######## design 1 ########
File: config.mk
export PLATFORM = sky130hd
export DESIGN_NAME = mult_div_unit
export DESIGN_NICKNAME = d
export VERILOG_FILES = /design/src/rtl/mult_div_unit.sv
export SDC_FILE = /design/constraint.sdc
export NUM_CORES = 1
export LEC_CHECK = 0
export CAP_MARGIN = 20
export CORE_MARGIN = 3
export CORE_UTILIZATION = 30
export DETAILED_ROUTE_END_ITERATION = 7
export PLACE_DENSITY = 0.5
export SYNTH_ARGS = -nofsm -noshare
export SYNTH_HDL_FRONTEND = slang
export SYNTH_SLANG_ARGS = --single-unit
File: constraint.sdc
create_clock -name clk -period 6.5 [get_ports clk]
set_clock_uncertainty 0.1 [all_clocks]
set_input_delay 1.3 -clock clk [delete_from_list [all_inputs] [get_ports clk]]
set_output_delay 1.3 -clock clk [all_outputs]
set_load 0.02 [all_outputs]
File: src/rtl/mult_div_unit.sv
`default_nettype none
// ============================================================================
// Module   : mult_div_unit
// Purpose  : Multi-cycle integer multiply / divide unit. It sits behind the
//            register file, takes RS/RT read data and produces a 2*WIDTH-bit
//            HI/LO result. The datapath advances one bit per cycle: shift-add
//            for multiply and restoring division for divide.
//            A start/busy/done handshake lets the controller stall the
//            pipeline. A 5-bit destination tag travels with the operation
//            and comes back with the result.
// Optional : MULTDIV_SIGNED_EN - when defined, op[1]=1 selects signed
//            operation (magnitude datapath plus a sign fix at completion).
//            When undefined, op[1] is ignored and every operation is
//            unsigned.
// Ports    : clk      - clock; all state changes on the rising edge
//            rst_n    - synchronous active-low reset
//            start    - begin an operation (sampled when IDLE or DONE)
//            op[1:0]  - op[0]: 0=multiply 1=divide; op[1]: signed
//            rs_data  - multiplicand / dividend
//            rt_data  - multiplier / divisor
//            dest_in  - write-back tag, captured with the operands
//            busy     - high while iterating
//            done     - one-cycle completion pulse
//            hi       - product upper half / remainder
//            lo       - product lower half / quotient
//            dest_out - tag of the completed operation
// Revision : 1.0 - initial release
// ============================================================================
module mult_div_unit #(
  parameter int WIDTH = 32,
  parameter int CNT_W = 6   // must be able to hold the value WIDTH
) (
  input  logic             clk,
  input  logic             rst_n,
  input  logic             start,
  input  logic [1:0]       op,
  input  logic [WIDTH-1:0] rs_data,
  input  logic [WIDTH-1:0] rt_data,
  input  logic [4:0]       dest_in,
  output logic             busy,
  output logic             done,
  output logic [WIDTH-1:0] hi,
  output logic [WIDTH-1:0] lo,
  output logic [4:0]       dest_out
);

  typedef enum logic [1:0] {
    S_IDLE = 2'd0,
    S_RUN  = 2'd1,
    S_DONE = 2'd2
  } state_t;

  state_t state, state_nxt;

  // Iteration state
  logic [CNT_W-1:0] cnt;
  logic [WIDTH-1:0] acc_hi;   // partial product upper half / partial remainder
  logic [WIDTH-1:0] acc_lo;   // multiplier being shifted out / quotient being shifted in
  logic [WIDTH-1:0] opb;      // multiplicand / divisor magnitude
  logic             is_div;
  logic [4:0]       dest_q;

  // Control
  logic accept;
  logic div_zero;
  logic last_iter;

  // Datapath
  logic [WIDTH-1:0] a_mag, b_mag;
  logic [WIDTH:0]   mul_sum;
  logic [WIDTH:0]   div_shift;
  logic [WIDTH:0]   div_diff;
  logic [WIDTH-1:0] step_hi, step_lo;
  logic [WIDTH-1:0] res_hi, res_lo;

  // A zero divisor is resolved at capture time and never enters RUN.
  assign div_zero = op[0] & (rt_data == '0);

  // --------------------------------------------------------------------------
  // Operand conditioning: signed operands are reduced to magnitudes so the
  // iteration datapath is purely unsigned. The most-negative value maps to
  // 2^(WIDTH-1), which is still representable as an unsigned magnitude.
  // --------------------------------------------------------------------------
`ifdef MULTDIV_SIGNED_EN
  logic sgn_op;
  logic rs_neg, rt_neg;
  logic neg_q;    // product / quotient must be negated at completion
  logic neg_r;    // remainder must be negated (follows the dividend's sign)

  assign sgn_op = op[1];
  assign rs_neg = sgn_op & rs_data[WIDTH-1];
  assign rt_neg = sgn_op & rt_data[WIDTH-1];
  assign a_mag  = rs_neg ? (-rs_data) : rs_data;
  assign b_mag  = rt_neg ? (-rt_data) : rt_data;
`else
  logic unused_op_sign;

  assign unused_op_sign = op[1];
  assign a_mag          = rs_data;
  assign b_mag          = rt_data;
`endif

  // --------------------------------------------------------------------------
  // FSM: state register
  // --------------------------------------------------------------------------
  always_ff @(posedge clk) begin
    if (!rst_n) begin
      state <= S_IDLE;
    end else begin
      state <= state_nxt;
    end
  end

  // --------------------------------------------------------------------------
  // FSM: next state and handshake outputs. DONE accepts a new start just like
  // IDLE so operations can be issued back to back without a bubble.
  // --------------------------------------------------------------------------
  always_comb begin
    state_nxt = state;
    accept    = 1'b0;
    last_iter = 1'b0;
    busy      = 1'b0;
    done      = 1'b0;
    case (state)
      S_IDLE, S_DONE: begin
        done = (state == S_DONE);
        if (start) begin
          accept    = 1'b1;
          state_nxt = div_zero ? S_DONE : S_RUN;
        end else begin
          state_nxt = S_IDLE;
        end
      end
      S_RUN: begin
        busy = 1'b1;
        if (cnt == CNT_W'(1)) begin
          last_iter = 1'b1;
          state_nxt = S_DONE;
        end
      end
      default: begin
        state_nxt = S_IDLE;
      end
    endcase
  end

  // --------------------------------------------------------------------------
  // One iteration step.
  // Multiply: conditionally add the multiplicand into the upper half, then
  //           shift {carry, acc_hi, acc_lo} right by one. After WIDTH steps
  //           {acc_hi, acc_lo} is the full product.
  // Divide:   shift the next dividend bit into the partial remainder, trial
  //           subtract the divisor and keep the difference only when it did
  //           not borrow. The quotient bit is the inverted borrow.
  // --------------------------------------------------------------------------
  always_comb begin
    mul_sum   = {1'b0, acc_hi} + (acc_lo[0] ? {1'b0, opb} : '0);
    div_shift = {acc_hi, acc_lo[WIDTH-1]};
    div_diff  = div_shift - {1'b0, opb};
    if (is_div) begin
      step_hi = div_diff[WIDTH] ? div_shift[WIDTH-1:0] : div_diff[WIDTH-1:0];
      step_lo = {acc_lo[WIDTH-2:0], ~div_diff[WIDTH]};
    end else begin
      step_hi = mul_sum[WIDTH:1];
      step_lo = {mul_sum[0], acc_lo[WIDTH-1:1]};
    end
  end

  // --------------------------------------------------------------------------
  // Result sign fix, applied to the final step as it is written to HI/LO.
  // --------------------------------------------------------------------------
`ifdef MULTDIV_SIGNED_EN
  always_comb begin
    res_hi = step_hi;
    res_lo = step_lo;
    if (is_div) begin
      if (neg_q) begin
        res_lo = -step_lo;
      end
      if (neg_r) begin
        res_hi = -step_hi;
      end
    end else if (neg_q) begin
      {res_hi, res_lo} = -{step_hi, step_lo};
    end
  end
`else
  assign res_hi = step_hi;
  assign res_lo = step_lo;
`endif

  // --------------------------------------------------------------------------
  // Datapath registers
  // --------------------------------------------------------------------------
  always_ff @(posedge clk) begin
    if (!rst_n) begin
      cnt      <= '0;
      acc_hi   <= '0;
      acc_lo   <= '0;
      opb      <= '0;
      is_div   <= 1'b0;
      dest_q   <= '0;
      hi       <= '0;
      lo       <= '0;
      dest_out <= '0;
`ifdef MULTDIV_SIGNED_EN
      neg_q    <= 1'b0;
      neg_r    <= 1'b0;
`endif
    end else if (accept) begin
      cnt    <= CNT_W'(WIDTH);
      acc_hi <= '0;
      acc_lo <= a_mag;
      opb    <= b_mag;
      is_div <= op[0];
      dest_q <= dest_in;
`ifdef MULTDIV_SIGNED_EN
      neg_q  <= rs_neg ^ rt_neg;
      neg_r  <= rs_neg;
`endif
      // Divide by zero completes on the next cycle with a fixed result:
      // the raw dividend in HI and all ones in LO.
      if (div_zero) begin
        hi       <= rs_data;
        lo       <= '1;
        dest_out <= dest_in;
      end
    end else if (state == S_RUN) begin
      cnt    <= cnt - CNT_W'(1);
      acc_hi <= step_hi;
      acc_lo <= step_lo;
      if (last_iter) begin
        hi       <= res_hi;
        lo       <= res_lo;
        dest_out <= dest_q;
      end
    end
  end

endmodule
`default_nettype wire

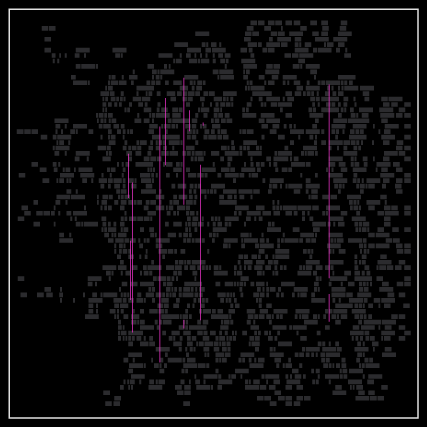
Figure 1: design 1, metal 4.
(2 px per µm) Cells faint in the background.
The layer carries 543 µm of wire. The longest straight run is 118 µm. The layer holds 1.4% of the routed length. 8 nets have wire on it.
total via count in the routed design: 11,200
Routed Wire Length: 39.5 mm

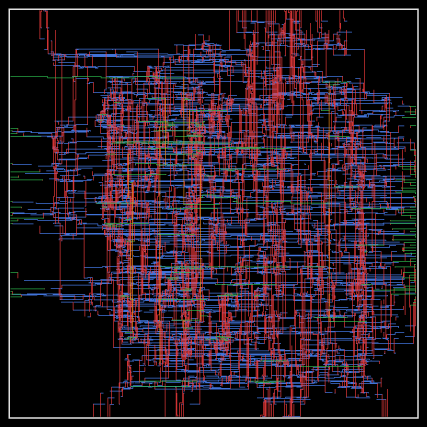
Figure 2: design 1, wiring by layer.
(2 px per µm)
Key: M1 = blue [wire length 19,800 µm]; M4 = orange [wire length 543 µm]; M2 = red [wire length 17,500 µm]; M3 = green [wire length 1,650 µm]

==> results.toml <==
# flow metrics
[status]
outcome = "finished clean"

[final_timing]
maxClockFrequency_mhz = 232
drv_slew = 0

[worst_setup_path]
worst-path-buf-inv = 2
cp-endpoint = "acc_hi[29]$_SDFFE_PP0P_"
end_kind = "flop"
cp-start-kind = "flop"

[global_routing]
gr-usage-all-layers = 0.189
number_of_antenna_violations_at_the_first_check_in_global_routing = 0

[synth]
syn_area_um2 = 11700
ys_async_sr_fraction = 0
synth_flop_count = 179
seq_area_frac_synth = 0.306
main_logic_family_after_synthesis = "AND-OR/OR-AND gates"
yosysChipArea_um2 = 11700
netlist_top_cells_count = "241 x nand2_1, 179 x dfxtp_1, 121 x o21ai_0"
floorplan.nets = 1651
synth.top_cell.area_share = 0.306
netlist_top_cells_area = "dfxtp_1 31%, nand2_1 7.7%, ha_1 7.0%, and2_1 5.4%, o21ai_0 5.2%"

[die]
top_level_ports = 145

[power_and_ir_drop]
cellLeakagePower_nw = 5.84
switching_share = 0.340
pwr_density_cell_nw_per_um2 = 215
clk-power_mw = 1.08
top_power_group = "sequential cells"

[finish]
combGateArea_um2 = 7540
layout.cells.most_common_list = "241 x nand2_1, 178 x dfxtp_1, 142 x clkdlybuf4s50_1"
comb_share = 0.534
fill_cells = 3969
clockBufferCount = 17
nMultiInputCombCells = 1174
nNetsFinal = 1724
sequential_standard_cell_area_um2 = 3580

[place]
count_of_input_and_output_buffers = 143

[clocking]
tritoncts = "done"
clock_latency_ns = 0.46
clock_path_buffers = 2

[worst_hold_path]
count_of_cells_along_the_worst_hold_path = 2

######## design 2 ########
Figure 3. Metal 4 (design 2).
(1 px per µm) Cells faint in the background.
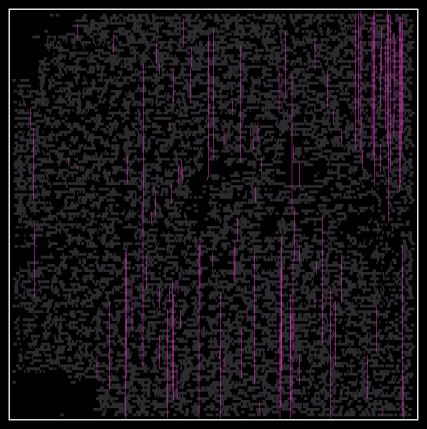
Figure 4. Routing congestion (design 2).
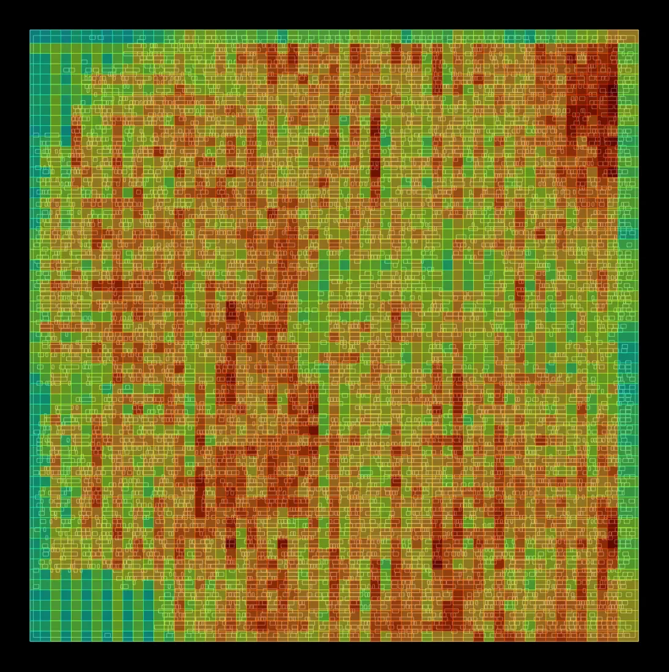
File: src/rtl/aes_pipeline_stage_ghash.sv
// rtl/aes_pipeline_stage_ghash.sv - AES-GCM final stage: GCTR XOR, iterative GHASH, tag output (optional GHASH_DECRYPT_EN)
module aes_pipeline_stage_ghash #(
  parameter int BITS_PER_CYCLE = 8
) (
  input  logic         clk,
  input  logic         rst,
  input  logic [0:2]   i_phase,
  input  logic [0:127] i_h,
  input  logic [0:127] i_encrypted_j0,
  input  logic [0:127] i_encrypted_cb,
  input  logic [0:127] i_plain_text,
  input  logic [0:127] i_aad,
  input  logic [0:127] i_instance_size,
`ifdef GHASH_DECRYPT_EN
  input  logic         i_decrypt,
`endif
  output logic         o_ready,
  output logic [0:127] o_cipher_text,
  output logic         o_cipher_valid,
  output logic [0:127] o_tag,
  output logic         o_tag_valid,
  output logic         o_error
);

  localparam int N_CYC = 128 / BITS_PER_CYCLE;
  localparam int CNT_W = (N_CYC > 1) ? $clog2(N_CYC) : 1;
  localparam logic [0:127] R_POLY = {8'he1, 120'd0};

  typedef enum logic [1:0] {S_IDLE, S_MULT, S_DONE} state_t;

  state_t             state_q, state_d;
  logic [0:127]       x_q, x_d, v_q, v_d, z_q, z_d, y_q, y_d, j0_q, j0_d;
  logic [0:127]       cipher_q, cipher_d, tag_q, tag_d;
  logic [CNT_W-1:0]   cnt_q, cnt_d;
  logic               len_q, len_d;
  logic               cipher_valid_q, cipher_valid_d;
  logic               tag_valid_q, tag_valid_d;
  logic               error_q, error_d;

  logic               blk_w;
  logic               dec_w;
  logic [0:127]       ghash_in;
  logic [0:127]       z_t, v_t;
  logic [6:0]         bit_idx;

`ifdef GHASH_DECRYPT_EN
  assign dec_w = i_decrypt;
`else
  assign dec_w = 1'b0;
`endif

  assign blk_w = (i_phase == 3'd1) || (i_phase == 3'd2) || (i_phase == 3'd3);

  // Next-state: accept/drop decisions, BITS_PER_CYCLE multiply steps, completion
  always_comb begin
    state_d        = state_q;
    x_d            = x_q;
    v_d            = v_q;
    z_d            = z_q;
    y_d            = y_q;
    j0_d           = j0_q;
    cnt_d          = cnt_q;
    len_d          = len_q;
    cipher_d       = cipher_q;
    tag_d          = tag_q;
    cipher_valid_d = 1'b0;
    tag_valid_d    = 1'b0;
    error_d        = error_q;
    ghash_in       = '0;
    z_t            = z_q;
    v_t            = v_q;
    bit_idx        = '0;

    // Decrypt feeds the received ciphertext straight into GHASH
    if (i_phase == 3'd1)      ghash_in = i_aad;
    else if (i_phase == 3'd2) ghash_in = dec_w ? i_plain_text : (i_plain_text ^ i_encrypted_cb);
    else if (i_phase == 3'd3) ghash_in = i_instance_size;

    // Bit 0 of X is the most significant GCM coefficient and is consumed first
    for (int j = 0; j < BITS_PER_CYCLE; j++) begin
      bit_idx = 7'(int'(cnt_q) * BITS_PER_CYCLE + j);
      if (x_q[bit_idx]) z_t = z_t ^ v_t;
      v_t = v_t[127] ? ({1'b0, v_t[0:126]} ^ R_POLY) : {1'b0, v_t[0:126]};
    end

    case (state_q)
      S_IDLE: begin
        if (blk_w) begin
          x_d     = y_q ^ ghash_in;
          v_d     = i_h;
          z_d     = '0;
          cnt_d   = '0;
          len_d   = (i_phase == 3'd3);
          state_d = S_MULT;
          if (i_phase == 3'd3) j0_d = i_encrypted_j0;
          if (i_phase == 3'd2) begin
            cipher_d       = i_plain_text ^ i_encrypted_cb;
            cipher_valid_d = 1'b1;
          end
        end
      end
      S_MULT: begin
        z_d   = z_t;
        v_d   = v_t;
        cnt_d = cnt_q + CNT_W'(1);
        if (cnt_q == CNT_W'(N_CYC - 1)) state_d = S_DONE;
      end
      S_DONE: begin
        state_d = S_IDLE;
        if (len_q) begin
          y_d         = '0;
          tag_d       = z_q ^ j0_q;
          tag_valid_d = 1'b1;
        end else begin
          y_d = z_q;
        end
      end
      default: state_d = S_IDLE;
    endcase

    // Blocks arriving while busy are dropped; the running multiply is untouched
    if (state_q != S_IDLE && blk_w) error_d = 1'b1;
  end

  // State and datapath registers; reset aborts any multiply in progress
  always_ff @(posedge clk or posedge rst) begin
    if (rst) begin
      state_q        <= S_IDLE;
      x_q            <= '0;
      v_q            <= '0;
      z_q            <= '0;
      y_q            <= '0;
      j0_q           <= '0;
      cnt_q          <= '0;
      len_q          <= 1'b0;
      cipher_q       <= '0;
      tag_q          <= '0;
      cipher_valid_q <= 1'b0;
      tag_valid_q    <= 1'b0;
      error_q        <= 1'b0;
    end else begin
      state_q        <= state_d;
      x_q            <= x_d;
      v_q            <= v_d;
      z_q            <= z_d;
      y_q            <= y_d;
      j0_q           <= j0_d;
      cnt_q          <= cnt_d;
      len_q          <= len_d;
      cipher_q       <= cipher_d;
      tag_q          <= tag_d;
      cipher_valid_q <= cipher_valid_d;
      tag_valid_q    <= tag_valid_d;
      error_q        <= error_d;
    end
  end

  assign o_ready        = (state_q == S_IDLE);
  assign o_cipher_text  = cipher_q;
  assign o_cipher_valid = cipher_valid_q;
  assign o_tag          = tag_q;
  assign o_tag_valid    = tag_valid_q;
  assign o_error        = error_q;

endmodule
File: config.mk
export PLATFORM = sky130hd
export DESIGN_NAME = aes_pipeline_stage_ghash
export DESIGN_NICKNAME = d
export VERILOG_FILES = /design/src/rtl/aes_pipeline_stage_ghash.sv
export SDC_FILE = /design/constraint.sdc
export NUM_CORES = 2
export LEC_CHECK = 0
export ABC_CLOCK_PERIOD_IN_PS = 39500
export CAP_MARGIN = 10
export CELL_PAD_IN_SITES_DETAIL_PLACEMENT = 0
export CELL_PAD_IN_SITES_GLOBAL_PLACEMENT = 1
export CORE_AREA = 2 2 405 407
export CTS_CLUSTER_SIZE = 40
export DETAILED_ROUTE_END_ITERATION = 8
export DIE_AREA = 0 0 407 409
export GPL_TIMING_DRIVEN = 1
export PLACE_DENSITY_LB_ADDON = 0.1
export SLEW_MARGIN = 20
export SYNTH_ARGS = -nofsm -noshare
export SYNTH_HDL_FRONTEND = slang
export SYNTH_SLANG_ARGS = --single-unit
export TNS_END_PERCENT = 1
File: constraint.sdc
create_clock -name clk -period 39.5 [get_ports clk]
set_clock_uncertainty 0.2 [all_clocks]
set_input_delay 5.925 -clock clk [delete_from_list [all_inputs] [get_ports clk]]
set_output_delay 5.925 -clock clk [all_outputs]
set_load 0.02 [all_outputs]
==> results.toml <==
# flow metrics
[finish]
fill_cells = 15800
antenna-diode-count = 31
clockBufferCount = 153
sequential_standard_cell_area_um2 = 22700

[synth]
floorplan.nets = 7357
synth_flop_count = 906
yosys.area_share.aoi = 0.205
flip_flops_with_a_built_in_enable = 0
main_logic_family_after_synthesis = "XOR/XNOR gates"
ys_async_sr_fraction = 1.00
synth_top_flop_cell = "dfrtp_1"

[worst_hold_path]
count_of_cells_along_the_worst_hold_path = 2

[clocking]
clock_path_buffers = 3
cts-root-buf = "clkbuf_16"
cts_post_setup_buffers_inserted = 0

[global_routing]
gr-max-usage-layer = "met1"

[die]
rows = 148
top_level_ports = 1033
die_height_um = 409

[final_timing]
maxClockFrequency_mhz = 101
max-slew-margin-rel = 0.178

[run]
stage_log_warnings = 59

[route]
drc_errors = 0
route.met3.wl_mm = 24.5

[status]
outcome = "finished clean"
## Picture notes: Figure 3
The wires run mostly vertical. The layer carries 7,110 µm of wire. 93 nets have wire on it. The layer holds 2.6% of the routed length.
Routed Wire Length: 278 mm
total via count in the routed design: 52,400

## Picture notes: Figure 4
global-route usage over all layers: 0.324
average detailed-routed wire length per instance: 29.6 µm
met2 Usage GRT: 0.467
Util after Layout: 0.454
GR Layer Usage met1: 0.484


######## design 3 ########
Figure 5. Sequential cells grouped by signal name (design 3).
(2 px per µm) Other sequential cells in the stronger grey, the rest of the logic in the fainter grey.
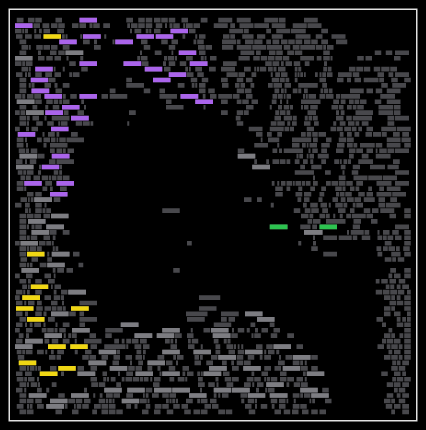
**src/rtl/alu_share_arbiter_pkg.sv**
```systemverilog
// Shared widths, one-hot op bit positions and requester tagging for the ALU share arbiter.
package alu_share_arbiter_pkg;

  localparam int XLEN = 32;
  localparam int OPW  = 39;
  localparam int IMMW = 12;

  localparam int OP_ADD   = 0;
  localparam int OP_SUB   = 1;
  localparam int OP_AND   = 2;
  localparam int OP_OR    = 3;
  localparam int OP_XOR   = 4;
  localparam int OP_SLL   = 5;
  localparam int OP_SRL   = 6;
  localparam int OP_SRA   = 7;
  localparam int OP_SLT   = 8;
  localparam int OP_SLTU  = 9;
  localparam int OP_LUI   = 10;
  localparam int OP_AUIPC = 11;

  typedef enum logic {
    REQ0 = 1'b0,
    REQ1 = 1'b1
  } req_id_t;

  typedef struct packed {
    logic    valid;
    req_id_t id;
  } tag_t;

  // More than one bit set: clearing the lowest set bit leaves something behind.
  function automatic logic multi_hot(input logic [OPW-1:0] op);
    return |(op & (op - {{(OPW-1){1'b0}}, 1'b1}));
  endfunction

endpackage

```
**src/rtl/alu_share_arbiter_if.sv**
```systemverilog
// One requester port of the ALU share arbiter: issue handshake, operands and response pulse.
interface alu_share_arbiter_if;
  import alu_share_arbiter_pkg::*;

  logic            valid;
  logic            ready;
  logic [XLEN-1:0] rs1;
  logic [XLEN-1:0] rs2;
  logic [XLEN-1:0] pc;
  logic [IMMW-1:0] imm;
  logic [OPW-1:0]  instr;
  logic            resp_valid;

  modport master (
    output valid, rs1, rs2, pc, imm, instr,
    input  ready, resp_valid
  );

  modport slave (
    input  valid, rs1, rs2, pc, imm, instr,
    output ready, resp_valid
  );

endinterface

```
**src/rtl/alu_share_arbiter_rr_arb2.sv**
```systemverilog
// Two-way round-robin arbiter; grant is combinational, pointer remembers the last winner.
//   state | meaning
//   REQ0  | req0 won last accept, req1 wins next contention
//   REQ1  | req1 won last accept (reset), req0 wins next contention
module rr_arb2
  import alu_share_arbiter_pkg::*;
(
  input  logic i_clk,
  input  logic i_rst,
  input  logic i_valid0,
  input  logic i_valid1,
  input  logic i_accept,
  output logic o_grant0,
  output logic o_grant1
);

  req_id_t r_last;

  always_comb begin
    o_grant0 = i_valid0 & (~i_valid1 | (r_last == REQ1));
    o_grant1 = i_valid1 & (~i_valid0 | (r_last == REQ0));
  end

  always_ff @(posedge i_clk or posedge i_rst) begin
    if (i_rst) begin
      r_last <= REQ1;
    end else if (i_accept) begin
      r_last <= o_grant1 ? REQ1 : REQ0;
    end
  end

endmodule

```
**src/rtl/alu_share_arbiter.sv**
```systemverilog
// Shares one registered ALU between req0 and req1: round-robin issue, tag pipe
// tracking ownership through the ALU latency, req0 flush and illegal-op detection.
module alu_share_arbiter
  import alu_share_arbiter_pkg::*;
#(
  parameter  int ALU_LAT = 1,
  localparam int CNTW    = $clog2(ALU_LAT + 1)
) (
  input  logic                i_clk,
  input  logic                i_rst,
  alu_share_arbiter_if.slave  req0_if,
  alu_share_arbiter_if.slave  req1_if,
  input  logic                i_flush0,
  output logic [XLEN-1:0]     o_alu_rs1,
  output logic [XLEN-1:0]     o_alu_rs2,
  output logic [XLEN-1:0]     o_alu_pc,
  output logic [IMMW-1:0]     o_alu_imm,
  output logic [OPW-1:0]      o_alu_instr,
  input  logic [XLEN-1:0]     i_alu_result,
  output logic [XLEN-1:0]     o_resp_data,
  output logic                o_illegal_op,
  output logic                o_illegal_id,
  output logic [CNTW-1:0]     o_inflight
);

  logic            w_v0, w_v1, w_g0, w_g1, w_acc, w_multi;
  req_id_t         w_win_id;
  logic [XLEN-1:0] w_sel_rs1, w_sel_rs2, w_sel_pc;
  logic [IMMW-1:0] w_sel_imm;
  logic [OPW-1:0]  w_sel_instr;
  logic [XLEN-1:0] r_hold_rs1, r_hold_rs2, r_hold_pc;
  logic [IMMW-1:0] r_hold_imm;
  tag_t            r_tag [ALU_LAT];
  tag_t            w_tail;
  logic            w_resp0, w_resp1;
  logic            r_illegal_op, r_illegal_id;
  logic [CNTW-1:0] w_cnt;

  // A flushed req0 is invisible to the arbiter, so req1 can take the slot.
  assign w_v0 = req0_if.valid & ~i_flush0;
  assign w_v1 = req1_if.valid;

  rr_arb2 u_rr_arb2 (
    .i_clk    (i_clk),
    .i_rst    (i_rst),
    .i_valid0 (w_v0),
    .i_valid1 (w_v1),
    .i_accept (w_acc),
    .o_grant0 (w_g0),
    .o_grant1 (w_g1)
  );

  assign w_acc         = w_g0 | w_g1;
  assign w_win_id      = w_g1 ? REQ1 : REQ0;
  assign req0_if.ready = w_g0;
  assign req1_if.ready = w_g1;

  always_comb begin
    w_sel_rs1   = req0_if.rs1;
    w_sel_rs2   = req0_if.rs2;
    w_sel_pc    = req0_if.pc;
    w_sel_imm   = req0_if.imm;
    w_sel_instr = req0_if.instr;
    if (w_g1) begin
      w_sel_rs1   = req1_if.rs1;
      w_sel_rs2   = req1_if.rs2;
      w_sel_pc    = req1_if.pc;
      w_sel_imm   = req1_if.imm;
      w_sel_instr = req1_if.instr;
    end
  end

  assign w_multi = w_acc & multi_hot(w_sel_instr);

  always_ff @(posedge i_clk or posedge i_rst) begin
    if (i_rst) begin
      r_hold_rs1 <= '0;
      r_hold_rs2 <= '0;
      r_hold_pc  <= '0;
      r_hold_imm <= '0;
    end else if (w_acc) begin
      r_hold_rs1 <= w_sel_rs1;
      r_hold_rs2 <= w_sel_rs2;
      r_hold_pc  <= w_sel_pc;
      r_hold_imm <= w_sel_imm;
    end
  end

  assign o_alu_rs1   = w_acc ? w_sel_rs1 : r_hold_rs1;
  assign o_alu_rs2   = w_acc ? w_sel_rs2 : r_hold_rs2;
  assign o_alu_pc    = w_acc ? w_sel_pc  : r_hold_pc;
  assign o_alu_imm   = w_acc ? w_sel_imm : r_hold_imm;
  assign o_alu_instr = (w_acc & ~w_multi) ? w_sel_instr : '0;

  // Entries shifting past a flush lose their req0 ownership; req1 entries ride through.
  always_ff @(posedge i_clk or posedge i_rst) begin
    if (i_rst) begin
      for (int i = 0; i < ALU_LAT; i++) begin
        r_tag[i] <= '{valid: 1'b0, id: REQ0};
      end
    end else begin
      r_tag[0].valid <= w_acc & ~w_multi;
      r_tag[0].id    <= w_win_id;
      for (int i = 1; i < ALU_LAT; i++) begin
        r_tag[i].valid <= r_tag[i-1].valid & ~(i_flush0 & (r_tag[i-1].id == REQ0));
        r_tag[i].id    <= r_tag[i-1].id;
      end
    end
  end

  assign w_tail  = r_tag[ALU_LAT-1];
  assign w_resp0 = w_tail.valid & (w_tail.id == REQ0) & ~i_flush0;
  assign w_resp1 = w_tail.valid & (w_tail.id == REQ1);

  assign req0_if.resp_valid = w_resp0;
  assign req1_if.resp_valid = w_resp1;
  assign o_resp_data        = (w_resp0 | w_resp1) ? i_alu_result : '0;

  always_ff @(posedge i_clk or posedge i_rst) begin
    if (i_rst) begin
      r_illegal_op <= 1'b0;
      r_illegal_id <= 1'b0;
    end else begin
      r_illegal_op <= w_multi;
      r_illegal_id <= w_multi & w_g1;
    end
  end

  assign o_illegal_op = r_illegal_op;
  assign o_illegal_id = r_illegal_id;

  always_comb begin
    w_cnt = '0;
    for (int i = 0; i < ALU_LAT; i++) begin
      w_cnt = w_cnt + CNTW'(r_tag[i].valid);
    end
  end

  assign o_inflight = w_cnt;

endmodule
```
**src/flat_wrapper.sv**
```systemverilog
// flat-port wrapper written by rule: the top's interface ports become plain ports
module alu_share_arbiter_flat import alu_share_arbiter_pkg::*;
#(
  parameter  int ALU_LAT = 1,
  localparam int CNTW    = $clog2(ALU_LAT + 1)
)
  (i_clk, i_rst, i_flush0, o_alu_rs1, o_alu_rs2, o_alu_pc, o_alu_imm, o_alu_instr, i_alu_result, o_resp_data, o_illegal_op, o_illegal_id, o_inflight, req0_if_valid, req0_if_rs1, req0_if_rs2, req0_if_pc, req0_if_imm, req0_if_instr, req0_if_ready, req0_if_resp_valid, req1_if_valid, req1_if_rs1, req1_if_rs2, req1_if_pc, req1_if_imm, req1_if_instr, req1_if_ready, req1_if_resp_valid);
  alu_share_arbiter_if req0_if_i ();
  alu_share_arbiter_if req1_if_i ();
  input  logic i_clk;
  input  logic i_rst;
  input  logic i_flush0;
  output logic [XLEN-1:0] o_alu_rs1;
  output logic [XLEN-1:0] o_alu_rs2;
  output logic [XLEN-1:0] o_alu_pc;
  output logic [IMMW-1:0] o_alu_imm;
  output logic [OPW-1:0] o_alu_instr;
  input  logic [XLEN-1:0] i_alu_result;
  output logic [XLEN-1:0] o_resp_data;
  output logic o_illegal_op;
  output logic o_illegal_id;
  output logic [CNTW-1:0] o_inflight;
  input wire logic [$bits(req0_if_i.valid)-1:0] req0_if_valid;
  input wire logic [$bits(req0_if_i.rs1)-1:0] req0_if_rs1;
  input wire logic [$bits(req0_if_i.rs2)-1:0] req0_if_rs2;
  input wire logic [$bits(req0_if_i.pc)-1:0] req0_if_pc;
  input wire logic [$bits(req0_if_i.imm)-1:0] req0_if_imm;
  input wire logic [$bits(req0_if_i.instr)-1:0] req0_if_instr;
  output wire logic [$bits(req0_if_i.ready)-1:0] req0_if_ready;
  output wire logic [$bits(req0_if_i.resp_valid)-1:0] req0_if_resp_valid;
  input wire logic [$bits(req1_if_i.valid)-1:0] req1_if_valid;
  input wire logic [$bits(req1_if_i.rs1)-1:0] req1_if_rs1;
  input wire logic [$bits(req1_if_i.rs2)-1:0] req1_if_rs2;
  input wire logic [$bits(req1_if_i.pc)-1:0] req1_if_pc;
  input wire logic [$bits(req1_if_i.imm)-1:0] req1_if_imm;
  input wire logic [$bits(req1_if_i.instr)-1:0] req1_if_instr;
  output wire logic [$bits(req1_if_i.ready)-1:0] req1_if_ready;
  output wire logic [$bits(req1_if_i.resp_valid)-1:0] req1_if_resp_valid;
  assign req0_if_i.valid = req0_if_valid;
  assign req0_if_i.rs1 = req0_if_rs1;
  assign req0_if_i.rs2 = req0_if_rs2;
  assign req0_if_i.pc = req0_if_pc;
  assign req0_if_i.imm = req0_if_imm;
  assign req0_if_i.instr = req0_if_instr;
  assign req0_if_ready = req0_if_i.ready;
  assign req0_if_resp_valid = req0_if_i.resp_valid;
  assign req1_if_i.valid = req1_if_valid;
  assign req1_if_i.rs1 = req1_if_rs1;
  assign req1_if_i.rs2 = req1_if_rs2;
  assign req1_if_i.pc = req1_if_pc;
  assign req1_if_i.imm = req1_if_imm;
  assign req1_if_i.instr = req1_if_instr;
  assign req1_if_ready = req1_if_i.ready;
  assign req1_if_resp_valid = req1_if_i.resp_valid;
  alu_share_arbiter #(.ALU_LAT(ALU_LAT)) u_core (.i_clk(i_clk), .i_rst(i_rst), .req0_if(req0_if_i), .req1_if(req1_if_i), .i_flush0(i_flush0), .o_alu_rs1(o_alu_rs1), .o_alu_rs2(o_alu_rs2), .o_alu_pc(o_alu_pc), .o_alu_imm(o_alu_imm), .o_alu_instr(o_alu_instr), .i_alu_result(i_alu_result), .o_resp_data(o_resp_data), .o_illegal_op(o_illegal_op), .o_illegal_id(o_illegal_id), .o_inflight(o_inflight));
endmodule
```
**config.mk**
```make
export PLATFORM = sky130hd
export DESIGN_NAME = alu_share_arbiter_flat
export DESIGN_NICKNAME = d
export VERILOG_FILES = /design/src/rtl/alu_share_arbiter_pkg.sv /design/src/rtl/alu_share_arbiter_if.sv /design/src/rtl/alu_share_arbiter_rr_arb2.sv /design/src/rtl/alu_share_arbiter.sv /design/src/flat_wrapper.sv
export SDC_FILE = /design/constraint.sdc
export NUM_CORES = 1
export LEC_CHECK = 0
export CORE_AREA = 2 2 201 203
export DETAILED_ROUTE_END_ITERATION = 16
export DIE_AREA = 0 0 203 205
export PLACE_DENSITY = 0.59
export RECOVER_POWER = 25
export SLEW_MARGIN = 30
export SYNTH_ARGS = -nofsm -noshare
export SYNTH_HDL_FRONTEND = slang
export SYNTH_HIERARCHICAL = 1
export SYNTH_SLANG_ARGS = --single-unit
export TNS_END_PERCENT = 1
```
**constraint.sdc**
```tcl
create_clock -name i_clk -period 5.3 [get_ports i_clk]
set_input_delay 0.795 -clock i_clk [delete_from_list [all_inputs] [get_ports i_clk]]
set_output_delay 0.795 -clock i_clk [all_outputs]
set_load 0.05 [all_outputs]
```
==> results.toml <==
# flow metrics
[place]
dp.cells = 1835
pre_cts_ws_ns = -0.185
routabilityCongestion = 0.894
post-dp-hpwl_mm = 27.2
placement.cell_area_um2 = 13800

[synth]
floorplan.nets = 1127
yosysChipArea_um2 = 7330
syn_area_um2 = 7330
synthMostInstantiatedCell = "mux2i_1"
synthesized_instance_count = 796
post_synthesis_average_cell_area_um2 = 9.21
yosys.area_share.aoi = 0.152
post_synth_mux_area_share = 0.193

[finish]
clockBufferCount = 17
area_growth_pct = 104
nMultiInputCombCells = 609
lay_top_count = "clkdlybuf4s50_1"

[route]
drtIter0Drc = 452
highest-signal-layer = "met5"
vias = 8478
route.met3.wl_mm = 3.27
met2WireLength_mm = 18.1

[status]
outcome = "finished, violations left"
failed_checks = "max-capacitance violations, max-slew violations"

[run]
cap_viol_max_count = 2

[final_timing]
drv_slew = 115
fin_skew_ns = 0.00992

[global_routing]
grtUsageMet2 = 0.299
met1_usage = 0.188
wire_length_of_the_first_global_routing_pass_mm = 52.9

[worst_setup_path]
startpoint_to_endpoint_class_of_the_critical_path = "input pin to primary output"
crit_family = "simple AND/OR/NAND/NOR gates"
end_kind = "primary output"
worst-path-buf-inv = 8

[power_and_ir_drop]
power_report.internal_total_mw = 2.29
top_power_group = "combinational cells"

[clocking]
cts_resized = 71
cts_post_setup_buffers_inserted = 7
cts-root-buf = "clkbuf_16"
tritoncts = "done"

[die]
rows = 73
floorplan.core_util = 0.186
top_level_ports = 517

[worst_hold_path]
count_of_cells_along_the_worst_hold_path = 2
class_of_the_tightest_hold_or_removal_check = "flop to flop"
About Figure 5:
Key: u_core/r_hold_imm = yellow [sequential cells 12, where bottom left]; u_core/r_hold_rs2 = purple [sequential cells 32, where top left]; u_core/r_tag = green [sequential cells 2]
sequential standard cell area: 2830 µm²
sequential group power: 1.01 mW
Util after Layout: 0.380
sequential cell area share: 0.189


######## design 4 ########
Figure 6. Routed clock nets over the placement (design 4).
(2 px per µm)
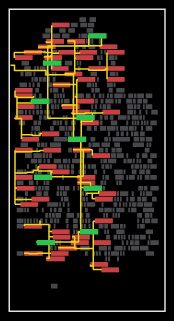
Figure 7. Wiring by layer (design 4).
(3 px per µm)
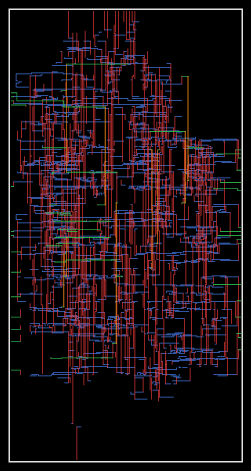
Figure 8. Close-up of the layout (design 4).
Window x 48 to 68, y 28 to 48 µm. Cells in grey, sequential cells in the stronger grey; small squares are vias.
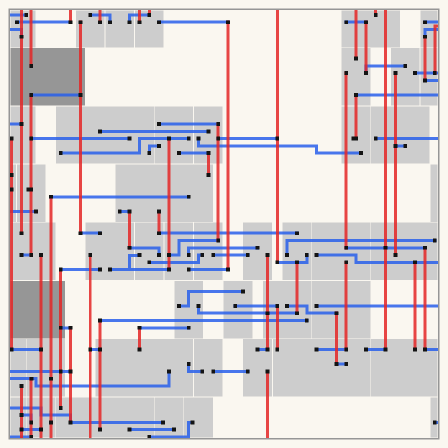
==> src/rtl/uart_rx_deframer.sv <==
// UART receive deframer: 16x oversampled start/data/parity/stop recovery feeding
// a single-entry holding register with sticky parity/framing/overrun flags.
module uart_rx_deframer #(
    parameter int unsigned DIV_W = 16,
    parameter int unsigned OVS   = 16
) (
    input  logic             pclk,
    input  logic             preset_n,
    input  logic             cfg_en,
    input  logic [DIV_W-1:0] cfg_div,
    input  logic [1:0]       cfg_dls,
    input  logic             cfg_pen,
    input  logic             cfg_eps,
    input  logic             cfg_stb,
    input  logic             uart_rx,
    input  logic             rx_rd,
    input  logic             clr_pif,
    input  logic             clr_fif,
    input  logic             clr_oif,
    output logic [7:0]       rx_data,
    output logic             rx_full,
    output logic             ctrl_rif,
    output logic             ctrl_pif,
    output logic             ctrl_fif,
    output logic             ctrl_oif,
    output logic             busy
);

    localparam int unsigned SMP_W = $clog2(OVS);
    localparam logic [SMP_W-1:0] SMP_MID  = SMP_W'(OVS / 2 - 1);
    localparam logic [SMP_W-1:0] SMP_LAST = SMP_W'(OVS - 1);

    typedef enum logic [2:0] {IDLE, START, DATA, PARITY, STOP1, STOP2} state_e;

    state_e             state_q, state_d;
    logic               rx_s1_q, rx_s1_d, rx_s2_q, rx_s2_d, rx_prev_q, rx_prev_d;
    logic [DIV_W-1:0]   div_cnt_q, div_cnt_d;
    logic [SMP_W-1:0]   smp_q, smp_d;
    logic [2:0]         bit_cnt_q, bit_cnt_d;
    logic [7:0]         shift_q, shift_d;
    logic [1:0]         dls_q, dls_d;
    logic               pen_q, pen_d, eps_q, eps_d, stb_q, stb_d;
    logic               perr_q, perr_d, ferr_q, ferr_d;
    logic               commit_q, commit_d;
    logic [7:0]         rx_data_q, rx_data_d;
    logic               rx_full_q, rx_full_d;
    logic               pif_q, pif_d, fif_q, fif_d, oif_q, oif_d;

    logic [DIV_W-1:0]   div_last;
    logic               tick, sample;

    always_comb begin
        rx_s1_d   = uart_rx;
        rx_s2_d   = rx_s1_q;
        rx_prev_d = rx_s2_q;
        state_d   = state_q;
        smp_d     = smp_q;
        bit_cnt_d = bit_cnt_q;
        shift_d   = shift_q;
        dls_d     = dls_q;
        pen_d     = pen_q;
        eps_d     = eps_q;
        stb_d     = stb_q;
        perr_d    = perr_q;
        ferr_d    = ferr_q;
        commit_d  = 1'b0;

        // A zero divisor is treated as one: a tick on every enabled cycle.
        div_last  = (cfg_div == '0) ? '0 : cfg_div - DIV_W'(1);
        tick      = cfg_en && (div_cnt_q >= div_last);
        div_cnt_d = (!cfg_en || tick) ? '0 : div_cnt_q + DIV_W'(1);
        sample    = tick && (smp_q == SMP_MID);
        if (tick) begin
            smp_d = (smp_q == SMP_LAST) ? '0 : smp_q + SMP_W'(1);
        end

        case (state_q)
            IDLE: begin
                if (cfg_en && rx_prev_q && !rx_s2_q) begin
                    state_d   = START;
                    smp_d     = '0;
                    bit_cnt_d = '0;
                    shift_d   = '0;
                    perr_d    = 1'b0;
                    ferr_d    = 1'b0;
                    dls_d     = cfg_dls;
                    pen_d     = cfg_pen;
                    eps_d     = cfg_eps;
                    stb_d     = cfg_stb;
                end
            end
            START: begin
                if (sample) state_d = rx_s2_q ? IDLE : DATA;
            end
            DATA: begin
                if (sample) begin
                    shift_d[bit_cnt_q] = rx_s2_q;
                    if (bit_cnt_q == {1'b0, dls_q} + 3'd4) begin
                        state_d = pen_q ? PARITY : STOP1;
                    end else begin
                        bit_cnt_d = bit_cnt_q + 3'd1;
                    end
                end
            end
            PARITY: begin
                if (sample) begin
                    // Upper unused data bits are zero, so reducing all 8 is safe.
                    perr_d  = ((^shift_q) ^ rx_s2_q) == eps_q;
                    state_d = STOP1;
                end
            end
            STOP1: begin
                if (sample) begin
                    if (!rx_s2_q) ferr_d = 1'b1;
                    if (stb_q) begin
                        state_d = STOP2;
                    end else begin
                        state_d  = IDLE;
                        commit_d = 1'b1;
                    end
                end
            end
            STOP2: begin
                if (sample) begin
                    if (!rx_s2_q) ferr_d = 1'b1;
                    state_d  = IDLE;
                    commit_d = 1'b1;
                end
            end
            default: state_d = IDLE;
        endcase

        if (!cfg_en) begin
            state_d   = IDLE;
            smp_d     = '0;
            bit_cnt_d = '0;
        end

        rx_data_d = rx_data_q;
        rx_full_d = rx_full_q & ~rx_rd;
        pif_d     = pif_q & ~clr_pif;
        fif_d     = fif_q & ~clr_fif;
        oif_d     = oif_q & ~clr_oif;
        // Commit reads the frame registers before any new start clears them.
        if (commit_q) begin
            if (!rx_full_q || rx_rd) begin
                rx_data_d = shift_q;
                rx_full_d = 1'b1;
                pif_d     = pif_d | perr_q;
                fif_d     = fif_d | ferr_q;
            end else begin
                oif_d = 1'b1;
            end
        end
    end

    always_ff @(posedge pclk or negedge preset_n) begin
        if (!preset_n) begin
            state_q   <= IDLE;
            rx_s1_q   <= 1'b1;
            rx_s2_q   <= 1'b1;
            rx_prev_q <= 1'b1;
            div_cnt_q <= '0;
            smp_q     <= '0;
            bit_cnt_q <= '0;
            shift_q   <= '0;
            dls_q     <= '0;
            pen_q     <= 1'b0;
            eps_q     <= 1'b0;
            stb_q     <= 1'b0;
            perr_q    <= 1'b0;
            ferr_q    <= 1'b0;
            commit_q  <= 1'b0;
            rx_data_q <= '0;
            rx_full_q <= 1'b0;
            pif_q     <= 1'b0;
            fif_q     <= 1'b0;
            oif_q     <= 1'b0;
        end else begin
            state_q   <= state_d;
            rx_s1_q   <= rx_s1_d;
            rx_s2_q   <= rx_s2_d;
            rx_prev_q <= rx_prev_d;
            div_cnt_q <= div_cnt_d;
            smp_q     <= smp_d;
            bit_cnt_q <= bit_cnt_d;
            shift_q   <= shift_d;
            dls_q     <= dls_d;
            pen_q     <= pen_d;
            eps_q     <= eps_d;
            stb_q     <= stb_d;
            perr_q    <= perr_d;
            ferr_q    <= ferr_d;
            commit_q  <= commit_d;
            rx_data_q <= rx_data_d;
            rx_full_q <= rx_full_d;
            pif_q     <= pif_d;
            fif_q     <= fif_d;
            oif_q     <= oif_d;
        end
    end

    assign rx_data  = rx_data_q;
    assign rx_full  = rx_full_q;
    assign ctrl_rif = rx_full_q;
    assign ctrl_pif = pif_q;
    assign ctrl_fif = fif_q;
    assign ctrl_oif = oif_q;
    assign busy     = (state_q != IDLE);

endmodule

==> config.mk <==
export PLATFORM = sky130hd
export DESIGN_NAME = uart_rx_deframer
export DESIGN_NICKNAME = d
export VERILOG_FILES = /design/src/rtl/uart_rx_deframer.sv
export SDC_FILE = /design/constraint.sdc
export NUM_CORES = 1
export LEC_CHECK = 0
export ABC_AREA = 1
export CAP_MARGIN = 20
export CORE_ASPECT_RATIO = 2
export CORE_MARGIN = 2
export CORE_UTILIZATION = 35
export DETAILED_ROUTE_END_ITERATION = 16
export SYNTH_ARGS = -nofsm -noshare
export SYNTH_HDL_FRONTEND = slang
export SYNTH_SLANG_ARGS = --single-unit
==> constraint.sdc <==
create_clock -name pclk -period 3.65 [get_ports pclk]
set_input_delay 0.9125 -clock pclk [delete_from_list [all_inputs] [get_ports pclk]]
set_output_delay 0.9125 -clock pclk [all_outputs]
set_load 0.03 [all_outputs]
==> results.toml <==
# flow metrics
[synth]
adder_share = 0.0701
netlist_top_cells_count = "119 x nand2_1, 54 x dfrtp_1, 51 x inv_1"
largest_area_cell = "dfrtp_1"
ys_cells = 480
ys.warnings.count = 0

[global_routing]
gr-max-usage-layer = "met2"
wire_length_of_the_first_global_routing_pass_mm = 15.4
largest_net_degree_at_the_start_of_global_routing = 37
met1_usage = 0.158

[worst_setup_path]
cp-endpoint = "shift_q[4]$_DFFE_PN0P_"
worst-path-buf-inv = 3

[power_and_ir_drop]
power_combinational_mw = 0.407

[finish]
drive_gt1_frac = 0.184
final_area_um2 = 4880
combGateArea_um2 = 2110
clockBufferCount = 13

[die]
top_level_ports = 43

[run]
cap_viol_max_count = 0
stage_log_warnings = 27

[final_timing]
setup-tns-final_ns = 0
max-slew-margin-rel = 0.447
tightest_slew_ns = 0.829

[place]
post-dp-hpwl_mm = 6.87
placement.cell_area_um2 = 4510

[clocking]
clock_path_buffers = 2
htreeDepth = 3

[status]
outcome = "finished clean"
## Picture notes: Figure 6
Key: clock-net drivers = green [count 9]; clock wires = yellow [length 793 µm]; flip-flops = red [count 57]
There are 10 routed clock nets.

## Picture notes: Figure 7
Key: M1 = blue [wire length 3,260 µm]; M3 = green [wire length 324 µm]; M4 = orange [wire length 275 µm]; M2 = red [wire length 5,160 µm]

## Picture notes: Figure 8
Key: M2 = red; M1 = blue
Sequential cells in the window: 0. 38 logic cells have their middle in the window. Most frequent: nand2_1 (9), inv_1 (8), ha_1 (6).


######## design 5 ########
**config.mk**
```make
export PLATFORM = sky130hd
export DESIGN_NAME = apb_slave_ctrl
export DESIGN_NICKNAME = d
export VERILOG_FILES = /design/src/rtl/apb_slave_ctrl.sv
export SDC_FILE = /design/constraint.sdc
export NUM_CORES = 1
export LEC_CHECK = 0
export CORE_UTILIZATION = 41
export DETAILED_ROUTE_END_ITERATION = 6
export GPL_ROUTABILITY_DRIVEN = 0
export PLACE_DENSITY = 0.81
export REMOVE_ABC_BUFFERS = 1
export SKIP_LAST_GASP = 1
export SLEW_MARGIN = 20
export SYNTH_ARGS = -nofsm -noshare
export SYNTH_HDL_FRONTEND = slang
export SYNTH_SLANG_ARGS = --single-unit
```
**constraint.sdc**
```tcl
create_clock -name PCLK -period 2.2 [get_ports PCLK]
set_input_delay 0.33 -clock PCLK [delete_from_list [all_inputs] [get_ports PCLK]]
set_output_delay 0.33 -clock PCLK [all_outputs]
set_load 0.02 [all_outputs]
```
**src/rtl/apb_slave_ctrl.sv**
```systemverilog
// APB4 slave front-end: terminates APB and forwards each in-range access to a
// backend as a registered one-cycle request, with decode-error and timeout responses.
module apb_slave_ctrl #(
  parameter int                    DATA_WIDTH     = 32,
  parameter int                    ADDR_WIDTH     = 32,
  parameter logic [ADDR_WIDTH-1:0] BASE_ADDR      = 32'h0000_0000,
  parameter logic [ADDR_WIDTH-1:0] ADDR_SPAN      = 32'h0000_1000,
  parameter int                    TIMEOUT_CYCLES = 16
) (
  input  logic                    PCLK,
  input  logic                    PRESET,
  input  logic                    PSEL,
  input  logic                    PENABLE,
  input  logic                    PWRITE,
  input  logic [ADDR_WIDTH-1:0]   PADDR,
  input  logic [DATA_WIDTH-1:0]   PWDATA,
  input  logic [DATA_WIDTH/8-1:0] PSTRB,
  output logic [DATA_WIDTH-1:0]   PRDATA,
  output logic                    PREADY,
  output logic                    PSLVERR,
  output logic                    req,
  output logic                    req_write,
  output logic [ADDR_WIDTH-1:0]   req_addr,
  output logic [DATA_WIDTH-1:0]   req_wdata,
  output logic [DATA_WIDTH/8-1:0] req_strb,
  input  logic                    rsp_valid,
  input  logic [DATA_WIDTH-1:0]   rsp_rdata,
  input  logic                    rsp_error
);

  localparam int STRB_WIDTH = DATA_WIDTH / 8;
  localparam int CNT_W      = (TIMEOUT_CYCLES < 2) ? 1 : $clog2(TIMEOUT_CYCLES + 1);
  localparam logic [CNT_W-1:0] TIMEOUT_VAL = CNT_W'(TIMEOUT_CYCLES);
  localparam bit TIMEOUT_EN = (TIMEOUT_CYCLES != 0);

  localparam logic [1:0] ST_IDLE = 2'd0;
  localparam logic [1:0] ST_WAIT = 2'd1;
  localparam logic [1:0] ST_DONE = 2'd2;

  logic [1:0]            state_q, state_d;
  logic [CNT_W-1:0]      cnt_q, cnt_d;
  logic                  req_q, req_d;
  logic                  req_write_q, req_write_d;
  logic [ADDR_WIDTH-1:0] req_addr_q, req_addr_d;
  logic [DATA_WIDTH-1:0] req_wdata_q, req_wdata_d;
  logic [STRB_WIDTH-1:0] req_strb_q, req_strb_d;
  logic [DATA_WIDTH-1:0] rdata_q, rdata_d;
  logic                  err_q, err_d;

  // One extra bit so BASE_ADDR+ADDR_SPAN at the top of the map does not wrap.
  logic [ADDR_WIDTH:0]   paddr_ext, base_ext, limit_ext;
  logic                  in_range;
  logic [ADDR_WIDTH-1:0] addr_offset;
  logic [STRB_WIDTH-1:0] strb_fwd;
  logic                  setup_phase;
  logic                  pready_int;

  assign paddr_ext   = {1'b0, PADDR};
  assign base_ext    = {1'b0, BASE_ADDR};
  assign limit_ext   = base_ext + {1'b0, ADDR_SPAN};
  assign in_range    = (paddr_ext >= base_ext) && (paddr_ext < limit_ext);
  assign addr_offset = PADDR - BASE_ADDR;
  assign setup_phase = PSEL && !PENABLE;

  for (genvar gi = 0; gi < STRB_WIDTH; gi++) begin : g_strb
    assign strb_fwd[gi] = PSTRB[gi] & PWRITE;
  end

  always_comb begin
    state_d     = state_q;
    cnt_d       = cnt_q;
    req_d       = 1'b0;
    req_write_d = req_write_q;
    req_addr_d  = req_addr_q;
    req_wdata_d = req_wdata_q;
    req_strb_d  = req_strb_q;
    rdata_d     = rdata_q;
    err_d       = err_q;

    case (state_q)
      ST_IDLE: begin
        if (setup_phase) begin
          req_write_d = PWRITE;
          req_addr_d  = addr_offset;
          req_wdata_d = PWDATA;
          req_strb_d  = strb_fwd;
          rdata_d     = '0;
          err_d       = !in_range;
          if (in_range) begin
            req_d   = 1'b1;
            cnt_d   = CNT_W'(1);
            state_d = ST_WAIT;
          end else begin
            cnt_d   = '0;
            state_d = ST_DONE;
          end
        end
      end

      ST_WAIT: begin
        if (!PSEL) begin
          cnt_d   = '0;
          state_d = ST_IDLE;
        end else if (rsp_valid) begin
          // A response arriving on the timeout cycle takes priority over the timeout.
          rdata_d = req_write_q ? '0 : rsp_rdata;
          err_d   = rsp_error;
          cnt_d   = '0;
          state_d = ST_DONE;
        end else if (TIMEOUT_EN && (cnt_q == TIMEOUT_VAL)) begin
          rdata_d = '0;
          err_d   = 1'b1;
          cnt_d   = '0;
          state_d = ST_DONE;
        end else if (TIMEOUT_EN) begin
          cnt_d = cnt_q + CNT_W'(1);
        end
      end

      ST_DONE: begin
        if (!PSEL || PENABLE) begin
          state_d = ST_IDLE;
        end
      end

      default: begin
        cnt_d   = '0;
        state_d = ST_IDLE;
      end
    endcase
  end

  always_ff @(posedge PCLK) begin
    if (PRESET) begin
      state_q     <= ST_IDLE;
      cnt_q       <= '0;
      req_q       <= 1'b0;
      req_write_q <= 1'b0;
      req_addr_q  <= '0;
      req_wdata_q <= '0;
      req_strb_q  <= '0;
      rdata_q     <= '0;
      err_q       <= 1'b0;
    end else begin
      state_q     <= state_d;
      cnt_q       <= cnt_d;
      req_q       <= req_d;
      req_write_q <= req_write_d;
      req_addr_q  <= req_addr_d;
      req_wdata_q <= req_wdata_d;
      req_strb_q  <= req_strb_d;
      rdata_q     <= rdata_d;
      err_q       <= err_d;
    end
  end

  assign pready_int = (state_q == ST_DONE) && PSEL && PENABLE;
  assign PREADY     = pready_int;
  assign PSLVERR    = pready_int && err_q;
  assign PRDATA     = (pready_int && !PWRITE && !err_q) ? rdata_q : '0;

  assign req       = req_q;
  assign req_write = req_write_q;
  assign req_addr  = req_addr_q;
  assign req_wdata = req_wdata_q;
  assign req_strb  = req_strb_q;

endmodule

```
==> results.toml <==
# flow metrics
[status]
outcome = "finished clean"

[global_routing]
met1_usage = 0.257
gr-usage-all-layers = 0.229

[power_and_ir_drop]
vdd_ir_drop_max_mv = 0.444
seq-power_mw = 2.08
top_power_group = "sequential cells"

[final_timing]
finalWorstSetupSlack_ns = 0.0178
tightest_slew_ns = 0.481
unrepaired_setup_endpoints_after_global_routing = "yes"
max-slew-margin-rel = 0.679

[synth]
synthMostInstantiatedCell = "nand2_1"
netlist_top_cells_count = "171 x nand2_1, 110 x dfxtp_1, 106 x a21oi_1"
flip_flops_with_a_built_in_enable = 0
yosys.area_share.simple = 0.289
ys_cells = 549
synth.top_cell.area_share = 0.501
synth_flop_count = 110
ys_async_sr_fraction = 0
netlist_top_cells_area = "dfxtp_1 50%, nand2_1 15%, a21oi_1 12%, and2_1 4.7%, nand3_1 4.6%"
main_logic_family_after_synthesis = "simple AND/OR/NAND/NOR gates"
post_synthesis_average_cell_area_um2 = 8.00
syn_area_um2 = 4390
ys.warnings.count = 0
synth_top_flop_cell = "dfxtp_1"

[route]
met1_length_mm = 5.13
met2WireLength_mm = 6.38
wl_per_cell_um = 14.7
route.met3.wl_mm = 1.31

[clocking]
clkSlewWorstSetupHoldPaths_ns = 0.09
holdBufCountCts = 0
cts-root-buf = "clkbuf_8"
cts-buffers-inserted = 9
cts.sinks = 110

[finish]
area_share_nonclk_buffers = 0.325
layout.cells.most_common_list = "176 x clkdlybuf4s50_1, 170 x nand2_1, 109 x dfxtp_1"
drive_gt1_frac = 0.103
sequential_standard_cell_area_um2 = 2200
clock_cell_area_share = 0.0277
layout.cells.largest_class = "flip-flops and latches"

[die]
top_level_ports = 211
floorplan.core_util = 0.424
die_x_um = 106
die_height_um = 106

[worst_setup_path]
cpPeakStageDelay_ns = 0.52
crit_family = "buffers and inverters"
timing.critical_path.fanout_max = 16
cp_cell_sequence = "clkdlybuf4s50_1 -> and3_4 -> nor3b_4 -> buf_4 -> buf_12 -> and2_1 -> buf_2"
startpoint_of_the_most_critical_register_to_register_path = "cnt_q[0]$_SDFFE_PP0P_"

[worst_hold_path]
class_of_the_tightest_hold_or_removal_check = "input pin to flop"
min_from = "PRESET"
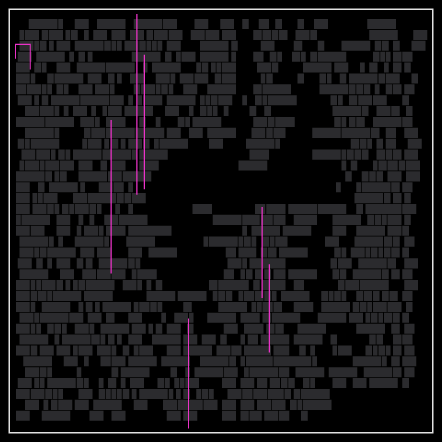
Figure 9: design 5, metal 4.
(4 px per µm) Cells faint in the background.
The layer carries 201 µm of wire. The longest straight run is 44.9 µm. The wires run mostly vertical.
total via count in the routed design: 4,459
Routed Wire Length: 13.0 mm


######## design 6 ########
===== config.mk =====
export PLATFORM = sky130hd
export DESIGN_NAME = wb_stage
export DESIGN_NICKNAME = d
export VERILOG_FILES = /design/src/rtl/wb_stage.sv
export SDC_FILE = /design/constraint.sdc
export NUM_CORES = 1
export LEC_CHECK = 0
export CORE_ASPECT_RATIO = 2
export CORE_MARGIN = 2
export CORE_UTILIZATION = 30
export CTS_BUF_LIST = sky130_fd_sc_hd__clkbuf_16
export DETAILED_ROUTE_END_ITERATION = 12
export HOLD_SLACK_MARGIN = 0.03
export PLACE_DENSITY = 0.5
export SLEW_MARGIN = 15
export SYNTH_ARGS = -nofsm -noshare
export SYNTH_HDL_FRONTEND = slang
export SYNTH_SLANG_ARGS = --single-unit

===== constraint.sdc =====
create_clock -name clk -period 3.75 [get_ports clk]
set_clock_uncertainty 0.05 [all_clocks]
set_input_delay 0.9375 -clock clk [delete_from_list [all_inputs] [get_ports clk]]
set_output_delay 0.9375 -clock clk [all_outputs]
set_load 0.02 [all_outputs]

===== src/rtl/wb_stage.sv =====
// wb_stage: write-back arbitration stage with a small circular queue.
// Merges the ALU and load result streams onto one register-file write port.
// Results leave in arrival order, with load ahead of ALU when both arrive
// in the same cycle. Each accepted result is written back exactly once.
// Optional feature: define WB_PERF_EN to add perf_stall_o, a saturating
// count of stalled cycles.
module wb_stage #(
    parameter int DEPTH = 4
) (
    input  logic        clk,
    input  logic        rst,
    input  logic        alu_valid_i,
    input  logic [3:0]  alu_r_i,
    input  logic [31:0] alu_data_i,
    input  logic        ld_valid_i,
    input  logic [3:0]  ld_r_i,
    input  logic [31:0] ld_data_i,
    output logic        stall_o,
    output logic        wb_o,
    output logic [3:0]  wb_r_o,
    output logic [31:0] wb_data_o
`ifdef WB_PERF_EN
    ,
    output logic [15:0] perf_stall_o
`endif
);

    localparam int PW = $clog2(DEPTH);
    localparam int CW = PW + 1;

    logic [3:0]    mem_r_reg [DEPTH];
    logic [31:0]   mem_d_reg [DEPTH];
    logic [PW-1:0] head_reg, tail_reg, tail_plus1;
    logic [CW-1:0] count_reg, count_next;

    logic          ld_acc, alu_acc, pop;
    logic          p0_v, p1_v;
    logic [3:0]    p0_r, p1_r;
    logic [31:0]   p0_d, p1_d;
    logic [1:0]    push_n;
    logic          wb_next;
    logic [3:0]    wb_r_next;
    logic [31:0]   wb_data_next;

    // Keep two free slots so that a full two-result cycle can always be absorbed
    assign stall_o    = (count_reg > CW'(DEPTH - 2));
    assign ld_acc     = ld_valid_i  & ~stall_o;
    assign alu_acc    = alu_valid_i & ~stall_o;
    assign tail_plus1 = tail_reg + PW'(1);
    assign push_n     = {1'b0, p0_v} + {1'b0, p1_v};
    assign count_next = count_reg + CW'(push_n) - CW'(pop);

    // Select the write-port source and decide which accepted results get queued
    always_comb begin
        wb_next      = 1'b0;
        wb_r_next    = wb_r_o;
        wb_data_next = wb_data_o;
        pop          = 1'b0;
        p0_v         = 1'b0;
        p0_r         = ld_r_i;
        p0_d         = ld_data_i;
        p1_v         = 1'b0;
        p1_r         = alu_r_i;
        p1_d         = alu_data_i;
        if (count_reg != '0) begin
            // Older queued work goes first; new arrivals line up behind it
            wb_next      = 1'b1;
            wb_r_next    = mem_r_reg[head_reg];
            wb_data_next = mem_d_reg[head_reg];
            pop          = 1'b1;
            if (ld_acc) begin
                p0_v = 1'b1;
                p1_v = alu_acc;
            end else if (alu_acc) begin
                p0_v = 1'b1;
                p0_r = alu_r_i;
                p0_d = alu_data_i;
            end
        end else if (ld_acc) begin
            // Load bypasses the empty queue; a same-cycle ALU result waits one cycle
            wb_next      = 1'b1;
            wb_r_next    = ld_r_i;
            wb_data_next = ld_data_i;
            p0_v         = alu_acc;
            p0_r         = alu_r_i;
            p0_d         = alu_data_i;
        end else if (alu_acc) begin
            wb_next      = 1'b1;
            wb_r_next    = alu_r_i;
            wb_data_next = alu_data_i;
        end
    end

    // Queue storage: the first push lands at tail, the second at tail+1
    generate
        for (genvar gi = 0; gi < DEPTH; gi++) begin : g_slot
            // Write this slot when either push targets it
            always_ff @(posedge clk) begin
                if (p0_v && tail_reg == PW'(gi)) begin
                    mem_r_reg[gi] <= p0_r;
                    mem_d_reg[gi] <= p0_d;
                end else if (p1_v && tail_plus1 == PW'(gi)) begin
                    mem_r_reg[gi] <= p1_r;
                    mem_d_reg[gi] <= p1_d;
                end
            end
        end
    endgenerate

    // Pointer, occupancy and write-port registers; reset discards queued entries
    always_ff @(posedge clk or negedge rst) begin
        if (!rst) begin
            head_reg  <= '0;
            tail_reg  <= '0;
            count_reg <= '0;
            wb_o      <= 1'b0;
            wb_r_o    <= '0;
            wb_data_o <= '0;
        end else begin
            head_reg  <= head_reg + PW'(pop);
            tail_reg  <= tail_reg + PW'(push_n);
            count_reg <= count_next;
            wb_o      <= wb_next;
            wb_r_o    <= wb_r_next;
            wb_data_o <= wb_data_next;
        end
    end

`ifndef SYNTHESIS
    // Occupancy must never exceed the queue depth
    always_ff @(posedge clk) begin
        if (rst) begin
            assert (int'(count_reg) + int'(push_n) - int'(pop) <= DEPTH);
        end
    end
`endif

`ifdef WB_PERF_EN
    // Saturating count of cycles spent applying back-pressure
    always_ff @(posedge clk or negedge rst) begin
        if (!rst) begin
            perf_stall_o <= '0;
        end else if (stall_o && perf_stall_o != 16'hFFFF) begin
            perf_stall_o <= perf_stall_o + 16'd1;
        end
    end
`endif

endmodule


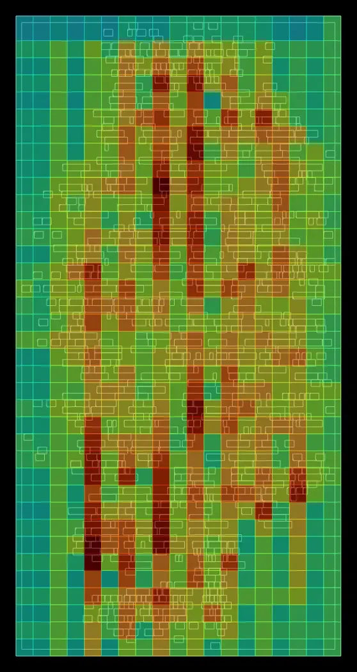
Figure 10: design 6, routing congestion.
average detailed-routed wire length per instance: 23.4 µm
met2 Usage GRT: 0.332
layer carrying the most global-route usage: met2
GR Layer Usage met1: 0.174
Util after Layout: 0.375

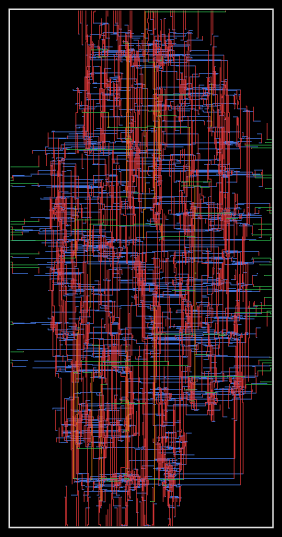
Figure 11: design 6, wiring by layer.
(2 px per µm)
Key: M3 = green [wire length 989 µm]; M2 = red [wire length 16,000 µm]; M1 = blue [wire length 10,100 µm]; M4 = orange [wire length 1,010 µm]
global-route usage over all layers: 0.170
Routed Wire Length: 28.1 mm
total via count in the routed design: 6,183

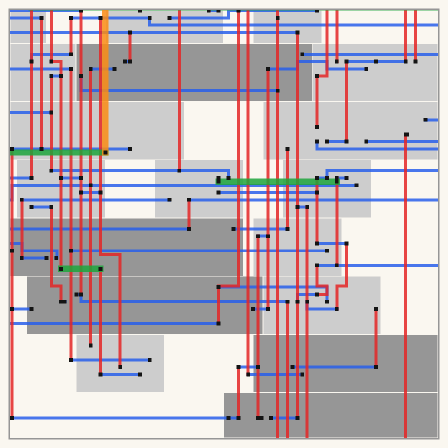
Figure 12: design 6, close-up of the layout.
Window x 88 to 108, y 55 to 75 µm. Cells in grey, sequential cells in the stronger grey; small squares are vias.
Key: M3 = green; M1 = blue; M4 = orange; M2 = red
Sequential cells in the window: 5. Most frequent: mux2_2 (6), edfxtp_1 (5). 18 logic cells have their middle in the window. Netlist names of flops here include mem_d_reg (5).

==> results.toml <==
# flow metrics
[worst_setup_path]
crit_arrival_ns = 3.59
startpoint_to_endpoint_class_of_the_critical_path = "input pin to flop"
worst-path-buf-inv = 4
cpMaxStageDelayCell = "clkdlybuf4s50_1"
timing.critical_path.fanout_max = 2
cpPeakStageDelay_ns = 0.42
cp-start-kind = "input pin"

[final_timing]
min_period_ns = 3.32
timing.final.hold_violations = 0
drv_slew = 0
max-slew-margin-rel = 0.270

[finish]
nNetsFinal = 844
clockBufferCount = 17
layout.cells.most_common_list = "144 x edfxtp_1, 112 x clkdlybuf4s50_1, 109 x mux2_2"
lay_top_count = "edfxtp_1"
clock_cell_area_share = 0.0484
drive_gt1_frac = 0.323
layout.cells.largest_class = "flip-flops and latches"
final_cells = 1201
seqAreaFraction = 0.452
comb_share = 0.331

[synth]
largest_area_cell = "edfxtp_1"
adder_share = 0.00980
post_synthesis_average_cell_area_um2 = 14.9
synth_flop_count = 188
ys_async_sr_fraction = 0.234
netlist_top_cells_count = "144 x edfxtp_1, 109 x mux2_2, 72 x o21ai_0"

[place]
count_of_input_and_output_buffers = 113
dp.cells = 1169
post-dp-hpwl_mm = 17.9

[power_and_ir_drop]
switching_share = 0.356
post-layout-total-power_mw = 9.41
power_combinational_mw = 4.13

[die]
top_level_ports = 114
die_x_um = 131
rows = 93
die_height_um = 258

[route]
route.met3.wl_um = 988
vias_per_inst = 5.15
drc_errors = 0
met1_length_mm = 10.1
highest-signal-layer = "met4"

[clocking]
clock_path_buffers = 2
tritoncts = "done"
cts_post_setup_buffers_inserted = 0
cts_resized = 0

[global_routing]
gr-usage-met3 = 0.0272
number_of_antenna_violations_at_the_first_check_in_global_routing = 0
largest_net_degree_at_the_start_of_global_routing = 38

[worst_hold_path]
count_of_cells_along_the_worst_hold_path = 2
class_of_the_tightest_hold_or_removal_check = "flop to flop"

[run]
cap_viol_max_count = 0

[status]
outcome = "finished clean"

######## design 7 ########
Figure 13. Close-up of the layout (design 7).
Window x 62 to 82, y 14 to 34 µm. Cells in grey, sequential cells in the stronger grey; small squares are vias.
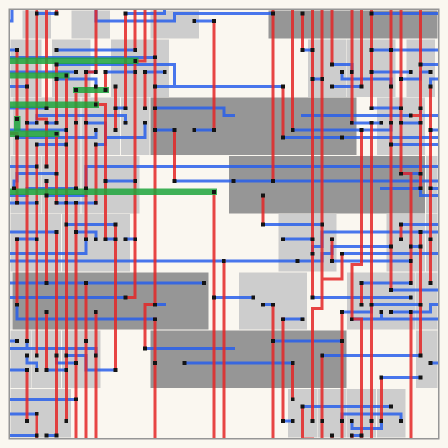
Figure 14. Routed clock nets over the placement (design 7).
(3 px per µm)
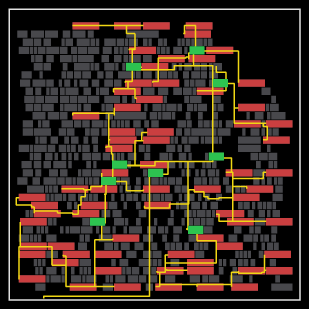
Figure 15. Routing congestion (design 7).
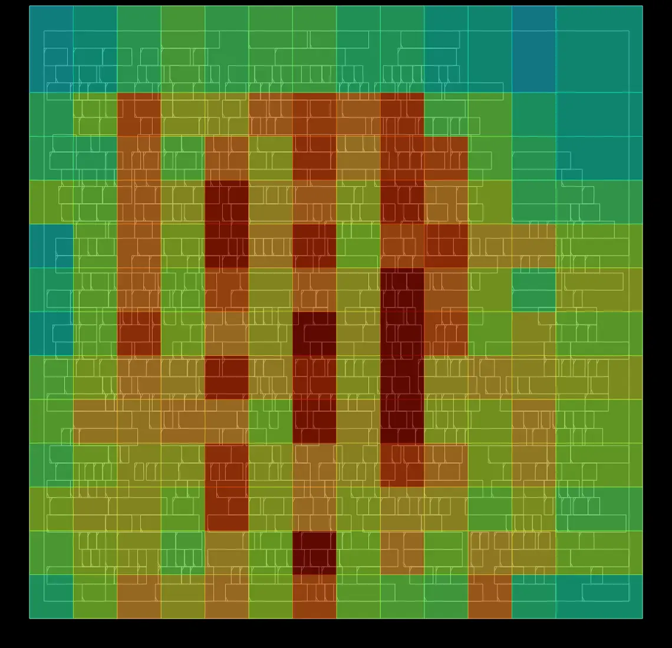
File: src/rtl/morse_pkg.sv
// -----------------------------------------------------------------------------
// morse_pkg
// Shared types and constants for the Morse symbol player:
//   - state_e   : player FSM encoding (IDLE, TONE, GAP)
//   - DOT/DASH  : element type values as stored in sym_bits
//   - DUR_W     : width of millisecond durations
//   - LEN_W     : width of the element count / element index
//   - UNIT_W    : width of the run-time unit time in ms
//   - scale_ms(): unit time multiplied by a unit count, in DUR_W bits
// -----------------------------------------------------------------------------
package morse_pkg;

  typedef enum logic [1:0] {
    ST_IDLE = 2'd0,
    ST_TONE = 2'd1,
    ST_GAP  = 2'd2
  } state_e;

  localparam logic DOT  = 1'b0;
  localparam logic DASH = 1'b1;

  // The longest duration is DASH_UNITS * 1023 ms; with DASH_UNITS <= 4 that
  // still fits in 12 bits (3 * 1023 = 3069 for the default dash).
  localparam int DUR_W  = 12;
  localparam int LEN_W  = 4;
  localparam int UNIT_W = 10;

  function automatic logic [DUR_W-1:0] scale_ms(input logic [UNIT_W-1:0] unit,
                                                input int                units);
    return DUR_W'(unit) * DUR_W'(units);
  endfunction

endpackage

File: src/rtl/ms_tick_gen.sv
// -----------------------------------------------------------------------------
// ms_tick_gen
// Millisecond prescaler. Counts enabled clock cycles and raises tick_o for one
// cycle on every CLK_PER_MS-th enabled cycle. clear_i restarts the count at 0
// on the next edge, so a new count period begins with no phase carried over.
//
// Ports:
//   clk      in   system clock
//   rst_n    in   asynchronous active-low reset
//   clear_i  in   restart the prescaler (takes priority over en_i)
//   en_i     in   count enable
//   tick_o   out  one-cycle tick at the last cycle of each ms period
// -----------------------------------------------------------------------------
module ms_tick_gen #(
  parameter int CLK_PER_MS = 50000
) (
  input  logic clk,
  input  logic rst_n,
  input  logic clear_i,
  input  logic en_i,
  output logic tick_o
);

  localparam int                CNT_W = (CLK_PER_MS > 1) ? $clog2(CLK_PER_MS) : 1;
  localparam logic [CNT_W-1:0]  LAST  = CNT_W'(CLK_PER_MS - 1);

  logic [CNT_W-1:0] cnt_q;
  logic [CNT_W-1:0] cnt_d;

  // The tick is not gated by clear_i: the owner derives its clear from this
  // tick, so gating here would close a combinational loop.
  assign tick_o = en_i && (cnt_q == LAST);

  always_comb begin
    // NOTE: default first, so every path assigns cnt_d and no latch is inferred.
    cnt_d = cnt_q;
    if (clear_i) begin
      cnt_d = '0;
    end else if (en_i) begin
      cnt_d = (cnt_q == LAST) ? '0 : cnt_q + CNT_W'(1);
    end
  end

  // NOTE: sequential state uses non-blocking assignments so every register
  // samples pre-edge values regardless of statement order.
  always_ff @(posedge clk or negedge rst_n) begin
    if (!rst_n) begin
      cnt_q <= '0;
    end else begin
      cnt_q <= cnt_d;
    end
  end

endmodule

File: src/rtl/morse_sym_player.sv
// -----------------------------------------------------------------------------
// morse_sym_player
// Plays one Morse symbol of up to MAX_LEN elements on a buzzer pin. Each
// element is a dot (1 unit) or a dash (DASH_UNITS units); consecutive elements
// are separated by a silent gap of GAP_UNITS units. There is no trailing gap:
// spacing between symbols belongs to the sequencer above this block.
// Every state lasts exactly dur_ms * CLK_PER_MS clock periods.
//
// Parameters:
//   CLK_PER_MS  clock cycles per millisecond
//   MAX_LEN     maximum elements per symbol (<= 15)
//   DASH_UNITS  dash length in units (1..4)
//   GAP_UNITS   inter-element gap in units (1..4)
//   ACTIVE_LOW  1: pin_out=0 sounds the buzzer, 0: pin_out=1 sounds it
//
// Ports:
//   clk       in   system clock
//   rst_n     in   asynchronous active-low reset
//   start     in   one-cycle request, sampled only in IDLE
//   abort     in   synchronous cancel, wins over start and expiry
//   sym_len   in   element count, clamped to MAX_LEN
//   sym_bits  in   element types, bit0 first, 1=dash 0=dot
//   unit_ms   in   unit time in ms, 0 treated as 1
//   busy      out  high while a symbol is playing
//   done      out  one-cycle completion pulse
//   pin_out   out  buzzer drive
// -----------------------------------------------------------------------------
module morse_sym_player
  import morse_pkg::*;
#(
  parameter int CLK_PER_MS = 50000,
  parameter int MAX_LEN    = 8,
  parameter int DASH_UNITS = 3,
  parameter int GAP_UNITS  = 1,
  parameter int ACTIVE_LOW = 1
) (
  input  logic               clk,
  input  logic               rst_n,
  input  logic               start,
  input  logic               abort,
  input  logic [LEN_W-1:0]   sym_len,
  input  logic [MAX_LEN-1:0] sym_bits,
  input  logic [UNIT_W-1:0]  unit_ms,
  output logic               busy,
  output logic               done,
  output logic               pin_out
);

  localparam logic [LEN_W-1:0] MAX_LEN_W = LEN_W'(MAX_LEN);
  localparam logic             PIN_ON    = (ACTIVE_LOW != 0) ? 1'b0 : 1'b1;
  localparam logic             PIN_OFF   = ~PIN_ON;

  // Registered state
  state_e             state_q;
  logic [MAX_LEN-1:0] bits_q;
  logic [LEN_W-1:0]   len_q;
  logic [LEN_W-1:0]   idx_q;
  logic [DUR_W-1:0]   dot_q;
  logic [DUR_W-1:0]   dash_q;
  logic [DUR_W-1:0]   gap_q;
  logic [DUR_W-1:0]   ms_q;      // ms remaining in the current state
  logic               busy_q;
  logic               done_q;
  logic               pin_q;

  // Values derived from the inputs at accept time
  logic [LEN_W-1:0]   len_d;
  logic [UNIT_W-1:0]  unit_d;
  logic [DUR_W-1:0]   dot_d;
  logic [DUR_W-1:0]   dash_d;
  logic [DUR_W-1:0]   gap_d;
  logic [DUR_W-1:0]   first_ms_d;

  // Values derived from the latched symbol
  logic [LEN_W-1:0]   idx_d;
  logic [MAX_LEN-1:0] next_bits;
  logic [DUR_W-1:0]   next_tone_ms;

  logic tick;
  logic accept;
  logic expire;
  logic last_elem;
  logic tick_clear;

  always_comb begin
    len_d      = (sym_len > MAX_LEN_W) ? MAX_LEN_W : sym_len;
    unit_d     = (unit_ms == '0) ? UNIT_W'(1) : unit_ms;
    dot_d      = scale_ms(unit_d, 1);
    dash_d     = scale_ms(unit_d, DASH_UNITS);
    gap_d      = scale_ms(unit_d, GAP_UNITS);
    first_ms_d = (sym_bits[0] == DASH) ? dash_d : dot_d;

    // Shifting rather than indexing keeps the select width-clean for any
    // MAX_LEN; bit 0 of the shifted vector is the element to play next.
    idx_d        = idx_q + LEN_W'(1);
    next_bits    = bits_q >> idx_d;
    next_tone_ms = (next_bits[0] == DASH) ? dash_q : dot_q;
  end

  assign accept    = (state_q == ST_IDLE) && start && !abort;
  assign expire    = tick && (ms_q == DUR_W'(1));
  assign last_elem = (idx_q == (len_q - LEN_W'(1)));

  // Every state entry (accept, expiry, abort) restarts the ms prescaler.
  assign tick_clear = accept || expire || abort;

  ms_tick_gen #(
    .CLK_PER_MS (CLK_PER_MS)
  ) u_tick (
    .clk     (clk),
    .rst_n   (rst_n),
    .clear_i (tick_clear),
    .en_i    (state_q != ST_IDLE),
    .tick_o  (tick)
  );

  always_ff @(posedge clk or negedge rst_n) begin
    if (!rst_n) begin
      // NOTE: the latched symbol registers are reset along with the control
      // state; they are few, and this keeps every output X-free after reset.
      state_q <= ST_IDLE;
      bits_q  <= '0;
      len_q   <= '0;
      idx_q   <= '0;
      dot_q   <= '0;
      dash_q  <= '0;
      gap_q   <= '0;
      ms_q    <= '0;
      busy_q  <= 1'b0;
      done_q  <= 1'b0;
      pin_q   <= PIN_OFF;
    end else begin
      done_q <= 1'b0;

      // Count down one ms per tick; reloads below override this on expiry.
      if (tick) begin
        ms_q <= ms_q - DUR_W'(1);
      end

      if (abort) begin
        state_q <= ST_IDLE;
        busy_q  <= 1'b0;
        pin_q   <= PIN_OFF;
        idx_q   <= '0;
        ms_q    <= '0;
      end else begin
        case (state_q)
          ST_IDLE: begin
            if (start) begin
              bits_q <= sym_bits;
              len_q  <= len_d;
              dot_q  <= dot_d;
              dash_q <= dash_d;
              gap_q  <= gap_d;
              idx_q  <= '0;
              if (len_d == '0) begin
                // Empty symbol: complete immediately without playing.
                done_q <= 1'b1;
              end else begin
                state_q <= ST_TONE;
                busy_q  <= 1'b1;
                pin_q   <= PIN_ON;
                ms_q    <= first_ms_d;
              end
            end
          end

          ST_TONE: begin
            if (expire) begin
              pin_q <= PIN_OFF;
              if (last_elem) begin
                state_q <= ST_IDLE;
                busy_q  <= 1'b0;
                done_q  <= 1'b1;
                idx_q   <= '0;
                ms_q    <= '0;
              end else begin
                state_q <= ST_GAP;
                ms_q    <= gap_q;
              end
            end
          end

          ST_GAP: begin
            if (expire) begin
              state_q <= ST_TONE;
              pin_q   <= PIN_ON;
              idx_q   <= idx_d;
              ms_q    <= next_tone_ms;
            end
          end

          default: begin
            state_q <= ST_IDLE;
            busy_q  <= 1'b0;
            pin_q   <= PIN_OFF;
            idx_q   <= '0;
            ms_q    <= '0;
          end
        endcase
      end
    end
  end

  assign busy    = busy_q;
  assign done    = done_q;
  assign pin_out = pin_q;

endmodule
File: config.mk
export PLATFORM = sky130hd
export DESIGN_NAME = morse_sym_player
export DESIGN_NICKNAME = d
export VERILOG_FILES = /design/src/rtl/morse_pkg.sv /design/src/rtl/ms_tick_gen.sv /design/src/rtl/morse_sym_player.sv
export SDC_FILE = /design/constraint.sdc
export NUM_CORES = 1
export LEC_CHECK = 0
export CAP_MARGIN = 20
export CORE_MARGIN = 2
export CORE_UTILIZATION = 55
export CTS_CLUSTER_DIAMETER = 60
export CTS_CLUSTER_SIZE = 40
export DETAILED_ROUTE_END_ITERATION = 7
export PLACE_DENSITY = 0.75
export SKIP_LAST_GASP = 1
export SLEW_MARGIN = 20
export SYNTH_ARGS = -nofsm -noshare
export SYNTH_HDL_FRONTEND = slang
export SYNTH_SLANG_ARGS = --single-unit
File: constraint.sdc
create_clock -name clk -period 3.6 [get_ports clk]
set_clock_uncertainty 0.05 [all_clocks]
set_input_delay 0.72 -clock clk [delete_from_list [all_inputs] [get_ports clk]]
set_output_delay 0.72 -clock clk [all_outputs]
set_load 0.01 [all_outputs]
==> results.toml <==
# flow metrics
[synth]
netlist_top_cells_area = "dfrtp_1 37%, nand2_1 6.4%, o21ai_0 5.3%, nor2_1 4.8%, ha_1 4.5%"
netlist_top_cells_count = "80 x nand2_1, 69 x dfrtp_1, 60 x nor2_1"
seq_area_frac_synth = 0.373
yosysChipArea_um2 = 4700
post_synth_mux_area_share = 0.0210
synth_flop_count = 70
synthMostInstantiatedCell = "nand2_1"
synth_top_flop_cell = "dfrtp_1"

[finish]
numSequentialCells = 70
lay_top_count = "nand2_1"
clockBufferCount = 9

[worst_setup_path]
worstSetupStartpoint = "unit_ms[8]"
startpoint_to_endpoint_class_of_the_critical_path = "input pin to flop"
timing.rr.end = "ms_q[8]$_DFF_PN0_"
cp_cell_sequence = "clkdlybuf4s50_1 -> inv_1 -> ha_1 -> and4bb_4 -> and3_4 -> nor2_4 -> ha_1 -> a21oi_2 -> nor2b_1 -> o21ai_0 -> or3b_4 -> a221oi_2 -> nand4b_1 -> mux2_2"

[clocking]
cts.sinks = 70
cts-buffers-inserted = 9
clock_path_buffers = 2

[worst_hold_path]
class_of_the_tightest_hold_or_removal_check = "input pin to async pin"

[power_and_ir_drop]
power_report.internal_total_mw = 1.49
post-layout-total-power_mw = 2.11
switching_share = 0.296
top_power_group = "sequential cells"

[global_routing]
globalRouteOverflowTotal = 0
first_global_vias = 4083

[route]
met2WireLength_mm = 5.65

[die]
taps = 105

[status]
outcome = "finished clean"
## Picture notes: Figure 13
Key: M1 = blue; M2 = red; M3 = green
Sequential cells in the window: 4. Netlist names of flops here include u_tick.cnt_q (2). 31 logic cells have their middle in the window. Most frequent: a21oi_1 (5), nor2_1 (4), nand2_1 (4).

## Picture notes: Figure 14
Key: clock-net drivers = green [count 9]; clock wires = yellow [length 880 µm]; flip-flops = red [count 70]
There are 10 routed clock nets. Position of the flops: widely spread.

## Picture notes: Figure 15
GR Layer Usage met3: 0.0403
global-route usage over all layers: 0.267
met2 Usage GRT: 0.438
layer carrying the most global-route usage: met2
average detailed-routed wire length per instance: 16.4 µm


######## design 8 ########
Figure 16. Sequential cells grouped by signal name (design 8).
(6 px per µm) Other sequential cells in the stronger grey, the rest of the logic in the fainter grey.
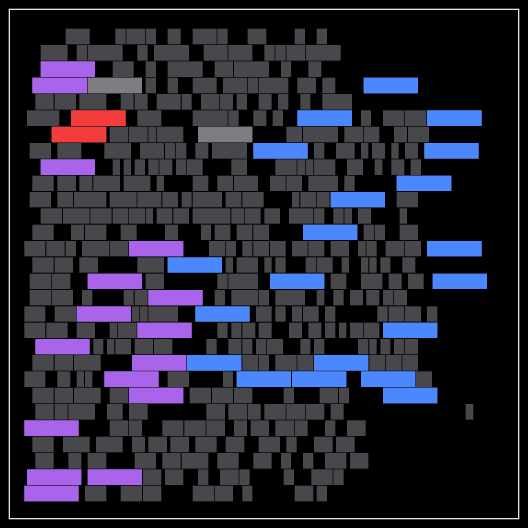
[src/rtl/core_step_ctrl.sv]
// rtl/core_step_ctrl.sv - execution controller: single-step, divided free-run and PC breakpoint as a core clock-enable
module core_step_ctrl #(
    parameter int RUN_DIV        = 1_000_000,
    parameter int STEP_CNT_WIDTH = 16
) (
    input  logic                      clk_i,
    input  logic                      arstn_i,
    input  logic                      step_btn_i,
    input  logic                      run_sw_i,
    input  logic                      bp_en_i,
    input  logic [31:0]               bp_addr_i,
    input  logic [31:0]               instr_addr_i,
    output logic                      core_ce_o,
    output logic                      running_o,
    output logic                      bp_hit_o,
    output logic [STEP_CNT_WIDTH-1:0] step_cnt_o
);

    localparam int DIV_W = (RUN_DIV > 1) ? $clog2(RUN_DIV) : 1;
    localparam logic [DIV_W-1:0] DIV_LAST = DIV_W'(RUN_DIV - 1);

    typedef enum logic [1:0] {
        ST_HALT  = 2'd0,
        ST_STEP  = 2'd1,
        ST_RUN   = 2'd2,
        ST_BREAK = 2'd3
    } state_t;

    state_t                    state_q, state_d;
    logic [DIV_W-1:0]          div_q, div_d;
    logic [STEP_CNT_WIDTH-1:0] step_cnt_q, step_cnt_d;
    logic                      btn_q, btn_d;
    logic                      bp_armed_q, bp_armed_d;

    logic                      step_req;
    logic                      bp_match;
    logic                      tick;
    logic                      ce;
    logic                      running;
    logic                      bp_hit;

    // A held button produces one request; the breakpoint is ignored until the
    // first instruction of a run has retired so a run can resume from bp_addr.
    assign step_req = step_btn_i & ~btn_q;
    assign bp_match = bp_en_i & (instr_addr_i == bp_addr_i) & bp_armed_q;
    assign tick     = (div_q == DIV_LAST);

    // State and datapath registers, cleared immediately by reset
    always_ff @(posedge clk_i or negedge arstn_i) begin
        if (!arstn_i) begin
            state_q    <= ST_HALT;
            div_q      <= '0;
            step_cnt_q <= '0;
            btn_q      <= 1'b0;
            bp_armed_q <= 1'b0;
        end else begin
            state_q    <= state_d;
            div_q      <= div_d;
            step_cnt_q <= step_cnt_d;
            btn_q      <= btn_d;
            bp_armed_q <= bp_armed_d;
        end
    end

    // Next-state decode; a step request outranks the run switch
    always_comb begin
        state_d = state_q;
        unique case (state_q)
            ST_HALT: begin
                if (step_req) begin
                    state_d = ST_STEP;
                end else if (run_sw_i) begin
                    state_d = ST_RUN;
                end
            end
            ST_STEP: begin
                state_d = ST_HALT;
            end
            ST_RUN: begin
                if (!run_sw_i) begin
                    state_d = ST_HALT;
                end else if (bp_match) begin
                    state_d = ST_BREAK;
                end
            end
            ST_BREAK: begin
                if (step_req) begin
                    state_d = ST_STEP;
                end else if (!run_sw_i) begin
                    state_d = ST_HALT;
                end
            end
            default: begin
                state_d = ST_HALT;
            end
        endcase
    end

    // Output decode from registered state; RUN pulses are gated by the switch and breakpoint
    always_comb begin
        ce      = 1'b0;
        running = 1'b0;
        bp_hit  = 1'b0;
        unique case (state_q)
            ST_STEP: begin
                ce = 1'b1;
            end
            ST_RUN: begin
                running = 1'b1;
                ce      = tick & run_sw_i & ~bp_match;
            end
            ST_BREAK: begin
                bp_hit = 1'b1;
            end
            default: begin
                ce = 1'b0;
            end
        endcase
    end

    // Divider, breakpoint arming, button history and retired-step counter
    always_comb begin
        btn_d      = step_btn_i;
        div_d      = div_q;
        bp_armed_d = bp_armed_q;
        step_cnt_d = ce ? (step_cnt_q + STEP_CNT_WIDTH'(1)) : step_cnt_q;
        unique case (state_q)
            ST_HALT: begin
                if (!step_req && run_sw_i) begin
                    div_d      = '0;
                    bp_armed_d = 1'b0;
                end
            end
            ST_RUN: begin
                if (!run_sw_i) begin
                    div_d = '0;
                end else if (!bp_match) begin
                    div_d = tick ? '0 : (div_q + 1'b1);
                    if (ce) begin
                        bp_armed_d = 1'b1;
                    end
                end
            end
            default: begin
                div_d = div_q;
            end
        endcase
    end

    assign core_ce_o  = ce;
    assign running_o  = running;
    assign bp_hit_o   = bp_hit;
    assign step_cnt_o = step_cnt_q;

endmodule

[config.mk]
export PLATFORM = sky130hd
export DESIGN_NAME = core_step_ctrl
export DESIGN_NICKNAME = d
export VERILOG_FILES = /design/src/rtl/core_step_ctrl.sv
export SDC_FILE = /design/constraint.sdc
export NUM_CORES = 1
export LEC_CHECK = 0
export ABC_AREA = 0
export ABC_CLOCK_PERIOD_IN_PS = 3200
export CAP_MARGIN = 10
export CORE_MARGIN = 2
export CORE_UTILIZATION = 42
export CTS_CLUSTER_SIZE = 30
export DETAILED_ROUTE_END_ITERATION = 8
export PLACE_DENSITY = 0.77
export RECOVER_POWER = 25
export SYNTH_ARGS = -nofsm -noshare
export SYNTH_HDL_FRONTEND = slang
export SYNTH_SLANG_ARGS = --single-unit
export TNS_END_PERCENT = 50
[constraint.sdc]
create_clock -name clk_i -period 3.2 [get_ports clk_i]
set_clock_uncertainty 0.1 [all_clocks]
set_input_delay 0.96 -clock clk_i [delete_from_list [all_inputs] [get_ports clk_i]]
set_output_delay 0.96 -clock clk_i [all_outputs]
set_load 0.01 [all_outputs]
==> results.toml <==
# flow metrics
[synth]
netlist-cell-type-count = 58
flip_flops_with_a_built_in_enable = 0
synthesized_instance_count = 279
netlist_top_cells_count = "40 x dfrtp_1, 28 x xnor2_1, 25 x o21ai_0"
yosysChipArea_um2 = 2730
synth_top_flop_cell = "dfrtp_1"

[power_and_ir_drop]
power.share.clock = 0.213
top_power_group = "combinational cells"
power_combinational_mw = 0.773

[status]
outcome = "finished, violations left"
failed_checks = "max-capacitance violations, max-slew violations, negative setup slack"

[final_timing]
drv_slew = 41
finalWorstSetupSlack_ns = -0.359
setup_viol = 1

[finish]
max_flop_register = "div_q"
clock_cell_area_share = 0.0256
final_core_util = 0.605
layout.cells.largest_class = "combinational gates"
lay_top_count = "dfrtp_1"
nNetsFinal = 463
numSequentialCells = 40

[global_routing]
grtUsageMet2 = 0.345
wire_length_of_the_first_global_routing_pass_mm = 11.7

[clocking]
tritoncts = "done"
cts_resized = 137
cts-buffers-inserted = 5

[route]
drtIter0Drc = 112
route.final.wire_length_mm = 7.02
met2WireLength_mm = 3.63

[worst_setup_path]
timing.rr.end = "div_q[2]$_DFFE_PN0P_"
cp_cell_sequence = "clkbuf_2 -> xnor2_1 -> nand4_1 -> or4_4 -> o31a_4 -> o21a_4 -> buf_6"
crit_arrival_ns = 2.50
crit_family = "simple AND/OR/NAND/NOR gates"

[run]
cap_viol_max_count = 1

[die]
die_x_um = 84.7
rows = 29
Notes on Figure 16 above:
Key: step_cnt_o = purple [sequential cells 16]; div_q = blue [sequential cells 20]; state_q = red [sequential cells 2]
Another 2 sequential cells are not coloured.


######## design 9 ########
Figure 17. Routing congestion (design 9).
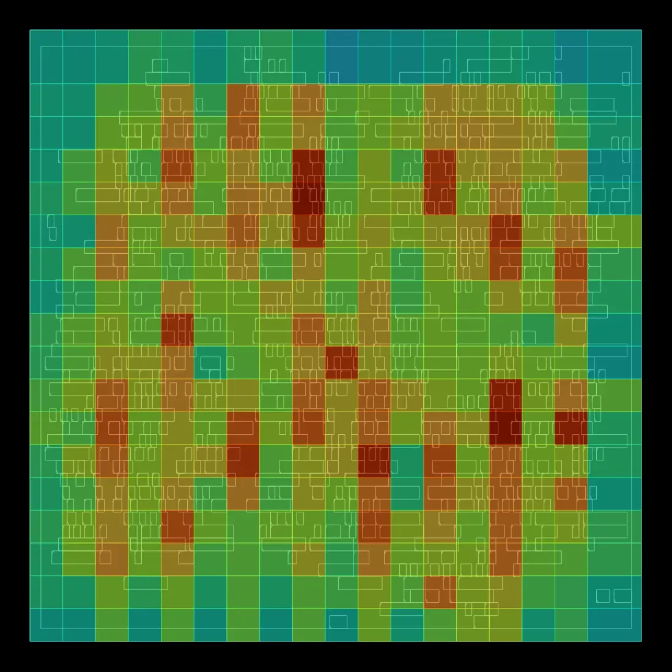
Figure 18. Close-up of the layout (design 9).
Window x 86 to 106, y 22 to 42 µm. Cells in grey, sequential cells in the stronger grey; small squares are vias.
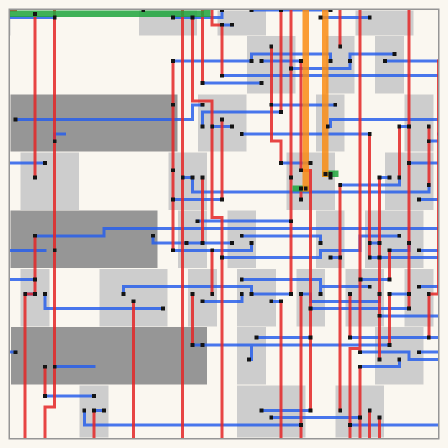
[src/rtl/snake_pkg.sv]
// Shared types and helpers for the snake direction input stage.
package snake_pkg;

    // System clock frequency in Hz.
    localparam int unsigned CLK_HZ = 25_200_000;

    // Movement direction encoding. Opposite directions differ only in bit 1.
    typedef enum logic [1:0] {
        DIR_RIGHT = 2'd0,
        DIR_DOWN  = 2'd1,
        DIR_LEFT  = 2'd2,
        DIR_UP    = 2'd3
    } dir_t;

    // Returns the direction that would be a 180 degree reversal of d.
    function automatic dir_t opposite(input dir_t d);
        return dir_t'(d ^ 2'b10);
    endfunction

endpackage

[src/rtl/btn_debounce.sv]
// One push-button: two-flop synchroniser, stability counter and a
// registered single-cycle pulse on each debounced 0->1 transition.
module btn_debounce #(
    parameter int unsigned DEBOUNCE_CYCLES = 252000
) (
    input  logic clk_i,
    input  logic rst_ni,
    input  logic btn_i,
    output logic rise_o
);

    localparam int unsigned CW = (DEBOUNCE_CYCLES > 1) ? $clog2(DEBOUNCE_CYCLES) : 1;
    localparam logic [CW-1:0] CNT_MAX = CW'(DEBOUNCE_CYCLES - 1);

    logic          sync1_q, sync2_q;
    logic          level_q, level_d;
    logic [CW-1:0] cnt_q, cnt_d;
    logic          rise_q, rise_d;

    // Counter restarts whenever the sample agrees with the debounced level;
    // after enough consecutive disagreeing samples the level flips.
    always_comb begin
        cnt_d   = cnt_q;
        level_d = level_q;
        if (sync2_q == level_q) begin
            cnt_d = '0;
        end else if (cnt_q == CNT_MAX) begin
            level_d = ~level_q;
            cnt_d   = '0;
        end else begin
            cnt_d = cnt_q + 1'b1;
        end
        rise_d = level_d & ~level_q;
    end

    // Synchroniser, debounce state and registered press pulse.
    always_ff @(posedge clk_i or negedge rst_ni) begin
        if (!rst_ni) begin
            sync1_q <= 1'b0;
            sync2_q <= 1'b0;
            level_q <= 1'b0;
            cnt_q   <= '0;
            rise_q  <= 1'b0;
        end else begin
            sync1_q <= btn_i;
            sync2_q <= sync1_q;
            level_q <= level_d;
            cnt_q   <= cnt_d;
            rise_q  <= rise_d;
        end
    end

    assign rise_o = rise_q;

endmodule

[src/rtl/snake_dir_ctrl.sv]
// Snake direction input stage: four debounced buttons feed a small turn
// queue; one queued turn is applied to mov_dir per movement tick.
// Optional build macro SNAKE_DIR_DBG_EN adds a saturating drop counter
// on the dbg bus; without it dbg is constant zero.
module snake_dir_ctrl
    import snake_pkg::*;
#(
    parameter int unsigned DEBOUNCE_CYCLES = 252000,
    parameter int unsigned QUEUE_DEPTH     = 2
) (
    input  logic       clk_25_2,
    input  logic       rst_n,
    input  logic [3:0] btn,
    input  logic       move_tick,
    output logic [1:0] mov_dir,
    output logic [2:0] q_count,
    output logic [7:0] dbg
);

    localparam logic [2:0] DEPTH    = 3'(QUEUE_DEPTH);
    localparam logic [1:0] LAST_PTR = 2'(QUEUE_DEPTH - 1);

    // Pointer advance with wrap at the configured depth.
    function automatic logic [1:0] inc_ptr(input logic [1:0] p);
        return (p == LAST_PTR) ? 2'd0 : p + 2'd1;
    endfunction

    logic [3:0] rise;

    // Storage is always four entries so a 2-bit pointer indexes it cleanly;
    // only the first QUEUE_DEPTH entries are ever written.
    dir_t       fifo_q [4];
    logic [1:0] wr_ptr_q, wr_ptr_d;
    logic [1:0] rd_ptr_q, rd_ptr_d;
    logic [2:0] count_q,  count_d;
    dir_t       mov_dir_q, mov_dir_d;

    logic       req_valid;
    dir_t       req_dir;
    logic [1:0] tail_ptr;
    dir_t       ref_dir;
    logic       accept;
    logic       full, empty;
    logic       push, pop;

    for (genvar i = 0; i < 4; i++) begin : g_btn
        btn_debounce #(
            .DEBOUNCE_CYCLES(DEBOUNCE_CYCLES)
        ) u_deb (
            .clk_i (clk_25_2),
            .rst_ni(rst_n),
            .btn_i (btn[i]),
            .rise_o(rise[i])
        );
    end

    // Pick one request per cycle: right > down > left > up.
    always_comb begin
        req_valid = |rise;
        req_dir   = DIR_RIGHT;
        if (rise[0])      req_dir = DIR_RIGHT;
        else if (rise[1]) req_dir = DIR_DOWN;
        else if (rise[2]) req_dir = DIR_LEFT;
        else if (rise[3]) req_dir = DIR_UP;
    end

    // Accept a turn only if it changes heading without reversing, judged
    // against the last queued turn (or the live direction when empty).
    always_comb begin
        full     = (count_q == DEPTH);
        empty    = (count_q == 3'd0);
        tail_ptr = (wr_ptr_q == 2'd0) ? LAST_PTR : wr_ptr_q - 2'd1;
        ref_dir  = empty ? mov_dir_q : fifo_q[tail_ptr];
        accept   = req_valid && (req_dir != ref_dir) && (req_dir != opposite(ref_dir));
        pop      = move_tick && !empty;
        push     = accept && (!full || pop);
    end

    // Queue pointers, occupancy and the applied direction.
    always_comb begin
        wr_ptr_d  = wr_ptr_q;
        rd_ptr_d  = rd_ptr_q;
        count_d   = count_q;
        mov_dir_d = mov_dir_q;
        if (push) wr_ptr_d = inc_ptr(wr_ptr_q);
        if (pop) begin
            rd_ptr_d  = inc_ptr(rd_ptr_q);
            mov_dir_d = fifo_q[rd_ptr_q];
        end
        case ({push, pop})
            2'b10:   count_d = count_q + 3'd1;
            2'b01:   count_d = count_q - 3'd1;
            default: count_d = count_q;
        endcase
    end

    // Queue and direction registers.
    always_ff @(posedge clk_25_2 or negedge rst_n) begin
        if (!rst_n) begin
            for (int i = 0; i < 4; i++) fifo_q[i] <= DIR_RIGHT;
            wr_ptr_q  <= 2'd0;
            rd_ptr_q  <= 2'd0;
            count_q   <= 3'd0;
            mov_dir_q <= DIR_RIGHT;
        end else begin
            if (push) fifo_q[wr_ptr_q] <= req_dir;
            wr_ptr_q  <= wr_ptr_d;
            rd_ptr_q  <= rd_ptr_d;
            count_q   <= count_d;
            mov_dir_q <= mov_dir_d;
        end
    end

    assign mov_dir = mov_dir_q;
    assign q_count = count_q;

`ifdef SNAKE_DIR_DBG_EN
    logic [5:0] drop_cnt_q, drop_cnt_d;
    logic [2:0] n_req, n_drop;
    logic [6:0] drop_sum;

    // Every press event that does not land in the queue counts as a drop,
    // including events that lost the priority pick.
    always_comb begin
        n_req      = 3'(rise[0]) + 3'(rise[1]) + 3'(rise[2]) + 3'(rise[3]);
        n_drop     = n_req - {2'b00, push};
        drop_sum   = {1'b0, drop_cnt_q} + {4'b0000, n_drop};
        drop_cnt_d = (drop_sum > 7'd63) ? 6'd63 : drop_sum[5:0];
    end

    // Saturating drop counter.
    always_ff @(posedge clk_25_2 or negedge rst_n) begin
        if (!rst_n) drop_cnt_q <= 6'd0;
        else        drop_cnt_q <= drop_cnt_d;
    end

    assign dbg = {count_q[1:0], drop_cnt_q};
`else
    assign dbg = 8'h00;
`endif

endmodule
[config.mk]
export PLATFORM = sky130hd
export DESIGN_NAME = snake_dir_ctrl
export DESIGN_NICKNAME = d
export VERILOG_FILES = /design/src/rtl/snake_pkg.sv /design/src/rtl/btn_debounce.sv /design/src/rtl/snake_dir_ctrl.sv
export SDC_FILE = /design/constraint.sdc
export NUM_CORES = 1
export LEC_CHECK = 0
export ABC_AREA = 1
export CELL_PAD_IN_SITES_DETAIL_PLACEMENT = 1
export CELL_PAD_IN_SITES_GLOBAL_PLACEMENT = 1
export CORE_MARGIN = 2
export CORE_UTILIZATION = 35
export CTS_BUF_LIST = sky130_fd_sc_hd__clkbuf_4
export DETAILED_ROUTE_END_ITERATION = 7
export PLACE_DENSITY_LB_ADDON = 0.25
export SYNTH_ARGS = -nofsm -noshare
export SYNTH_HDL_FRONTEND = slang
export SYNTH_SLANG_ARGS = --single-unit
export TNS_END_PERCENT = 1
[constraint.sdc]
create_clock -name clk_25_2 -period 2.1 [get_ports clk_25_2]
set_clock_uncertainty 0.15 [all_clocks]
set_input_delay 0.42 -clock clk_25_2 [delete_from_list [all_inputs] [get_ports clk_25_2]]
set_output_delay 0.42 -clock clk_25_2 [all_outputs]
set_load 0.01 [all_outputs]
==> results.toml <==
# flow metrics
[status]
outcome = "finished, violations left"
failed_checks = "negative setup slack"

[power_and_ir_drop]
sequential_fraction_of_design_power = 0.525
clk-power_mw = 1.30
power_combinational_mw = 0.705
pwr_density_cell_nw_per_um2 = 684
cellLeakagePower_nw = 2.80
switching_share = 0.267
top_power_group = "sequential cells"
total_switching_power_mw = 1.13

[die]
chipArea_um2 = 16500
floorplan.core_util = 0.357
taps = 188

[final_timing]
finalWorstSetupSlack_ns = -0.0976
setup_viol = 2
min_period_ns = 2.20
timing.hold.ws_ns = 0.208
unrepaired_setup_endpoints_after_global_routing = "yes"
max-slew-margin-rel = 0.628

[clocking]
clock_path_buffers = 2
cts-buffers-inserted = 9
tritoncts = "done"

[worst_setup_path]
cp-start-kind = "flop"
startpoint_to_endpoint_class_of_the_critical_path = "flop to flop"
startpoint_of_the_most_critical_register_to_register_path = "q_count[2]$_DFFE_PN0P_"
cp-endpoint = "q_count[2]$_DFFE_PN0P_"
critPathRequiredTime_ns = 2.33

[run]
cap_viol_max_count = 0

[finish]
drive_gt1_frac = 0.136
seqAreaFraction = 0.426
final_cells = 910
final.signal_inverter_count = 95
combGateArea_um2 = 2440
numSequentialCells = 105
nMultiInputCombCells = 466
reg_top3 = "g_btn.u_deb.cnt_q (72), fifo_q (8)"
nNetsFinal = 729

[global_routing]
wire_length_of_the_first_global_routing_pass_mm = 22.8
first_global_vias = 4929

[place]
pre_cts_ws_ns = -0.266
routabilityCongestion = 0.836

[route]
drc_errors = 0

[synth]
post_synthesis_average_cell_area_um2 = 8.12
yosys.area_share.aoi = 0.0502
yosys.area_share.simple = 0.320
About Figure 17:
global-route usage over all layers: 0.171
layer carrying the most global-route usage: met2

About Figure 18:
Key: M1 = blue; M4 = orange; M3 = green; M2 = red
Netlist names of flops here include g_btn.u_deb.cnt_q (3). 29 logic cells have their middle in the window. Most frequent: nand2_1 (6), inv_1 (4). Sequential cells in the window: 3.


######## design 10 ########
[config.mk]
export PLATFORM = sky130hd
export DESIGN_NAME = gps_cmd_tx_flat
export DESIGN_NICKNAME = d
export VERILOG_FILES = /design/src/rtl/gps_cmd_tx_pkg.sv /design/src/rtl/gps_cmd_tx_if.sv /design/src/rtl/gps_cmd_tx_uart_send_9600.sv /design/src/rtl/gps_cmd_tx.sv /design/src/flat_wrapper.sv
export SDC_FILE = /design/constraint.sdc
export NUM_CORES = 1
export LEC_CHECK = 0
export ABC_AREA = 1
export CAP_MARGIN = 20
export CORE_ASPECT_RATIO = 0.6
export CORE_UTILIZATION = 40
export CTS_CLUSTER_DIAMETER = 40
export DETAILED_ROUTE_END_ITERATION = 10
export GPL_TIMING_DRIVEN = 0
export SYNTH_ARGS = -nofsm -noshare
export SYNTH_HDL_FRONTEND = slang
export SYNTH_SLANG_ARGS = --single-unit
[constraint.sdc]
create_clock -name clk -period 6.2 [get_ports clk]
set_input_delay 0.62 -clock clk [delete_from_list [all_inputs] [get_ports clk]]
set_output_delay 0.62 -clock clk [all_outputs]
set_load 0.02 [all_outputs]
[src/rtl/gps_cmd_tx_pkg.sv]
// Shared constants, FSM encodings and sizing helpers for the GPS command transmitter.
package gps_cmd_tx_pkg;

    localparam int unsigned MAX_LEN_DEF = 48;
    localparam int unsigned FRAME_BITS  = 10;

    localparam logic [7:0] CH_DOLLAR = 8'h24;
    localparam logic [7:0] CH_STAR   = 8'h2A;
    localparam logic [7:0] CH_CR     = 8'h0D;
    localparam logic [7:0] CH_LF     = 8'h0A;

    typedef enum logic [2:0] {
        ST_IDLE   = 3'd0,
        ST_DOLLAR = 3'd1,
        ST_BODY   = 3'd2,
        ST_STAR   = 3'd3,
        ST_CK_HI  = 3'd4,
        ST_CK_LO  = 3'd5,
        ST_CR     = 3'd6,
        ST_LF     = 3'd7
    } state_t;

    // Clock cycles per serial bit (integer division).
    function automatic int unsigned bit_cycles(input int unsigned clk_hz, input int unsigned baud);
        return clk_hz / baud;
    endfunction

endpackage

[src/rtl/gps_cmd_tx_if.sv]
// Command request / serial line bundle between the host logic and gps_cmd_tx.
interface gps_cmd_tx_if
    import gps_cmd_tx_pkg::*;
#(
    parameter int unsigned MAX_LEN = MAX_LEN_DEF
);
    localparam int unsigned LEN_W = $clog2(MAX_LEN + 1);

    logic                   start;
    logic [MAX_LEN*8-1:0]   payload;
    logic [LEN_W-1:0]       len;
    logic                   data_tx;
    logic                   busy;
    logic                   done;

    modport master (
        output start, payload, len,
        input  data_tx, busy, done
    );

    modport slave (
        input  start, payload, len,
        output data_tx, busy, done
    );
endinterface

[src/rtl/gps_cmd_tx_uart_send_9600.sv]
// 8N1 bit serializer: start bit, 8 data bits LSB first, one stop bit.
// ready_c_o is high while idle and during the final cycle of a stop bit,
// so a byte loaded then starts with no idle gap.
module gps_cmd_tx_uart_send_9600
    import gps_cmd_tx_pkg::*;
#(
    parameter int unsigned BIT_CYCLES = 5208
) (
    input  logic       clk,
    input  logic       rst_n,
    input  logic [7:0] byte_i,
    input  logic       load_i,
    output logic       data_tx_o,
    output logic       ready_c_o
);
    localparam int unsigned CNT_W = (BIT_CYCLES > 1) ? $clog2(BIT_CYCLES) : 1;

    logic [CNT_W-1:0]      cnt_q, cnt_d;
    logic [3:0]            idx_q, idx_d;
    logic [FRAME_BITS-1:0] frame_q, frame_d;
    logic                  active_q, active_d;
    logic                  bit_end_c;
    logic                  last_c;

    assign bit_end_c = (cnt_q == CNT_W'(BIT_CYCLES - 1));
    assign last_c    = active_q && bit_end_c && (idx_q == 4'(FRAME_BITS - 1));
    assign ready_c_o = !active_q || last_c;

    // Line is the LSB of the frame shifter; ones shift in so it idles high.
    assign data_tx_o = frame_q[0];

    // Next bit counter / bit index / shifter values.
    always_comb begin
        cnt_d    = cnt_q;
        idx_d    = idx_q;
        frame_d  = frame_q;
        active_d = active_q;
        if (load_i && ready_c_o) begin
            frame_d  = {1'b1, byte_i, 1'b0};
            cnt_d    = '0;
            idx_d    = '0;
            active_d = 1'b1;
        end else if (active_q) begin
            if (bit_end_c) begin
                cnt_d   = '0;
                frame_d = {1'b1, frame_q[FRAME_BITS-1:1]};
                if (idx_q == 4'(FRAME_BITS - 1)) begin
                    idx_d    = '0;
                    active_d = 1'b0;
                end else begin
                    idx_d = idx_q + 4'd1;
                end
            end else begin
                cnt_d = cnt_q + CNT_W'(1);
            end
        end
    end

    // Serializer registers; reset forces the line high immediately.
    always_ff @(posedge clk or negedge rst_n) begin
        if (!rst_n) begin
            cnt_q    <= '0;
            idx_q    <= '0;
            frame_q  <= '1;
            active_q <= 1'b0;
        end else begin
            cnt_q    <= cnt_d;
            idx_q    <= idx_d;
            frame_q  <= frame_d;
            active_q <= active_d;
        end
    end

endmodule

[src/rtl/gps_cmd_tx.sv]
// NMEA/PMTK sentence transmitter: frames "$<payload>*HH\r\n" onto the GPS RX line.
// Each byte state loads its own character once, then on the serializer's
// final stop-bit cycle moves on and loads the next character in the same cycle.
module gps_cmd_tx
    import gps_cmd_tx_pkg::*;
#(
    parameter int unsigned CLK_HZ  = 50_000_000,
    parameter int unsigned BAUD    = 9600,
    parameter int unsigned MAX_LEN = MAX_LEN_DEF
) (
    input  logic        clk,
    input  logic        rst_n,
    gps_cmd_tx_if.slave bus
);
    localparam int unsigned BIT_CYCLES = bit_cycles(CLK_HZ, BAUD);
    localparam int unsigned LEN_W      = $clog2(MAX_LEN + 1);
    localparam int unsigned IDX_W      = (MAX_LEN > 1) ? $clog2(MAX_LEN) : 1;

    state_t                  state_q, state_d;
    logic [IDX_W-1:0]        idx_q, idx_d;
    logic [LEN_W-1:0]        len_q, len_d;
    logic [MAX_LEN-1:0][7:0] pay_q, pay_d;
    logic [7:0]              ck_q, ck_d;
    logic                    loaded_q, loaded_d;
    logic                    busy_q, busy_d;
    logic                    done_q, done_d;

    logic                    len_ok_c;
    logic                    accept_c;
    logic                    first_c;
    logic                    adv_c;
    logic                    load_c;
    logic                    ser_ready_c;
    logic                    ser_tx_c;
    logic [IDX_W-1:0]        sel_c;
    logic [7:0]              body_byte_c;
    logic [7:0]              tx_byte_c;

    // Uppercase ASCII hex digit for a nibble.
    function automatic logic [7:0] hex_ascii(input logic [3:0] nib);
        if (nib < 4'd10) begin
            return 8'h30 + {4'h0, nib};
        end
        return 8'h37 + {4'h0, nib};
    endfunction

    assign len_ok_c = (bus.len != '0) && (bus.len <= LEN_W'(MAX_LEN));
    assign accept_c = (state_q == ST_IDLE) && bus.start && len_ok_c;
    assign first_c  = (state_q != ST_IDLE) && !loaded_q && ser_ready_c;
    assign adv_c    = (state_q != ST_IDLE) && loaded_q && ser_ready_c;

    // State register: byte state and payload byte index.
    always_ff @(posedge clk or negedge rst_n) begin
        if (!rst_n) begin
            state_q <= ST_IDLE;
            idx_q   <= '0;
        end else begin
            state_q <= state_d;
            idx_q   <= idx_d;
        end
    end

    // Next-state logic: advance when the current byte finishes its stop bit.
    always_comb begin
        state_d = state_q;
        idx_d   = idx_q;
        case (state_q)
            ST_IDLE: begin
                if (accept_c) begin
                    state_d = ST_DOLLAR;
                    idx_d   = '0;
                end
            end
            ST_DOLLAR: begin
                if (adv_c) begin
                    state_d = ST_BODY;
                    idx_d   = '0;
                end
            end
            ST_BODY: begin
                if (adv_c) begin
                    if (idx_q == IDX_W'(len_q - LEN_W'(1))) begin
                        state_d = ST_STAR;
                    end else begin
                        idx_d = idx_q + IDX_W'(1);
                    end
                end
            end
            ST_STAR:  if (adv_c) state_d = ST_CK_HI;
            ST_CK_HI: if (adv_c) state_d = ST_CK_LO;
            ST_CK_LO: if (adv_c) state_d = ST_CR;
            ST_CR:    if (adv_c) state_d = ST_LF;
            ST_LF:    if (adv_c) state_d = ST_IDLE;
            default:  state_d = ST_IDLE;
        endcase
    end

    // Output logic: serializer load, character select, latch/checksum updates.
    always_comb begin
        load_c      = first_c || (adv_c && (state_q != ST_LF));
        sel_c       = IDX_W'(MAX_LEN - 1) - idx_d;
        body_byte_c = pay_q[sel_c];
        tx_byte_c   = 8'h00;
        len_d       = len_q;
        pay_d       = pay_q;
        ck_d        = ck_q;
        loaded_d    = loaded_q;
        busy_d      = (state_d != ST_IDLE);
        done_d      = adv_c && (state_q == ST_LF);

        case (state_d)
            ST_DOLLAR: tx_byte_c = CH_DOLLAR;
            ST_BODY:   tx_byte_c = body_byte_c;
            ST_STAR:   tx_byte_c = CH_STAR;
            ST_CK_HI:  tx_byte_c = hex_ascii(ck_q[7:4]);
            ST_CK_LO:  tx_byte_c = hex_ascii(ck_q[3:0]);
            ST_CR:     tx_byte_c = CH_CR;
            ST_LF:     tx_byte_c = CH_LF;
            default:   tx_byte_c = 8'h00;
        endcase

        if (accept_c) begin
            len_d    = bus.len;
            pay_d    = bus.payload;
            ck_d     = '0;
            loaded_d = 1'b0;
        end else if (state_d == ST_IDLE) begin
            loaded_d = 1'b0;
        end else if (load_c) begin
            loaded_d = 1'b1;
        end

        if (load_c && (state_d == ST_BODY)) begin
            ck_d = ck_q ^ body_byte_c;
        end
    end

    // Datapath registers: latched request, checksum, status outputs.
    always_ff @(posedge clk or negedge rst_n) begin
        if (!rst_n) begin
            len_q    <= '0;
            pay_q    <= '0;
            ck_q     <= '0;
            loaded_q <= 1'b0;
            busy_q   <= 1'b0;
            done_q   <= 1'b0;
        end else begin
            len_q    <= len_d;
            pay_q    <= pay_d;
            ck_q     <= ck_d;
            loaded_q <= loaded_d;
            busy_q   <= busy_d;
            done_q   <= done_d;
        end
    end

    gps_cmd_tx_uart_send_9600 #(
        .BIT_CYCLES (BIT_CYCLES)
    ) u_ser (
        .clk       (clk),
        .rst_n     (rst_n),
        .byte_i    (tx_byte_c),
        .load_i    (load_c),
        .data_tx_o (ser_tx_c),
        .ready_c_o (ser_ready_c)
    );

    assign bus.data_tx = ser_tx_c;
    assign bus.busy    = busy_q;
    assign bus.done    = done_q;

endmodule

[src/flat_wrapper.sv]
// flat-port wrapper written by rule: the top's interface ports become plain ports
module gps_cmd_tx_flat import gps_cmd_tx_pkg::*;
#(
    parameter int unsigned CLK_HZ  = 50_000_000,
    parameter int unsigned BAUD    = 9600,
    parameter int unsigned MAX_LEN = MAX_LEN_DEF
)
  (clk, rst_n, bus_start, bus_payload, bus_len, bus_data_tx, bus_busy, bus_done);
  gps_cmd_tx_if #(.MAX_LEN(MAX_LEN)) bus_i ();
  input  logic clk;
  input  logic rst_n;
  input wire logic [$bits(bus_i.start)-1:0] bus_start;
  input wire logic [$bits(bus_i.payload)-1:0] bus_payload;
  input wire logic [$bits(bus_i.len)-1:0] bus_len;
  output wire logic [$bits(bus_i.data_tx)-1:0] bus_data_tx;
  output wire logic [$bits(bus_i.busy)-1:0] bus_busy;
  output wire logic [$bits(bus_i.done)-1:0] bus_done;
  assign bus_i.start = bus_start;
  assign bus_i.payload = bus_payload;
  assign bus_i.len = bus_len;
  assign bus_data_tx = bus_i.data_tx;
  assign bus_busy = bus_i.busy;
  assign bus_done = bus_i.done;
  gps_cmd_tx #(.CLK_HZ(CLK_HZ), .BAUD(BAUD), .MAX_LEN(MAX_LEN)) u_core (.clk(clk), .rst_n(rst_n), .bus(bus_i));
endmodule
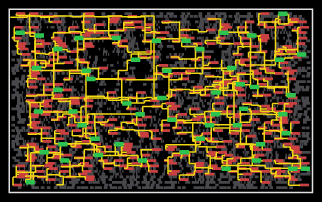
Figure 19: design 10, routed clock nets over the placement.
(1 px per µm)
Key: clock wires = yellow [length 6,450 µm]; flip-flops = red [count 437]; clock-net drivers = green [count 52]
There are 53 routed clock nets. Position of the flops: widely spread.

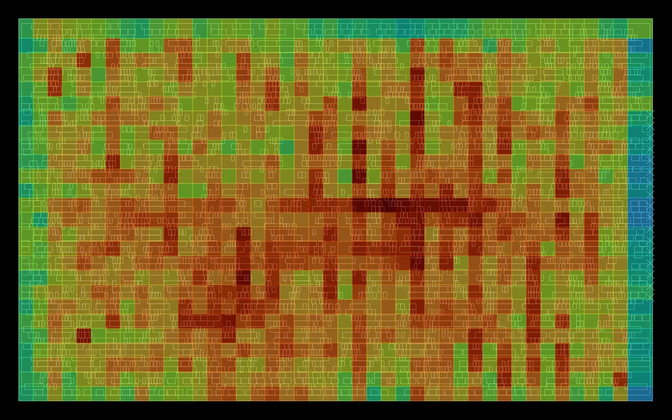
Figure 20: design 10, routing congestion.
average detailed-routed wire length per instance: 23.0 µm
global-route usage over all layers: 0.348
met2 Usage GRT: 0.477
layer carrying the most global-route usage: met1
GR Layer Usage met1: 0.540

==> results.toml <==
# flow metrics
[run]
stage_log_warnings = 31

[power_and_ir_drop]
top_power_group = "the clock network"
power_combinational_mw = 0.629
pwr_density_cell_nw_per_um2 = 247
switching_share = 0.247
sequential_fraction_of_design_power = 0.444
clk-power_mw = 3.25

[final_timing]
fin_skew_ns = 0.0259
min_period_ns = 4.48
maxClockFrequency_mhz = 223
finalWorstSetupSlack_ns = 1.72

[status]
outcome = "finished, violations left"
failed_checks = "design-rule violations"

[worst_setup_path]
cpMaxStageDelayCell = "clkbuf_1"
crit_path_frequent_cell = "nand3_1"
cp_cell_sequence = "inv_1 -> ha_1 -> nand2_1 -> nand2_1 -> nor2_1 -> nand2_1 -> nor2_1 -> nand3_1 -> nand3_1 -> nand3_1 -> nand2_2 -> buf_4 -> clkbuf_1 -> nand3_1 -> nand3_1 -> nand3_1 -> nand3_1 -> nand3_1 -> nand2_1 -> o21ai_0 -> o21ai_0 -> inv_1"
crit_cells = 22
crit_family = "simple AND/OR/NAND/NOR gates"
startpoint_of_the_most_critical_register_to_register_path = "u_core.len_q[0]$_DFFE_PN0P_"
register_to_register_setup_slack_ns = 1.72
cp-endpoint = "u_core.ck_q[6]$_DFFE_PN0P_"

[finish]
largest_register_ffs = 384
nNetsFinal = 3812
num-nonclk-buffers = 581
combGateArea_um2 = 9420
area_growth_pct = 31.3

[clocking]
cts.sinks = 437
clkSlewWorstSetupHoldPaths_ns = 0.06

[global_routing]
wire_length_of_the_first_global_routing_pass_mm = 139
number_of_antenna_violations_at_the_first_check_in_global_routing = 3

[die]
core_area_um2 = 52900
taps = 703
die_height_um = 182
chipArea_um2 = 54800

[route]
drtPass1Iterations = 9
drtAntennaViolNets = 0
vias_per_inst = 5.43
route.met3.wl_mm = 10.7
highest-signal-layer = "met5"
drc_errors = 17

[synth]
largest_area_cell = "dfrtp_1"
adder_share = 0.00406
yosysChipArea_um2 = 21600
synthesized_instance_count = 2957
synth_top_flop_cell = "dfrtp_1"
seq_area_frac_synth = 0.508
yosys.area_share.xor_xnor = 0.00203
netlist_top_cells_area = "dfrtp_1 50%, nand2_1 27%, nand3_1 11%, clkbuf_1 1.8%, inv_1 1.6%"
netlist-cell-type-count = 40
synth_flop_count = 437
post_synthesis_average_cell_area_um2 = 7.29

[worst_hold_path]
hold_path_end = "u_core.pay_q[92]$_DFFE_PN0P_"
class_of_the_tightest_hold_or_removal_check = "flop to flop"

[place]
dp.cells = 4060
count_of_input_and_output_buffers = 395

######## design 11 ########
Figure 21. Wiring by layer (design 11).
(4 px per µm)
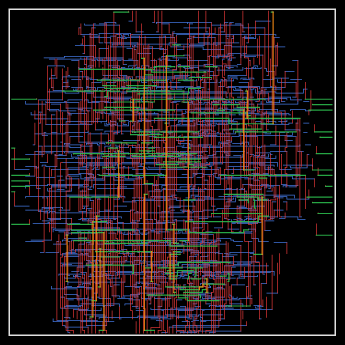
==> config.mk <==
export PLATFORM = sky130hd
export DESIGN_NAME = multicycle_controller
export DESIGN_NICKNAME = d
export VERILOG_FILES = /design/src/rtl/riscv_ctrl_pkg.sv /design/src/rtl/mc_ctrl_decode.sv /design/src/rtl/multicycle_controller.sv
export SDC_FILE = /design/constraint.sdc
export NUM_CORES = 1
export LEC_CHECK = 0
export ABC_AREA = 1
export CAP_MARGIN = 25
export CORE_MARGIN = 2
export CORE_UTILIZATION = 45
export DETAILED_ROUTE_END_ITERATION = 12
export PLACE_DENSITY = 0.86
export SETUP_SLACK_MARGIN = 0.05
export SLEW_MARGIN = 20
export SYNTH_ARGS = -nofsm -noshare
export SYNTH_HDL_FRONTEND = slang
export SYNTH_SLANG_ARGS = --single-unit
export TNS_END_PERCENT = 5
==> constraint.sdc <==
create_clock -name clk_i -period 1.3 [get_ports clk_i]
set_input_delay 0.26 -clock clk_i [delete_from_list [all_inputs] [get_ports clk_i]]
set_output_delay 0.26 -clock clk_i [all_outputs]
set_load 0.01 [all_outputs]
==> src/rtl/riscv_ctrl_pkg.sv <==
// Shared encodings for the multi-cycle RV32I controller: opcodes, FSM states,
// datapath select codes and the per-state control word.
package riscv_ctrl_pkg;

    localparam logic [6:0] OpLoad   = 7'b0000011;
    localparam logic [6:0] OpStore  = 7'b0100011;
    localparam logic [6:0] OpRType  = 7'b0110011;
    localparam logic [6:0] OpIType  = 7'b0010011;
    localparam logic [6:0] OpBranch = 7'b1100011;
    localparam logic [6:0] OpJal    = 7'b1101111;
    localparam logic [6:0] OpJalr   = 7'b1100111;

    typedef enum logic [3:0] {
        StFetch    = 4'd0,
        StDecode   = 4'd1,
        StMemAdr   = 4'd2,
        StMemRead  = 4'd3,
        StMemWb    = 4'd4,
        StMemWrite = 4'd5,
        StExecR    = 4'd6,
        StExecI    = 4'd7,
        StAluWb    = 4'd8,
        StBeq      = 4'd9,
        StJal      = 4'd10,
        StJalr     = 4'd11,
        StJalrPc   = 4'd12
    } state_t;

    localparam logic [1:0] SrcAPc    = 2'b00;
    localparam logic [1:0] SrcAOldPc = 2'b01;
    localparam logic [1:0] SrcARs1   = 2'b10;

    localparam logic [1:0] SrcBRs2   = 2'b00;
    localparam logic [1:0] SrcBImm   = 2'b01;
    localparam logic [1:0] SrcBFour  = 2'b10;

    localparam logic [1:0] AluAdd    = 2'b00;
    localparam logic [1:0] AluSub    = 2'b01;
    localparam logic [1:0] AluRType  = 2'b10;
    localparam logic [1:0] AluIType  = 2'b11;

    localparam logic [1:0] ResAluOut = 2'b00;
    localparam logic [1:0] ResData   = 2'b01;
    localparam logic [1:0] ResAlu    = 2'b10;

    localparam logic [1:0] ImmI      = 2'b00;
    localparam logic [1:0] ImmS      = 2'b01;
    localparam logic [1:0] ImmB      = 2'b10;
    localparam logic [1:0] ImmJ      = 2'b11;

    // Raw per-state controls; *_on_ready and pc_write_zero are qualified in the top.
    typedef struct packed {
        logic       mem_req;
        logic       mem_write;
        logic       adr_src;
        logic       reg_write;
        logic       pc_write;
        logic       pc_write_zero;
        logic       fetch_on_ready;
        logic       retire;
        logic       retire_on_ready;
        logic [1:0] alu_src_a;
        logic [1:0] alu_src_b;
        logic [1:0] alu_op;
        logic [1:0] result_src;
    } ctrl_t;

    function automatic logic [1:0] imm_sel(input logic [6:0] op);
        logic [1:0] sel;
        case (op)
            OpStore:  sel = ImmS;
            OpBranch: sel = ImmB;
            OpJal:    sel = ImmJ;
            default:  sel = ImmI;
        endcase
        return sel;
    endfunction

    function automatic logic op_legal(input logic [6:0] op);
        logic ok;
        case (op)
            OpLoad, OpStore, OpRType, OpIType, OpBranch, OpJal, OpJalr: ok = 1'b1;
            default: ok = 1'b0;
        endcase
        return ok;
    endfunction

endpackage

==> src/rtl/mc_ctrl_decode.sv <==
// Combinational map from FSM state to the raw datapath control word.
module mc_ctrl_decode
    import riscv_ctrl_pkg::*;
(
    input  state_t state_i,
    output ctrl_t  ctrl_o
);

    always_comb begin
        ctrl_o = '0;
        unique case (state_i)
            StFetch: begin
                ctrl_o.mem_req        = 1'b1;
                ctrl_o.fetch_on_ready = 1'b1;
                ctrl_o.alu_src_a      = SrcAPc;
                ctrl_o.alu_src_b      = SrcBFour;
                ctrl_o.alu_op         = AluAdd;
                ctrl_o.result_src     = ResAlu;
            end
            StDecode: begin
                ctrl_o.alu_src_a = SrcAOldPc;
                ctrl_o.alu_src_b = SrcBImm;
                ctrl_o.alu_op    = AluAdd;
            end
            StMemAdr, StJalr: begin
                ctrl_o.alu_src_a = SrcARs1;
                ctrl_o.alu_src_b = SrcBImm;
                ctrl_o.alu_op    = AluAdd;
            end
            StMemRead: begin
                ctrl_o.mem_req = 1'b1;
                ctrl_o.adr_src = 1'b1;
            end
            StMemWb: begin
                ctrl_o.result_src = ResData;
                ctrl_o.reg_write  = 1'b1;
                ctrl_o.retire     = 1'b1;
            end
            StMemWrite: begin
                ctrl_o.mem_req         = 1'b1;
                ctrl_o.mem_write       = 1'b1;
                ctrl_o.adr_src         = 1'b1;
                ctrl_o.retire_on_ready = 1'b1;
            end
            StExecR: begin
                ctrl_o.alu_src_a = SrcARs1;
                ctrl_o.alu_src_b = SrcBRs2;
                ctrl_o.alu_op    = AluRType;
            end
            StExecI: begin
                ctrl_o.alu_src_a = SrcARs1;
                ctrl_o.alu_src_b = SrcBImm;
                ctrl_o.alu_op    = AluIType;
            end
            StAluWb: begin
                ctrl_o.result_src = ResAluOut;
                ctrl_o.reg_write  = 1'b1;
                ctrl_o.retire     = 1'b1;
            end
            StBeq: begin
                ctrl_o.alu_src_a     = SrcARs1;
                ctrl_o.alu_src_b     = SrcBRs2;
                ctrl_o.alu_op        = AluSub;
                ctrl_o.result_src    = ResAluOut;
                ctrl_o.pc_write_zero = 1'b1;
                ctrl_o.retire        = 1'b1;
            end
            StJal, StJalrPc: begin
                // PC takes the target in ALUOut while the ALU forms the link value.
                ctrl_o.alu_src_a  = SrcAOldPc;
                ctrl_o.alu_src_b  = SrcBFour;
                ctrl_o.alu_op     = AluAdd;
                ctrl_o.result_src = ResAluOut;
                ctrl_o.pc_write   = 1'b1;
            end
            default: ctrl_o = '0;
        endcase
    end

endmodule

==> src/rtl/multicycle_controller.sv <==
// Main sequencing FSM of the multi-cycle RV32I core: state register, next-state
// logic, memory handshake qualification and the retired-instruction counter.
module multicycle_controller
    import riscv_ctrl_pkg::*;
#(
    parameter int unsigned INSTRET_W = 32
) (
    input  logic                 clk_i,
    input  logic                 rst_i,
    input  logic [6:0]           opcode_i,
    input  logic                 zero_i,
    input  logic                 mem_ready_i,
    output logic                 mem_req_o,
    output logic                 mem_write_o,
    output logic                 adr_src_o,
    output logic                 ir_write_o,
    output logic                 pc_write_o,
    output logic                 reg_write_o,
    output logic [1:0]           alu_src_a_o,
    output logic [1:0]           alu_src_b_o,
    output logic [1:0]           alu_op_o,
    output logic [1:0]           imm_src_o,
    output logic [1:0]           result_src_o,
    output logic                 illegal_o,
    output logic                 retire_o,
    output logic [INSTRET_W-1:0] instret_o,
    output logic [3:0]           state_dbg_o
);

    state_t               state_q, state_d;
    ctrl_t                ctrl;
    logic [INSTRET_W-1:0] instret_q, instret_d;

    mc_ctrl_decode u_decode (
        .state_i (state_q),
        .ctrl_o  (ctrl)
    );

    always_ff @(posedge clk_i) begin
        if (rst_i) begin
            state_q <= StFetch;
        end else begin
            state_q <= state_d;
        end
    end

    always_comb begin
        state_d = state_q;
        case (state_q)
            StFetch:    if (mem_ready_i) state_d = StDecode;
            StDecode: begin
                case (opcode_i)
                    OpLoad, OpStore: state_d = StMemAdr;
                    OpRType:         state_d = StExecR;
                    OpIType:         state_d = StExecI;
                    OpBranch:        state_d = StBeq;
                    OpJal:           state_d = StJal;
                    OpJalr:          state_d = StJalr;
                    default:         state_d = StFetch;
                endcase
            end
            StMemAdr:   state_d = (opcode_i == OpStore) ? StMemWrite : StMemRead;
            StMemRead:  if (mem_ready_i) state_d = StMemWb;
            StMemWb:    state_d = StFetch;
            StMemWrite: if (mem_ready_i) state_d = StFetch;
            StExecR:    state_d = StAluWb;
            StExecI:    state_d = StAluWb;
            StAluWb:    state_d = StFetch;
            StBeq:      state_d = StFetch;
            StJal:      state_d = StAluWb;
            StJalr:     state_d = StJalrPc;
            StJalrPc:   state_d = StAluWb;
            default:    state_d = StFetch;
        endcase
    end

    // Reset dominates every input, so a pending access is dropped without side effects.
    always_comb begin
        mem_req_o    = 1'b0;
        mem_write_o  = 1'b0;
        adr_src_o    = 1'b0;
        ir_write_o   = 1'b0;
        pc_write_o   = 1'b0;
        reg_write_o  = 1'b0;
        alu_src_a_o  = 2'b00;
        alu_src_b_o  = 2'b00;
        alu_op_o     = 2'b00;
        imm_src_o    = 2'b00;
        result_src_o = 2'b00;
        illegal_o    = 1'b0;
        retire_o     = 1'b0;
        if (!rst_i) begin
            mem_req_o    = ctrl.mem_req;
            mem_write_o  = ctrl.mem_write;
            adr_src_o    = ctrl.adr_src;
            ir_write_o   = ctrl.fetch_on_ready & mem_ready_i;
            pc_write_o   = ctrl.pc_write | (ctrl.fetch_on_ready & mem_ready_i)
                         | (ctrl.pc_write_zero & zero_i);
            reg_write_o  = ctrl.reg_write;
            alu_src_a_o  = ctrl.alu_src_a;
            alu_src_b_o  = ctrl.alu_src_b;
            alu_op_o     = ctrl.alu_op;
            imm_src_o    = imm_sel(opcode_i);
            result_src_o = ctrl.result_src;
            illegal_o    = (state_q == StDecode) && !op_legal(opcode_i);
            retire_o     = ctrl.retire | (ctrl.retire_on_ready & mem_ready_i);
        end
    end

    always_comb begin
        instret_d = instret_q;
        if (retire_o) begin
            instret_d = instret_q + INSTRET_W'(1);
        end
    end

    always_ff @(posedge clk_i) begin
        if (rst_i) begin
            instret_q <= '0;
        end else begin
            instret_q <= instret_d;
        end
    end

    assign instret_o   = instret_q;
    assign state_dbg_o = state_q;

endmodule

==> results.toml <==
# flow metrics
[status]
failed_checks = "negative setup slack"
outcome = "finished, violations left"

[final_timing]
timing.final.hold_violations = 0
setup_viol = 53
timing.hold.ws_ns = 0.243
finalWorstSetupSlack_ns = -0.492

[power_and_ir_drop]
pwr_density_cell_nw_per_um2 = 539
seq-power_mw = 1.11

[synth]
netlist_top_cells_area = "dfxtp_1 27%, nand2_1 23%, nor2_1 11%, a21oi_2 5.9%, inv_1 5.7%"
ys_cells = 450
synth_top_flop_cell = "dfxtp_1"
floorplan.nets = 462
syn_area_um2 = 2680
yosys.area_share.simple = 0.472
seq_area_frac_synth = 0.269
adder_share = 0.00467

[place]
pre_cts_ws_ns = -1.06
post-dp-hpwl_mm = 6.87

[clocking]
cts.sinks = 36

[worst_setup_path]
critPathRequiredTime_ns = 1.49
cpMaxStageDelayCell = "dfxtp_4"
register_to_register_setup_slack_ns = -0.49
worst-path-buf-inv = 5

[finish]
numSequentialCells = 36
antenna-diode-count = 0
seqAreaFraction = 0.181
drive_gt1_frac = 0.450
combGateArea_um2 = 1880
clockBufferCount = 7

[worst_hold_path]
count_of_cells_along_the_worst_hold_path = 2

[route]
wl_per_cell_um = 15.0
route.final.wire_length_mm = 10.3

[run]
stage_log_warnings = 29

[die]
core_area_um2 = 5850
die_x_um = 81.1

[global_routing]
number_of_antenna_violations_at_the_first_check_in_global_routing = 0
## Picture notes: Figure 21
Key: M4 = orange [wire length 349 µm]; M2 = red [wire length 4,970 µm]; M1 = blue [wire length 4,010 µm]; M3 = green [wire length 928 µm]


######## design 12 ########
## config.mk

```make
export PLATFORM = sky130hd
export DESIGN_NAME = multicycle_ctrl
export DESIGN_NICKNAME = d
export VERILOG_FILES = /design/src/rtl/multicycle_ctrl.sv
export SDC_FILE = /design/constraint.sdc
export NUM_CORES = 1
export LEC_CHECK = 0
export CAP_MARGIN = 40
export CORE_ASPECT_RATIO = 1.5
export CORE_MARGIN = 1
export CORE_UTILIZATION = 25
export DETAILED_ROUTE_END_ITERATION = 7
export PLACE_DENSITY = 0.58
export SLEW_MARGIN = 40
export SYNTH_ARGS = -nofsm -noshare
export SYNTH_HDL_FRONTEND = slang
export SYNTH_SLANG_ARGS = --single-unit
```

## constraint.sdc

```tcl
create_clock -name clk -period 6.7 [get_ports clk]
set_input_delay 1.675 -clock clk [delete_from_list [all_inputs] [get_ports clk]]
set_output_delay 1.675 -clock clk [all_outputs]
set_load 0.03 [all_outputs]
```

## src/rtl/multicycle_ctrl.sv

```systemverilog
// Multi-cycle control FSM for the RV32I core.
// Sequences fetch/decode/exec/mem/wb around a shared memory port.
module multicycle_ctrl #(
    parameter int MEM_TIMEOUT = 15,
    parameter int TMO_W       = 4
) (
    input  logic        clk,
    input  logic        rst_n,
    input  logic [31:0] inst_code,
    input  logic        mem_ready,
    input  logic        branch_taken,
    output logic        ir_we,
    output logic        pc_we,
    output logic        pc_sel,
    output logic        mem_req,
    output logic        mem_we,
    output logic        mem_addr_sel,
    output logic        alu_src_imm,
    output logic        reg_we,
    output logic [1:0]  wb_sel,
    output logic        retire,
    output logic        illegal,
    output logic        bus_err,
    output logic [2:0]  state_o
);

    typedef enum logic [2:0] {
        S_FETCH  = 3'd0,
        S_DECODE = 3'd1,
        S_EXEC   = 3'd2,
        S_MEM    = 3'd3,
        S_WB     = 3'd4,
        S_TRAP   = 3'd5
    } state_t;

    localparam logic [6:0] OPC_LOAD   = 7'b0000011;
    localparam logic [6:0] OPC_OPIMM  = 7'b0010011;
    localparam logic [6:0] OPC_OP     = 7'b0110011;
    localparam logic [6:0] OPC_LUI    = 7'b0110111;
    localparam logic [6:0] OPC_STORE  = 7'b0100011;
    localparam logic [6:0] OPC_BRANCH = 7'b1100011;
    localparam logic [6:0] OPC_JAL    = 7'b1101111;

    // Last waiting cycle allowed before declaring a bus error.
    localparam int              TMO_LIM_I = (MEM_TIMEOUT > 0) ? MEM_TIMEOUT - 1 : 0;
    localparam logic [TMO_W-1:0] TMO_LIM  = TMO_LIM_I[TMO_W-1:0];
    localparam bit              TMO_EN    = (MEM_TIMEOUT != 0);

    state_t           r_state;
    logic [TMO_W-1:0] r_cnt;
    logic             r_illegal;
    logic             r_bus_err;

    logic [6:0]       w_opc;
    logic             w_load;
    logic             w_opimm;
    logic             w_op;
    logic             w_lui;
    logic             w_store;
    logic             w_branch;
    logic             w_jal;
    logic             w_legal;
    logic             w_tmo;
    logic [TMO_W-1:0] w_cnt_inc;
    logic             w_unused;

    assign w_opc    = inst_code[6:0];
    assign w_load   = (w_opc == OPC_LOAD);
    assign w_opimm  = (w_opc == OPC_OPIMM);
    assign w_op     = (w_opc == OPC_OP);
    assign w_lui    = (w_opc == OPC_LUI);
    assign w_store  = (w_opc == OPC_STORE);
    assign w_branch = (w_opc == OPC_BRANCH);
    assign w_jal    = (w_opc == OPC_JAL);
    assign w_legal  = w_load | w_opimm | w_op | w_lui |
                      w_store | w_branch | w_jal;
    assign w_unused = ^inst_code[31:7];

    // Saturating wait counter; the timeout fires on the last allowed wait.
    assign w_cnt_inc = (&r_cnt) ? r_cnt : r_cnt + 1'b1;
    assign w_tmo     = TMO_EN && (r_cnt == TMO_LIM);

    // State sequencing, wait counting and sticky error flags.
    always_ff @(posedge clk or negedge rst_n) begin
        if (!rst_n) begin
            r_state   <= S_FETCH;
            r_cnt     <= '0;
            r_illegal <= 1'b0;
            r_bus_err <= 1'b0;
        end else begin
            unique case (r_state)
                S_FETCH: begin
                    if (mem_ready) begin
                        r_state <= S_DECODE;
                    end else if (w_tmo) begin
                        r_bus_err <= 1'b1;
                        r_state   <= S_TRAP;
                    end else begin
                        r_cnt <= w_cnt_inc;
                    end
                end
                S_DECODE: begin
                    if (w_legal) begin
                        r_state <= S_EXEC;
                    end else begin
                        r_illegal <= 1'b1;
                        r_state   <= S_TRAP;
                    end
                end
                S_EXEC: begin
                    if (w_load || w_store) begin
                        r_state <= S_MEM;
                        r_cnt   <= '0;
                    end else if (w_op || w_opimm || w_lui) begin
                        r_state <= S_WB;
                    end else if (w_branch || w_jal) begin
                        r_state <= S_FETCH;
                        r_cnt   <= '0;
                    end else begin
                        r_illegal <= 1'b1;
                        r_state   <= S_TRAP;
                    end
                end
                S_MEM: begin
                    if (mem_ready) begin
                        if (w_load) begin
                            r_state <= S_WB;
                        end else begin
                            r_state <= S_FETCH;
                            r_cnt   <= '0;
                        end
                    end else if (w_tmo) begin
                        r_bus_err <= 1'b1;
                        r_state   <= S_TRAP;
                    end else begin
                        r_cnt <= w_cnt_inc;
                    end
                end
                S_WB: begin
                    r_state <= S_FETCH;
                    r_cnt   <= '0;
                end
                S_TRAP: begin
                    r_state <= S_TRAP;
                end
                default: begin
                    r_state <= S_TRAP;
                end
            endcase
        end
    end

    // Per-state datapath controls; forced low while reset is asserted.
    always_comb begin
        ir_we        = 1'b0;
        pc_we        = 1'b0;
        pc_sel       = 1'b0;
        mem_req      = 1'b0;
        mem_we       = 1'b0;
        mem_addr_sel = 1'b0;
        alu_src_imm  = 1'b0;
        reg_we       = 1'b0;
        wb_sel       = 2'd0;
        retire       = 1'b0;
        if (rst_n) begin
            unique case (r_state)
                S_FETCH: begin
                    mem_req = 1'b1;
                    ir_we   = mem_ready;
                end
                S_EXEC: begin
                    alu_src_imm = w_load | w_store | w_opimm;
                    if (w_branch) begin
                        pc_we  = 1'b1;
                        pc_sel = branch_taken;
                        retire = 1'b1;
                    end else if (w_jal) begin
                        reg_we = 1'b1;
                        wb_sel = 2'd2;
                        pc_we  = 1'b1;
                        pc_sel = 1'b1;
                        retire = 1'b1;
                    end
                end
                S_MEM: begin
                    mem_req      = 1'b1;
                    mem_addr_sel = 1'b1;
                    alu_src_imm  = 1'b1;
                    mem_we       = w_store;
                    if (mem_ready && w_store) begin
                        pc_we  = 1'b1;
                        retire = 1'b1;
                    end
                end
                S_WB: begin
                    reg_we = 1'b1;
                    pc_we  = 1'b1;
                    retire = 1'b1;
                    if (w_load) begin
                        wb_sel = 2'd1;
                    end else if (w_lui) begin
                        wb_sel = 2'd3;
                    end else begin
                        wb_sel = 2'd0;
                    end
                end
                default: begin
                end
            endcase
        end
    end

    assign illegal = r_illegal;
    assign bus_err = r_bus_err;
    assign state_o = r_state;

endmodule
```

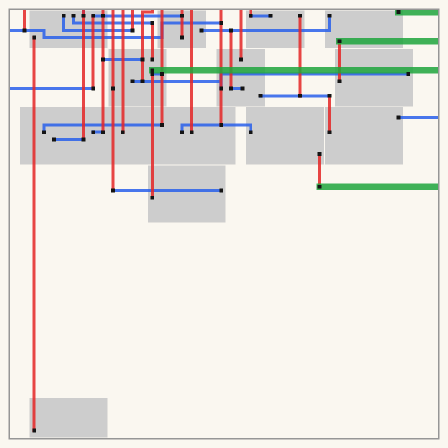
Figure 22: design 12, close-up of the layout.
Window x 29 to 49, y 9 to 29 µm. Cells in grey, sequential cells in the stronger grey; small squares are vias.
Key: M2 = red; M1 = blue; M3 = green
Most frequent: clkdlybuf4s50_1 (6), and3_1 (2). 12 logic cells have their middle in the window. Sequential cells in the window: 0.

==> results.toml <==
# flow metrics
[synth]
yosysChipArea_um2 = 932
netlist-cell-type-count = 48
syn_area_um2 = 932
yosys.area_share.simple = 0.336
yosys.area_share.xor_xnor = 0
netlist_top_cells_area = "dfrtp_1 24%, a21oi_1 4.3%, nand2b_1 4.0%, nand2_1 3.6%, o21ai_0 3.2%"
adder_share = 0.0268
seq_area_frac_synth = 0.242
netlist_top_cells_count = "9 x dfrtp_1, 9 x nand2_1, 8 x a21oi_1"

[worst_setup_path]
crit_family = "buffers and inverters"
crit_cells = 6
worst-path-buf-inv = 2
startpoint_of_the_most_critical_register_to_register_path = "state_o[2]$_DFF_PN0_"
startpoint_to_endpoint_class_of_the_critical_path = "input pin to primary output"
crit_path_frequent_cell = "clkdlybuf4s50_1"

[route]
vias = 1012
drc_errors = 0
met2WireLength_mm = 1.36
met1_length_mm = 1.05
drtAntennaViolNets = 0
route.final.wire_length_mm = 2.54

[global_routing]
gr-max-usage-layer = "met2"
first_global_vias = 947
largest_net_degree_at_the_start_of_global_routing = 16

[final_timing]
tightest_slew_ns = 0.535
setup-tns-final_ns = 0
max-slew-margin-rel = 0.640
unrepaired_setup_endpoints_after_global_routing = "no"
finalWorstSetupSlack_ns = 0.911

[finish]
layout.cells.most_common_list = "26 x clkdlybuf4s50_1, 9 x nand2_1, 9 x dfrtp_1"
antenna-diode-count = 0
nMultiInputCombCells = 98
numSequentialCells = 9
comb_share = 0.522
clockBufferCount = 4
area_share_nonclk_buffers = 0.211
num-nonclk-buffers = 27
final.signal_inverter_count = 4
drive_gt1_frac = 0.0986
nNetsFinal = 181
largest_register_ffs = 4

[status]
outcome = "finished clean"

[power_and_ir_drop]
power_report.internal_total_mw = 0.107
switching_share = 0.230
pwr-share-comb = 0.167
clk-power_mw = 0.0604
power.share.clock = 0.436
sequential_fraction_of_design_power = 0.398

[place]
routabilityCongestion = 0.806
placement.cell_area_um2 = 1220

[die]
die_height_um = 76.8
die_x_um = 51.9

[worst_hold_path]
min_from = "bus_err$_DFFE_PN0P_"

[run]
stage_log_warnings = 52

[clocking]
htreeDepth = 1

######## design 13 ########
Figure 23. Routing congestion (design 13).
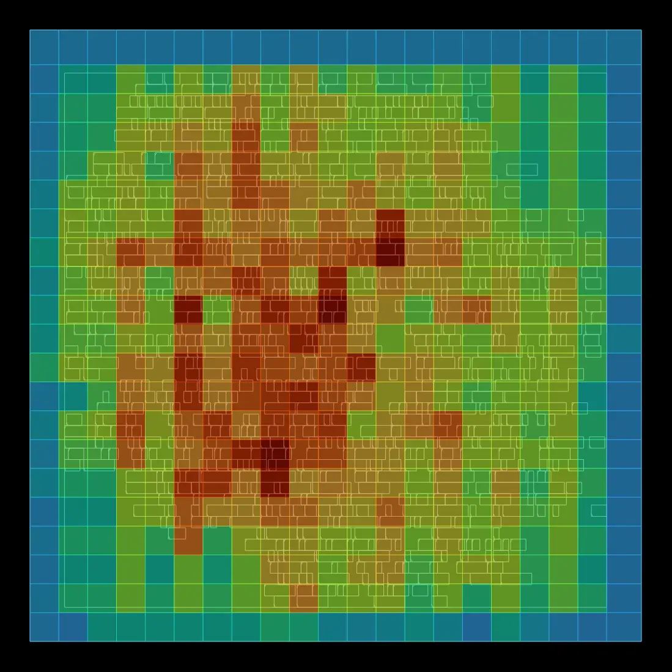
Figure 24. Close-up of the layout (design 13).
Window x 100 to 120, y 27 to 47 µm. Cells in grey, sequential cells in the stronger grey; small squares are vias.
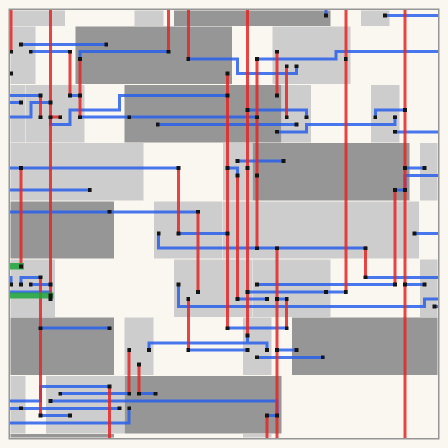
Figure 25. Routed clock nets over the placement (design 13).
(2 px per µm)
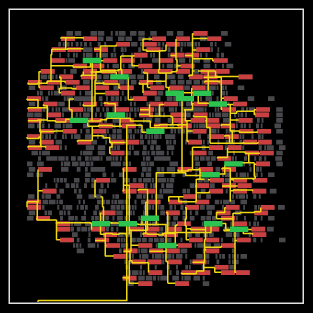
`config.mk`:
```
export PLATFORM = sky130hd
export DESIGN_NAME = box_cmd_rx_flat
export DESIGN_NICKNAME = d
export VERILOG_FILES = /design/src/rtl/box_cmd_pkg.sv /design/src/rtl/box_cmd_rx_if.sv /design/src/rtl/box_cmd_parse_fsm.sv /design/src/rtl/box_cmd_rx.sv /design/src/flat_wrapper.sv
export SDC_FILE = /design/constraint.sdc
export NUM_CORES = 1
export LEC_CHECK = 0
export CAP_MARGIN = 20
export CORE_MARGIN = 8
export CORE_UTILIZATION = 45
export DETAILED_ROUTE_END_ITERATION = 8
export GPL_TIMING_DRIVEN = 0
export PLACE_DENSITY = 0.72
export RECOVER_POWER = 50
export SETUP_SLACK_MARGIN = 0.3
export SLEW_MARGIN = 20
export SYNTH_ARGS = -nofsm -noshare
export SYNTH_HDL_FRONTEND = slang
export SYNTH_SLANG_ARGS = --single-unit
export TNS_END_PERCENT = 30
```
`constraint.sdc`:
```
create_clock -name clk -period 2.75 [get_ports clk]
set_input_delay 0.4125 -clock clk [delete_from_list [all_inputs] [get_ports clk]]
set_output_delay 0.4125 -clock clk [all_outputs]
set_load 0.02 [all_outputs]
```
`src/rtl/box_cmd_pkg.sv`:
```
// Shared types and constants for the draw-box command receiver.
package box_cmd_pkg;

    localparam int         BOX_BYTES_DEFAULT = 6;   // matches DRAW_BOX_DATA_BYTE
    localparam logic [7:0] MAGIC_DEFAULT     = 8'hA5;

    localparam logic [1:0] ERR_MAGIC = 2'd0;
    localparam logic [1:0] ERR_CNT   = 2'd1;
    localparam logic [1:0] ERR_CSUM  = 2'd2;
    localparam logic [1:0] ERR_LEN   = 2'd3;

    typedef enum logic [2:0] {
        ST_IDLE = 3'd0,
        ST_SEQ  = 3'd1,
        ST_CNT  = 3'd2,
        ST_PAY  = 3'd3,
        ST_CSUM = 3'd4,
        ST_TAIL = 3'd5,
        ST_DROP = 3'd6
    } box_state_e;

endpackage

```
`src/rtl/box_cmd_rx_if.sv`:
```
// RX byte stream from the UDP packet engine into the box command receiver.
interface box_cmd_rx_if;
    // Valid-only stream: no back-pressure, a byte is taken on every clock with
    // rx_valid high, and one packet is one unbroken run of rx_valid.
    logic       rx_valid;
    logic [7:0] rx_data;

    modport master (output rx_valid, rx_data);
    modport slave  (input  rx_valid, rx_data);
endinterface

```
`src/rtl/box_cmd_parse_fsm.sv`:
```
// Packet framing FSM: checks magic/count/checksum/length and fills the staging buffer.
module box_cmd_parse_fsm
    import box_cmd_pkg::*;
#(
    parameter int         BOX_NUM   = 1,
    parameter int         BOX_BYTES = BOX_BYTES_DEFAULT,
    parameter logic [7:0] MAGIC     = MAGIC_DEFAULT,
    localparam int        STG_W     = BOX_NUM * BOX_BYTES * 8,
    localparam int        CNT_W     = $clog2(BOX_NUM + 1)
) (
    input  logic              clk,
    input  logic              rst,
    box_cmd_rx_if.slave       rx,
    output logic [STG_W-1:0]  stage_data,
    output logic [CNT_W-1:0]  stage_cnt,
    output logic [7:0]        stage_seq,
    output logic              pkt_good,
    output logic              pkt_err,
    output logic [1:0]        err_code,
    output box_state_e        state_dbg
);

    localparam int IDX_W = $clog2(BOX_NUM * BOX_BYTES + 1);

    box_state_e        state_q, state_d;
    logic [7:0]        acc_q, acc_d;
    logic [7:0]        seq_q, seq_d;
    logic [CNT_W-1:0]  cnt_q, cnt_d;
    logic [IDX_W-1:0]  idx_q, idx_d;
    logic [IDX_W-1:0]  last_q, last_d;
    logic [STG_W-1:0]  stg_q, stg_d;
    logic              err_q;
    logic [1:0]        code_q, code_d;
    logic              err_fire;
    logic [1:0]        err_sel;
    logic              vld;
    logic [7:0]        dat;
    logic              cnt_over;

    assign vld      = rx.rx_valid;
    assign dat      = rx.rx_data;
    assign cnt_over = 32'(dat) > BOX_NUM;

    always_ff @(posedge clk) begin
        if (rst) begin
            state_q <= ST_IDLE;
            acc_q   <= '0;
            seq_q   <= '0;
            cnt_q   <= '0;
            idx_q   <= '0;
            last_q  <= '0;
            stg_q   <= '0;
            err_q   <= 1'b0;
            code_q  <= '0;
        end else begin
            state_q <= state_d;
            acc_q   <= acc_d;
            seq_q   <= seq_d;
            cnt_q   <= cnt_d;
            idx_q   <= idx_d;
            last_q  <= last_d;
            stg_q   <= stg_d;
            err_q   <= err_fire;
            code_q  <= code_d;
        end
    end

    // A gap inside SEQ..CSUM is a truncation and goes straight back to IDLE.
    always_comb begin
        state_d  = state_q;
        err_fire = 1'b0;
        err_sel  = ERR_MAGIC;
        pkt_good = 1'b0;
        case (state_q)
            ST_IDLE: if (vld) begin
                if (dat == MAGIC) begin
                    state_d = ST_SEQ;
                end else begin
                    err_fire = 1'b1;
                    err_sel  = ERR_MAGIC;
                    state_d  = ST_DROP;
                end
            end
            ST_SEQ: begin
                if (!vld) begin
                    err_fire = 1'b1;
                    err_sel  = ERR_LEN;
                    state_d  = ST_IDLE;
                end else begin
                    state_d = ST_CNT;
                end
            end
            ST_CNT: begin
                if (!vld) begin
                    err_fire = 1'b1;
                    err_sel  = ERR_LEN;
                    state_d  = ST_IDLE;
                end else if (cnt_over) begin
                    err_fire = 1'b1;
                    err_sel  = ERR_CNT;
                    state_d  = ST_DROP;
                end else begin
                    state_d = (dat == 8'd0) ? ST_CSUM : ST_PAY;
                end
            end
            ST_PAY: begin
                if (!vld) begin
                    err_fire = 1'b1;
                    err_sel  = ERR_LEN;
                    state_d  = ST_IDLE;
                end else if (idx_q == last_q) begin
                    state_d = ST_CSUM;
                end
            end
            ST_CSUM: begin
                if (!vld) begin
                    err_fire = 1'b1;
                    err_sel  = ERR_LEN;
                    state_d  = ST_IDLE;
                end else if (dat != acc_q) begin
                    err_fire = 1'b1;
                    err_sel  = ERR_CSUM;
                    state_d  = ST_DROP;
                end else begin
                    state_d = ST_TAIL;
                end
            end
            ST_TAIL: begin
                if (vld) begin
                    err_fire = 1'b1;
                    err_sel  = ERR_LEN;
                    state_d  = ST_DROP;
                end else begin
                    pkt_good = 1'b1;
                    state_d  = ST_IDLE;
                end
            end
            ST_DROP: if (!vld) state_d = ST_IDLE;
            default: state_d = ST_IDLE;
        endcase
    end

    always_comb begin
        acc_d  = acc_q;
        seq_d  = seq_q;
        cnt_d  = cnt_q;
        idx_d  = idx_q;
        last_d = last_q;
        stg_d  = stg_q;
        code_d = err_fire ? err_sel : code_q;
        case (state_q)
            ST_IDLE: begin
                acc_d = dat;
                idx_d = '0;
            end
            ST_SEQ: if (vld) begin
                seq_d = dat;
                acc_d = acc_q ^ dat;
            end
            ST_CNT: if (vld && !cnt_over) begin
                cnt_d  = CNT_W'(dat);
                last_d = IDX_W'(32'(dat) * BOX_BYTES - 1);
                stg_d  = '0;
                acc_d  = acc_q ^ dat;
            end
            ST_PAY: if (vld) begin
                stg_d[8*idx_q +: 8] = dat;
                idx_d = idx_q + IDX_W'(1);
                acc_d = acc_q ^ dat;
            end
            default: ;
        endcase
    end

    assign stage_data = stg_q;
    assign stage_cnt  = cnt_q;
    assign stage_seq  = seq_q;
    assign pkt_err    = err_q;
    assign err_code   = code_q;
    assign state_dbg  = state_q;

endmodule

```
`src/rtl/box_cmd_rx.sv`:
```
// Box command receiver: parses RX packets, holds pending/active box lists,
// and commits pending to active only on frame_sync so boxes never tear mid-frame.
module box_cmd_rx
    import box_cmd_pkg::*;
#(
    parameter int         BOX_NUM   = 1,
    parameter int         BOX_BYTES = BOX_BYTES_DEFAULT,
    parameter logic [7:0] MAGIC     = MAGIC_DEFAULT,
    localparam int        BOX_W     = BOX_NUM * BOX_BYTES * 8,
    localparam int        CNT_W     = $clog2(BOX_NUM + 1)
) (
    input  logic              clk,
    input  logic              rst,
    box_cmd_rx_if.slave       rx,
    input  logic              frame_sync,
    output logic [BOX_W-1:0]  boxes,
    output logic [CNT_W-1:0]  box_cnt,
    output logic [7:0]        seq,
    output logic              pkt_ok,
    output logic              pkt_err,
    output logic [1:0]        err_code,
    output logic              commit,
    output box_state_e        state_dbg
);

    logic [BOX_W-1:0]  stg_data;
    logic [CNT_W-1:0]  stg_cnt;
    logic [7:0]        stg_seq;
    logic              pkt_good;

    logic [BOX_W-1:0]  pend_data_q, pend_data_d;
    logic [CNT_W-1:0]  pend_cnt_q, pend_cnt_d;
    logic [7:0]        pend_seq_q, pend_seq_d;
    logic              pend_flag_q, pend_flag_d;
    logic [BOX_W-1:0]  act_data_q, act_data_d;
    logic [CNT_W-1:0]  act_cnt_q, act_cnt_d;
    logic [7:0]        act_seq_q, act_seq_d;
    logic              pkt_ok_q, commit_q, commit_d;

    box_cmd_parse_fsm #(
        .BOX_NUM   (BOX_NUM),
        .BOX_BYTES (BOX_BYTES),
        .MAGIC     (MAGIC)
    ) u_parse (
        .clk        (clk),
        .rst        (rst),
        .rx         (rx),
        .stage_data (stg_data),
        .stage_cnt  (stg_cnt),
        .stage_seq  (stg_seq),
        .pkt_good   (pkt_good),
        .pkt_err    (pkt_err),
        .err_code   (err_code),
        .state_dbg  (state_dbg)
    );

    // The pending load happens in the pkt_ok cycle; a frame_sync in that same
    // cycle still commits the older pending contents, and the new packet waits.
    always_comb begin
        commit_d    = frame_sync & pend_flag_q;
        act_data_d  = commit_d ? pend_data_q : act_data_q;
        act_cnt_d   = commit_d ? pend_cnt_q  : act_cnt_q;
        act_seq_d   = commit_d ? pend_seq_q  : act_seq_q;
        pend_data_d = pkt_ok_q ? stg_data : pend_data_q;
        pend_cnt_d  = pkt_ok_q ? stg_cnt  : pend_cnt_q;
        pend_seq_d  = pkt_ok_q ? stg_seq  : pend_seq_q;
        pend_flag_d = pkt_ok_q ? 1'b1 : (commit_d ? 1'b0 : pend_flag_q);
    end

    always_ff @(posedge clk) begin
        if (rst) begin
            pend_data_q <= '0;
            pend_cnt_q  <= '0;
            pend_seq_q  <= '0;
            pend_flag_q <= 1'b0;
            act_data_q  <= '0;
            act_cnt_q   <= '0;
            act_seq_q   <= '0;
            pkt_ok_q    <= 1'b0;
            commit_q    <= 1'b0;
        end else begin
            pend_data_q <= pend_data_d;
            pend_cnt_q  <= pend_cnt_d;
            pend_seq_q  <= pend_seq_d;
            pend_flag_q <= pend_flag_d;
            act_data_q  <= act_data_d;
            act_cnt_q   <= act_cnt_d;
            act_seq_q   <= act_seq_d;
            pkt_ok_q    <= pkt_good;
            commit_q    <= commit_d;
        end
    end

    assign boxes   = act_data_q;
    assign box_cnt = act_cnt_q;
    assign seq     = act_seq_q;
    assign pkt_ok  = pkt_ok_q;
    assign commit  = commit_q;

endmodule

```
`src/flat_wrapper.sv`:
```
// flat-port wrapper written by rule: the top's interface ports become plain ports
module box_cmd_rx_flat import box_cmd_pkg::*;
#(
    parameter int         BOX_NUM   = 1,
    parameter int         BOX_BYTES = BOX_BYTES_DEFAULT,
    parameter logic [7:0] MAGIC     = MAGIC_DEFAULT,
    localparam int        BOX_W     = BOX_NUM * BOX_BYTES * 8,
    localparam int        CNT_W     = $clog2(BOX_NUM + 1)
)
  (clk, rst, frame_sync, boxes, box_cnt, seq, pkt_ok, pkt_err, err_code, commit, state_dbg, rx_rx_valid, rx_rx_data);
  box_cmd_rx_if rx_i ();
  input  logic clk;
  input  logic rst;
  input  logic frame_sync;
  output logic [BOX_W-1:0] boxes;
  output logic [CNT_W-1:0] box_cnt;
  output logic [7:0] seq;
  output logic pkt_ok;
  output logic pkt_err;
  output logic [1:0] err_code;
  output logic commit;
  output box_state_e state_dbg;
  input wire logic [$bits(rx_i.rx_valid)-1:0] rx_rx_valid;
  input wire logic [$bits(rx_i.rx_data)-1:0] rx_rx_data;
  assign rx_i.rx_valid = rx_rx_valid;
  assign rx_i.rx_data = rx_rx_data;
  box_cmd_rx #(.BOX_NUM(BOX_NUM), .BOX_BYTES(BOX_BYTES), .MAGIC(MAGIC)) u_core (.clk(clk), .rst(rst), .rx(rx_i), .frame_sync(frame_sync), .boxes(boxes), .box_cnt(box_cnt), .seq(seq), .pkt_ok(pkt_ok), .pkt_err(pkt_err), .err_code(err_code), .commit(commit), .state_dbg(state_dbg));
endmodule
```
==> results.toml <==
# flow metrics
[finish]
comb_share = 0.375
area_growth_pct = 22.9
fill_cells = 1498
final_cells = 1179
final.signal_inverter_count = 13
area_share_nonclk_buffers = 0.112
numSequentialCells = 194

[synth]
yosys.area_share.simple = 0.200
post_synth_mux_area_share = 0.0865
yosysChipArea_um2 = 7640
netlist-cell-type-count = 54
floorplan.nets = 867
netlist_top_cells_count = "194 x dfxtp_1, 132 x nand2_1, 96 x nor2_1"
largest_area_cell = "dfxtp_1"
main_logic_family_after_synthesis = "simple AND/OR/NAND/NOR gates"
flip_flops_with_a_built_in_enable = 0
ys.warnings.count = 0
synth_top_flop_cell = "dfxtp_1"
ys_cells = 847
syn_area_um2 = 7640
yosys.area_share.aoi = 0.138

[power_and_ir_drop]
total_switching_power_mw = 1.62
pwr_density_cell_nw_per_um2 = 657
sequential_fraction_of_design_power = 0.475
vdd_ir_drop_max_mv = 0.454
power_combinational_mw = 0.706
post-layout-total-power_mw = 6.17

[clocking]
clock_path_buffers = 2
cts.sinks = 194
clock_latency_ns = 0.43
tritoncts = "done"
holdBufCountCts = 0

[die]
chipArea_um2 = 21400
die_height_um = 146
taps = 220
top_level_ports = 77
core_area_um2 = 16600

[status]
outcome = "finished clean"

[worst_hold_path]
hold_path_end = "u_core.u_parse.stage_seq[3]$_SDFFE_PP0P_"
min_from = "rx_rx_data[3]"
class_of_the_tightest_hold_or_removal_check = "input pin to flop"

[global_routing]
globalRouteOverflowTotal = 0
wire_length_of_the_first_global_routing_pass_mm = 31.7
number_of_antenna_violations_at_the_first_check_in_global_routing = 0
gr-max-usage-layer = "met2"

[worst_setup_path]
cpMaxStageDelayCell = "clkbuf_1"
timing.critical_path.fanout_max = 10
end_kind = "flop"
cpPeakStageDelay_ns = 0.64
crit_family = "buffers and inverters"
crit_cells = 5
worstSetupStartpoint = "u_core.pkt_ok$_SDFF_PP0_"
cp-endpoint = "u_core.pend_data_q[44]$_SDFFE_PP0P_"
cp-start-kind = "flop"
ff2ff_path_depth = 5
timing.rr.end = "u_core.pend_data_q[44]$_SDFFE_PP0P_"

[route]
highest-signal-layer = "met4"
route.met3.wl_mm = 1.18
drc_errors = 0
vias = 6320
drtPass1Iterations = 5

[final_timing]
drv_slew = 0
max-slew-margin-rel = 0.440
min_period_ns = 2.37
unrepaired_setup_endpoints_after_global_routing = "yes"
setup-tns-final_ns = 0

[place]
routabilityCongestion = 0.920
placement.cell_area_um2 = 8620
Notes on Figure 23 above:
global-route usage over all layers: 0.183
GR Layer Usage met3: 0.0479
met2 Usage GRT: 0.286
GR Layer Usage met1: 0.242
average detailed-routed wire length per instance: 16.7 µm

Notes on Figure 24 above:
Key: M3 = green; M2 = red; M1 = blue
23 logic cells have their middle in the window. Most frequent: dfxtp_1 (7), mux2i_1 (4), nor2_1 (4). Sequential cells in the window: 7. Netlist names of flops here include u_core.pend_data_q (4), u_core.u_parse.stage_data (3).

Notes on Figure 25 above:
Key: clock-net drivers = green [count 17]; flip-flops = red [count 194]; clock wires = yellow [length 2,170 µm]
Position of the flops: widely spread. There are 18 routed clock nets.


######## design 14 ########
<file path="src/rtl/traffic_pkg.sv">
// Shared encodings for the traffic-light countdown display.
// Holds the phase encodings, seven-segment codes and digit-select patterns.
package traffic_pkg;

  typedef enum logic [1:0] {
    S1 = 2'b00,  // main green
    S2 = 2'b01,  // main yellow
    S3 = 2'b10,  // side green
    S4 = 2'b11   // side yellow
  } light_state_e;

  // Active-low {dp,g,f,e,d,c,b,a}
  localparam logic [7:0] SEG_0     = 8'hC0;
  localparam logic [7:0] SEG_1     = 8'hF9;
  localparam logic [7:0] SEG_2     = 8'hA4;
  localparam logic [7:0] SEG_3     = 8'hB0;
  localparam logic [7:0] SEG_4     = 8'h99;
  localparam logic [7:0] SEG_5     = 8'h92;
  localparam logic [7:0] SEG_6     = 8'h82;
  localparam logic [7:0] SEG_7     = 8'hF8;
  localparam logic [7:0] SEG_8     = 8'h80;
  localparam logic [7:0] SEG_9     = 8'h90;
  localparam logic [7:0] SEG_DASH  = 8'hBF;
  localparam logic [7:0] SEG_BLANK = 8'hFF;

  // Active-low digit enables: bit0 ones, bit1 tens
  localparam logic [1:0] DIG_ONES = 2'b10;
  localparam logic [1:0] DIG_TENS = 2'b01;
  localparam logic [1:0] DIG_NONE = 2'b11;

  // Yellow phases (S2/S4) are the ones that blink
  function automatic logic is_yellow(input logic [1:0] st);
    return st[0];
  endfunction

endpackage

</file>
<file path="src/rtl/seg7_decode.sv">
// Combinational BCD digit to active-low seven-segment code; non-decimal blanks.
module seg7_decode
  import traffic_pkg::*;
(
  input  logic [3:0] digit,
  output logic [7:0] seg_c
);

  always_comb begin
    seg_c = SEG_BLANK;
    unique case (digit)
      4'd0:    seg_c = SEG_0;
      4'd1:    seg_c = SEG_1;
      4'd2:    seg_c = SEG_2;
      4'd3:    seg_c = SEG_3;
      4'd4:    seg_c = SEG_4;
      4'd5:    seg_c = SEG_5;
      4'd6:    seg_c = SEG_6;
      4'd7:    seg_c = SEG_7;
      4'd8:    seg_c = SEG_8;
      4'd9:    seg_c = SEG_9;
      default: seg_c = SEG_BLANK;
    endcase
  end

endmodule

</file>
<file path="src/rtl/countdown_display.sv">
// Two-digit multiplexed countdown display for the traffic controller.
// Captures phase/time on tick_en, scans ones/tens slots, blinks in yellow phases.
module countdown_display
  import traffic_pkg::*;
#(
  parameter int unsigned SCAN_DIV = 6000
) (
  input  logic       clk,
  input  logic       rst_n,
  input  logic       tick_en,
  input  logic [1:0] light_state,
  input  logic [3:0] time_left,
  output logic [7:0] seg,
  output logic [1:0] dig_sel,
  output logic       blink
);

  localparam int unsigned CNT_W = $clog2(SCAN_DIV);

  logic [CNT_W-1:0] cnt_q, cnt_d;
  light_state_e     state_q, state_d;
  logic [3:0]       time_q, time_d;
  logic             valid_q, valid_d;
  logic             blink_q, blink_d;
  logic [1:0]       dig_sel_q, dig_sel_d;
  logic [7:0]       seg_q, seg_d;

  logic             scan_wrap_c;
  logic             tens_c;
  logic [3:0]       ones_c;
  logic [3:0]       digit_c;
  logic [7:0]       dec_seg_c;

  // Scan counter and digit alternation
  always_comb begin
    cnt_d       = cnt_q + CNT_W'(1);
    dig_sel_d   = dig_sel_q;
    scan_wrap_c = (cnt_q == CNT_W'(SCAN_DIV - 1));
    if (scan_wrap_c) begin
      cnt_d     = '0;
      dig_sel_d = (dig_sel_q == DIG_ONES) ? DIG_TENS : DIG_ONES;
    end
  end

  // Tick capture and blink phase
  always_comb begin
    state_d = state_q;
    time_d  = time_q;
    valid_d = valid_q;
    blink_d = blink_q;
    if (tick_en) begin
      state_d = light_state_e'(light_state);
      time_d  = time_left;
      valid_d = 1'b1;
      blink_d = is_yellow(light_state) ? ~blink_q : 1'b0;
    end
  end

  // Segment data is built from next-state values so seg and dig_sel switch together
  always_comb begin
    tens_c  = (time_d >= 4'd10);
    ones_c  = time_d - (tens_c ? 4'd10 : 4'd0);
    digit_c = (dig_sel_d == DIG_TENS) ? {3'b000, tens_c} : ones_c;
  end

  seg7_decode u_seg7_decode (
    .digit (digit_c),
    .seg_c (dec_seg_c)
  );

  always_comb begin
    seg_d = SEG_BLANK;
    if (dig_sel_d == DIG_NONE) begin
      seg_d = SEG_BLANK;
    end else if (!valid_d) begin
      seg_d = SEG_DASH;
    end else if (blink_d) begin
      seg_d = SEG_BLANK;
    end else if ((dig_sel_d == DIG_TENS) && !tens_c) begin
      seg_d = SEG_BLANK;
    end else begin
      seg_d = dec_seg_c;
    end
  end

  always_ff @(posedge clk) begin
    if (!rst_n) begin
      cnt_q     <= '0;
      state_q   <= S1;
      time_q    <= 4'd0;
      valid_q   <= 1'b0;
      blink_q   <= 1'b0;
      dig_sel_q <= DIG_NONE;
      seg_q     <= SEG_BLANK;
    end else begin
      cnt_q     <= cnt_d;
      state_q   <= state_d;
      time_q    <= time_d;
      valid_q   <= valid_d;
      blink_q   <= blink_d;
      dig_sel_q <= dig_sel_d;
      seg_q     <= seg_d;
    end
  end

  assign seg     = seg_q;
  assign dig_sel = dig_sel_q;
  assign blink   = blink_q;

endmodule

</file>
<file path="config.mk">
export PLATFORM = sky130hd
export DESIGN_NAME = countdown_display
export DESIGN_NICKNAME = d
export VERILOG_FILES = /design/src/rtl/traffic_pkg.sv /design/src/rtl/seg7_decode.sv /design/src/rtl/countdown_display.sv
export SDC_FILE = /design/constraint.sdc
export NUM_CORES = 1
export LEC_CHECK = 0
export ABC_AREA = 1
export CAP_MARGIN = 20
export CORE_MARGIN = 1
export CORE_UTILIZATION = 54
export CTS_CLUSTER_SIZE = 20
export DETAILED_ROUTE_END_ITERATION = 12
export MAX_ROUTING_LAYER = met4
export PLACE_DENSITY = 0.78
export SLEW_MARGIN = 15
export SYNTH_ARGS = -nofsm -noshare
export SYNTH_HDL_FRONTEND = slang
export SYNTH_HIERARCHICAL = 1
export SYNTH_SLANG_ARGS = --single-unit
</file>
<file path="constraint.sdc">
create_clock -name clk -period 2.6 [get_ports clk]
set_clock_uncertainty 0.15 [all_clocks]
set_input_delay 0.26 -clock clk [delete_from_list [all_inputs] [get_ports clk]]
set_output_delay 0.26 -clock clk [all_outputs]
set_load 0.01 [all_outputs]
</file>
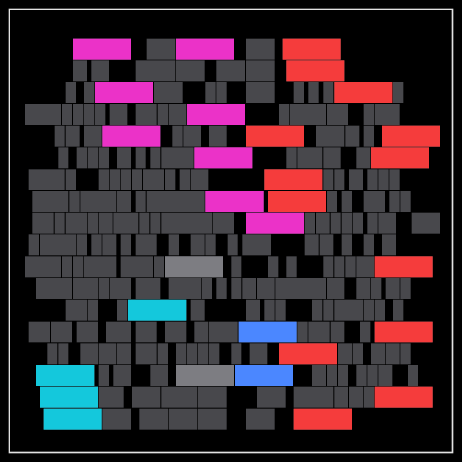
Figure 26: design 14, sequential cells grouped by signal name.
(8 px per µm) Other sequential cells in the stronger grey, the rest of the logic in the fainter grey.
Key: seg = magenta [sequential cells 8]; time_q = cyan [sequential cells 4, where bottom left]; cnt_q = red [sequential cells 13]; dig_sel = blue [sequential cells 2]
Another 2 sequential cells are not coloured.

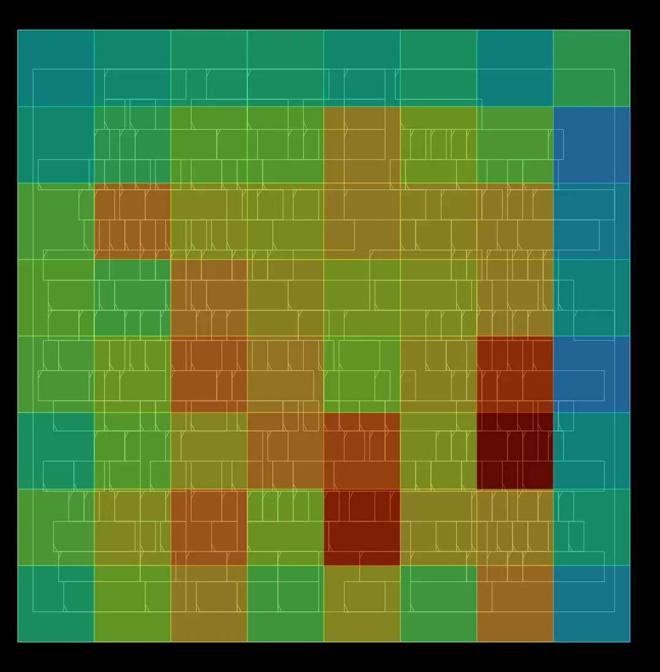
Figure 27: design 14, routing congestion.
met2 Usage GRT: 0.343
Util after Layout: 0.736
GR Layer Usage met3: 0.0609
layer carrying the most global-route usage: met2

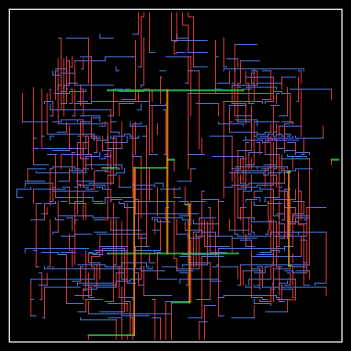
Figure 28: design 14, wiring by layer.
(6 px per µm)
Key: M2 = red [wire length 1,370 µm]; M1 = blue [wire length 1,210 µm]; M3 = green [wire length 65.8 µm]; M4 = orange [wire length 87.0 µm]
total via count in the routed design: 1,328
global-route usage over all layers: 0.206

==> results.toml <==
# flow metrics
[place]
post-dp-hpwl_mm = 2.21
pre_cts_ws_ns = -0.202
count_of_input_and_output_buffers = 18

[route]
route.final.wire_length_mm = 2.74
met1_length_mm = 1.21

[finish]
nNetsFinal = 257
layout.cells.largest_class = "combinational gates"
comb_share = 0.430
seqAreaFraction = 0.307
lay_top_count = "nand2_1"

[global_routing]
met1_usage = 0.213

[synth]
netlist_top_cells_area = "dfxtp_1 38%, nand2_1 11%, nor2_1 6.6%, ha_1 6.5%, inv_1 6.4%"
yosys.area_share.aoi = 0.0728
flip_flops_with_a_built_in_enable = 0
synth.top_cell.area_share = 0.380
main_logic_family_after_synthesis = "simple AND/OR/NAND/NOR gates"

[status]
outcome = "finished clean"

[final_timing]
setup_viol = 0
drv_slew = 0

[run]
cap_viol_max_count = 0

[clocking]
cts_post_setup_buffers_inserted = 0
cts.sinks = 29

[power_and_ir_drop]
pwr-share-comb = 0.197

[worst_hold_path]
min_from = "tick_en"
count_of_cells_along_the_worst_hold_path = 3

[worst_setup_path]
critPathRequiredTime_ns = 2.67
crit_arrival_ns = 2.44

######## design 15 ########
===== src/rtl/cache_16_ctrl.sv =====
// Read-miss controller for the direct-mapped cache_16 (4 lines x 4 words, 1-bit tag).
// Define CACHE_16_CTRL_STATS_EN to add saturating hit_cnt / miss_cnt outputs.

module cache_16_ctrl #(
   parameter  int unsigned WIDTH  = 32,
   parameter  int unsigned LINES  = 4,
   parameter  int unsigned WORDS  = 4,
   parameter  int unsigned ADDR_W = 5,
   localparam int unsigned IW     = $clog2(LINES),
   localparam int unsigned OW     = $clog2(WORDS)
) (
   input  logic                            clk,
   input  logic                            rst,
   input  logic                            req_valid,
   input  logic [ADDR_W-1:0]               req_addr,
   output logic                            req_ready,
   output logic                            resp_valid,
   output logic [WIDTH-1:0]                resp_data,
   output logic                            mem_rd,
   output logic [ADDR_W-1:0]               mem_addr,
   input  logic                            mem_ack,
   input  logic [WIDTH-1:0]                mem_rdata,
   output logic                            c_in_tag,
   output logic [IW-1:0]                   c_index,
   output logic [IW+OW-1:0]                c_offset,
   output logic [LINES-1:0]                c_load,
   output logic [WIDTH*LINES*WORDS-1:0]    c_line_bus,
   input  logic [WIDTH-1:0]                c_data,
   input  logic                            c_hit
`ifdef CACHE_16_CTRL_STATS_EN
   ,
   output logic [15:0]                     hit_cnt,
   output logic [15:0]                     miss_cnt
`endif
);

   typedef enum logic [2:0] {
      S_IDLE,
      S_LOOKUP,
      S_FILL,
      S_LOAD,
      S_RESP
   } state_t;

   state_t                      state_q, state_d;
   logic [ADDR_W-1:0]           addr_q, addr_d;
   logic [OW-1:0]               beat_q, beat_d;
   logic [WORDS-1:0][WIDTH-1:0] linebuf_q, linebuf_d;
   logic [LINES-1:0]            line_valid_q, line_valid_d;
   logic                        req_ready_q, req_ready_d;
   logic                        resp_valid_q, resp_valid_d;
   logic [WIDTH-1:0]            resp_data_q, resp_data_d;
   logic                        mem_rd_q, mem_rd_d;
   logic [ADDR_W-1:0]           mem_addr_q, mem_addr_d;
   logic [LINES-1:0]            c_load_q, c_load_d;

`ifdef CACHE_16_CTRL_STATS_EN
   logic                        retry_q, retry_d;
   logic [15:0]                 hit_cnt_q, hit_cnt_d;
   logic [15:0]                 miss_cnt_q, miss_cnt_d;
`endif

   logic [IW-1:0]               idx;
   logic                        hit_eff;

   // cache_16 reports hit on stale lines after reset, so qualify with our own valid bits
   assign idx     = addr_q[OW +: IW];
   assign hit_eff = c_hit && line_valid_q[idx];

   // Next-state, datapath and registered-output computation
   always_comb begin
      state_d      = state_q;
      addr_d       = addr_q;
      beat_d       = beat_q;
      linebuf_d    = linebuf_q;
      line_valid_d = line_valid_q;
      resp_data_d  = resp_data_q;
`ifdef CACHE_16_CTRL_STATS_EN
      retry_d      = retry_q;
      hit_cnt_d    = hit_cnt_q;
      miss_cnt_d   = miss_cnt_q;
`endif

      case (state_q)
         S_IDLE: begin
            if (req_valid && req_ready_q) begin
               addr_d  = req_addr;
               state_d = S_LOOKUP;
`ifdef CACHE_16_CTRL_STATS_EN
               retry_d = 1'b0;
`endif
            end
         end
         S_LOOKUP: begin
            if (hit_eff) begin
               resp_data_d = c_data;
               state_d     = S_RESP;
            end else begin
               beat_d  = '0;
               state_d = S_FILL;
            end
`ifdef CACHE_16_CTRL_STATS_EN
            if (!retry_q) begin
               if (hit_eff) begin
                  if (hit_cnt_q != 16'hFFFF) hit_cnt_d = hit_cnt_q + 16'd1;
               end else begin
                  if (miss_cnt_q != 16'hFFFF) miss_cnt_d = miss_cnt_q + 16'd1;
               end
            end
`endif
         end
         S_FILL: begin
            if (mem_ack && mem_rd_q) begin
               linebuf_d[beat_q] = mem_rdata;
               if (beat_q == OW'(WORDS - 1)) begin
                  beat_d  = '0;
                  state_d = S_LOAD;
               end else begin
                  beat_d = beat_q + OW'(1);
               end
            end
         end
         S_LOAD: begin
            line_valid_d[idx] = 1'b1;
            state_d           = S_LOOKUP;
`ifdef CACHE_16_CTRL_STATS_EN
            retry_d           = 1'b1;
`endif
         end
         S_RESP: begin
            state_d = S_IDLE;
         end
         default: begin
            state_d = S_IDLE;
         end
      endcase

      // Outputs are registered, so they are derived from the state being entered
      req_ready_d  = (state_d == S_IDLE);
      resp_valid_d = (state_d == S_RESP);
      mem_rd_d     = (state_d == S_FILL);
      mem_addr_d   = mem_rd_d ? {addr_d[ADDR_W-1:OW], beat_d} : '0;
      c_load_d     = (state_d == S_LOAD) ? (LINES'(1) << idx) : '0;
   end

   always_ff @(posedge clk) begin
      if (!rst) begin
         state_q      <= S_IDLE;
         addr_q       <= '0;
         beat_q       <= '0;
         linebuf_q    <= '0;
         line_valid_q <= '0;
         req_ready_q  <= 1'b1;
         resp_valid_q <= 1'b0;
         resp_data_q  <= '0;
         mem_rd_q     <= 1'b0;
         mem_addr_q   <= '0;
         c_load_q     <= '0;
`ifdef CACHE_16_CTRL_STATS_EN
         retry_q      <= 1'b0;
         hit_cnt_q    <= '0;
         miss_cnt_q   <= '0;
`endif
      end else begin
         state_q      <= state_d;
         addr_q       <= addr_d;
         beat_q       <= beat_d;
         linebuf_q    <= linebuf_d;
         line_valid_q <= line_valid_d;
         req_ready_q  <= req_ready_d;
         resp_valid_q <= resp_valid_d;
         resp_data_q  <= resp_data_d;
         mem_rd_q     <= mem_rd_d;
         mem_addr_q   <= mem_addr_d;
         c_load_q     <= c_load_d;
`ifdef CACHE_16_CTRL_STATS_EN
         retry_q      <= retry_d;
         hit_cnt_q    <= hit_cnt_d;
         miss_cnt_q   <= miss_cnt_d;
`endif
      end
   end

   assign req_ready  = req_ready_q;
   assign resp_valid = resp_valid_q;
   assign resp_data  = resp_data_q;
   assign mem_rd     = mem_rd_q;
   assign mem_addr   = mem_addr_q;
   assign c_load     = c_load_q;
   assign c_in_tag   = addr_q[ADDR_W-1];
   assign c_index    = idx;
   assign c_offset   = addr_q[IW+OW-1:0];

   // Every word slot j of the cache bus carries linebuf[j % WORDS]
   assign c_line_bus = {LINES{linebuf_q}};

`ifdef CACHE_16_CTRL_STATS_EN
   assign hit_cnt  = hit_cnt_q;
   assign miss_cnt = miss_cnt_q;
`endif

endmodule


===== config.mk =====
export PLATFORM = sky130hd
export DESIGN_NAME = cache_16_ctrl
export DESIGN_NICKNAME = d
export VERILOG_FILES = /design/src/rtl/cache_16_ctrl.sv
export SDC_FILE = /design/constraint.sdc
export NUM_CORES = 1
export LEC_CHECK = 0
export ABC_AREA = 1
export CORE_AREA = 2 2 248 250
export DETAILED_ROUTE_END_ITERATION = 7
export DIE_AREA = 0 0 250 252
export SKIP_CTS_REPAIR_TIMING = 1
export SYNTH_ARGS = -nofsm -noshare
export SYNTH_HDL_FRONTEND = slang
export SYNTH_SLANG_ARGS = --single-unit

===== constraint.sdc =====
create_clock -name clk -period 1.36 [get_ports clk]
set_input_delay 0.272 -clock clk [delete_from_list [all_inputs] [get_ports clk]]
set_output_delay 0.272 -clock clk [all_outputs]
set_load 0.005 [all_outputs]

==> results.toml <==
# flow metrics
[finish]
final_core_util = 0.321
nNetsFinal = 1712
antenna-diode-count = 2
layout.cells.largest_class = "non-clock buffers"
num-nonclk-buffers = 851
seqAreaFraction = 0.217
final.signal_inverter_count = 18
final_area_um2 = 19300
clockBufferCount = 18
drive_gt1_frac = 0.434
area_share_nonclk_buffers = 0.510

[synth]
yosys.area_share.simple = 0.176
seq_area_frac_synth = 0.384
adder_share = 0.00516
synthesized_instance_count = 1217

[power_and_ir_drop]
pwr_density_cell_nw_per_um2 = 613
clk-power_mw = 5.38
cellLeakagePower_nw = 14.9

[route]
drtAntennaViolNets = 0
drtIter0Drc = 416
met2WireLength_mm = 26.7

[status]
outcome = "finished, violations left"
failed_checks = "negative setup slack"

[die]
core_area_um2 = 60100
die_x_um = 250
floorplan.core_util = 0.161
top_level_ports = 637

[clocking]
clkSlewWorstSetupHoldPaths_ns = 0.08
cts-buffers-inserted = 17
clock_latency_ns = 0.49
cts.sinks = 186

[final_timing]
unrepaired_setup_endpoints_after_global_routing = "yes"
setup-tns-final_ns = -15.09
finalWorstSetupSlack_ns = -0.168
timing.final.hold_violations = 0
setup_viol = 283
tightest_slew_ns = 0.416

[worst_setup_path]
cpPeakStageDelay_ns = 0.36
critPathRequiredTime_ns = 1.09
cp-endpoint = "c_line_bus[230]"
startpoint_to_endpoint_class_of_the_critical_path = "flop to primary output"
end_kind = "primary output"
startpoint_of_the_most_critical_register_to_register_path = "addr_q[2]$_SDFF_PN0_"

[worst_hold_path]
min_from = "rst"

[global_routing]
gr-usage-all-layers = 0.131
first_global_vias = 8315
largest_net_degree_at_the_start_of_global_routing = 38

[run]
cap_viol_max_count = 0

[place]
dp.cells = 2278
placement.cell_area_um2 = 15000
count_of_input_and_output_buffers = 636
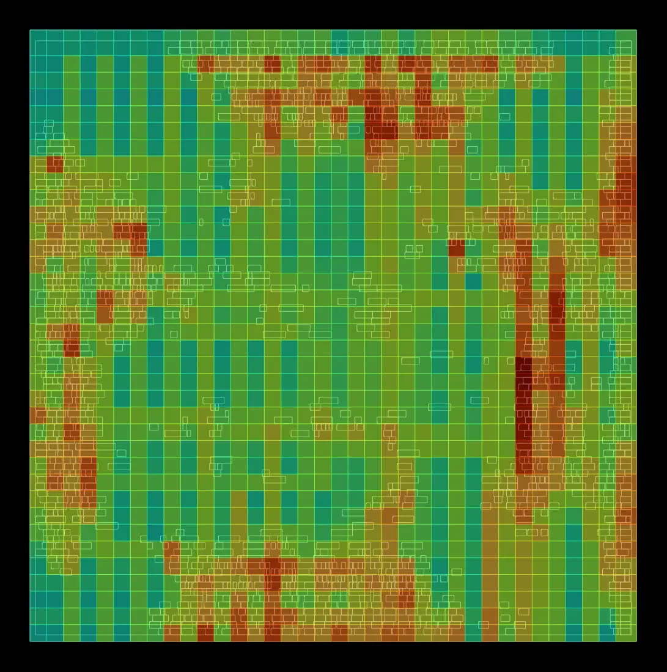
Figure 29: design 15, routing congestion.
average detailed-routed wire length per instance: 20.8 µm
layer carrying the most global-route usage: met2
GR Layer Usage met1: 0.153
met2 Usage GRT: 0.233

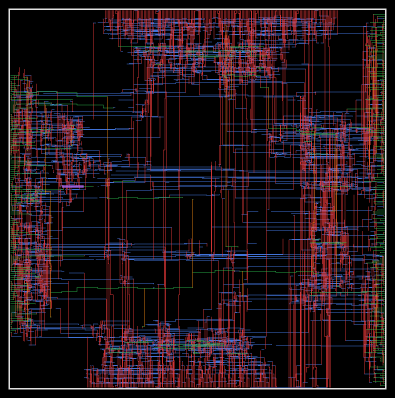
Figure 30: design 15, wiring by layer.
(1.5 px per µm)
Key: M4 = orange [wire length 1,100 µm]; M5 = purple [wire length 12.9 µm]; M2 = red [wire length 26.7 mm]; M1 = blue [wire length 19,600 µm]; M3 = green [wire length 3,100 µm]


######## design 16 ########
Figure 31. Sequential cells grouped by signal name (design 16).
(6 px per µm) Other sequential cells in the stronger grey, the rest of the logic in the fainter grey.
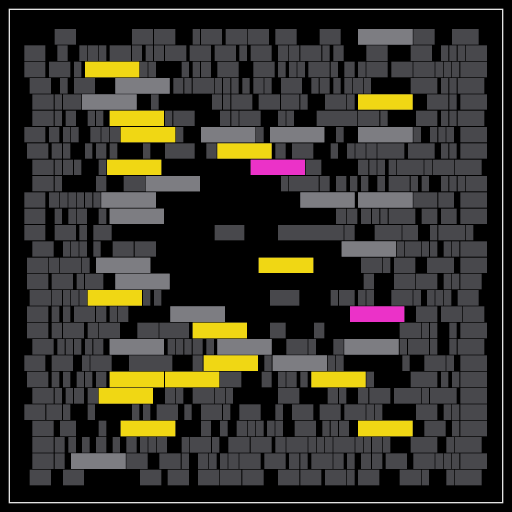
### src/rtl/mem_port_arbiter.sv
// Merges the CPU instruction and data ports onto one shared memory port, one transaction at a time.
// Optional build macro ARB_ROUND_ROBIN_EN: alternate grants on ties (default: D-side always wins).
module mem_port_arbiter #(
  parameter int ADDR_W = 16,
  parameter int DATA_W = 16,
  parameter int BE_W   = DATA_W / 8
) (
  input  logic              clk,
  input  logic              rst_n,
  input  logic [ADDR_W-1:0] imem_address,
  input  logic [DATA_W-1:0] imem_wdata,
  input  logic              imem_read,
  input  logic              imem_write,
  input  logic [BE_W-1:0]   imem_byte_enable,
  output logic [DATA_W-1:0] imem_rdata,
  output logic              imem_resp,
  input  logic [ADDR_W-1:0] dmem_address,
  input  logic [DATA_W-1:0] dmem_wdata,
  input  logic              dmem_read,
  input  logic              dmem_write,
  input  logic [BE_W-1:0]   dmem_byte_enable,
  output logic [DATA_W-1:0] dmem_rdata,
  output logic              dmem_resp,
  output logic [ADDR_W-1:0] pmem_address,
  output logic [DATA_W-1:0] pmem_wdata,
  output logic              pmem_read,
  output logic              pmem_write,
  output logic [BE_W-1:0]   pmem_byte_enable,
  input  logic [DATA_W-1:0] pmem_rdata,
  input  logic              pmem_resp
);

  typedef enum logic [1:0] {
    IDLE    = 2'd0,
    SERVE_I = 2'd1,
    SERVE_D = 2'd2
  } state_t;

  state_t            state_q;
  logic [ADDR_W-1:0] addr_q;
  logic [DATA_W-1:0] wdata_q;
  logic [BE_W-1:0]   be_q;
  logic              rd_q;
  logic              wr_q;
  logic              req_i;
  logic              req_d;
  logic              pick_d_d;

  assign req_i = imem_read | imem_write;
  assign req_d = dmem_read | dmem_write;

`ifdef ARB_ROUND_ROBIN_EN
  // last_grant_q: 1 = D-side granted most recently
  logic last_grant_q;
  assign pick_d_d = req_d & (~req_i | ~last_grant_q);
`else
  assign pick_d_d = req_d;
`endif

  always_ff @(posedge clk or negedge rst_n) begin
    if (!rst_n) begin
      state_q      <= IDLE;
      addr_q       <= '0;
      wdata_q      <= '0;
      be_q         <= '0;
      rd_q         <= 1'b0;
      wr_q         <= 1'b0;
`ifdef ARB_ROUND_ROBIN_EN
      last_grant_q <= 1'b1;
`endif
    end else begin
      case (state_q)
        IDLE: begin
          if (pick_d_d) begin
            state_q      <= SERVE_D;
            addr_q       <= dmem_address;
            wdata_q      <= dmem_wdata;
            be_q         <= dmem_byte_enable;
            rd_q         <= dmem_read & ~dmem_write;
            wr_q         <= dmem_write;
`ifdef ARB_ROUND_ROBIN_EN
            last_grant_q <= 1'b1;
`endif
          end else if (req_i) begin
            state_q      <= SERVE_I;
            addr_q       <= imem_address;
            wdata_q      <= imem_wdata;
            be_q         <= imem_byte_enable;
            rd_q         <= imem_read & ~imem_write;
            wr_q         <= imem_write;
`ifdef ARB_ROUND_ROBIN_EN
            last_grant_q <= 1'b0;
`endif
          end
        end
        SERVE_I, SERVE_D: begin
          if (pmem_resp) begin
            state_q <= IDLE;
            rd_q    <= 1'b0;
            wr_q    <= 1'b0;
          end
        end
        default: begin
          state_q <= IDLE;
          rd_q    <= 1'b0;
          wr_q    <= 1'b0;
        end
      endcase
    end
  end

  assign pmem_address     = addr_q;
  assign pmem_wdata       = wdata_q;
  assign pmem_byte_enable = be_q;
  assign pmem_read        = rd_q;
  assign pmem_write       = wr_q;

  // Responses are routed combinationally; a resp seen in IDLE matches neither owner.
  assign imem_resp  = (state_q == SERVE_I) & pmem_resp;
  assign dmem_resp  = (state_q == SERVE_D) & pmem_resp;
  assign imem_rdata = imem_resp ? pmem_rdata : '0;
  assign dmem_rdata = dmem_resp ? pmem_rdata : '0;

`ifndef SYNTHESIS
  a_i_rw_excl: assert property (@(posedge clk) disable iff (!rst_n) !(imem_read && imem_write))
    else $error("imem_read and imem_write asserted together");
  a_d_rw_excl: assert property (@(posedge clk) disable iff (!rst_n) !(dmem_read && dmem_write))
    else $error("dmem_read and dmem_write asserted together");
`endif

endmodule

### config.mk
export PLATFORM = sky130hd
export DESIGN_NAME = mem_port_arbiter
export DESIGN_NICKNAME = d
export VERILOG_FILES = /design/src/rtl/mem_port_arbiter.sv
export SDC_FILE = /design/constraint.sdc
export NUM_CORES = 1
export LEC_CHECK = 0
export ABC_AREA = 1
export CAP_MARGIN = 20
export CORE_MARGIN = 2
export CORE_UTILIZATION = 38
export CTS_CLUSTER_DIAMETER = 200
export DETAILED_ROUTE_END_ITERATION = 10
export PLACE_DENSITY = 0.94
export RECOVER_POWER = 100
export REMOVE_ABC_BUFFERS = 1
export SKIP_CTS_REPAIR_TIMING = 1
export SKIP_LAST_GASP = 1
export SLEW_MARGIN = 40
export SYNTH_ARGS = -nofsm -noshare
export SYNTH_HDL_FRONTEND = slang
export SYNTH_SLANG_ARGS = --single-unit
### constraint.sdc
create_clock -name clk -period 2.2 [get_ports clk]
set_input_delay 0.44 -clock clk [delete_from_list [all_inputs] [get_ports clk]]
set_output_delay 0.44 -clock clk [all_outputs]
set_load 0.005 [all_outputs]
==> results.toml <==
# flow metrics
[worst_hold_path]
class_of_the_tightest_hold_or_removal_check = "flop to flop"

[finish]
area_growth_pct = 80.5
area_share_nonclk_buffers = 0.430
numSequentialCells = 38
lay_top_count = "nand2_1"

[route]
drtIter0Drc = 50

[clocking]
tritoncts = "done"
cts.sinks = 38

[power_and_ir_drop]
pwr_density_cell_nw_per_um2 = 852

[final_timing]
tightest_slew_ns = 0.907
maxClockFrequency_mhz = 458
finalWorstSetupSlack_ns = 0.0183

[synth]
netlist_top_cells_count = "113 x nand2_1, 60 x o21ai_0, 57 x inv_1"
synth.top_cell.area_share = 0.411
netlist-cell-type-count = 16

[worst_setup_path]
timing.rr.end = "pmem_address[10]$_DFFE_PN0P_"
end_kind = "primary output"
cpMaxStageDelayCell = "clkdlybuf4s50_1"

[global_routing]
largest_net_degree_at_the_start_of_global_routing = 43

[die]
rows = 28

[status]
outcome = "finished clean"
Notes on Figure 31 above:
Key: pmem_byte_enable = magenta [sequential cells 2]; pmem_wdata = yellow [sequential cells 16]
Another 20 sequential cells are not coloured.


######## design 17 ########
Figure 32. Close-up of the layout (design 17).
Window x 114 to 134, y 32 to 52 µm. Cells in grey, sequential cells in the stronger grey; small squares are vias.
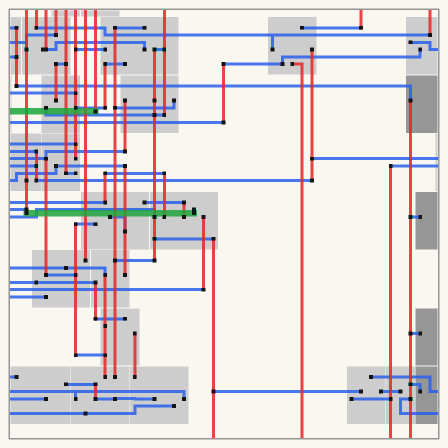
Figure 33. Wiring by layer (design 17).
(2 px per µm)
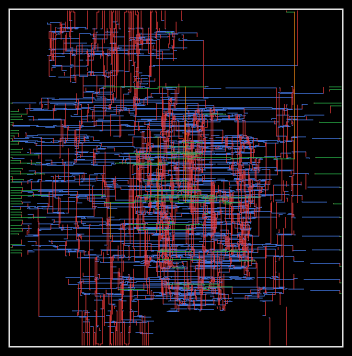
$ cat config.mk
export PLATFORM = sky130hd
export DESIGN_NAME = alu_share_arbiter_flat
export DESIGN_NICKNAME = d
export VERILOG_FILES = /design/src/rtl/alu_share_arbiter_if.sv /design/src/rtl/alu_share_arbiter.sv /design/src/flat_wrapper.sv
export SDC_FILE = /design/constraint.sdc
export NUM_CORES = 1
export LEC_CHECK = 0
export CORE_AREA = 4 4 162 164
export DETAILED_ROUTE_END_ITERATION = 8
export DIE_AREA = 0 0 166 168
export PLACE_DENSITY_LB_ADDON = 0.2
export SYNTH_ARGS = -nofsm -noshare
export SYNTH_HDL_FRONTEND = slang
export SYNTH_SLANG_ARGS = --single-unit
$ cat constraint.sdc
create_clock -name clk -period 7.55 [get_ports clk]
set_clock_uncertainty 0.2 [all_clocks]
set_input_delay 1.51 -clock clk [delete_from_list [all_inputs] [get_ports clk]]
set_output_delay 1.51 -clock clk [all_outputs]
set_load 0.01 [all_outputs]
$ cat src/rtl/alu_share_arbiter_if.sv
// Handshake and operand/result bus between the two requesting engines and the
// shared-ALU arbiter. The requesters drive through 'master'; the arbiter is the 'slave'.
interface alu_share_arbiter_if;
    logic [1:0]  req_valid;
    logic [1:0]  req_ready;
    logic [2:0]  req0_opc;
    logic [2:0]  req1_opc;
    logic [15:0] req0_a;
    logic [15:0] req1_a;
    logic [15:0] req0_b;
    logic [15:0] req1_b;
    logic        req0_c;
    logic        req1_c;
    logic        rsp_valid;
    logic        rsp_ready;
    logic        rsp_id;
    logic [15:0] rsp_data;
    logic        rsp_zer;
    logic        rsp_neg;

    modport master (
        output req_valid, req0_opc, req1_opc, req0_a, req1_a,
               req0_b, req1_b, req0_c, req1_c, rsp_ready,
        input  req_ready, rsp_valid, rsp_id, rsp_data, rsp_zer, rsp_neg
    );

    modport slave (
        input  req_valid, req0_opc, req1_opc, req0_a, req1_a,
               req0_b, req1_b, req0_c, req1_c, rsp_ready,
        output req_ready, rsp_valid, rsp_id, rsp_data, rsp_zer, rsp_neg
    );
endinterface

$ cat src/rtl/alu_share_arbiter.sv
// Round-robin sharing of one combinational 16-bit ALU between two requesters:
// accept in IDLE, compute in EXEC, hold the tagged result in RESP until consumed.
module alu_share_arbiter #(
    parameter logic FIRST_PRIO = 1'b0,
    parameter int   CNT_W      = 16
) (
    input  logic               clk,
    input  logic               rst_n,
    alu_share_arbiter_if.slave bus,
    output logic               busy,
    output logic [CNT_W-1:0]   op_count
);

    typedef enum logic [1:0] {
        IDLE = 2'd0,
        EXEC = 2'd1,
        RESP = 2'd2
    } state_t;

    state_t             state;
    state_t             state_nxt;
    logic               last_grant;
    logic               grant;
    logic               accept;
    logic [2:0]         opc_q;
    logic [15:0]        a_q;
    logic [15:0]        b_q;
    logic               c_q;
    logic               id_q;
    logic [15:0]        alu_out;
    logic signed [15:0] b_sra;
    logic [15:0]        rsp_data_q;
    logic               rsp_id_q;
    logic               rsp_zer_q;
    logic               rsp_neg_q;

    // Contention goes to whoever was not served last; a lone request always wins.
    always_comb begin
        grant = 1'b0;
        if (bus.req_valid == 2'b10) begin
            grant = 1'b1;
        end else if (bus.req_valid == 2'b11) begin
            grant = ~last_grant;
        end
    end

    always_comb begin
        accept        = (state == IDLE) && (bus.req_valid != 2'b00);
        bus.req_ready = 2'b00;
        if (accept && rst_n) begin
            bus.req_ready = grant ? 2'b10 : 2'b01;
        end
    end

    always_comb begin
        state_nxt = state;
        case (state)
            IDLE:    if (accept) state_nxt = EXEC;
            EXEC:    state_nxt = RESP;
            RESP:    if (bus.rsp_ready) state_nxt = IDLE;
            default: state_nxt = IDLE;
        endcase
    end

    always_comb begin
        b_sra   = $signed(b_q) >>> 1;
        alu_out = 16'h0000;
        case (opc_q)
            3'b000:  alu_out = ~a_q + 16'd1;
            3'b001:  alu_out = a_q + 16'd1;
            3'b010:  alu_out = a_q + b_q + {15'd0, c_q};
            3'b011:  alu_out = a_q + b_sra;
            3'b100:  alu_out = a_q & b_q;
            3'b101:  alu_out = a_q | b_q;
            3'b110:  alu_out = {a_q[7:0], b_q[7:0]};
            default: alu_out = 16'h0000;
        endcase
    end

    always_ff @(posedge clk or negedge rst_n) begin
        if (!rst_n) begin
            state      <= IDLE;
            last_grant <= ~FIRST_PRIO;
            op_count   <= '0;
        end else begin
            state <= state_nxt;
            if (state == RESP && bus.rsp_ready) begin
                last_grant <= rsp_id_q;
                if (op_count != {CNT_W{1'b1}}) begin
                    op_count <= op_count + {{(CNT_W-1){1'b0}}, 1'b1};
                end
            end
        end
    end

    // Only the granted requester's fields are muxed in, so the loser's inputs never matter.
    always_ff @(posedge clk or negedge rst_n) begin
        if (!rst_n) begin
            opc_q      <= 3'b000;
            a_q        <= 16'h0000;
            b_q        <= 16'h0000;
            c_q        <= 1'b0;
            id_q       <= 1'b0;
            rsp_data_q <= 16'h0000;
            rsp_id_q   <= 1'b0;
            rsp_zer_q  <= 1'b0;
            rsp_neg_q  <= 1'b0;
        end else begin
            if (accept) begin
                opc_q <= grant ? bus.req1_opc : bus.req0_opc;
                a_q   <= grant ? bus.req1_a   : bus.req0_a;
                b_q   <= grant ? bus.req1_b   : bus.req0_b;
                c_q   <= grant ? bus.req1_c   : bus.req0_c;
                id_q  <= grant;
            end
            if (state == EXEC) begin
                rsp_data_q <= alu_out;
                rsp_id_q   <= id_q;
                rsp_zer_q  <= (alu_out == 16'h0000);
                rsp_neg_q  <= alu_out[15];
            end
        end
    end

    assign bus.rsp_valid = (state == RESP);
    assign bus.rsp_id    = rsp_id_q;
    assign bus.rsp_data  = rsp_data_q;
    assign bus.rsp_zer   = rsp_zer_q;
    assign bus.rsp_neg   = rsp_neg_q;
    assign busy          = (state != IDLE);

endmodule

$ cat src/flat_wrapper.sv
// flat-port wrapper written by rule: the top's interface ports become plain ports
module alu_share_arbiter_flat 
#(
    parameter logic FIRST_PRIO = 1'b0,
    parameter int   CNT_W      = 16
)
  (clk, rst_n, busy, op_count, bus_req_valid, bus_req0_opc, bus_req1_opc, bus_req0_a, bus_req1_a, bus_req0_b, bus_req1_b, bus_req0_c, bus_req1_c, bus_rsp_ready, bus_req_ready, bus_rsp_valid, bus_rsp_id, bus_rsp_data, bus_rsp_zer, bus_rsp_neg);
  alu_share_arbiter_if bus_i ();
  input  logic clk;
  input  logic rst_n;
  output logic busy;
  output logic [CNT_W-1:0] op_count;
  input wire logic [$bits(bus_i.req_valid)-1:0] bus_req_valid;
  input wire logic [$bits(bus_i.req0_opc)-1:0] bus_req0_opc;
  input wire logic [$bits(bus_i.req1_opc)-1:0] bus_req1_opc;
  input wire logic [$bits(bus_i.req0_a)-1:0] bus_req0_a;
  input wire logic [$bits(bus_i.req1_a)-1:0] bus_req1_a;
  input wire logic [$bits(bus_i.req0_b)-1:0] bus_req0_b;
  input wire logic [$bits(bus_i.req1_b)-1:0] bus_req1_b;
  input wire logic [$bits(bus_i.req0_c)-1:0] bus_req0_c;
  input wire logic [$bits(bus_i.req1_c)-1:0] bus_req1_c;
  input wire logic [$bits(bus_i.rsp_ready)-1:0] bus_rsp_ready;
  output wire logic [$bits(bus_i.req_ready)-1:0] bus_req_ready;
  output wire logic [$bits(bus_i.rsp_valid)-1:0] bus_rsp_valid;
  output wire logic [$bits(bus_i.rsp_id)-1:0] bus_rsp_id;
  output wire logic [$bits(bus_i.rsp_data)-1:0] bus_rsp_data;
  output wire logic [$bits(bus_i.rsp_zer)-1:0] bus_rsp_zer;
  output wire logic [$bits(bus_i.rsp_neg)-1:0] bus_rsp_neg;
  assign bus_i.req_valid = bus_req_valid;
  assign bus_i.req0_opc = bus_req0_opc;
  assign bus_i.req1_opc = bus_req1_opc;
  assign bus_i.req0_a = bus_req0_a;
  assign bus_i.req1_a = bus_req1_a;
  assign bus_i.req0_b = bus_req0_b;
  assign bus_i.req1_b = bus_req1_b;
  assign bus_i.req0_c = bus_req0_c;
  assign bus_i.req1_c = bus_req1_c;
  assign bus_i.rsp_ready = bus_rsp_ready;
  assign bus_req_ready = bus_i.req_ready;
  assign bus_rsp_valid = bus_i.rsp_valid;
  assign bus_rsp_id = bus_i.rsp_id;
  assign bus_rsp_data = bus_i.rsp_data;
  assign bus_rsp_zer = bus_i.rsp_zer;
  assign bus_rsp_neg = bus_i.rsp_neg;
  alu_share_arbiter #(.FIRST_PRIO(FIRST_PRIO), .CNT_W(CNT_W)) u_core (.clk(clk), .rst_n(rst_n), .bus(bus_i), .busy(busy), .op_count(op_count));
endmodule
==> results.toml <==
# flow metrics
[worst_setup_path]
crit_cells = 5
register_to_register_setup_slack_ns = 3.42

[final_timing]
max-slew-margin-rel = 0.432
finalWorstSetupSlack_ns = 2.22
timing.final.hold_violations = 0

[power_and_ir_drop]
pwr-share-comb = 0.658
power_report.internal_total_mw = 1.85
power_combinational_mw = 2.41

[synth]
yosysChipArea_um2 = 6130
ys_async_sr_fraction = 1.00
main_logic_family_after_synthesis = "AND-OR/OR-AND gates"
flip_flops_with_a_built_in_enable = 0

[global_routing]
largest_net_degree_at_the_start_of_global_routing = 76
wire_length_of_the_first_global_routing_pass_mm = 30.5
grtUsageMet2 = 0.196

[die]
floorplan.core_util = 0.246

[place]
routabilityCongestion = 0.834

[route]
met2WireLength_mm = 7.95

[clocking]
cts_post_setup_buffers_inserted = 0

[finish]
fill_cells = 2662
layout.cells.largest_class = "combinational gates"
reg_top3 = "u_core.a_q (16), u_core.b_q (16), u_core.op_count (16)"

[status]
outcome = "finished clean"

[worst_hold_path]
class_of_the_tightest_hold_or_removal_check = "flop to flop"

[run]
stage_log_warnings = 43
About Figure 32:
Key: M1 = blue; M3 = green; M2 = red
Sequential cells in the window: 0. 18 logic cells have their middle in the window. Most frequent: o21ai_0 (5), a211oi_1 (2), a21oi_1 (2).

About Figure 33:
Key: M2 = red [wire length 7,950 µm]; M3 = green [wire length 1,040 µm]; M1 = blue [wire length 10,000 µm]; M4 = orange [wire length 184 µm]


######## design 18 ########
Figure 34. Wiring by layer (design 18).
(6 px per µm)
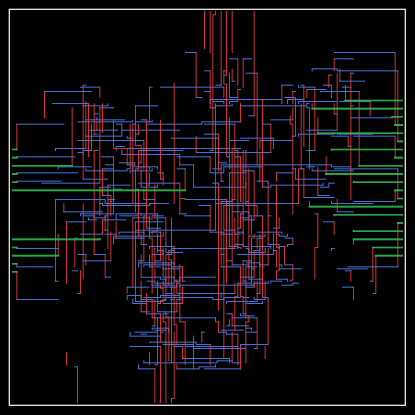
**src/rtl/counter_load_arbiter_pkg.sv**
```systemverilog
// Shared state encoding and constants for the counter load arbiter.
// The package name is counter_load_pkg; it is imported by the interface, the arbiter top and its sub-module.
package counter_load_pkg;

    typedef enum logic [1:0] {
        IDLE = 2'd0,
        LOAD = 2'd1,
        RUN  = 2'd2,
        DONE = 2'd3
    } state_e;

    localparam int DEFAULT_NUM_REQ = 4;
    localparam int DEFAULT_CNT_W   = 4;
    localparam int DEFAULT_TIMEOUT = 32;

    // Terminal count is all ones; users slice the low CNT_W bits.
    localparam logic [31:0] TERM_ALL_ONES = 32'hFFFF_FFFF;

endpackage

```
**src/rtl/counter_load_arbiter_if.sv**
```systemverilog
// Requester/counter-facing bundle of the counter load arbiter.
// The arbiter connects through the slave modport; the requesters and the counter use the master modport.
interface counter_load_arbiter_if
    import counter_load_pkg::*;
#(
    parameter int NUM_REQ = DEFAULT_NUM_REQ,
    parameter int CNT_W   = DEFAULT_CNT_W
);
    localparam int IDX_W = $clog2(NUM_REQ);

    logic [NUM_REQ-1:0]       req_i;
    logic [NUM_REQ*CNT_W-1:0] load_val_i;
    logic [NUM_REQ-1:0]       gnt_o;
    logic [NUM_REQ-1:0]       done_o;
    logic                     busy_o;
    logic [IDX_W-1:0]         owner_o;
    logic                     load_o;
    logic [CNT_W-1:0]         load_val_o;
    logic [CNT_W-1:0]         cnt_i;
    logic                     timeout_o;

    modport slave (
        input  req_i, load_val_i, cnt_i,
        output gnt_o, done_o, busy_o, owner_o, load_o, load_val_o, timeout_o
    );

    modport master (
        output req_i, load_val_i, cnt_i,
        input  gnt_o, done_o, busy_o, owner_o, load_o, load_val_o, timeout_o
    );

endinterface

```
**src/rtl/counter_load_arbiter_rr_arbiter.sv**
```systemverilog
// Combinational round-robin pick: search starts at ptr and wraps, yielding a one-hot grant and its index.
module rr_arbiter
    import counter_load_pkg::*;
#(
    parameter int NUM_REQ = DEFAULT_NUM_REQ,
    parameter int IDX_W   = $clog2(NUM_REQ)
) (
    input  logic [NUM_REQ-1:0] req,
    input  logic [IDX_W-1:0]   ptr,
    output logic [NUM_REQ-1:0] gnt,
    output logic [IDX_W-1:0]   idx,
    output logic               valid
);

    logic [IDX_W:0] cand;

    always_comb begin
        gnt   = '0;
        idx   = '0;
        valid = 1'b0;
        cand  = '0;
        for (int i = 0; i < NUM_REQ; i++) begin
            cand = {1'b0, ptr} + (IDX_W+1)'(i);
            if (cand >= (IDX_W+1)'(NUM_REQ)) begin
                cand = cand - (IDX_W+1)'(NUM_REQ);
            end
            if (!valid && req[cand[IDX_W-1:0]]) begin
                valid                 = 1'b1;
                gnt[cand[IDX_W-1:0]]  = 1'b1;
                idx                   = cand[IDX_W-1:0];
            end
        end
    end

endmodule

```
**src/rtl/counter_load_arbiter.sv**
```systemverilog
// Round-robin owner of a shared loadable up-counter: grant, load for one cycle, wait for terminal, report done.
// Optional RUN-state watchdog compiled in with COUNTER_LOAD_ARBITER_WATCHDOG_EN.
module counter_load_arbiter
    import counter_load_pkg::*;
#(
    parameter int NUM_REQ = DEFAULT_NUM_REQ,
    parameter int CNT_W   = DEFAULT_CNT_W,
    parameter int TIMEOUT = DEFAULT_TIMEOUT
) (
    input logic                    clk,
    input logic                    reset,
    counter_load_arbiter_if.slave  bus
);

    localparam int IDX_W = $clog2(NUM_REQ);

    localparam logic [1:0] S_IDLE = IDLE;
    localparam logic [1:0] S_LOAD = LOAD;
    localparam logic [1:0] S_RUN  = RUN;
    localparam logic [1:0] S_DONE = DONE;

    localparam logic [CNT_W-1:0] TERM_CNT = TERM_ALL_ONES[CNT_W-1:0];

    // Out-of-range configurations never grant.
    localparam bit CFG_OK = (NUM_REQ >= 2) && (NUM_REQ <= 8) && (TIMEOUT >= 1);

    logic [1:0]         state;
    logic [IDX_W-1:0]   ptr;
    logic [IDX_W-1:0]   owner;
    logic [NUM_REQ-1:0] gnt_q;
    logic               load_q;
    logic [CNT_W-1:0]   load_val_q;
    logic [NUM_REQ-1:0] done_vec;

    logic [NUM_REQ-1:0] arb_req;
    logic [NUM_REQ-1:0] arb_gnt;
    logic [IDX_W-1:0]   arb_idx;
    logic               arb_valid;

    logic               run_term;
    logic               wd_fire;

    assign arb_req  = CFG_OK ? bus.req_i : '0;
    assign run_term = (bus.cnt_i == TERM_CNT);

    rr_arbiter #(
        .NUM_REQ (NUM_REQ),
        .IDX_W   (IDX_W)
    ) u_arb (
        .req   (arb_req),
        .ptr   (ptr),
        .gnt   (arb_gnt),
        .idx   (arb_idx),
        .valid (arb_valid)
    );

    always_ff @(posedge clk or negedge reset) begin
        if (!reset) begin
            state      <= S_IDLE;
            ptr        <= '0;
            owner      <= '0;
            gnt_q      <= '0;
            load_q     <= 1'b0;
            load_val_q <= '0;
        end else begin
            gnt_q  <= '0;
            load_q <= 1'b0;
            case (state)
                S_IDLE: begin
                    if (arb_valid) begin
                        owner      <= arb_idx;
                        load_val_q <= bus.load_val_i[int'(arb_idx)*CNT_W +: CNT_W];
                        gnt_q      <= arb_gnt;
                        load_q     <= 1'b1;
                        state      <= S_LOAD;
                    end
                end
                S_LOAD: begin
                    ptr   <= (owner == IDX_W'(NUM_REQ-1)) ? '0 : owner + 1'b1;
                    state <= S_RUN;
                end
                S_RUN: begin
                    // Terminal takes priority over a watchdog expiry in the same cycle.
                    if (run_term) begin
                        state <= S_DONE;
                    end else if (wd_fire) begin
                        state <= S_IDLE;
                    end
                end
                S_DONE: begin
                    state <= S_IDLE;
                end
                default: begin
                    state <= S_IDLE;
                end
            endcase
        end
    end

`ifdef COUNTER_LOAD_ARBITER_WATCHDOG_EN
    localparam int WD_W = $clog2(TIMEOUT+1);

    logic [WD_W-1:0] wd_cnt;
    logic            timeout_q;

    assign wd_fire = (wd_cnt == WD_W'(TIMEOUT-1));

    always_ff @(posedge clk or negedge reset) begin
        if (!reset) begin
            wd_cnt    <= '0;
            timeout_q <= 1'b0;
        end else begin
            timeout_q <= (state == S_RUN) && !run_term && wd_fire;
            if (state == S_LOAD) begin
                wd_cnt <= '0;
            end else if ((state == S_RUN) && !wd_fire) begin
                wd_cnt <= wd_cnt + 1'b1;
            end
        end
    end

    assign bus.timeout_o = timeout_q;
`else
    assign wd_fire       = 1'b0;
    assign bus.timeout_o = 1'b0;
`endif

    always_comb begin
        done_vec = '0;
        if (state == S_DONE) begin
            done_vec[owner] = 1'b1;
        end
    end

    assign bus.gnt_o      = gnt_q;
    assign bus.load_o     = load_q;
    assign bus.load_val_o = load_val_q;
    assign bus.owner_o    = owner;
    assign bus.done_o     = done_vec;
    assign bus.busy_o     = (state != S_IDLE);

endmodule
```
**src/flat_wrapper.sv**
```systemverilog
// flat-port wrapper written by rule: the top's interface ports become plain ports
module counter_load_arbiter_flat import counter_load_pkg::*;
#(
    parameter int NUM_REQ = DEFAULT_NUM_REQ,
    parameter int CNT_W   = DEFAULT_CNT_W,
    parameter int TIMEOUT = DEFAULT_TIMEOUT
)
  (clk, reset, bus_req_i, bus_load_val_i, bus_cnt_i, bus_gnt_o, bus_done_o, bus_busy_o, bus_owner_o, bus_load_o, bus_load_val_o, bus_timeout_o);
  counter_load_arbiter_if #(.NUM_REQ(NUM_REQ), .CNT_W(CNT_W)) bus_i ();
  input logic clk;
  input logic reset;
  input wire logic [$bits(bus_i.req_i)-1:0] bus_req_i;
  input wire logic [$bits(bus_i.load_val_i)-1:0] bus_load_val_i;
  input wire logic [$bits(bus_i.cnt_i)-1:0] bus_cnt_i;
  output wire logic [$bits(bus_i.gnt_o)-1:0] bus_gnt_o;
  output wire logic [$bits(bus_i.done_o)-1:0] bus_done_o;
  output wire logic [$bits(bus_i.busy_o)-1:0] bus_busy_o;
  output wire logic [$bits(bus_i.owner_o)-1:0] bus_owner_o;
  output wire logic [$bits(bus_i.load_o)-1:0] bus_load_o;
  output wire logic [$bits(bus_i.load_val_o)-1:0] bus_load_val_o;
  output wire logic [$bits(bus_i.timeout_o)-1:0] bus_timeout_o;
  assign bus_i.req_i = bus_req_i;
  assign bus_i.load_val_i = bus_load_val_i;
  assign bus_i.cnt_i = bus_cnt_i;
  assign bus_gnt_o = bus_i.gnt_o;
  assign bus_done_o = bus_i.done_o;
  assign bus_busy_o = bus_i.busy_o;
  assign bus_owner_o = bus_i.owner_o;
  assign bus_load_o = bus_i.load_o;
  assign bus_load_val_o = bus_i.load_val_o;
  assign bus_timeout_o = bus_i.timeout_o;
  counter_load_arbiter #(.NUM_REQ(NUM_REQ), .CNT_W(CNT_W), .TIMEOUT(TIMEOUT)) u_core (.clk(clk), .reset(reset), .bus(bus_i));
endmodule
```
**config.mk**
```make
export PLATFORM = sky130hd
export DESIGN_NAME = counter_load_arbiter_flat
export DESIGN_NICKNAME = d
export VERILOG_FILES = /design/src/rtl/counter_load_arbiter_pkg.sv /design/src/rtl/counter_load_arbiter_if.sv /design/src/rtl/counter_load_arbiter_rr_arbiter.sv /design/src/rtl/counter_load_arbiter.sv /design/src/flat_wrapper.sv
export SDC_FILE = /design/constraint.sdc
export NUM_CORES = 1
export LEC_CHECK = 0
export CORE_MARGIN = 5
export CORE_UTILIZATION = 39
export CTS_CLUSTER_DIAMETER = 40
export DETAILED_ROUTE_END_ITERATION = 8
export GPL_TIMING_DRIVEN = 0
export PLACE_DENSITY = 0.74
export SYNTH_ARGS = -nofsm -noshare
export SYNTH_HDL_FRONTEND = slang
export SYNTH_SLANG_ARGS = --single-unit
```
**constraint.sdc**
```tcl
create_clock -name clk -period 3.39 [get_ports clk]
set_clock_uncertainty 0.2 [all_clocks]
set_input_delay 0.678 -clock clk [delete_from_list [all_inputs] [get_ports clk]]
set_output_delay 0.678 -clock clk [all_outputs]
set_load 0.005 [all_outputs]
```
==> results.toml <==
# flow metrics
[finish]
lay_top_count = "clkdlybuf4s50_1"
nNetsFinal = 211

[clocking]
clock_latency_ns = 0.27
htreeDepth = 1
clock_path_buffers = 2

[worst_setup_path]
critPathRequiredTime_ns = 3.32
startpoint_to_endpoint_class_of_the_critical_path = "input pin to flop"

[route]
drtAntennaViolNets = 0
met1_length_mm = 1.21
route.final.wire_length_mm = 2.86

[status]
outcome = "finished clean"

[worst_hold_path]
class_of_the_tightest_hold_or_removal_check = "flop to flop"

[synth]
netlist_top_cells_area = "dfrtp_1 31%, ha_1 17%, mux2i_1 7.4%, mux4_1 4.3%, nor2_1 4.0%"
yosys.area_share.aoi = 0.189

[place]
placement.cell_area_um2 = 1670

[die]
floorplan.core_util = 0.400

[run]
cap_viol_max_count = 0

[global_routing]
largest_net_degree_at_the_start_of_global_routing = 16
gr-max-usage-layer = "met2"
About Figure 34:
Key: M3 = green [wire length 203 µm]; M1 = blue [wire length 1,210 µm]; M2 = red [wire length 1,450 µm]


######## design 19 ########
Figure 35. Sequential cells grouped by signal name (design 19).
(6 px per µm) Other sequential cells in the stronger grey, the rest of the logic in the fainter grey.
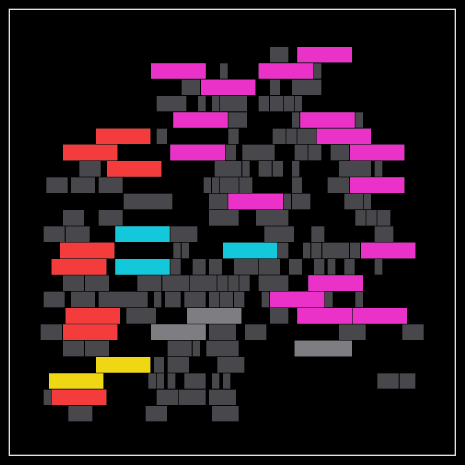
Figure 36. Wiring by layer (design 19).
(4 px per µm)
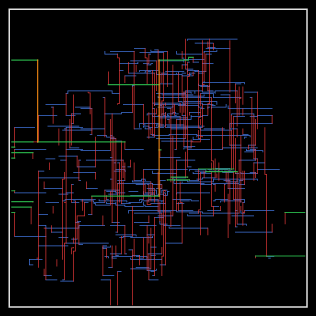
===== config.mk =====
export PLATFORM = sky130hd
export DESIGN_NAME = uart_tx_9600
export DESIGN_NICKNAME = d
export VERILOG_FILES = /design/src/rtl/uart_tx_9600.sv
export SDC_FILE = /design/constraint.sdc
export NUM_CORES = 1
export LEC_CHECK = 0
export ABC_CLOCK_PERIOD_IN_PS = 4100
export CORE_MARGIN = 5
export CORE_UTILIZATION = 40
export DETAILED_ROUTE_END_ITERATION = 8
export HOLD_SLACK_MARGIN = 0.12
export PLACE_DENSITY = 0.61
export SYNTH_ARGS = -nofsm -noshare
export SYNTH_HDL_FRONTEND = slang
export SYNTH_SLANG_ARGS = --single-unit

===== constraint.sdc =====
create_clock -name clk -period 4.1 [get_ports clk]
set_input_delay 0.615 -clock clk [delete_from_list [all_inputs] [get_ports clk]]
set_output_delay 0.615 -clock clk [all_outputs]
set_load 0.01 [all_outputs]

===== src/rtl/uart_tx_9600.sv =====
// 8N1/8E1 UART transmitter, one start bit, LSB-first data, STOP_BITS stop bits.
// Define UART_TX_PARITY_EN to insert an even-parity bit between data and stop.
module uart_tx_9600 #(
    parameter int CLKS_PER_BIT = 5208,
    parameter int STOP_BITS    = 1
) (
    input  logic       clk,
    input  logic       rst,
    input  logic [7:0] tx_data,
    input  logic       tx_valid,
    output logic       tx_ready,
    output logic       tx,
    output logic       busy
);

`ifdef UART_TX_PARITY_EN
    typedef enum logic [2:0] {IDLE, START, DATA, PARITY, STOP} state_t;
`else
    typedef enum logic [2:0] {IDLE, START, DATA, STOP} state_t;
`endif

    localparam logic [15:0] LAST_CNT  = 16'(CLKS_PER_BIT - 1);
    localparam logic [2:0]  LAST_STOP = 3'(STOP_BITS - 1);

    state_t      state_q, state_d;
    logic [15:0] cnt_q, cnt_d;
    logic [2:0]  idx_q, idx_d;
    logic [7:0]  shreg_q, shreg_d;
    logic        tx_q, tx_d;
    logic [1:0]  sync_q;
    logic        rst_ok;
    logic        bit_end;

    // Accepts are held off until the released reset has crossed two flops.
    always_ff @(posedge clk or negedge rst) begin
        if (!rst) begin
            sync_q <= 2'b00;
        end else begin
            sync_q <= {sync_q[0], 1'b1};
        end
    end

    assign rst_ok  = sync_q[1];
    assign bit_end = (cnt_q == LAST_CNT);

    always_ff @(posedge clk or negedge rst) begin
        if (!rst) begin
            state_q <= IDLE;
            cnt_q   <= 16'd0;
            idx_q   <= 3'd0;
            shreg_q <= 8'd0;
            tx_q    <= 1'b1;
        end else begin
            state_q <= state_d;
            cnt_q   <= cnt_d;
            idx_q   <= idx_d;
            shreg_q <= shreg_d;
            tx_q    <= tx_d;
        end
    end

    // tx is registered from the current state, so the line lags the FSM by one cycle.
    always_comb begin
        state_d = state_q;
        cnt_d   = cnt_q + 16'd1;
        idx_d   = idx_q;
        shreg_d = shreg_q;
        tx_d    = 1'b1;
        unique case (state_q)
            IDLE: begin
                cnt_d = 16'd0;
                idx_d = 3'd0;
                if (tx_valid && rst_ok) begin
                    state_d = START;
                    shreg_d = tx_data;
                end
            end
            START: begin
                tx_d = 1'b0;
                if (bit_end) begin
                    state_d = DATA;
                    cnt_d   = 16'd0;
                    idx_d   = 3'd0;
                end
            end
            DATA: begin
                tx_d = shreg_q[idx_q];
                if (bit_end) begin
                    cnt_d = 16'd0;
                    if (idx_q == 3'd7) begin
                        idx_d = 3'd0;
`ifdef UART_TX_PARITY_EN
                        state_d = PARITY;
`else
                        state_d = STOP;
`endif
                    end else begin
                        idx_d = idx_q + 3'd1;
                    end
                end
            end
`ifdef UART_TX_PARITY_EN
            PARITY: begin
                tx_d = ^shreg_q;
                if (bit_end) begin
                    state_d = STOP;
                    cnt_d   = 16'd0;
                    idx_d   = 3'd0;
                end
            end
`endif
            STOP: begin
                tx_d = 1'b1;
                if (bit_end) begin
                    cnt_d = 16'd0;
                    if (idx_q == LAST_STOP) begin
                        state_d = IDLE;
                        idx_d   = 3'd0;
                    end else begin
                        idx_d = idx_q + 3'd1;
                    end
                end
            end
            default: begin
                state_d = IDLE;
                cnt_d   = 16'd0;
                idx_d   = 3'd0;
            end
        endcase
    end

    assign tx_ready = (state_q == IDLE);
    assign busy     = ~tx_ready;
    assign tx       = tx_q;

endmodule


==> results.toml <==
# flow metrics
[finish]
area_share_nonclk_buffers = 0.0717
clockBufferCount = 6
nMultiInputCombCells = 101
nNetsFinal = 182
area_growth_pct = 16.9
numSequentialCells = 32
combGateArea_um2 = 796
layout.cells.most_common_list = "31 x dfrtp_1, 14 x nor2_1, 13 x clkdlybuf4s50_1"
clock_cell_area_share = 0.0482
comb_share = 0.414
layout.cells.largest_class = "flip-flops and latches"
final.signal_inverter_count = 8

[clocking]
cts-root-buf = "clkbuf_8"
cts-buffers-inserted = 5
tritoncts = "done"
holdBufCountCts = 0
htreeDepth = 2

[power_and_ir_drop]
power_combinational_mw = 0.427
total_switching_power_mw = 0.386
post-layout-total-power_mw = 1.16
vdd_ir_drop_max_mv = 0.338
clk-power_mw = 0.248

[final_timing]
finalWorstSetupSlack_ns = 1.87
fin_crit_sh = 0.545
setup-tns-final_ns = 0
unrepaired_setup_endpoints_after_global_routing = "no"
max-slew-margin-rel = 0.651

[route]
met1_length_mm = 1.27
vias_per_inst = 5.10
route.met3.wl_um = 134
drtIter0Drc = 66

[synth]
ys_async_sr_fraction = 1.00
synthMostInstantiatedCell = "dfrtp_1"
post_synthesis_average_cell_area_um2 = 11.4
seq_area_frac_synth = 0.488
largest_area_cell = "dfrtp_1"
flip_flops_with_a_built_in_enable = 0
main_logic_family_after_synthesis = "simple AND/OR/NAND/NOR gates"
adder_share = 0.0685
yosys.area_share.aoi = 0.0526
synthesized_instance_count = 144
yosysChipArea_um2 = 1640
yosys.area_share.simple = 0.192
post_synth_mux_area_share = 0.110
synth.top_cell.area_share = 0.472
netlist-cell-type-count = 33

[worst_setup_path]
timing.critical_path.fanout_max = 5
register_to_register_setup_slack_ns = 2.28
crit_cells = 4
crit_family = "buffers and inverters"
cpPeakStageDelay_ns = 0.53
critPathRequiredTime_ns = 3.48
worst-path-buf-inv = 3
worstSetupStartpoint = "state_q[0]$_DFFE_PN0P_"

[run]
stage_log_warnings = 31

[global_routing]
gr-max-usage-layer = "met2"
gr-usage-all-layers = 0.129
gr-usage-met3 = 0.0514
grtUsageMet2 = 0.210

[die]
die_height_um = 74.1
top_level_ports = 14

[worst_hold_path]
count_of_cells_along_the_worst_hold_path = 0

[place]
placement.cell_area_um2 = 1830
routabilityCongestion = 0.813
count_of_input_and_output_buffers = 13

[status]
outcome = "finished clean"
## Picture notes: Figure 35
Key: sync_q = yellow [sequential cells 2]; shreg_q = red [sequential cells 8]; cnt_q = magenta [sequential cells 16]; idx_q = cyan [sequential cells 3]
sequential group power: 0.486 mW
sequential standard cell area: 802 µm²
sequential cell area share: 0.418
Util after Layout: 0.480

## Picture notes: Figure 36
Key: M2 = red [wire length 1,420 µm]; M4 = orange [wire length 54.4 µm]; M1 = blue [wire length 1,270 µm]; M3 = green [wire length 134 µm]


######## design 20 ########
Figure 37. Routed clock nets over the placement (design 20).
(2 px per µm)
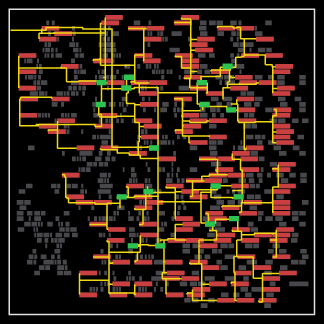
Figure 38. Wiring by layer (design 20).
(2 px per µm)
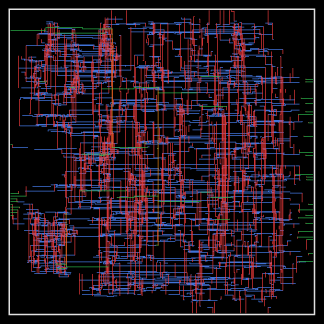
[src/rtl/seg7_frame_decoder.sv]
// seg7_frame_decoder: reads back an 8-digit hex seven-segment display from a strobed
// segment bus, rebuilds the 32-bit word and publishes it once it has been stable.
//
// Ports:
//   clk          system clock, rising edge
//   rst          asynchronous active-high reset
//   seg_in       segment pattern {g,f,e,d,c,b,a}; inverted when SEG_ACTIVE_LOW=1
//   dig_sel      digit index of seg_in; digit i maps to data_out[4i+3:4i]
//   seg_strobe   seg_in/dig_sel valid this cycle
//   data_out     last published word
//   data_valid   1-cycle pulse when data_out is updated
//   data_stable  data_out matches the most recent valid frame
//   frame_err    1-cycle pulse: completed frame had an undecodable digit
//   timeout      1-cycle pulse: partial frame dropped after idle timeout
module seg7_frame_decoder #(
    parameter int STABLE_FRAMES  = 2,
    parameter int TIMEOUT_CYC    = 100000,
    parameter bit SEG_ACTIVE_LOW = 1'b0
) (
    input  logic        clk,
    input  logic        rst,
    input  logic [6:0]  seg_in,
    input  logic [2:0]  dig_sel,
    input  logic        seg_strobe,
    output logic [31:0] data_out,
    output logic        data_valid,
    output logic        data_stable,
    output logic        frame_err,
    output logic        timeout
);
    localparam int MW = $clog2(STABLE_FRAMES + 1);
    localparam int TW = $clog2(TIMEOUT_CYC + 1);
    localparam logic [MW-1:0] MATCH_MAX = MW'(STABLE_FRAMES);
    localparam logic [TW-1:0] IDLE_LAST = TW'(TIMEOUT_CYC - 1);

    logic [6:0]    seg;
    logic [3:0]    nib;
    logic          nib_ok;
    logic [31:0]   nib_buf, buf_next, frame_reg, last_frame;
    logic [7:0]    mask, mask_next;
    logic          bad, frame_bad, frame_done, same;
    logic [MW-1:0] match_cnt, cnt_next;
    logic [TW-1:0] idle_cnt;

    assign seg = SEG_ACTIVE_LOW ? ~seg_in : seg_in;

    always_comb begin
        nib    = 4'h0;
        nib_ok = 1'b1;
        case (seg)
            7'h3F: nib = 4'h0;
            7'h06: nib = 4'h1;
            7'h5B: nib = 4'h2;
            7'h4F: nib = 4'h3;
            7'h66: nib = 4'h4;
            7'h6D: nib = 4'h5;
            7'h7D: nib = 4'h6;
            7'h07: nib = 4'h7;
            7'h7F: nib = 4'h8;
            7'h6F: nib = 4'h9;
            7'h77: nib = 4'hA;
            7'h7C: nib = 4'hB;
            7'h39: nib = 4'hC;
            7'h5E: nib = 4'hD;
            7'h79: nib = 4'hE;
            7'h71: nib = 4'hF;
            default: nib_ok = 1'b0;
        endcase
    end

    // Undecodable digits are stored as 0 and only flagged through bad.
    assign buf_next  = (nib_buf & ~(32'hF << {dig_sel, 2'b00})) | ({28'd0, nib} << {dig_sel, 2'b00});
    assign mask_next = mask | (8'd1 << dig_sel);
    assign same      = frame_reg == last_frame;
    assign cnt_next  = !same ? MW'(1) : (match_cnt == MATCH_MAX ? MATCH_MAX : match_cnt + 1'b1);

    always_ff @(posedge clk or posedge rst) begin
        if (rst) begin
            data_out    <= '0;
            data_valid  <= 1'b0;
            data_stable <= 1'b0;
            frame_err   <= 1'b0;
            timeout     <= 1'b0;
            nib_buf     <= '0;
            frame_reg   <= '0;
            last_frame  <= '0;
            mask        <= '0;
            bad         <= 1'b0;
            frame_bad   <= 1'b0;
            frame_done  <= 1'b0;
            match_cnt   <= '0;
            idle_cnt    <= '0;
        end else begin
            data_valid <= 1'b0;
            frame_err  <= 1'b0;
            timeout    <= 1'b0;
            frame_done <= 1'b0;
            if (seg_strobe) begin
                idle_cnt <= '0;
                nib_buf  <= buf_next;
                if (&mask_next) begin
                    frame_reg  <= buf_next;
                    frame_bad  <= bad | ~nib_ok;
                    frame_done <= 1'b1;
                    mask       <= '0;
                    bad        <= 1'b0;
                end else begin
                    mask <= mask_next;
                    bad  <= bad | ~nib_ok;
                end
            end else if (mask != '0) begin
                if (idle_cnt == IDLE_LAST) begin
                    idle_cnt    <= '0;
                    mask        <= '0;
                    bad         <= 1'b0;
                    match_cnt   <= '0;
                    data_stable <= 1'b0;
                    timeout     <= 1'b1;
                end else begin
                    idle_cnt <= idle_cnt + 1'b1;
                end
            end
            // A frame completes with mask cleared, so evaluation never coincides with a timeout.
            if (frame_done) begin
                if (frame_bad) begin
                    frame_err   <= 1'b1;
                    match_cnt   <= '0;
                    data_stable <= 1'b0;
                end else begin
                    last_frame <= frame_reg;
                    match_cnt  <= cnt_next;
                    if (cnt_next == MATCH_MAX && !(data_stable && same)) begin
                        data_out    <= frame_reg;
                        data_valid  <= 1'b1;
                        data_stable <= 1'b1;
                    end else if (!same) begin
                        data_stable <= 1'b0;
                    end
                end
            end
        end
    end
endmodule

[config.mk]
export PLATFORM = sky130hd
export DESIGN_NAME = seg7_frame_decoder
export DESIGN_NICKNAME = d
export VERILOG_FILES = /design/src/rtl/seg7_frame_decoder.sv
export SDC_FILE = /design/constraint.sdc
export NUM_CORES = 1
export LEC_CHECK = 0
export CAP_MARGIN = 20
export CELL_PAD_IN_SITES_DETAIL_PLACEMENT = 0
export CELL_PAD_IN_SITES_GLOBAL_PLACEMENT = 2
export CORE_MARGIN = 2
export CORE_UTILIZATION = 35
export CTS_BUF_LIST = sky130_fd_sc_hd__clkbuf_4 sky130_fd_sc_hd__clkbuf_8
export CTS_CLUSTER_SIZE = 40
export DETAILED_ROUTE_END_ITERATION = 7
export GPL_TIMING_DRIVEN = 0
export PLACE_DENSITY_LB_ADDON = 0.1
export SYNTH_ARGS = -nofsm -noshare
export SYNTH_HDL_FRONTEND = slang
export SYNTH_SLANG_ARGS = --single-unit
[constraint.sdc]
create_clock -name clk -period 7.65 [get_ports clk]
set_input_delay 1.53 -clock clk [delete_from_list [all_inputs] [get_ports clk]]
set_output_delay 1.53 -clock clk [all_outputs]
set_load 0.01 [all_outputs]
==> results.toml <==
# flow metrics
[final_timing]
timing.hold.ws_ns = 0.488
maxClockFrequency_mhz = 238

[finish]
nNetsFinal = 769
nMultiInputCombCells = 471
clock_cell_area_share = 0.0413
numSequentialCells = 162

[power_and_ir_drop]
top_power_group = "sequential cells"
seq-power_mw = 1.21

[synth]
ys.warnings.count = 0
adder_share = 0.00327
synthMostInstantiatedCell = "dfrtp_1"

[worst_hold_path]
count_of_cells_along_the_worst_hold_path = 1
min_from = "data_out[15]$_DFFE_PP0P_"

[status]
outcome = "finished clean"

[route]
route.final.wire_length_mm = 18.4
vias = 5261

[clocking]
cts_post_setup_buffers_inserted = 0
tritoncts = "done"
clock_path_buffers = 2

[worst_setup_path]
ff2ff_path_depth = 6
Notes on Figure 37 above:
Key: clock wires = yellow [length 2,020 µm]; flip-flops = red [count 162]; clock-net drivers = green [count 17]
Position of the flops: widely spread. There are 18 routed clock nets.

Notes on Figure 38 above:
Key: M3 = green [wire length 452 µm]; M2 = red [wire length 8,900 µm]; M1 = blue [wire length 8,850 µm]; M4 = orange [wire length 163 µm]


######## design 21 ########
`config.mk`:
```
export PLATFORM = sky130hd
export DESIGN_NAME = mem_stage_ctrl
export DESIGN_NICKNAME = d
export VERILOG_FILES = /design/src/rtl/mem_stage_ctrl_pkg.sv /design/src/rtl/mem_stage_ctrl_sat_counter.sv /design/src/rtl/mem_stage_ctrl.sv
export SDC_FILE = /design/constraint.sdc
export NUM_CORES = 1
export LEC_CHECK = 0
export CORE_AREA = 3 3 87 89
export DETAILED_ROUTE_END_ITERATION = 8
export DIE_AREA = 0 0 90 92
export HOLD_SLACK_MARGIN = 0.06
export PLACE_DENSITY_LB_ADDON = 0.1
export SETUP_SLACK_MARGIN = 0.1
export SLEW_MARGIN = 10
export SYNTH_ARGS = -nofsm -noshare
export SYNTH_HDL_FRONTEND = slang
export SYNTH_SLANG_ARGS = --single-unit
export TNS_END_PERCENT = 100
```
`constraint.sdc`:
```
create_clock -name clk -period 4.65 [get_ports clk]
set_input_delay 0.93 -clock clk [delete_from_list [all_inputs] [get_ports clk]]
set_output_delay 0.93 -clock clk [all_outputs]
set_load 0.02 [all_outputs]
```
`src/rtl/mem_stage_ctrl_pkg.sv`:
```
`default_nettype none
// ============================================================================
// Module   : mem_stage_ctrl_pkg
// Brief    : Shared state encoding and default constants for mem_stage_ctrl.
// Revision : 1.0 - initial release
// ============================================================================
package mem_stage_ctrl_pkg;

    typedef enum logic [1:0] {
        ST_IDLE = 2'd0,
        ST_WAIT = 2'd1,
        ST_HALT = 2'd2,
        ST_ERR  = 2'd3
    } state_t;

    localparam int C_TIMEOUT_DEFAULT = 64;
    localparam int C_TMR_W           = 16;

endpackage
`default_nettype wire

```
`src/rtl/mem_stage_ctrl_sat_counter.sv`:
```
`default_nettype none
// ============================================================================
// Module   : sat_counter
// Brief    : Up-counter with enable, synchronous clear, async active-low reset;
//            holds at all-ones instead of wrapping.
// Revision : 1.0 - initial release
// ============================================================================
module sat_counter #(
    parameter int WIDTH = 16
) (
    input  logic             clk,
    input  logic             rst,
    input  logic             clr,
    input  logic             en,
    output logic [WIDTH-1:0] cnt
);

    localparam logic [WIDTH-1:0] c_ONE = WIDTH'(1);

    logic [WIDTH-1:0] r_cnt;

    always_ff @(posedge clk or negedge rst) begin
        if (!rst) begin
            r_cnt <= '0;
        end else if (clr) begin
            r_cnt <= '0;
        end else if (en && (r_cnt != '1)) begin
            r_cnt <= r_cnt + c_ONE;
        end
    end

    assign cnt = r_cnt;

endmodule
`default_nettype wire

```
`src/rtl/mem_stage_ctrl.sv`:
```
`default_nettype none
// ============================================================================
// Module   : mem_stage_ctrl
// Brief    : Memory-stage sequencer: request issue, pipeline stall/bubble,
//            halt and sticky error/timeout reporting.
// Revision : 1.0 - initial release
// ============================================================================
module mem_stage_ctrl
    import mem_stage_ctrl_pkg::*;
#(
    parameter int TIMEOUT = C_TIMEOUT_DEFAULT,
    parameter int CNT_W   = 16
) (
    input  logic             clk,
    input  logic             rst,
    input  logic             validM,
    input  logic             readEnM,
    input  logic             memWrtM,
    input  logic             createDumpM,
    input  logic             memDone,
    input  logic             memStall,
    input  logic             memErr,
    output logic             memRd,
    output logic             memWr,
    output logic             stallXM,
    output logic             bubbleW,
    output logic             haltOut,
    output logic             errOut,
    output logic [CNT_W-1:0] stallCnt
);

    localparam logic [C_TMR_W-1:0] c_TIMEOUT = C_TMR_W'(TIMEOUT);

    state_t               r_state;
    state_t               w_next;
    logic                 r_rd_iss;
    logic                 r_wr_iss;
    logic                 r_halt;
    logic                 r_err;
    logic                 w_acc;
    logic                 w_illegal;
    logic                 w_rd;
    logic                 w_wr;
    logic                 w_stall;
    logic                 w_bubble;
    logic                 w_in_wait_next;
    logic                 w_cnt_en;
    logic [C_TMR_W-1:0]   w_timer;

    assign w_acc     = validM & (readEnM | memWrtM);
    assign w_illegal = validM & readEnM & memWrtM;

    always_ff @(posedge clk or negedge rst) begin
        if (!rst) begin
            r_state  <= ST_IDLE;
            r_rd_iss <= 1'b0;
            r_wr_iss <= 1'b0;
            r_halt   <= 1'b0;
            r_err    <= 1'b0;
        end else begin
            r_state <= w_next;
            if ((r_state == ST_IDLE) && (w_next == ST_WAIT)) begin
                r_rd_iss <= readEnM;
                r_wr_iss <= memWrtM;
            end
            r_halt <= r_halt | (w_next == ST_HALT);
            r_err  <= r_err  | (w_next == ST_ERR);
        end
    end

    always_comb begin
        w_next   = r_state;
        w_rd     = 1'b0;
        w_wr     = 1'b0;
        w_stall  = 1'b0;
        w_bubble = 1'b0;
        case (r_state)
            ST_IDLE: begin
                if (w_illegal) begin
                    w_next   = ST_ERR;
                    w_stall  = 1'b1;
                    w_bubble = 1'b1;
                end else if (validM && createDumpM) begin
                    w_next  = ST_HALT;
                    w_stall = 1'b1;
                end else if (w_acc && memStall) begin
                    w_stall  = 1'b1;
                    w_bubble = 1'b1;
                end else if (w_acc) begin
                    w_rd = readEnM;
                    w_wr = memWrtM;
                    if (memErr) begin
                        w_next   = ST_ERR;
                        w_stall  = 1'b1;
                        w_bubble = 1'b1;
                    end else if (!memDone) begin
                        w_next   = ST_WAIT;
                        w_stall  = 1'b1;
                        w_bubble = 1'b1;
                    end
                end
            end
            ST_WAIT: begin
                w_rd = r_rd_iss;
                w_wr = r_wr_iss;
                // Error outranks a coincident done; done releases the pipe on this edge.
                if (memErr) begin
                    w_next   = ST_ERR;
                    w_stall  = 1'b1;
                    w_bubble = 1'b1;
                end else if (memDone) begin
                    w_next = ST_IDLE;
                end else begin
                    if (w_timer == c_TIMEOUT) begin
                        w_next = ST_ERR;
                    end
                    w_stall  = 1'b1;
                    w_bubble = 1'b1;
                end
            end
            ST_HALT, ST_ERR: begin
                w_stall  = 1'b1;
                w_bubble = 1'b1;
            end
            default: begin
                w_next = ST_IDLE;
            end
        endcase
    end

    // Timer reads 1 in the first WAIT cycle and is held at 0 everywhere else.
    assign w_in_wait_next = (w_next == ST_WAIT);

    sat_counter #(
        .WIDTH (C_TMR_W)
    ) u_timer (
        .clk (clk),
        .rst (rst),
        .clr (!w_in_wait_next),
        .en  (w_in_wait_next),
        .cnt (w_timer)
    );

    assign w_cnt_en = w_stall & ((r_state == ST_IDLE) | (r_state == ST_WAIT));

    sat_counter #(
        .WIDTH (CNT_W)
    ) u_stall_cnt (
        .clk (clk),
        .rst (rst),
        .clr (1'b0),
        .en  (w_cnt_en),
        .cnt (stallCnt)
    );

    assign memRd   = rst & w_rd;
    assign memWr   = rst & w_wr;
    assign stallXM = rst & w_stall;
    assign bubbleW = rst & w_bubble;
    assign haltOut = r_halt;
    assign errOut  = r_err;

endmodule
`default_nettype wire

```
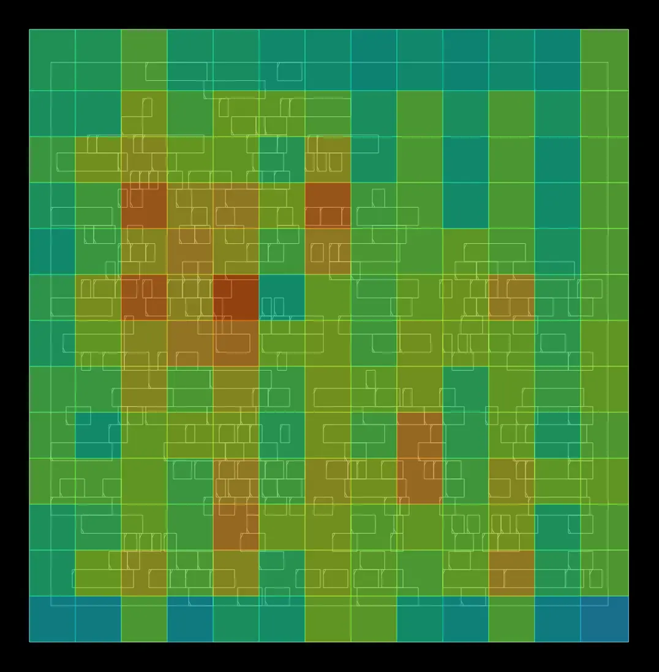
Figure 39: design 21, routing congestion.
met2 Usage GRT: 0.200
average detailed-routed wire length per instance: 13.9 µm

==> results.toml <==
# flow metrics
[place]
dp.cells = 343
routabilityCongestion = 0.775
placement.cell_area_um2 = 2510

[power_and_ir_drop]
switching_share = 0.279
total_switching_power_mw = 0.201
pwr-share-comb = 0.156

[status]
outcome = "finished clean"

[route]
drtPass1Iterations = 4
highest-signal-layer = "met4"
met1_length_mm = 2.38

[clocking]
tritoncts = "done"
holdBufCountCts = 0

[synth]
synthesized_instance_count = 224
synth_flop_count = 38
flip_flops_with_a_built_in_enable = 0
syn_area_um2 = 2130
synth.top_cell.area_share = 0.445
netlist_top_cells_count = "38 x dfrtp_1, 28 x nor2_1, 17 x nand2_1"
yosysChipArea_um2 = 2130
post_synthesis_average_cell_area_um2 = 9.53

[finish]
nMultiInputCombCells = 172
layout.cells.largest_class = "combinational gates"
seqAreaFraction = 0.365
final.signal_inverter_count = 6
final_area_um2 = 2600
numSequentialCells = 38

[worst_hold_path]
class_of_the_tightest_hold_or_removal_check = "flop to flop"

[worst_setup_path]
timing.rr.end = "u_timer.cnt[2]$_DFFE_PN0P_"
startpoint_of_the_most_critical_register_to_register_path = "u_timer.cnt[0]$_DFFE_PN0P_"
crit_path_frequent_cell = "clkdlybuf4s50_1"
cpPeakStageDelay_ns = 0.61

[global_routing]
largest_net_degree_at_the_start_of_global_routing = 25
globalRouteOverflowTotal = 0

[final_timing]
fin_crit_sh = 0.830

######## design 22 ########
Figure 40. Routing congestion (design 22).
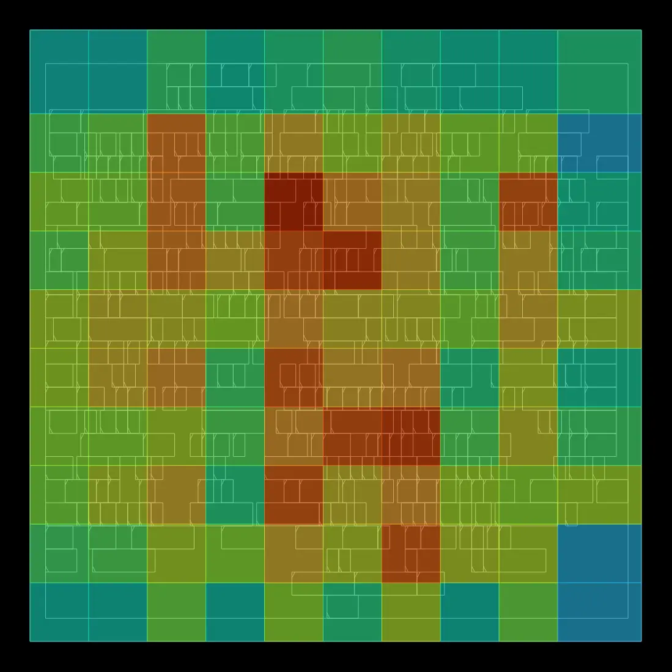
Figure 41. Close-up of the layout (design 22).
Window x 44 to 64, y 8 to 28 µm. Cells in grey, sequential cells in the stronger grey; small squares are vias.
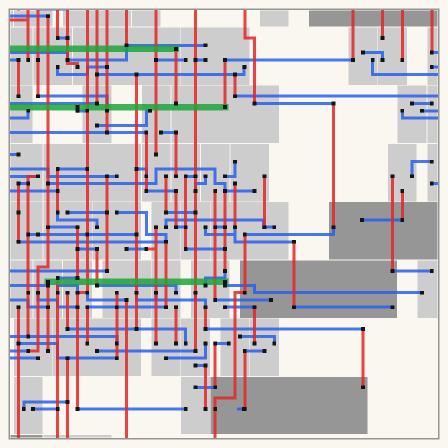
--- src/rtl/mem_wrapper_access_ctrl.sv ---
// mem_wrapper_access_ctrl
// Sequences one muxed memory request at a time onto the macro pins:
// IDLE -> SETUP (1 cycle) -> ACCESS (N cycles) -> DONE (o_valid pulse) -> RELEASE.
// Illegal opcodes skip the macro entirely and complete with o_err.
// Optional build macro: MEM_WRAPPER_ACCESS_CTRL_PARITY_EN adds write parity
// generation (o_mem_wpar) and read parity checking (i_mem_rpar).
module mem_wrapper_access_ctrl #(
    parameter int NBW_DATA     = 8,
    parameter int NBW_CNT      = 8,
    parameter int READ_CYCLES  = 2,
    parameter int PROG_CYCLES  = 10,
    parameter int ERASE_CYCLES = 50
) (
    input  logic                i_clk,
    input  logic                i_rst,
    input  logic [NBW_DATA-1:0] i_addr,
    input  logic [NBW_DATA-1:0] i_data,
    input  logic [3:0]          i_op,
    input  logic                i_region,
    input  logic                i_op_valid,
    output logic                o_valid,
    output logic [NBW_DATA-1:0] o_data,
    output logic                o_err,
    output logic                o_busy,
    output logic [NBW_DATA-1:0] o_mem_addr,
    output logic [NBW_DATA-1:0] o_mem_wdata,
    output logic                o_mem_ce,
    output logic                o_mem_we,
    output logic                o_mem_erase,
    output logic                o_mem_ifren,
`ifdef MEM_WRAPPER_ACCESS_CTRL_PARITY_EN
    output logic                o_mem_wpar,
    input  logic                i_mem_rpar,
`endif
    input  logic [NBW_DATA-1:0] i_mem_rdata
);

    typedef enum logic [2:0] {
        S_IDLE,
        S_SETUP,
        S_ACCESS,
        S_DONE,
        S_RELEASE
    } state_t;

    localparam logic [3:0] OP_READ  = 4'h1;
    localparam logic [3:0] OP_PROG  = 4'h2;
    localparam logic [3:0] OP_ERASE = 4'h3;

    // Counter preload is N-1 so that ACCESS lasts exactly N cycles.
    localparam logic [NBW_CNT-1:0] CNT_READ  = NBW_CNT'(READ_CYCLES - 1);
    localparam logic [NBW_CNT-1:0] CNT_PROG  = NBW_CNT'(PROG_CYCLES - 1);
    localparam logic [NBW_CNT-1:0] CNT_ERASE = NBW_CNT'(ERASE_CYCLES - 1);

    state_t              r_state;
    logic [NBW_CNT-1:0]  r_cnt;
    logic [NBW_DATA-1:0] r_addr;
    logic [NBW_DATA-1:0] r_data;
    logic [3:0]          r_op;
    logic                r_region;
    logic                r_valid;
    logic [NBW_DATA-1:0] r_rdata;
    logic                r_err;
    logic                r_busy;
    logic                r_ce;
    logic                r_we;
    logic                r_erase;
    logic                w_legal;
`ifdef MEM_WRAPPER_ACCESS_CTRL_PARITY_EN
    logic                r_wpar;
`endif

    assign w_legal = (i_op == OP_READ) || (i_op == OP_PROG) || (i_op == OP_ERASE);

    // Address, write data and region follow chip enable so they read 0 outside SETUP/ACCESS.
    assign o_mem_addr  = r_ce ? r_addr   : '0;
    assign o_mem_wdata = r_ce ? r_data   : '0;
    assign o_mem_ifren = r_ce ? r_region : 1'b0;
    assign o_mem_ce    = r_ce;
    assign o_mem_we    = r_we;
    assign o_mem_erase = r_erase;
    assign o_valid     = r_valid;
    assign o_data      = r_rdata;
    assign o_err       = r_err;
    assign o_busy      = r_busy;
`ifdef MEM_WRAPPER_ACCESS_CTRL_PARITY_EN
    assign o_mem_wpar  = r_wpar;
`endif

    // Access FSM with registered handshake and strobe outputs.
    always_ff @(posedge i_clk) begin
        if (i_rst) begin
            r_state  <= S_IDLE;
            r_cnt    <= '0;
            r_addr   <= '0;
            r_data   <= '0;
            r_op     <= '0;
            r_region <= 1'b0;
            r_valid  <= 1'b0;
            r_rdata  <= '0;
            r_err    <= 1'b0;
            r_busy   <= 1'b0;
            r_ce     <= 1'b0;
            r_we     <= 1'b0;
            r_erase  <= 1'b0;
`ifdef MEM_WRAPPER_ACCESS_CTRL_PARITY_EN
            r_wpar   <= 1'b0;
`endif
        end else begin
            r_valid <= 1'b0;
            case (r_state)
                S_IDLE: begin
                    if (i_op_valid) begin
                        r_addr   <= i_addr;
                        r_data   <= i_data;
                        r_op     <= i_op;
                        r_region <= i_region;
                        r_rdata  <= '0;
                        r_busy   <= 1'b1;
                        if (w_legal) begin
                            r_err   <= 1'b0;
                            r_ce    <= 1'b1;
                            r_state <= S_SETUP;
                        end else begin
                            // Illegal op completes immediately, macro untouched.
                            r_err   <= 1'b1;
                            r_valid <= 1'b1;
                            r_state <= S_DONE;
                        end
                    end
                end
                S_SETUP: begin
                    case (r_op)
                        OP_PROG:  r_cnt <= CNT_PROG;
                        OP_ERASE: r_cnt <= CNT_ERASE;
                        default:  r_cnt <= CNT_READ;
                    endcase
                    r_we    <= (r_op == OP_PROG);
                    r_erase <= (r_op == OP_ERASE);
`ifdef MEM_WRAPPER_ACCESS_CTRL_PARITY_EN
                    r_wpar  <= (r_op == OP_PROG) ? ^r_data : 1'b0;
`endif
                    r_state <= S_ACCESS;
                end
                S_ACCESS: begin
                    if (r_cnt == '0) begin
                        if (r_op == OP_READ) begin
                            r_rdata <= i_mem_rdata;
`ifdef MEM_WRAPPER_ACCESS_CTRL_PARITY_EN
                            r_err   <= (^i_mem_rdata) != i_mem_rpar;
`endif
                        end
                        r_ce    <= 1'b0;
                        r_we    <= 1'b0;
                        r_erase <= 1'b0;
`ifdef MEM_WRAPPER_ACCESS_CTRL_PARITY_EN
                        r_wpar  <= 1'b0;
`endif
                        r_valid <= 1'b1;
                        r_state <= S_DONE;
                    end else begin
                        r_cnt <= r_cnt - NBW_CNT'(1);
                    end
                end
                S_DONE: begin
                    r_state <= S_RELEASE;
                end
                S_RELEASE: begin
                    // Four-phase: wait for the requester to drop its level.
                    if (!i_op_valid) begin
                        r_busy  <= 1'b0;
                        r_state <= S_IDLE;
                    end
                end
                default: begin
                    r_state <= S_IDLE;
                end
            endcase
        end
    end

endmodule

--- config.mk ---
export PLATFORM = sky130hd
export DESIGN_NAME = mem_wrapper_access_ctrl
export DESIGN_NICKNAME = d
export VERILOG_FILES = /design/src/rtl/mem_wrapper_access_ctrl.sv
export SDC_FILE = /design/constraint.sdc
export NUM_CORES = 1
export LEC_CHECK = 0
export ABC_AREA = 1
export CORE_MARGIN = 1.5
export CORE_UTILIZATION = 47
export DETAILED_ROUTE_END_ITERATION = 10
export HOLD_SLACK_MARGIN = 0.15
export PLACE_DENSITY = 0.85
export RECOVER_POWER = 100
export SLEW_MARGIN = 20
export SYNTH_ARGS = -nofsm -noshare
export SYNTH_HDL_FRONTEND = slang
export SYNTH_SLANG_ARGS = --single-unit
--- constraint.sdc ---
create_clock -name i_clk -period 1.9 [get_ports i_clk]
set_input_delay 0.57 -clock i_clk [delete_from_list [all_inputs] [get_ports i_clk]]
set_output_delay 0.57 -clock i_clk [all_outputs]
set_load 0.005 [all_outputs]
==> results.toml <==
# flow metrics
[synth]
synth_flop_count = 46
floorplan.nets = 350
yosys.area_share.simple = 0.329
yosys.area_share.aoi = 0.134
seq_area_frac_synth = 0.412
flip_flops_with_a_built_in_enable = 0
yosysChipArea_um2 = 2230
post_synth_mux_area_share = 0

[global_routing]
grtUsageMet2 = 0.361
wire_length_of_the_first_global_routing_pass_mm = 8.27
gr-usage-met3 = 0.0611
largest_net_degree_at_the_start_of_global_routing = 30
globalRouteOverflowTotal = 0
number_of_antenna_violations_at_the_first_check_in_global_routing = 0

[route]
drc_errors = 0
vias = 2120
route.final.wire_length_mm = 4.91
met1_length_mm = 2.15

[final_timing]
timing.hold.ws_ns = 0.456
fin_skew_ns = 0.00335
unrepaired_setup_endpoints_after_global_routing = "no"
maxClockFrequency_mhz = 542
timing.final.hold_violations = 0
max-slew-margin-rel = 0.593
finalWorstSetupSlack_ns = 0.0564
drv_slew = 0
min_period_ns = 1.84
fin_crit_sh = 0.970

[worst_setup_path]
timing.critical_path.fanout_max = 10
crit_cells = 2
critPathRequiredTime_ns = 1.33
cp-endpoint = "o_mem_ce"
cpMaxStageDelayCell = "clkdlybuf4s50_1"
timing.rr.end = "o_data[5]$_SDFFE_PP0P_"
startpoint_to_endpoint_class_of_the_critical_path = "flop to primary output"
cpPeakStageDelay_ns = 0.50

[finish]
nNetsFinal = 413
lay_top_count = "nand2_1"
area_share_nonclk_buffers = 0.232
clock_cell_area_share = 0.0281
layout.cells.most_common_list = "102 x nand2_1, 45 x dfxtp_1, 42 x a21oi_1"
combGateArea_um2 = 1050

[place]
post-dp-hpwl_mm = 3.46
count_of_input_and_output_buffers = 62
dp.cells = 421

[clocking]
cts_resized = 18
holdBufCountCts = 0
clock_latency_ns = 0.30
cts.sinks = 46

[worst_hold_path]
class_of_the_tightest_hold_or_removal_check = "flop to flop"

[power_and_ir_drop]
post-layout-total-power_mw = 3.86
seq-power_mw = 1.39
power_report.internal_total_mw = 2.30
cellLeakagePower_nw = 1.46
switching_share = 0.405
sequential_fraction_of_design_power = 0.360

[die]
chipArea_um2 = 5180
taps = 52

[status]
outcome = "finished clean"
## Picture notes: Figure 40
global-route usage over all layers: 0.202
layer carrying the most global-route usage: met2
GR Layer Usage met1: 0.229
Util after Layout: 0.657

## Picture notes: Figure 41
Key: M1 = blue; M2 = red; M3 = green
Netlist names of flops here include r_cnt (2), o_data (1). 42 logic cells have their middle in the window. Sequential cells in the window: 3. Most frequent: nand2_1 (14), nor2_1 (7).


######## design 23 ########
$ cat src/rtl/fifo_1r1w_prog.sv
// Single-clock valid/ready FIFO with configurable width/depth, occupancy count,
// programmable almost-full/almost-empty flags, synchronous flush and a high-water mark.
module fifo_1r1w_prog #(
  parameter int width_p     = 8,
  parameter int depth_p     = 8,
  parameter int af_thresh_p = 6,
  parameter int ae_thresh_p = 2
) (
  input  logic                         clk_i,
  input  logic                         reset_i,
  input  logic                         flush_i,
  input  logic [width_p-1:0]           data_i,
  input  logic                         valid_i,
  output logic                         ready_o,
  output logic [width_p-1:0]           data_o,
  output logic                         valid_o,
  input  logic                         ready_i,
  output logic [$clog2(depth_p+1)-1:0] count_o,
  output logic                         almost_full_o,
  output logic                         almost_empty_o,
  output logic [$clog2(depth_p+1)-1:0] max_count_o
);

  localparam int cnt_w = $clog2(depth_p + 1);
  localparam int ptr_w = $clog2(depth_p);
  localparam logic [cnt_w-1:0] full_c  = cnt_w'(depth_p);
  localparam logic [cnt_w-1:0] af_c    = cnt_w'(af_thresh_p);
  localparam logic [cnt_w-1:0] ae_c    = cnt_w'(ae_thresh_p);
  localparam logic [ptr_w-1:0] last_c  = ptr_w'(depth_p - 1);

  if (depth_p < 2) begin : g_bad_depth
    $error("fifo_1r1w_prog: depth_p must be >= 2");
  end
  if (af_thresh_p < 1 || af_thresh_p > depth_p) begin : g_bad_af
    $error("fifo_1r1w_prog: af_thresh_p must be in 1..depth_p");
  end
  if (ae_thresh_p < 0 || ae_thresh_p >= depth_p) begin : g_bad_ae
    $error("fifo_1r1w_prog: ae_thresh_p must be in 0..depth_p-1");
  end

  logic [width_p-1:0] mem [depth_p];
  logic [ptr_w-1:0]   wr_ptr_r, rd_ptr_r;
  logic [cnt_w-1:0]   count_r, count_nxt, max_r;
  logic               wr_en, rd_en;

  // Handshake qualifiers depend only on state and flush, never on valid_i/ready_i.
  assign ready_o = (count_r != full_c) & ~flush_i;
  assign valid_o = (count_r != '0) & ~flush_i;
  assign wr_en   = valid_i & ready_o;
  assign rd_en   = valid_o & ready_i;

  assign data_o         = mem[rd_ptr_r];
  assign count_o        = count_r;
  assign max_count_o    = max_r;
  assign almost_full_o  = (count_r >= af_c);
  assign almost_empty_o = (count_r <= ae_c);

  always_comb begin
    count_nxt = count_r;
    if (flush_i)
      count_nxt = '0;
    else if (wr_en && !rd_en)
      count_nxt = count_r + cnt_w'(1);
    else if (rd_en && !wr_en)
      count_nxt = count_r - cnt_w'(1);
  end

  // Storage carries no reset; contents are qualified by count_r.
  always_ff @(posedge clk_i) begin
    if (wr_en)
      mem[wr_ptr_r] <= data_i;
  end

  always_ff @(posedge clk_i or negedge reset_i) begin
    if (!reset_i) begin
      wr_ptr_r <= '0;
      rd_ptr_r <= '0;
      count_r  <= '0;
      max_r    <= '0;
    end else begin
      count_r <= count_nxt;
      if (count_nxt > max_r)
        max_r <= count_nxt;
      if (flush_i) begin
        wr_ptr_r <= '0;
        rd_ptr_r <= '0;
      end else begin
        if (wr_en)
          wr_ptr_r <= (wr_ptr_r == last_c) ? '0 : wr_ptr_r + ptr_w'(1);
        if (rd_en)
          rd_ptr_r <= (rd_ptr_r == last_c) ? '0 : rd_ptr_r + ptr_w'(1);
      end
    end
  end

endmodule

$ cat config.mk
export PLATFORM = sky130hd
export DESIGN_NAME = fifo_1r1w_prog
export DESIGN_NICKNAME = d
export VERILOG_FILES = /design/src/rtl/fifo_1r1w_prog.sv
export SDC_FILE = /design/constraint.sdc
export NUM_CORES = 1
export LEC_CHECK = 0
export CAP_MARGIN = 0
export CORE_UTILIZATION = 61
export DETAILED_ROUTE_END_ITERATION = 10
export GPL_TIMING_DRIVEN = 0
export PLACE_DENSITY_LB_ADDON = 0.1
export SLEW_MARGIN = 20
export SYNTH_ARGS = -nofsm -noshare
export SYNTH_HDL_FRONTEND = slang
export SYNTH_SLANG_ARGS = --single-unit
$ cat constraint.sdc
create_clock -name clk_i -period 6.4 [get_ports clk_i]
set_input_delay 1.28 -clock clk_i [delete_from_list [all_inputs] [get_ports clk_i]]
set_output_delay 1.28 -clock clk_i [all_outputs]
set_load 0.005 [all_outputs]
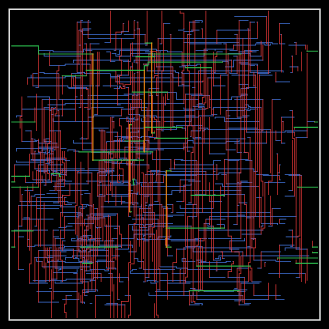
Figure 42: design 23, wiring by layer.
(4 px per µm)
Key: M2 = red [wire length 3,690 µm]; M1 = blue [wire length 2,610 µm]; M3 = green [wire length 285 µm]; M4 = orange [wire length 110 µm]

==> results.toml <==
# flow metrics
[synth]
synth_top_flop_cell = "edfxtp_1"
post_synthesis_average_cell_area_um2 = 17.0
ys_cells = 203
ys.warnings.count = 0
post_synth_mux_area_share = 0.141
main_logic_family_after_synthesis = "multiplexers"

[die]
rows = 27
die_height_um = 77.3
core_area_um2 = 5470

[clocking]
tritoncts = "done"
clock_path_buffers = 2

[finish]
area_growth_pct = 18.4
numSequentialCells = 78
max_flop_register = "mem"
nMultiInputCombCells = 108
lay_top_count = "edfxtp_1"
comb_share = 0.274
area_share_nonclk_buffers = 0.0941
num-nonclk-buffers = 42

[place]
pre_cts_ws_ns = 2.10

[worst_hold_path]
min_from = "max_count_o[3]$_DFFE_PN0N_"

[power_and_ir_drop]
power_combinational_mw = 0.462

[run]
stage_log_warnings = 28

[route]
drc_errors = 0
route.final.wire_length_mm = 6.69
drtAntennaViolNets = 0

[final_timing]
fin_crit_sh = 0.623
fin_skew_ns = 0.0104

[worst_setup_path]
critPathRequiredTime_ns = 6.63
cpPeakStageDelay_ns = 0.52
cp-start-kind = "input pin"
ff2ff_path_depth = 11
startpoint_of_the_most_critical_register_to_register_path = "count_o[1]$_DFF_PN0_"

[status]
outcome = "finished clean"

[global_routing]
gr-max-usage-layer = "met2"
met1_usage = 0.295

######## design 24 ########
Figure 43. Wiring by layer (design 24).
(6 px per µm)
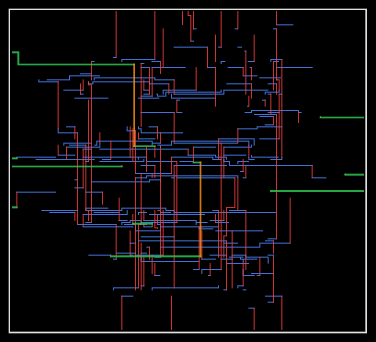
$ cat src/rtl/rca_accumulator.sv
// Streaming accumulator: sums N_OPS 4-bit operands through a ripple-carry adder,
// counting adder carry-outs, and hands the result over a valid/ready pair.

package rca_accumulator_pkg;
  typedef enum logic [1:0] {
    IDLE  = 2'd0,
    ACCUM = 2'd1,
    DONE  = 2'd2
  } state_t;
endpackage

module ripple_carry_adder #(
  parameter int W = 4
) (
  input  logic [W-1:0] in0,
  input  logic [W-1:0] in1,
  output logic [W-1:0] out,
  output logic         cout
);
  logic [W:0] c;

  assign c[0] = 1'b0;

  for (genvar i = 0; i < W; i++) begin : g_fa
    assign out[i]   = in0[i] ^ in1[i] ^ c[i];
    assign c[i + 1] = (in0[i] & in1[i]) | (c[i] & (in0[i] ^ in1[i]));
  end

  assign cout = c[W];
endmodule

module rca_accumulator
  import rca_accumulator_pkg::*;
#(
  parameter int N_OPS = 4
) (
  input  logic       clk,
  input  logic       rst,
  input  logic       in_valid,
  output logic       in_ready,
  input  logic [3:0] in_data,
  output logic       out_valid,
  input  logic       out_ready,
  output logic [3:0] out_sum,
  output logic [3:0] out_carries,
  output logic       busy
);
  localparam logic [3:0] LAST = 4'(N_OPS);

  if (N_OPS < 1 || N_OPS > 15) begin : g_bad_n_ops
    $error("rca_accumulator: N_OPS must be in 1..15");
  end

  state_t     state;
  state_t     state_nxt;
  logic [3:0] acc;
  logic [3:0] cnt;
  logic [3:0] carries;
  logic [3:0] sum_nxt;
  logic       cout;
  logic       accept;
  logic       last_op;

  ripple_carry_adder #(.W(4)) u_adder (
    .in0  (acc),
    .in1  (in_data),
    .out  (sum_nxt),
    .cout (cout)
  );

  assign in_ready    = (state != DONE);
  assign accept      = in_valid & in_ready;
  assign last_op     = (cnt + 4'd1) == LAST;
  assign out_valid   = (state == DONE);
  assign busy        = (state != IDLE);
  assign out_sum     = acc;
  assign out_carries = carries;

  always_comb begin
    // NOTE: default assigned first so every path drives state_nxt and no latch is inferred.
    state_nxt = state;
    unique case (state)
      IDLE:    if (accept) state_nxt = last_op ? DONE : ACCUM;
      ACCUM:   if (accept && last_op) state_nxt = DONE;
      DONE:    if (out_ready) state_nxt = IDLE;
      default: state_nxt = IDLE;
    endcase
  end

  // Reset wins over any accept or handoff in the same cycle.
  always_ff @(posedge clk) begin
    // NOTE: non-blocking assignments so every register samples pre-edge values.
    if (rst) begin
      state   <= IDLE;
      acc     <= '0;
      cnt     <= '0;
      carries <= '0;
    end else begin
      state <= state_nxt;
      if (accept) begin
        acc     <= sum_nxt;
        carries <= carries + {3'b000, cout};
        cnt     <= cnt + 4'd1;
      end else if (state == DONE && out_ready) begin
        acc     <= '0;
        cnt     <= '0;
        carries <= '0;
      end
    end
  end
endmodule

$ cat config.mk
export PLATFORM = sky130hd
export DESIGN_NAME = rca_accumulator
export DESIGN_NICKNAME = d
export VERILOG_FILES = /design/src/rtl/rca_accumulator.sv
export SDC_FILE = /design/constraint.sdc
export NUM_CORES = 1
export LEC_CHECK = 0
export CORE_ASPECT_RATIO = 0.9
export CORE_MARGIN = 1.5
export CORE_UTILIZATION = 25
export CTS_BUF_LIST = sky130_fd_sc_hd__clkbuf_8
export DETAILED_ROUTE_END_ITERATION = 7
export PLACE_DENSITY = 0.44
export SLEW_MARGIN = 20
export SYNTH_ARGS = -nofsm -noshare
export SYNTH_HDL_FRONTEND = slang
export SYNTH_SLANG_ARGS = --single-unit
$ cat constraint.sdc
create_clock -name clk -period 3.2 [get_ports clk]
set_input_delay 0.64 -clock clk [delete_from_list [all_inputs] [get_ports clk]]
set_output_delay 0.64 -clock clk [all_outputs]
set_load 0.05 [all_outputs]
==> results.toml <==
# flow metrics
[power_and_ir_drop]
vdd_ir_drop_max_mv = 0.206
power_combinational_mw = 0.0910

[final_timing]
maxClockFrequency_mhz = 351
fin_skew_ns = 0.00264

[worst_setup_path]
cp-endpoint = "out_carries[3]$_SDFFE_PP0P_"
startpoint_to_endpoint_class_of_the_critical_path = "input pin to flop"
crit_cells = 11
crit_arrival_ns = 3.03
ff2ff_path_depth = 10

[status]
outcome = "finished clean"

[place]
post-dp-hpwl_mm = 1.06
dp.cells = 124

[global_routing]
met1_usage = 0.137

[synth]
floorplan.nets = 84
netlist_top_cells_count = "14 x dfxtp_1, 6 x inv_1, 5 x a22o_1"
synthMostInstantiatedCell = "dfxtp_1"

[finish]
layout.cells.largest_class = "combinational gates"
## Picture notes: Figure 43
Key: M4 = orange [wire length 29.2 µm]; M2 = red [wire length 622 µm]; M1 = blue [wire length 752 µm]; M3 = green [wire length 90.0 µm]



## Gallery

Close-up of the layout.
panel A
Window x 143 to 163, y 41 to 61 µm. Cells in grey, sequential cells in the stronger grey; small squares are vias.
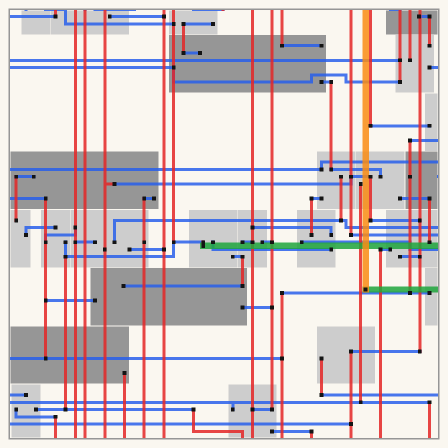
panel B
Window x 46 to 66, y 9 to 29 µm. Cells in grey, sequential cells in the stronger grey; small squares are vias.
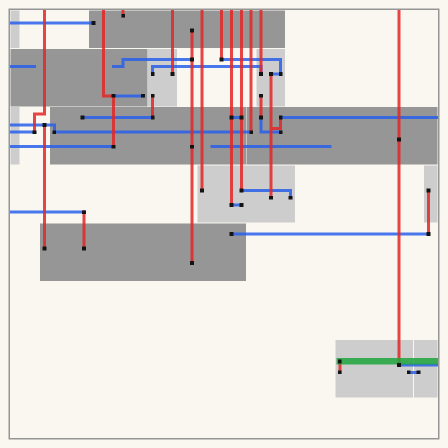
panel C
Window x 216 to 236, y 35 to 55 µm. Cells in grey, sequential cells in the stronger grey; small squares are vias.
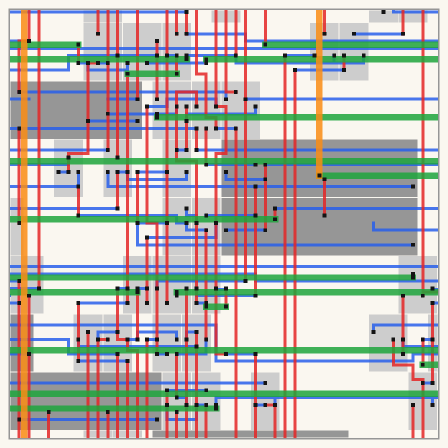
panel D
Window x 178 to 198, y 53 to 73 µm. Cells in grey, sequential cells in the stronger grey; small squares are vias.
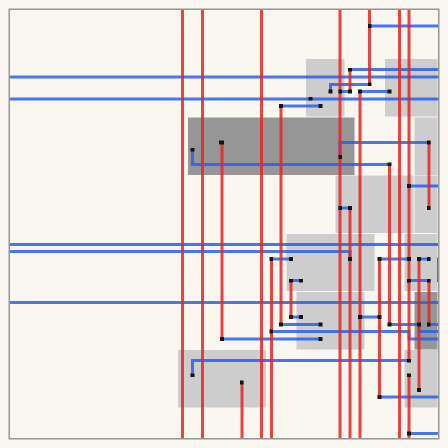
panel E
Window x 48 to 68, y 9 to 29 µm. Cells in grey, sequential cells in the stronger grey; small squares are vias.
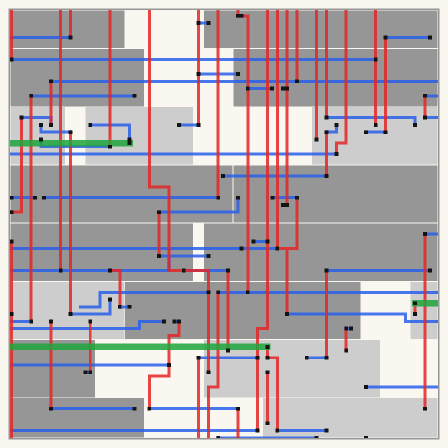
panel F
Window x 31 to 51, y 4 to 24 µm. Cells in grey, sequential cells in the stronger grey; small squares are vias.
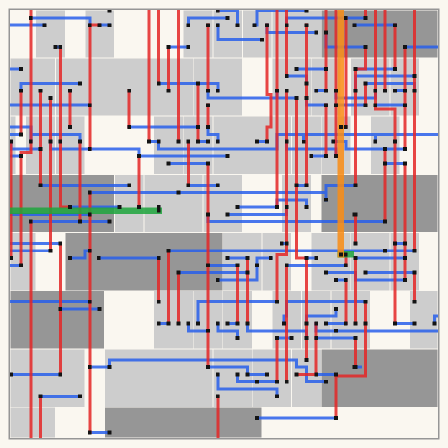
panel D -> design 15
panel E -> design 23
panel B -> design 19
panel F -> design 14
panel C -> design 10
panel A -> design 1

Key to panel B:
Key: M3 = green; M2 = red; M1 = blue
Sequential cells in the window: 5. Most frequent: dfrtp_1 (4), nor2_1 (2). Netlist names of flops here include cnt_q (4), tx (1). 9 logic cells have their middle in the window.


==> layout pictures side by side <==
Metal 4.
picture 1
(1.5 px per µm) Cells faint in the background.
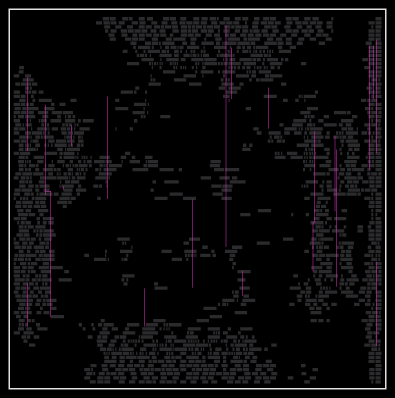
picture 2
(2 px per µm) Cells faint in the background.
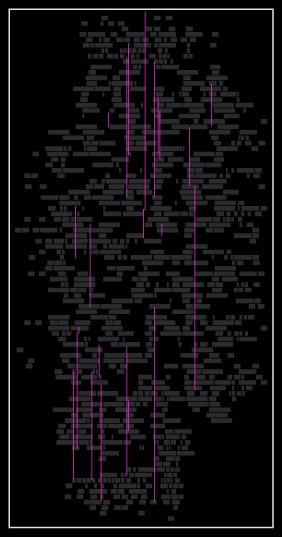
picture 3
(4 px per µm) Cells faint in the background.
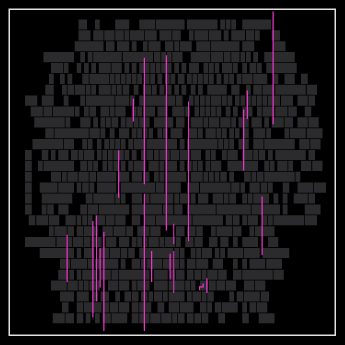
picture 4
(1.5 px per µm) Cells faint in the background.
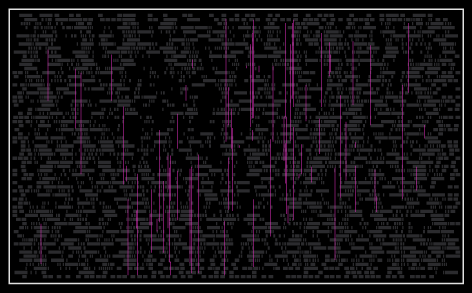
picture 5
(4 px per µm) Cells faint in the background.
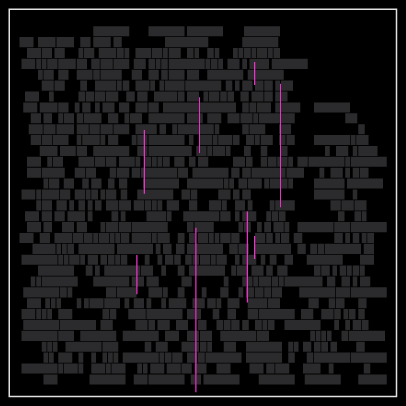
picture 6
(2 px per µm) Cells faint in the background.
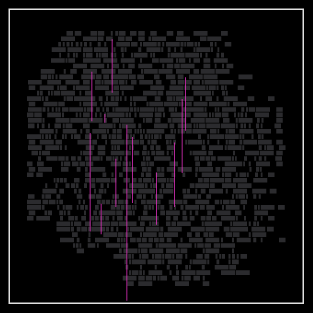
picture 6 -> design 13
picture 1 -> design 15
picture 2 -> design 6
picture 4 -> design 10
picture 3 -> design 11
picture 5 -> design 7
Of these, smallest die: picture 3

Power is estimated from default activity; no workload was simulated.
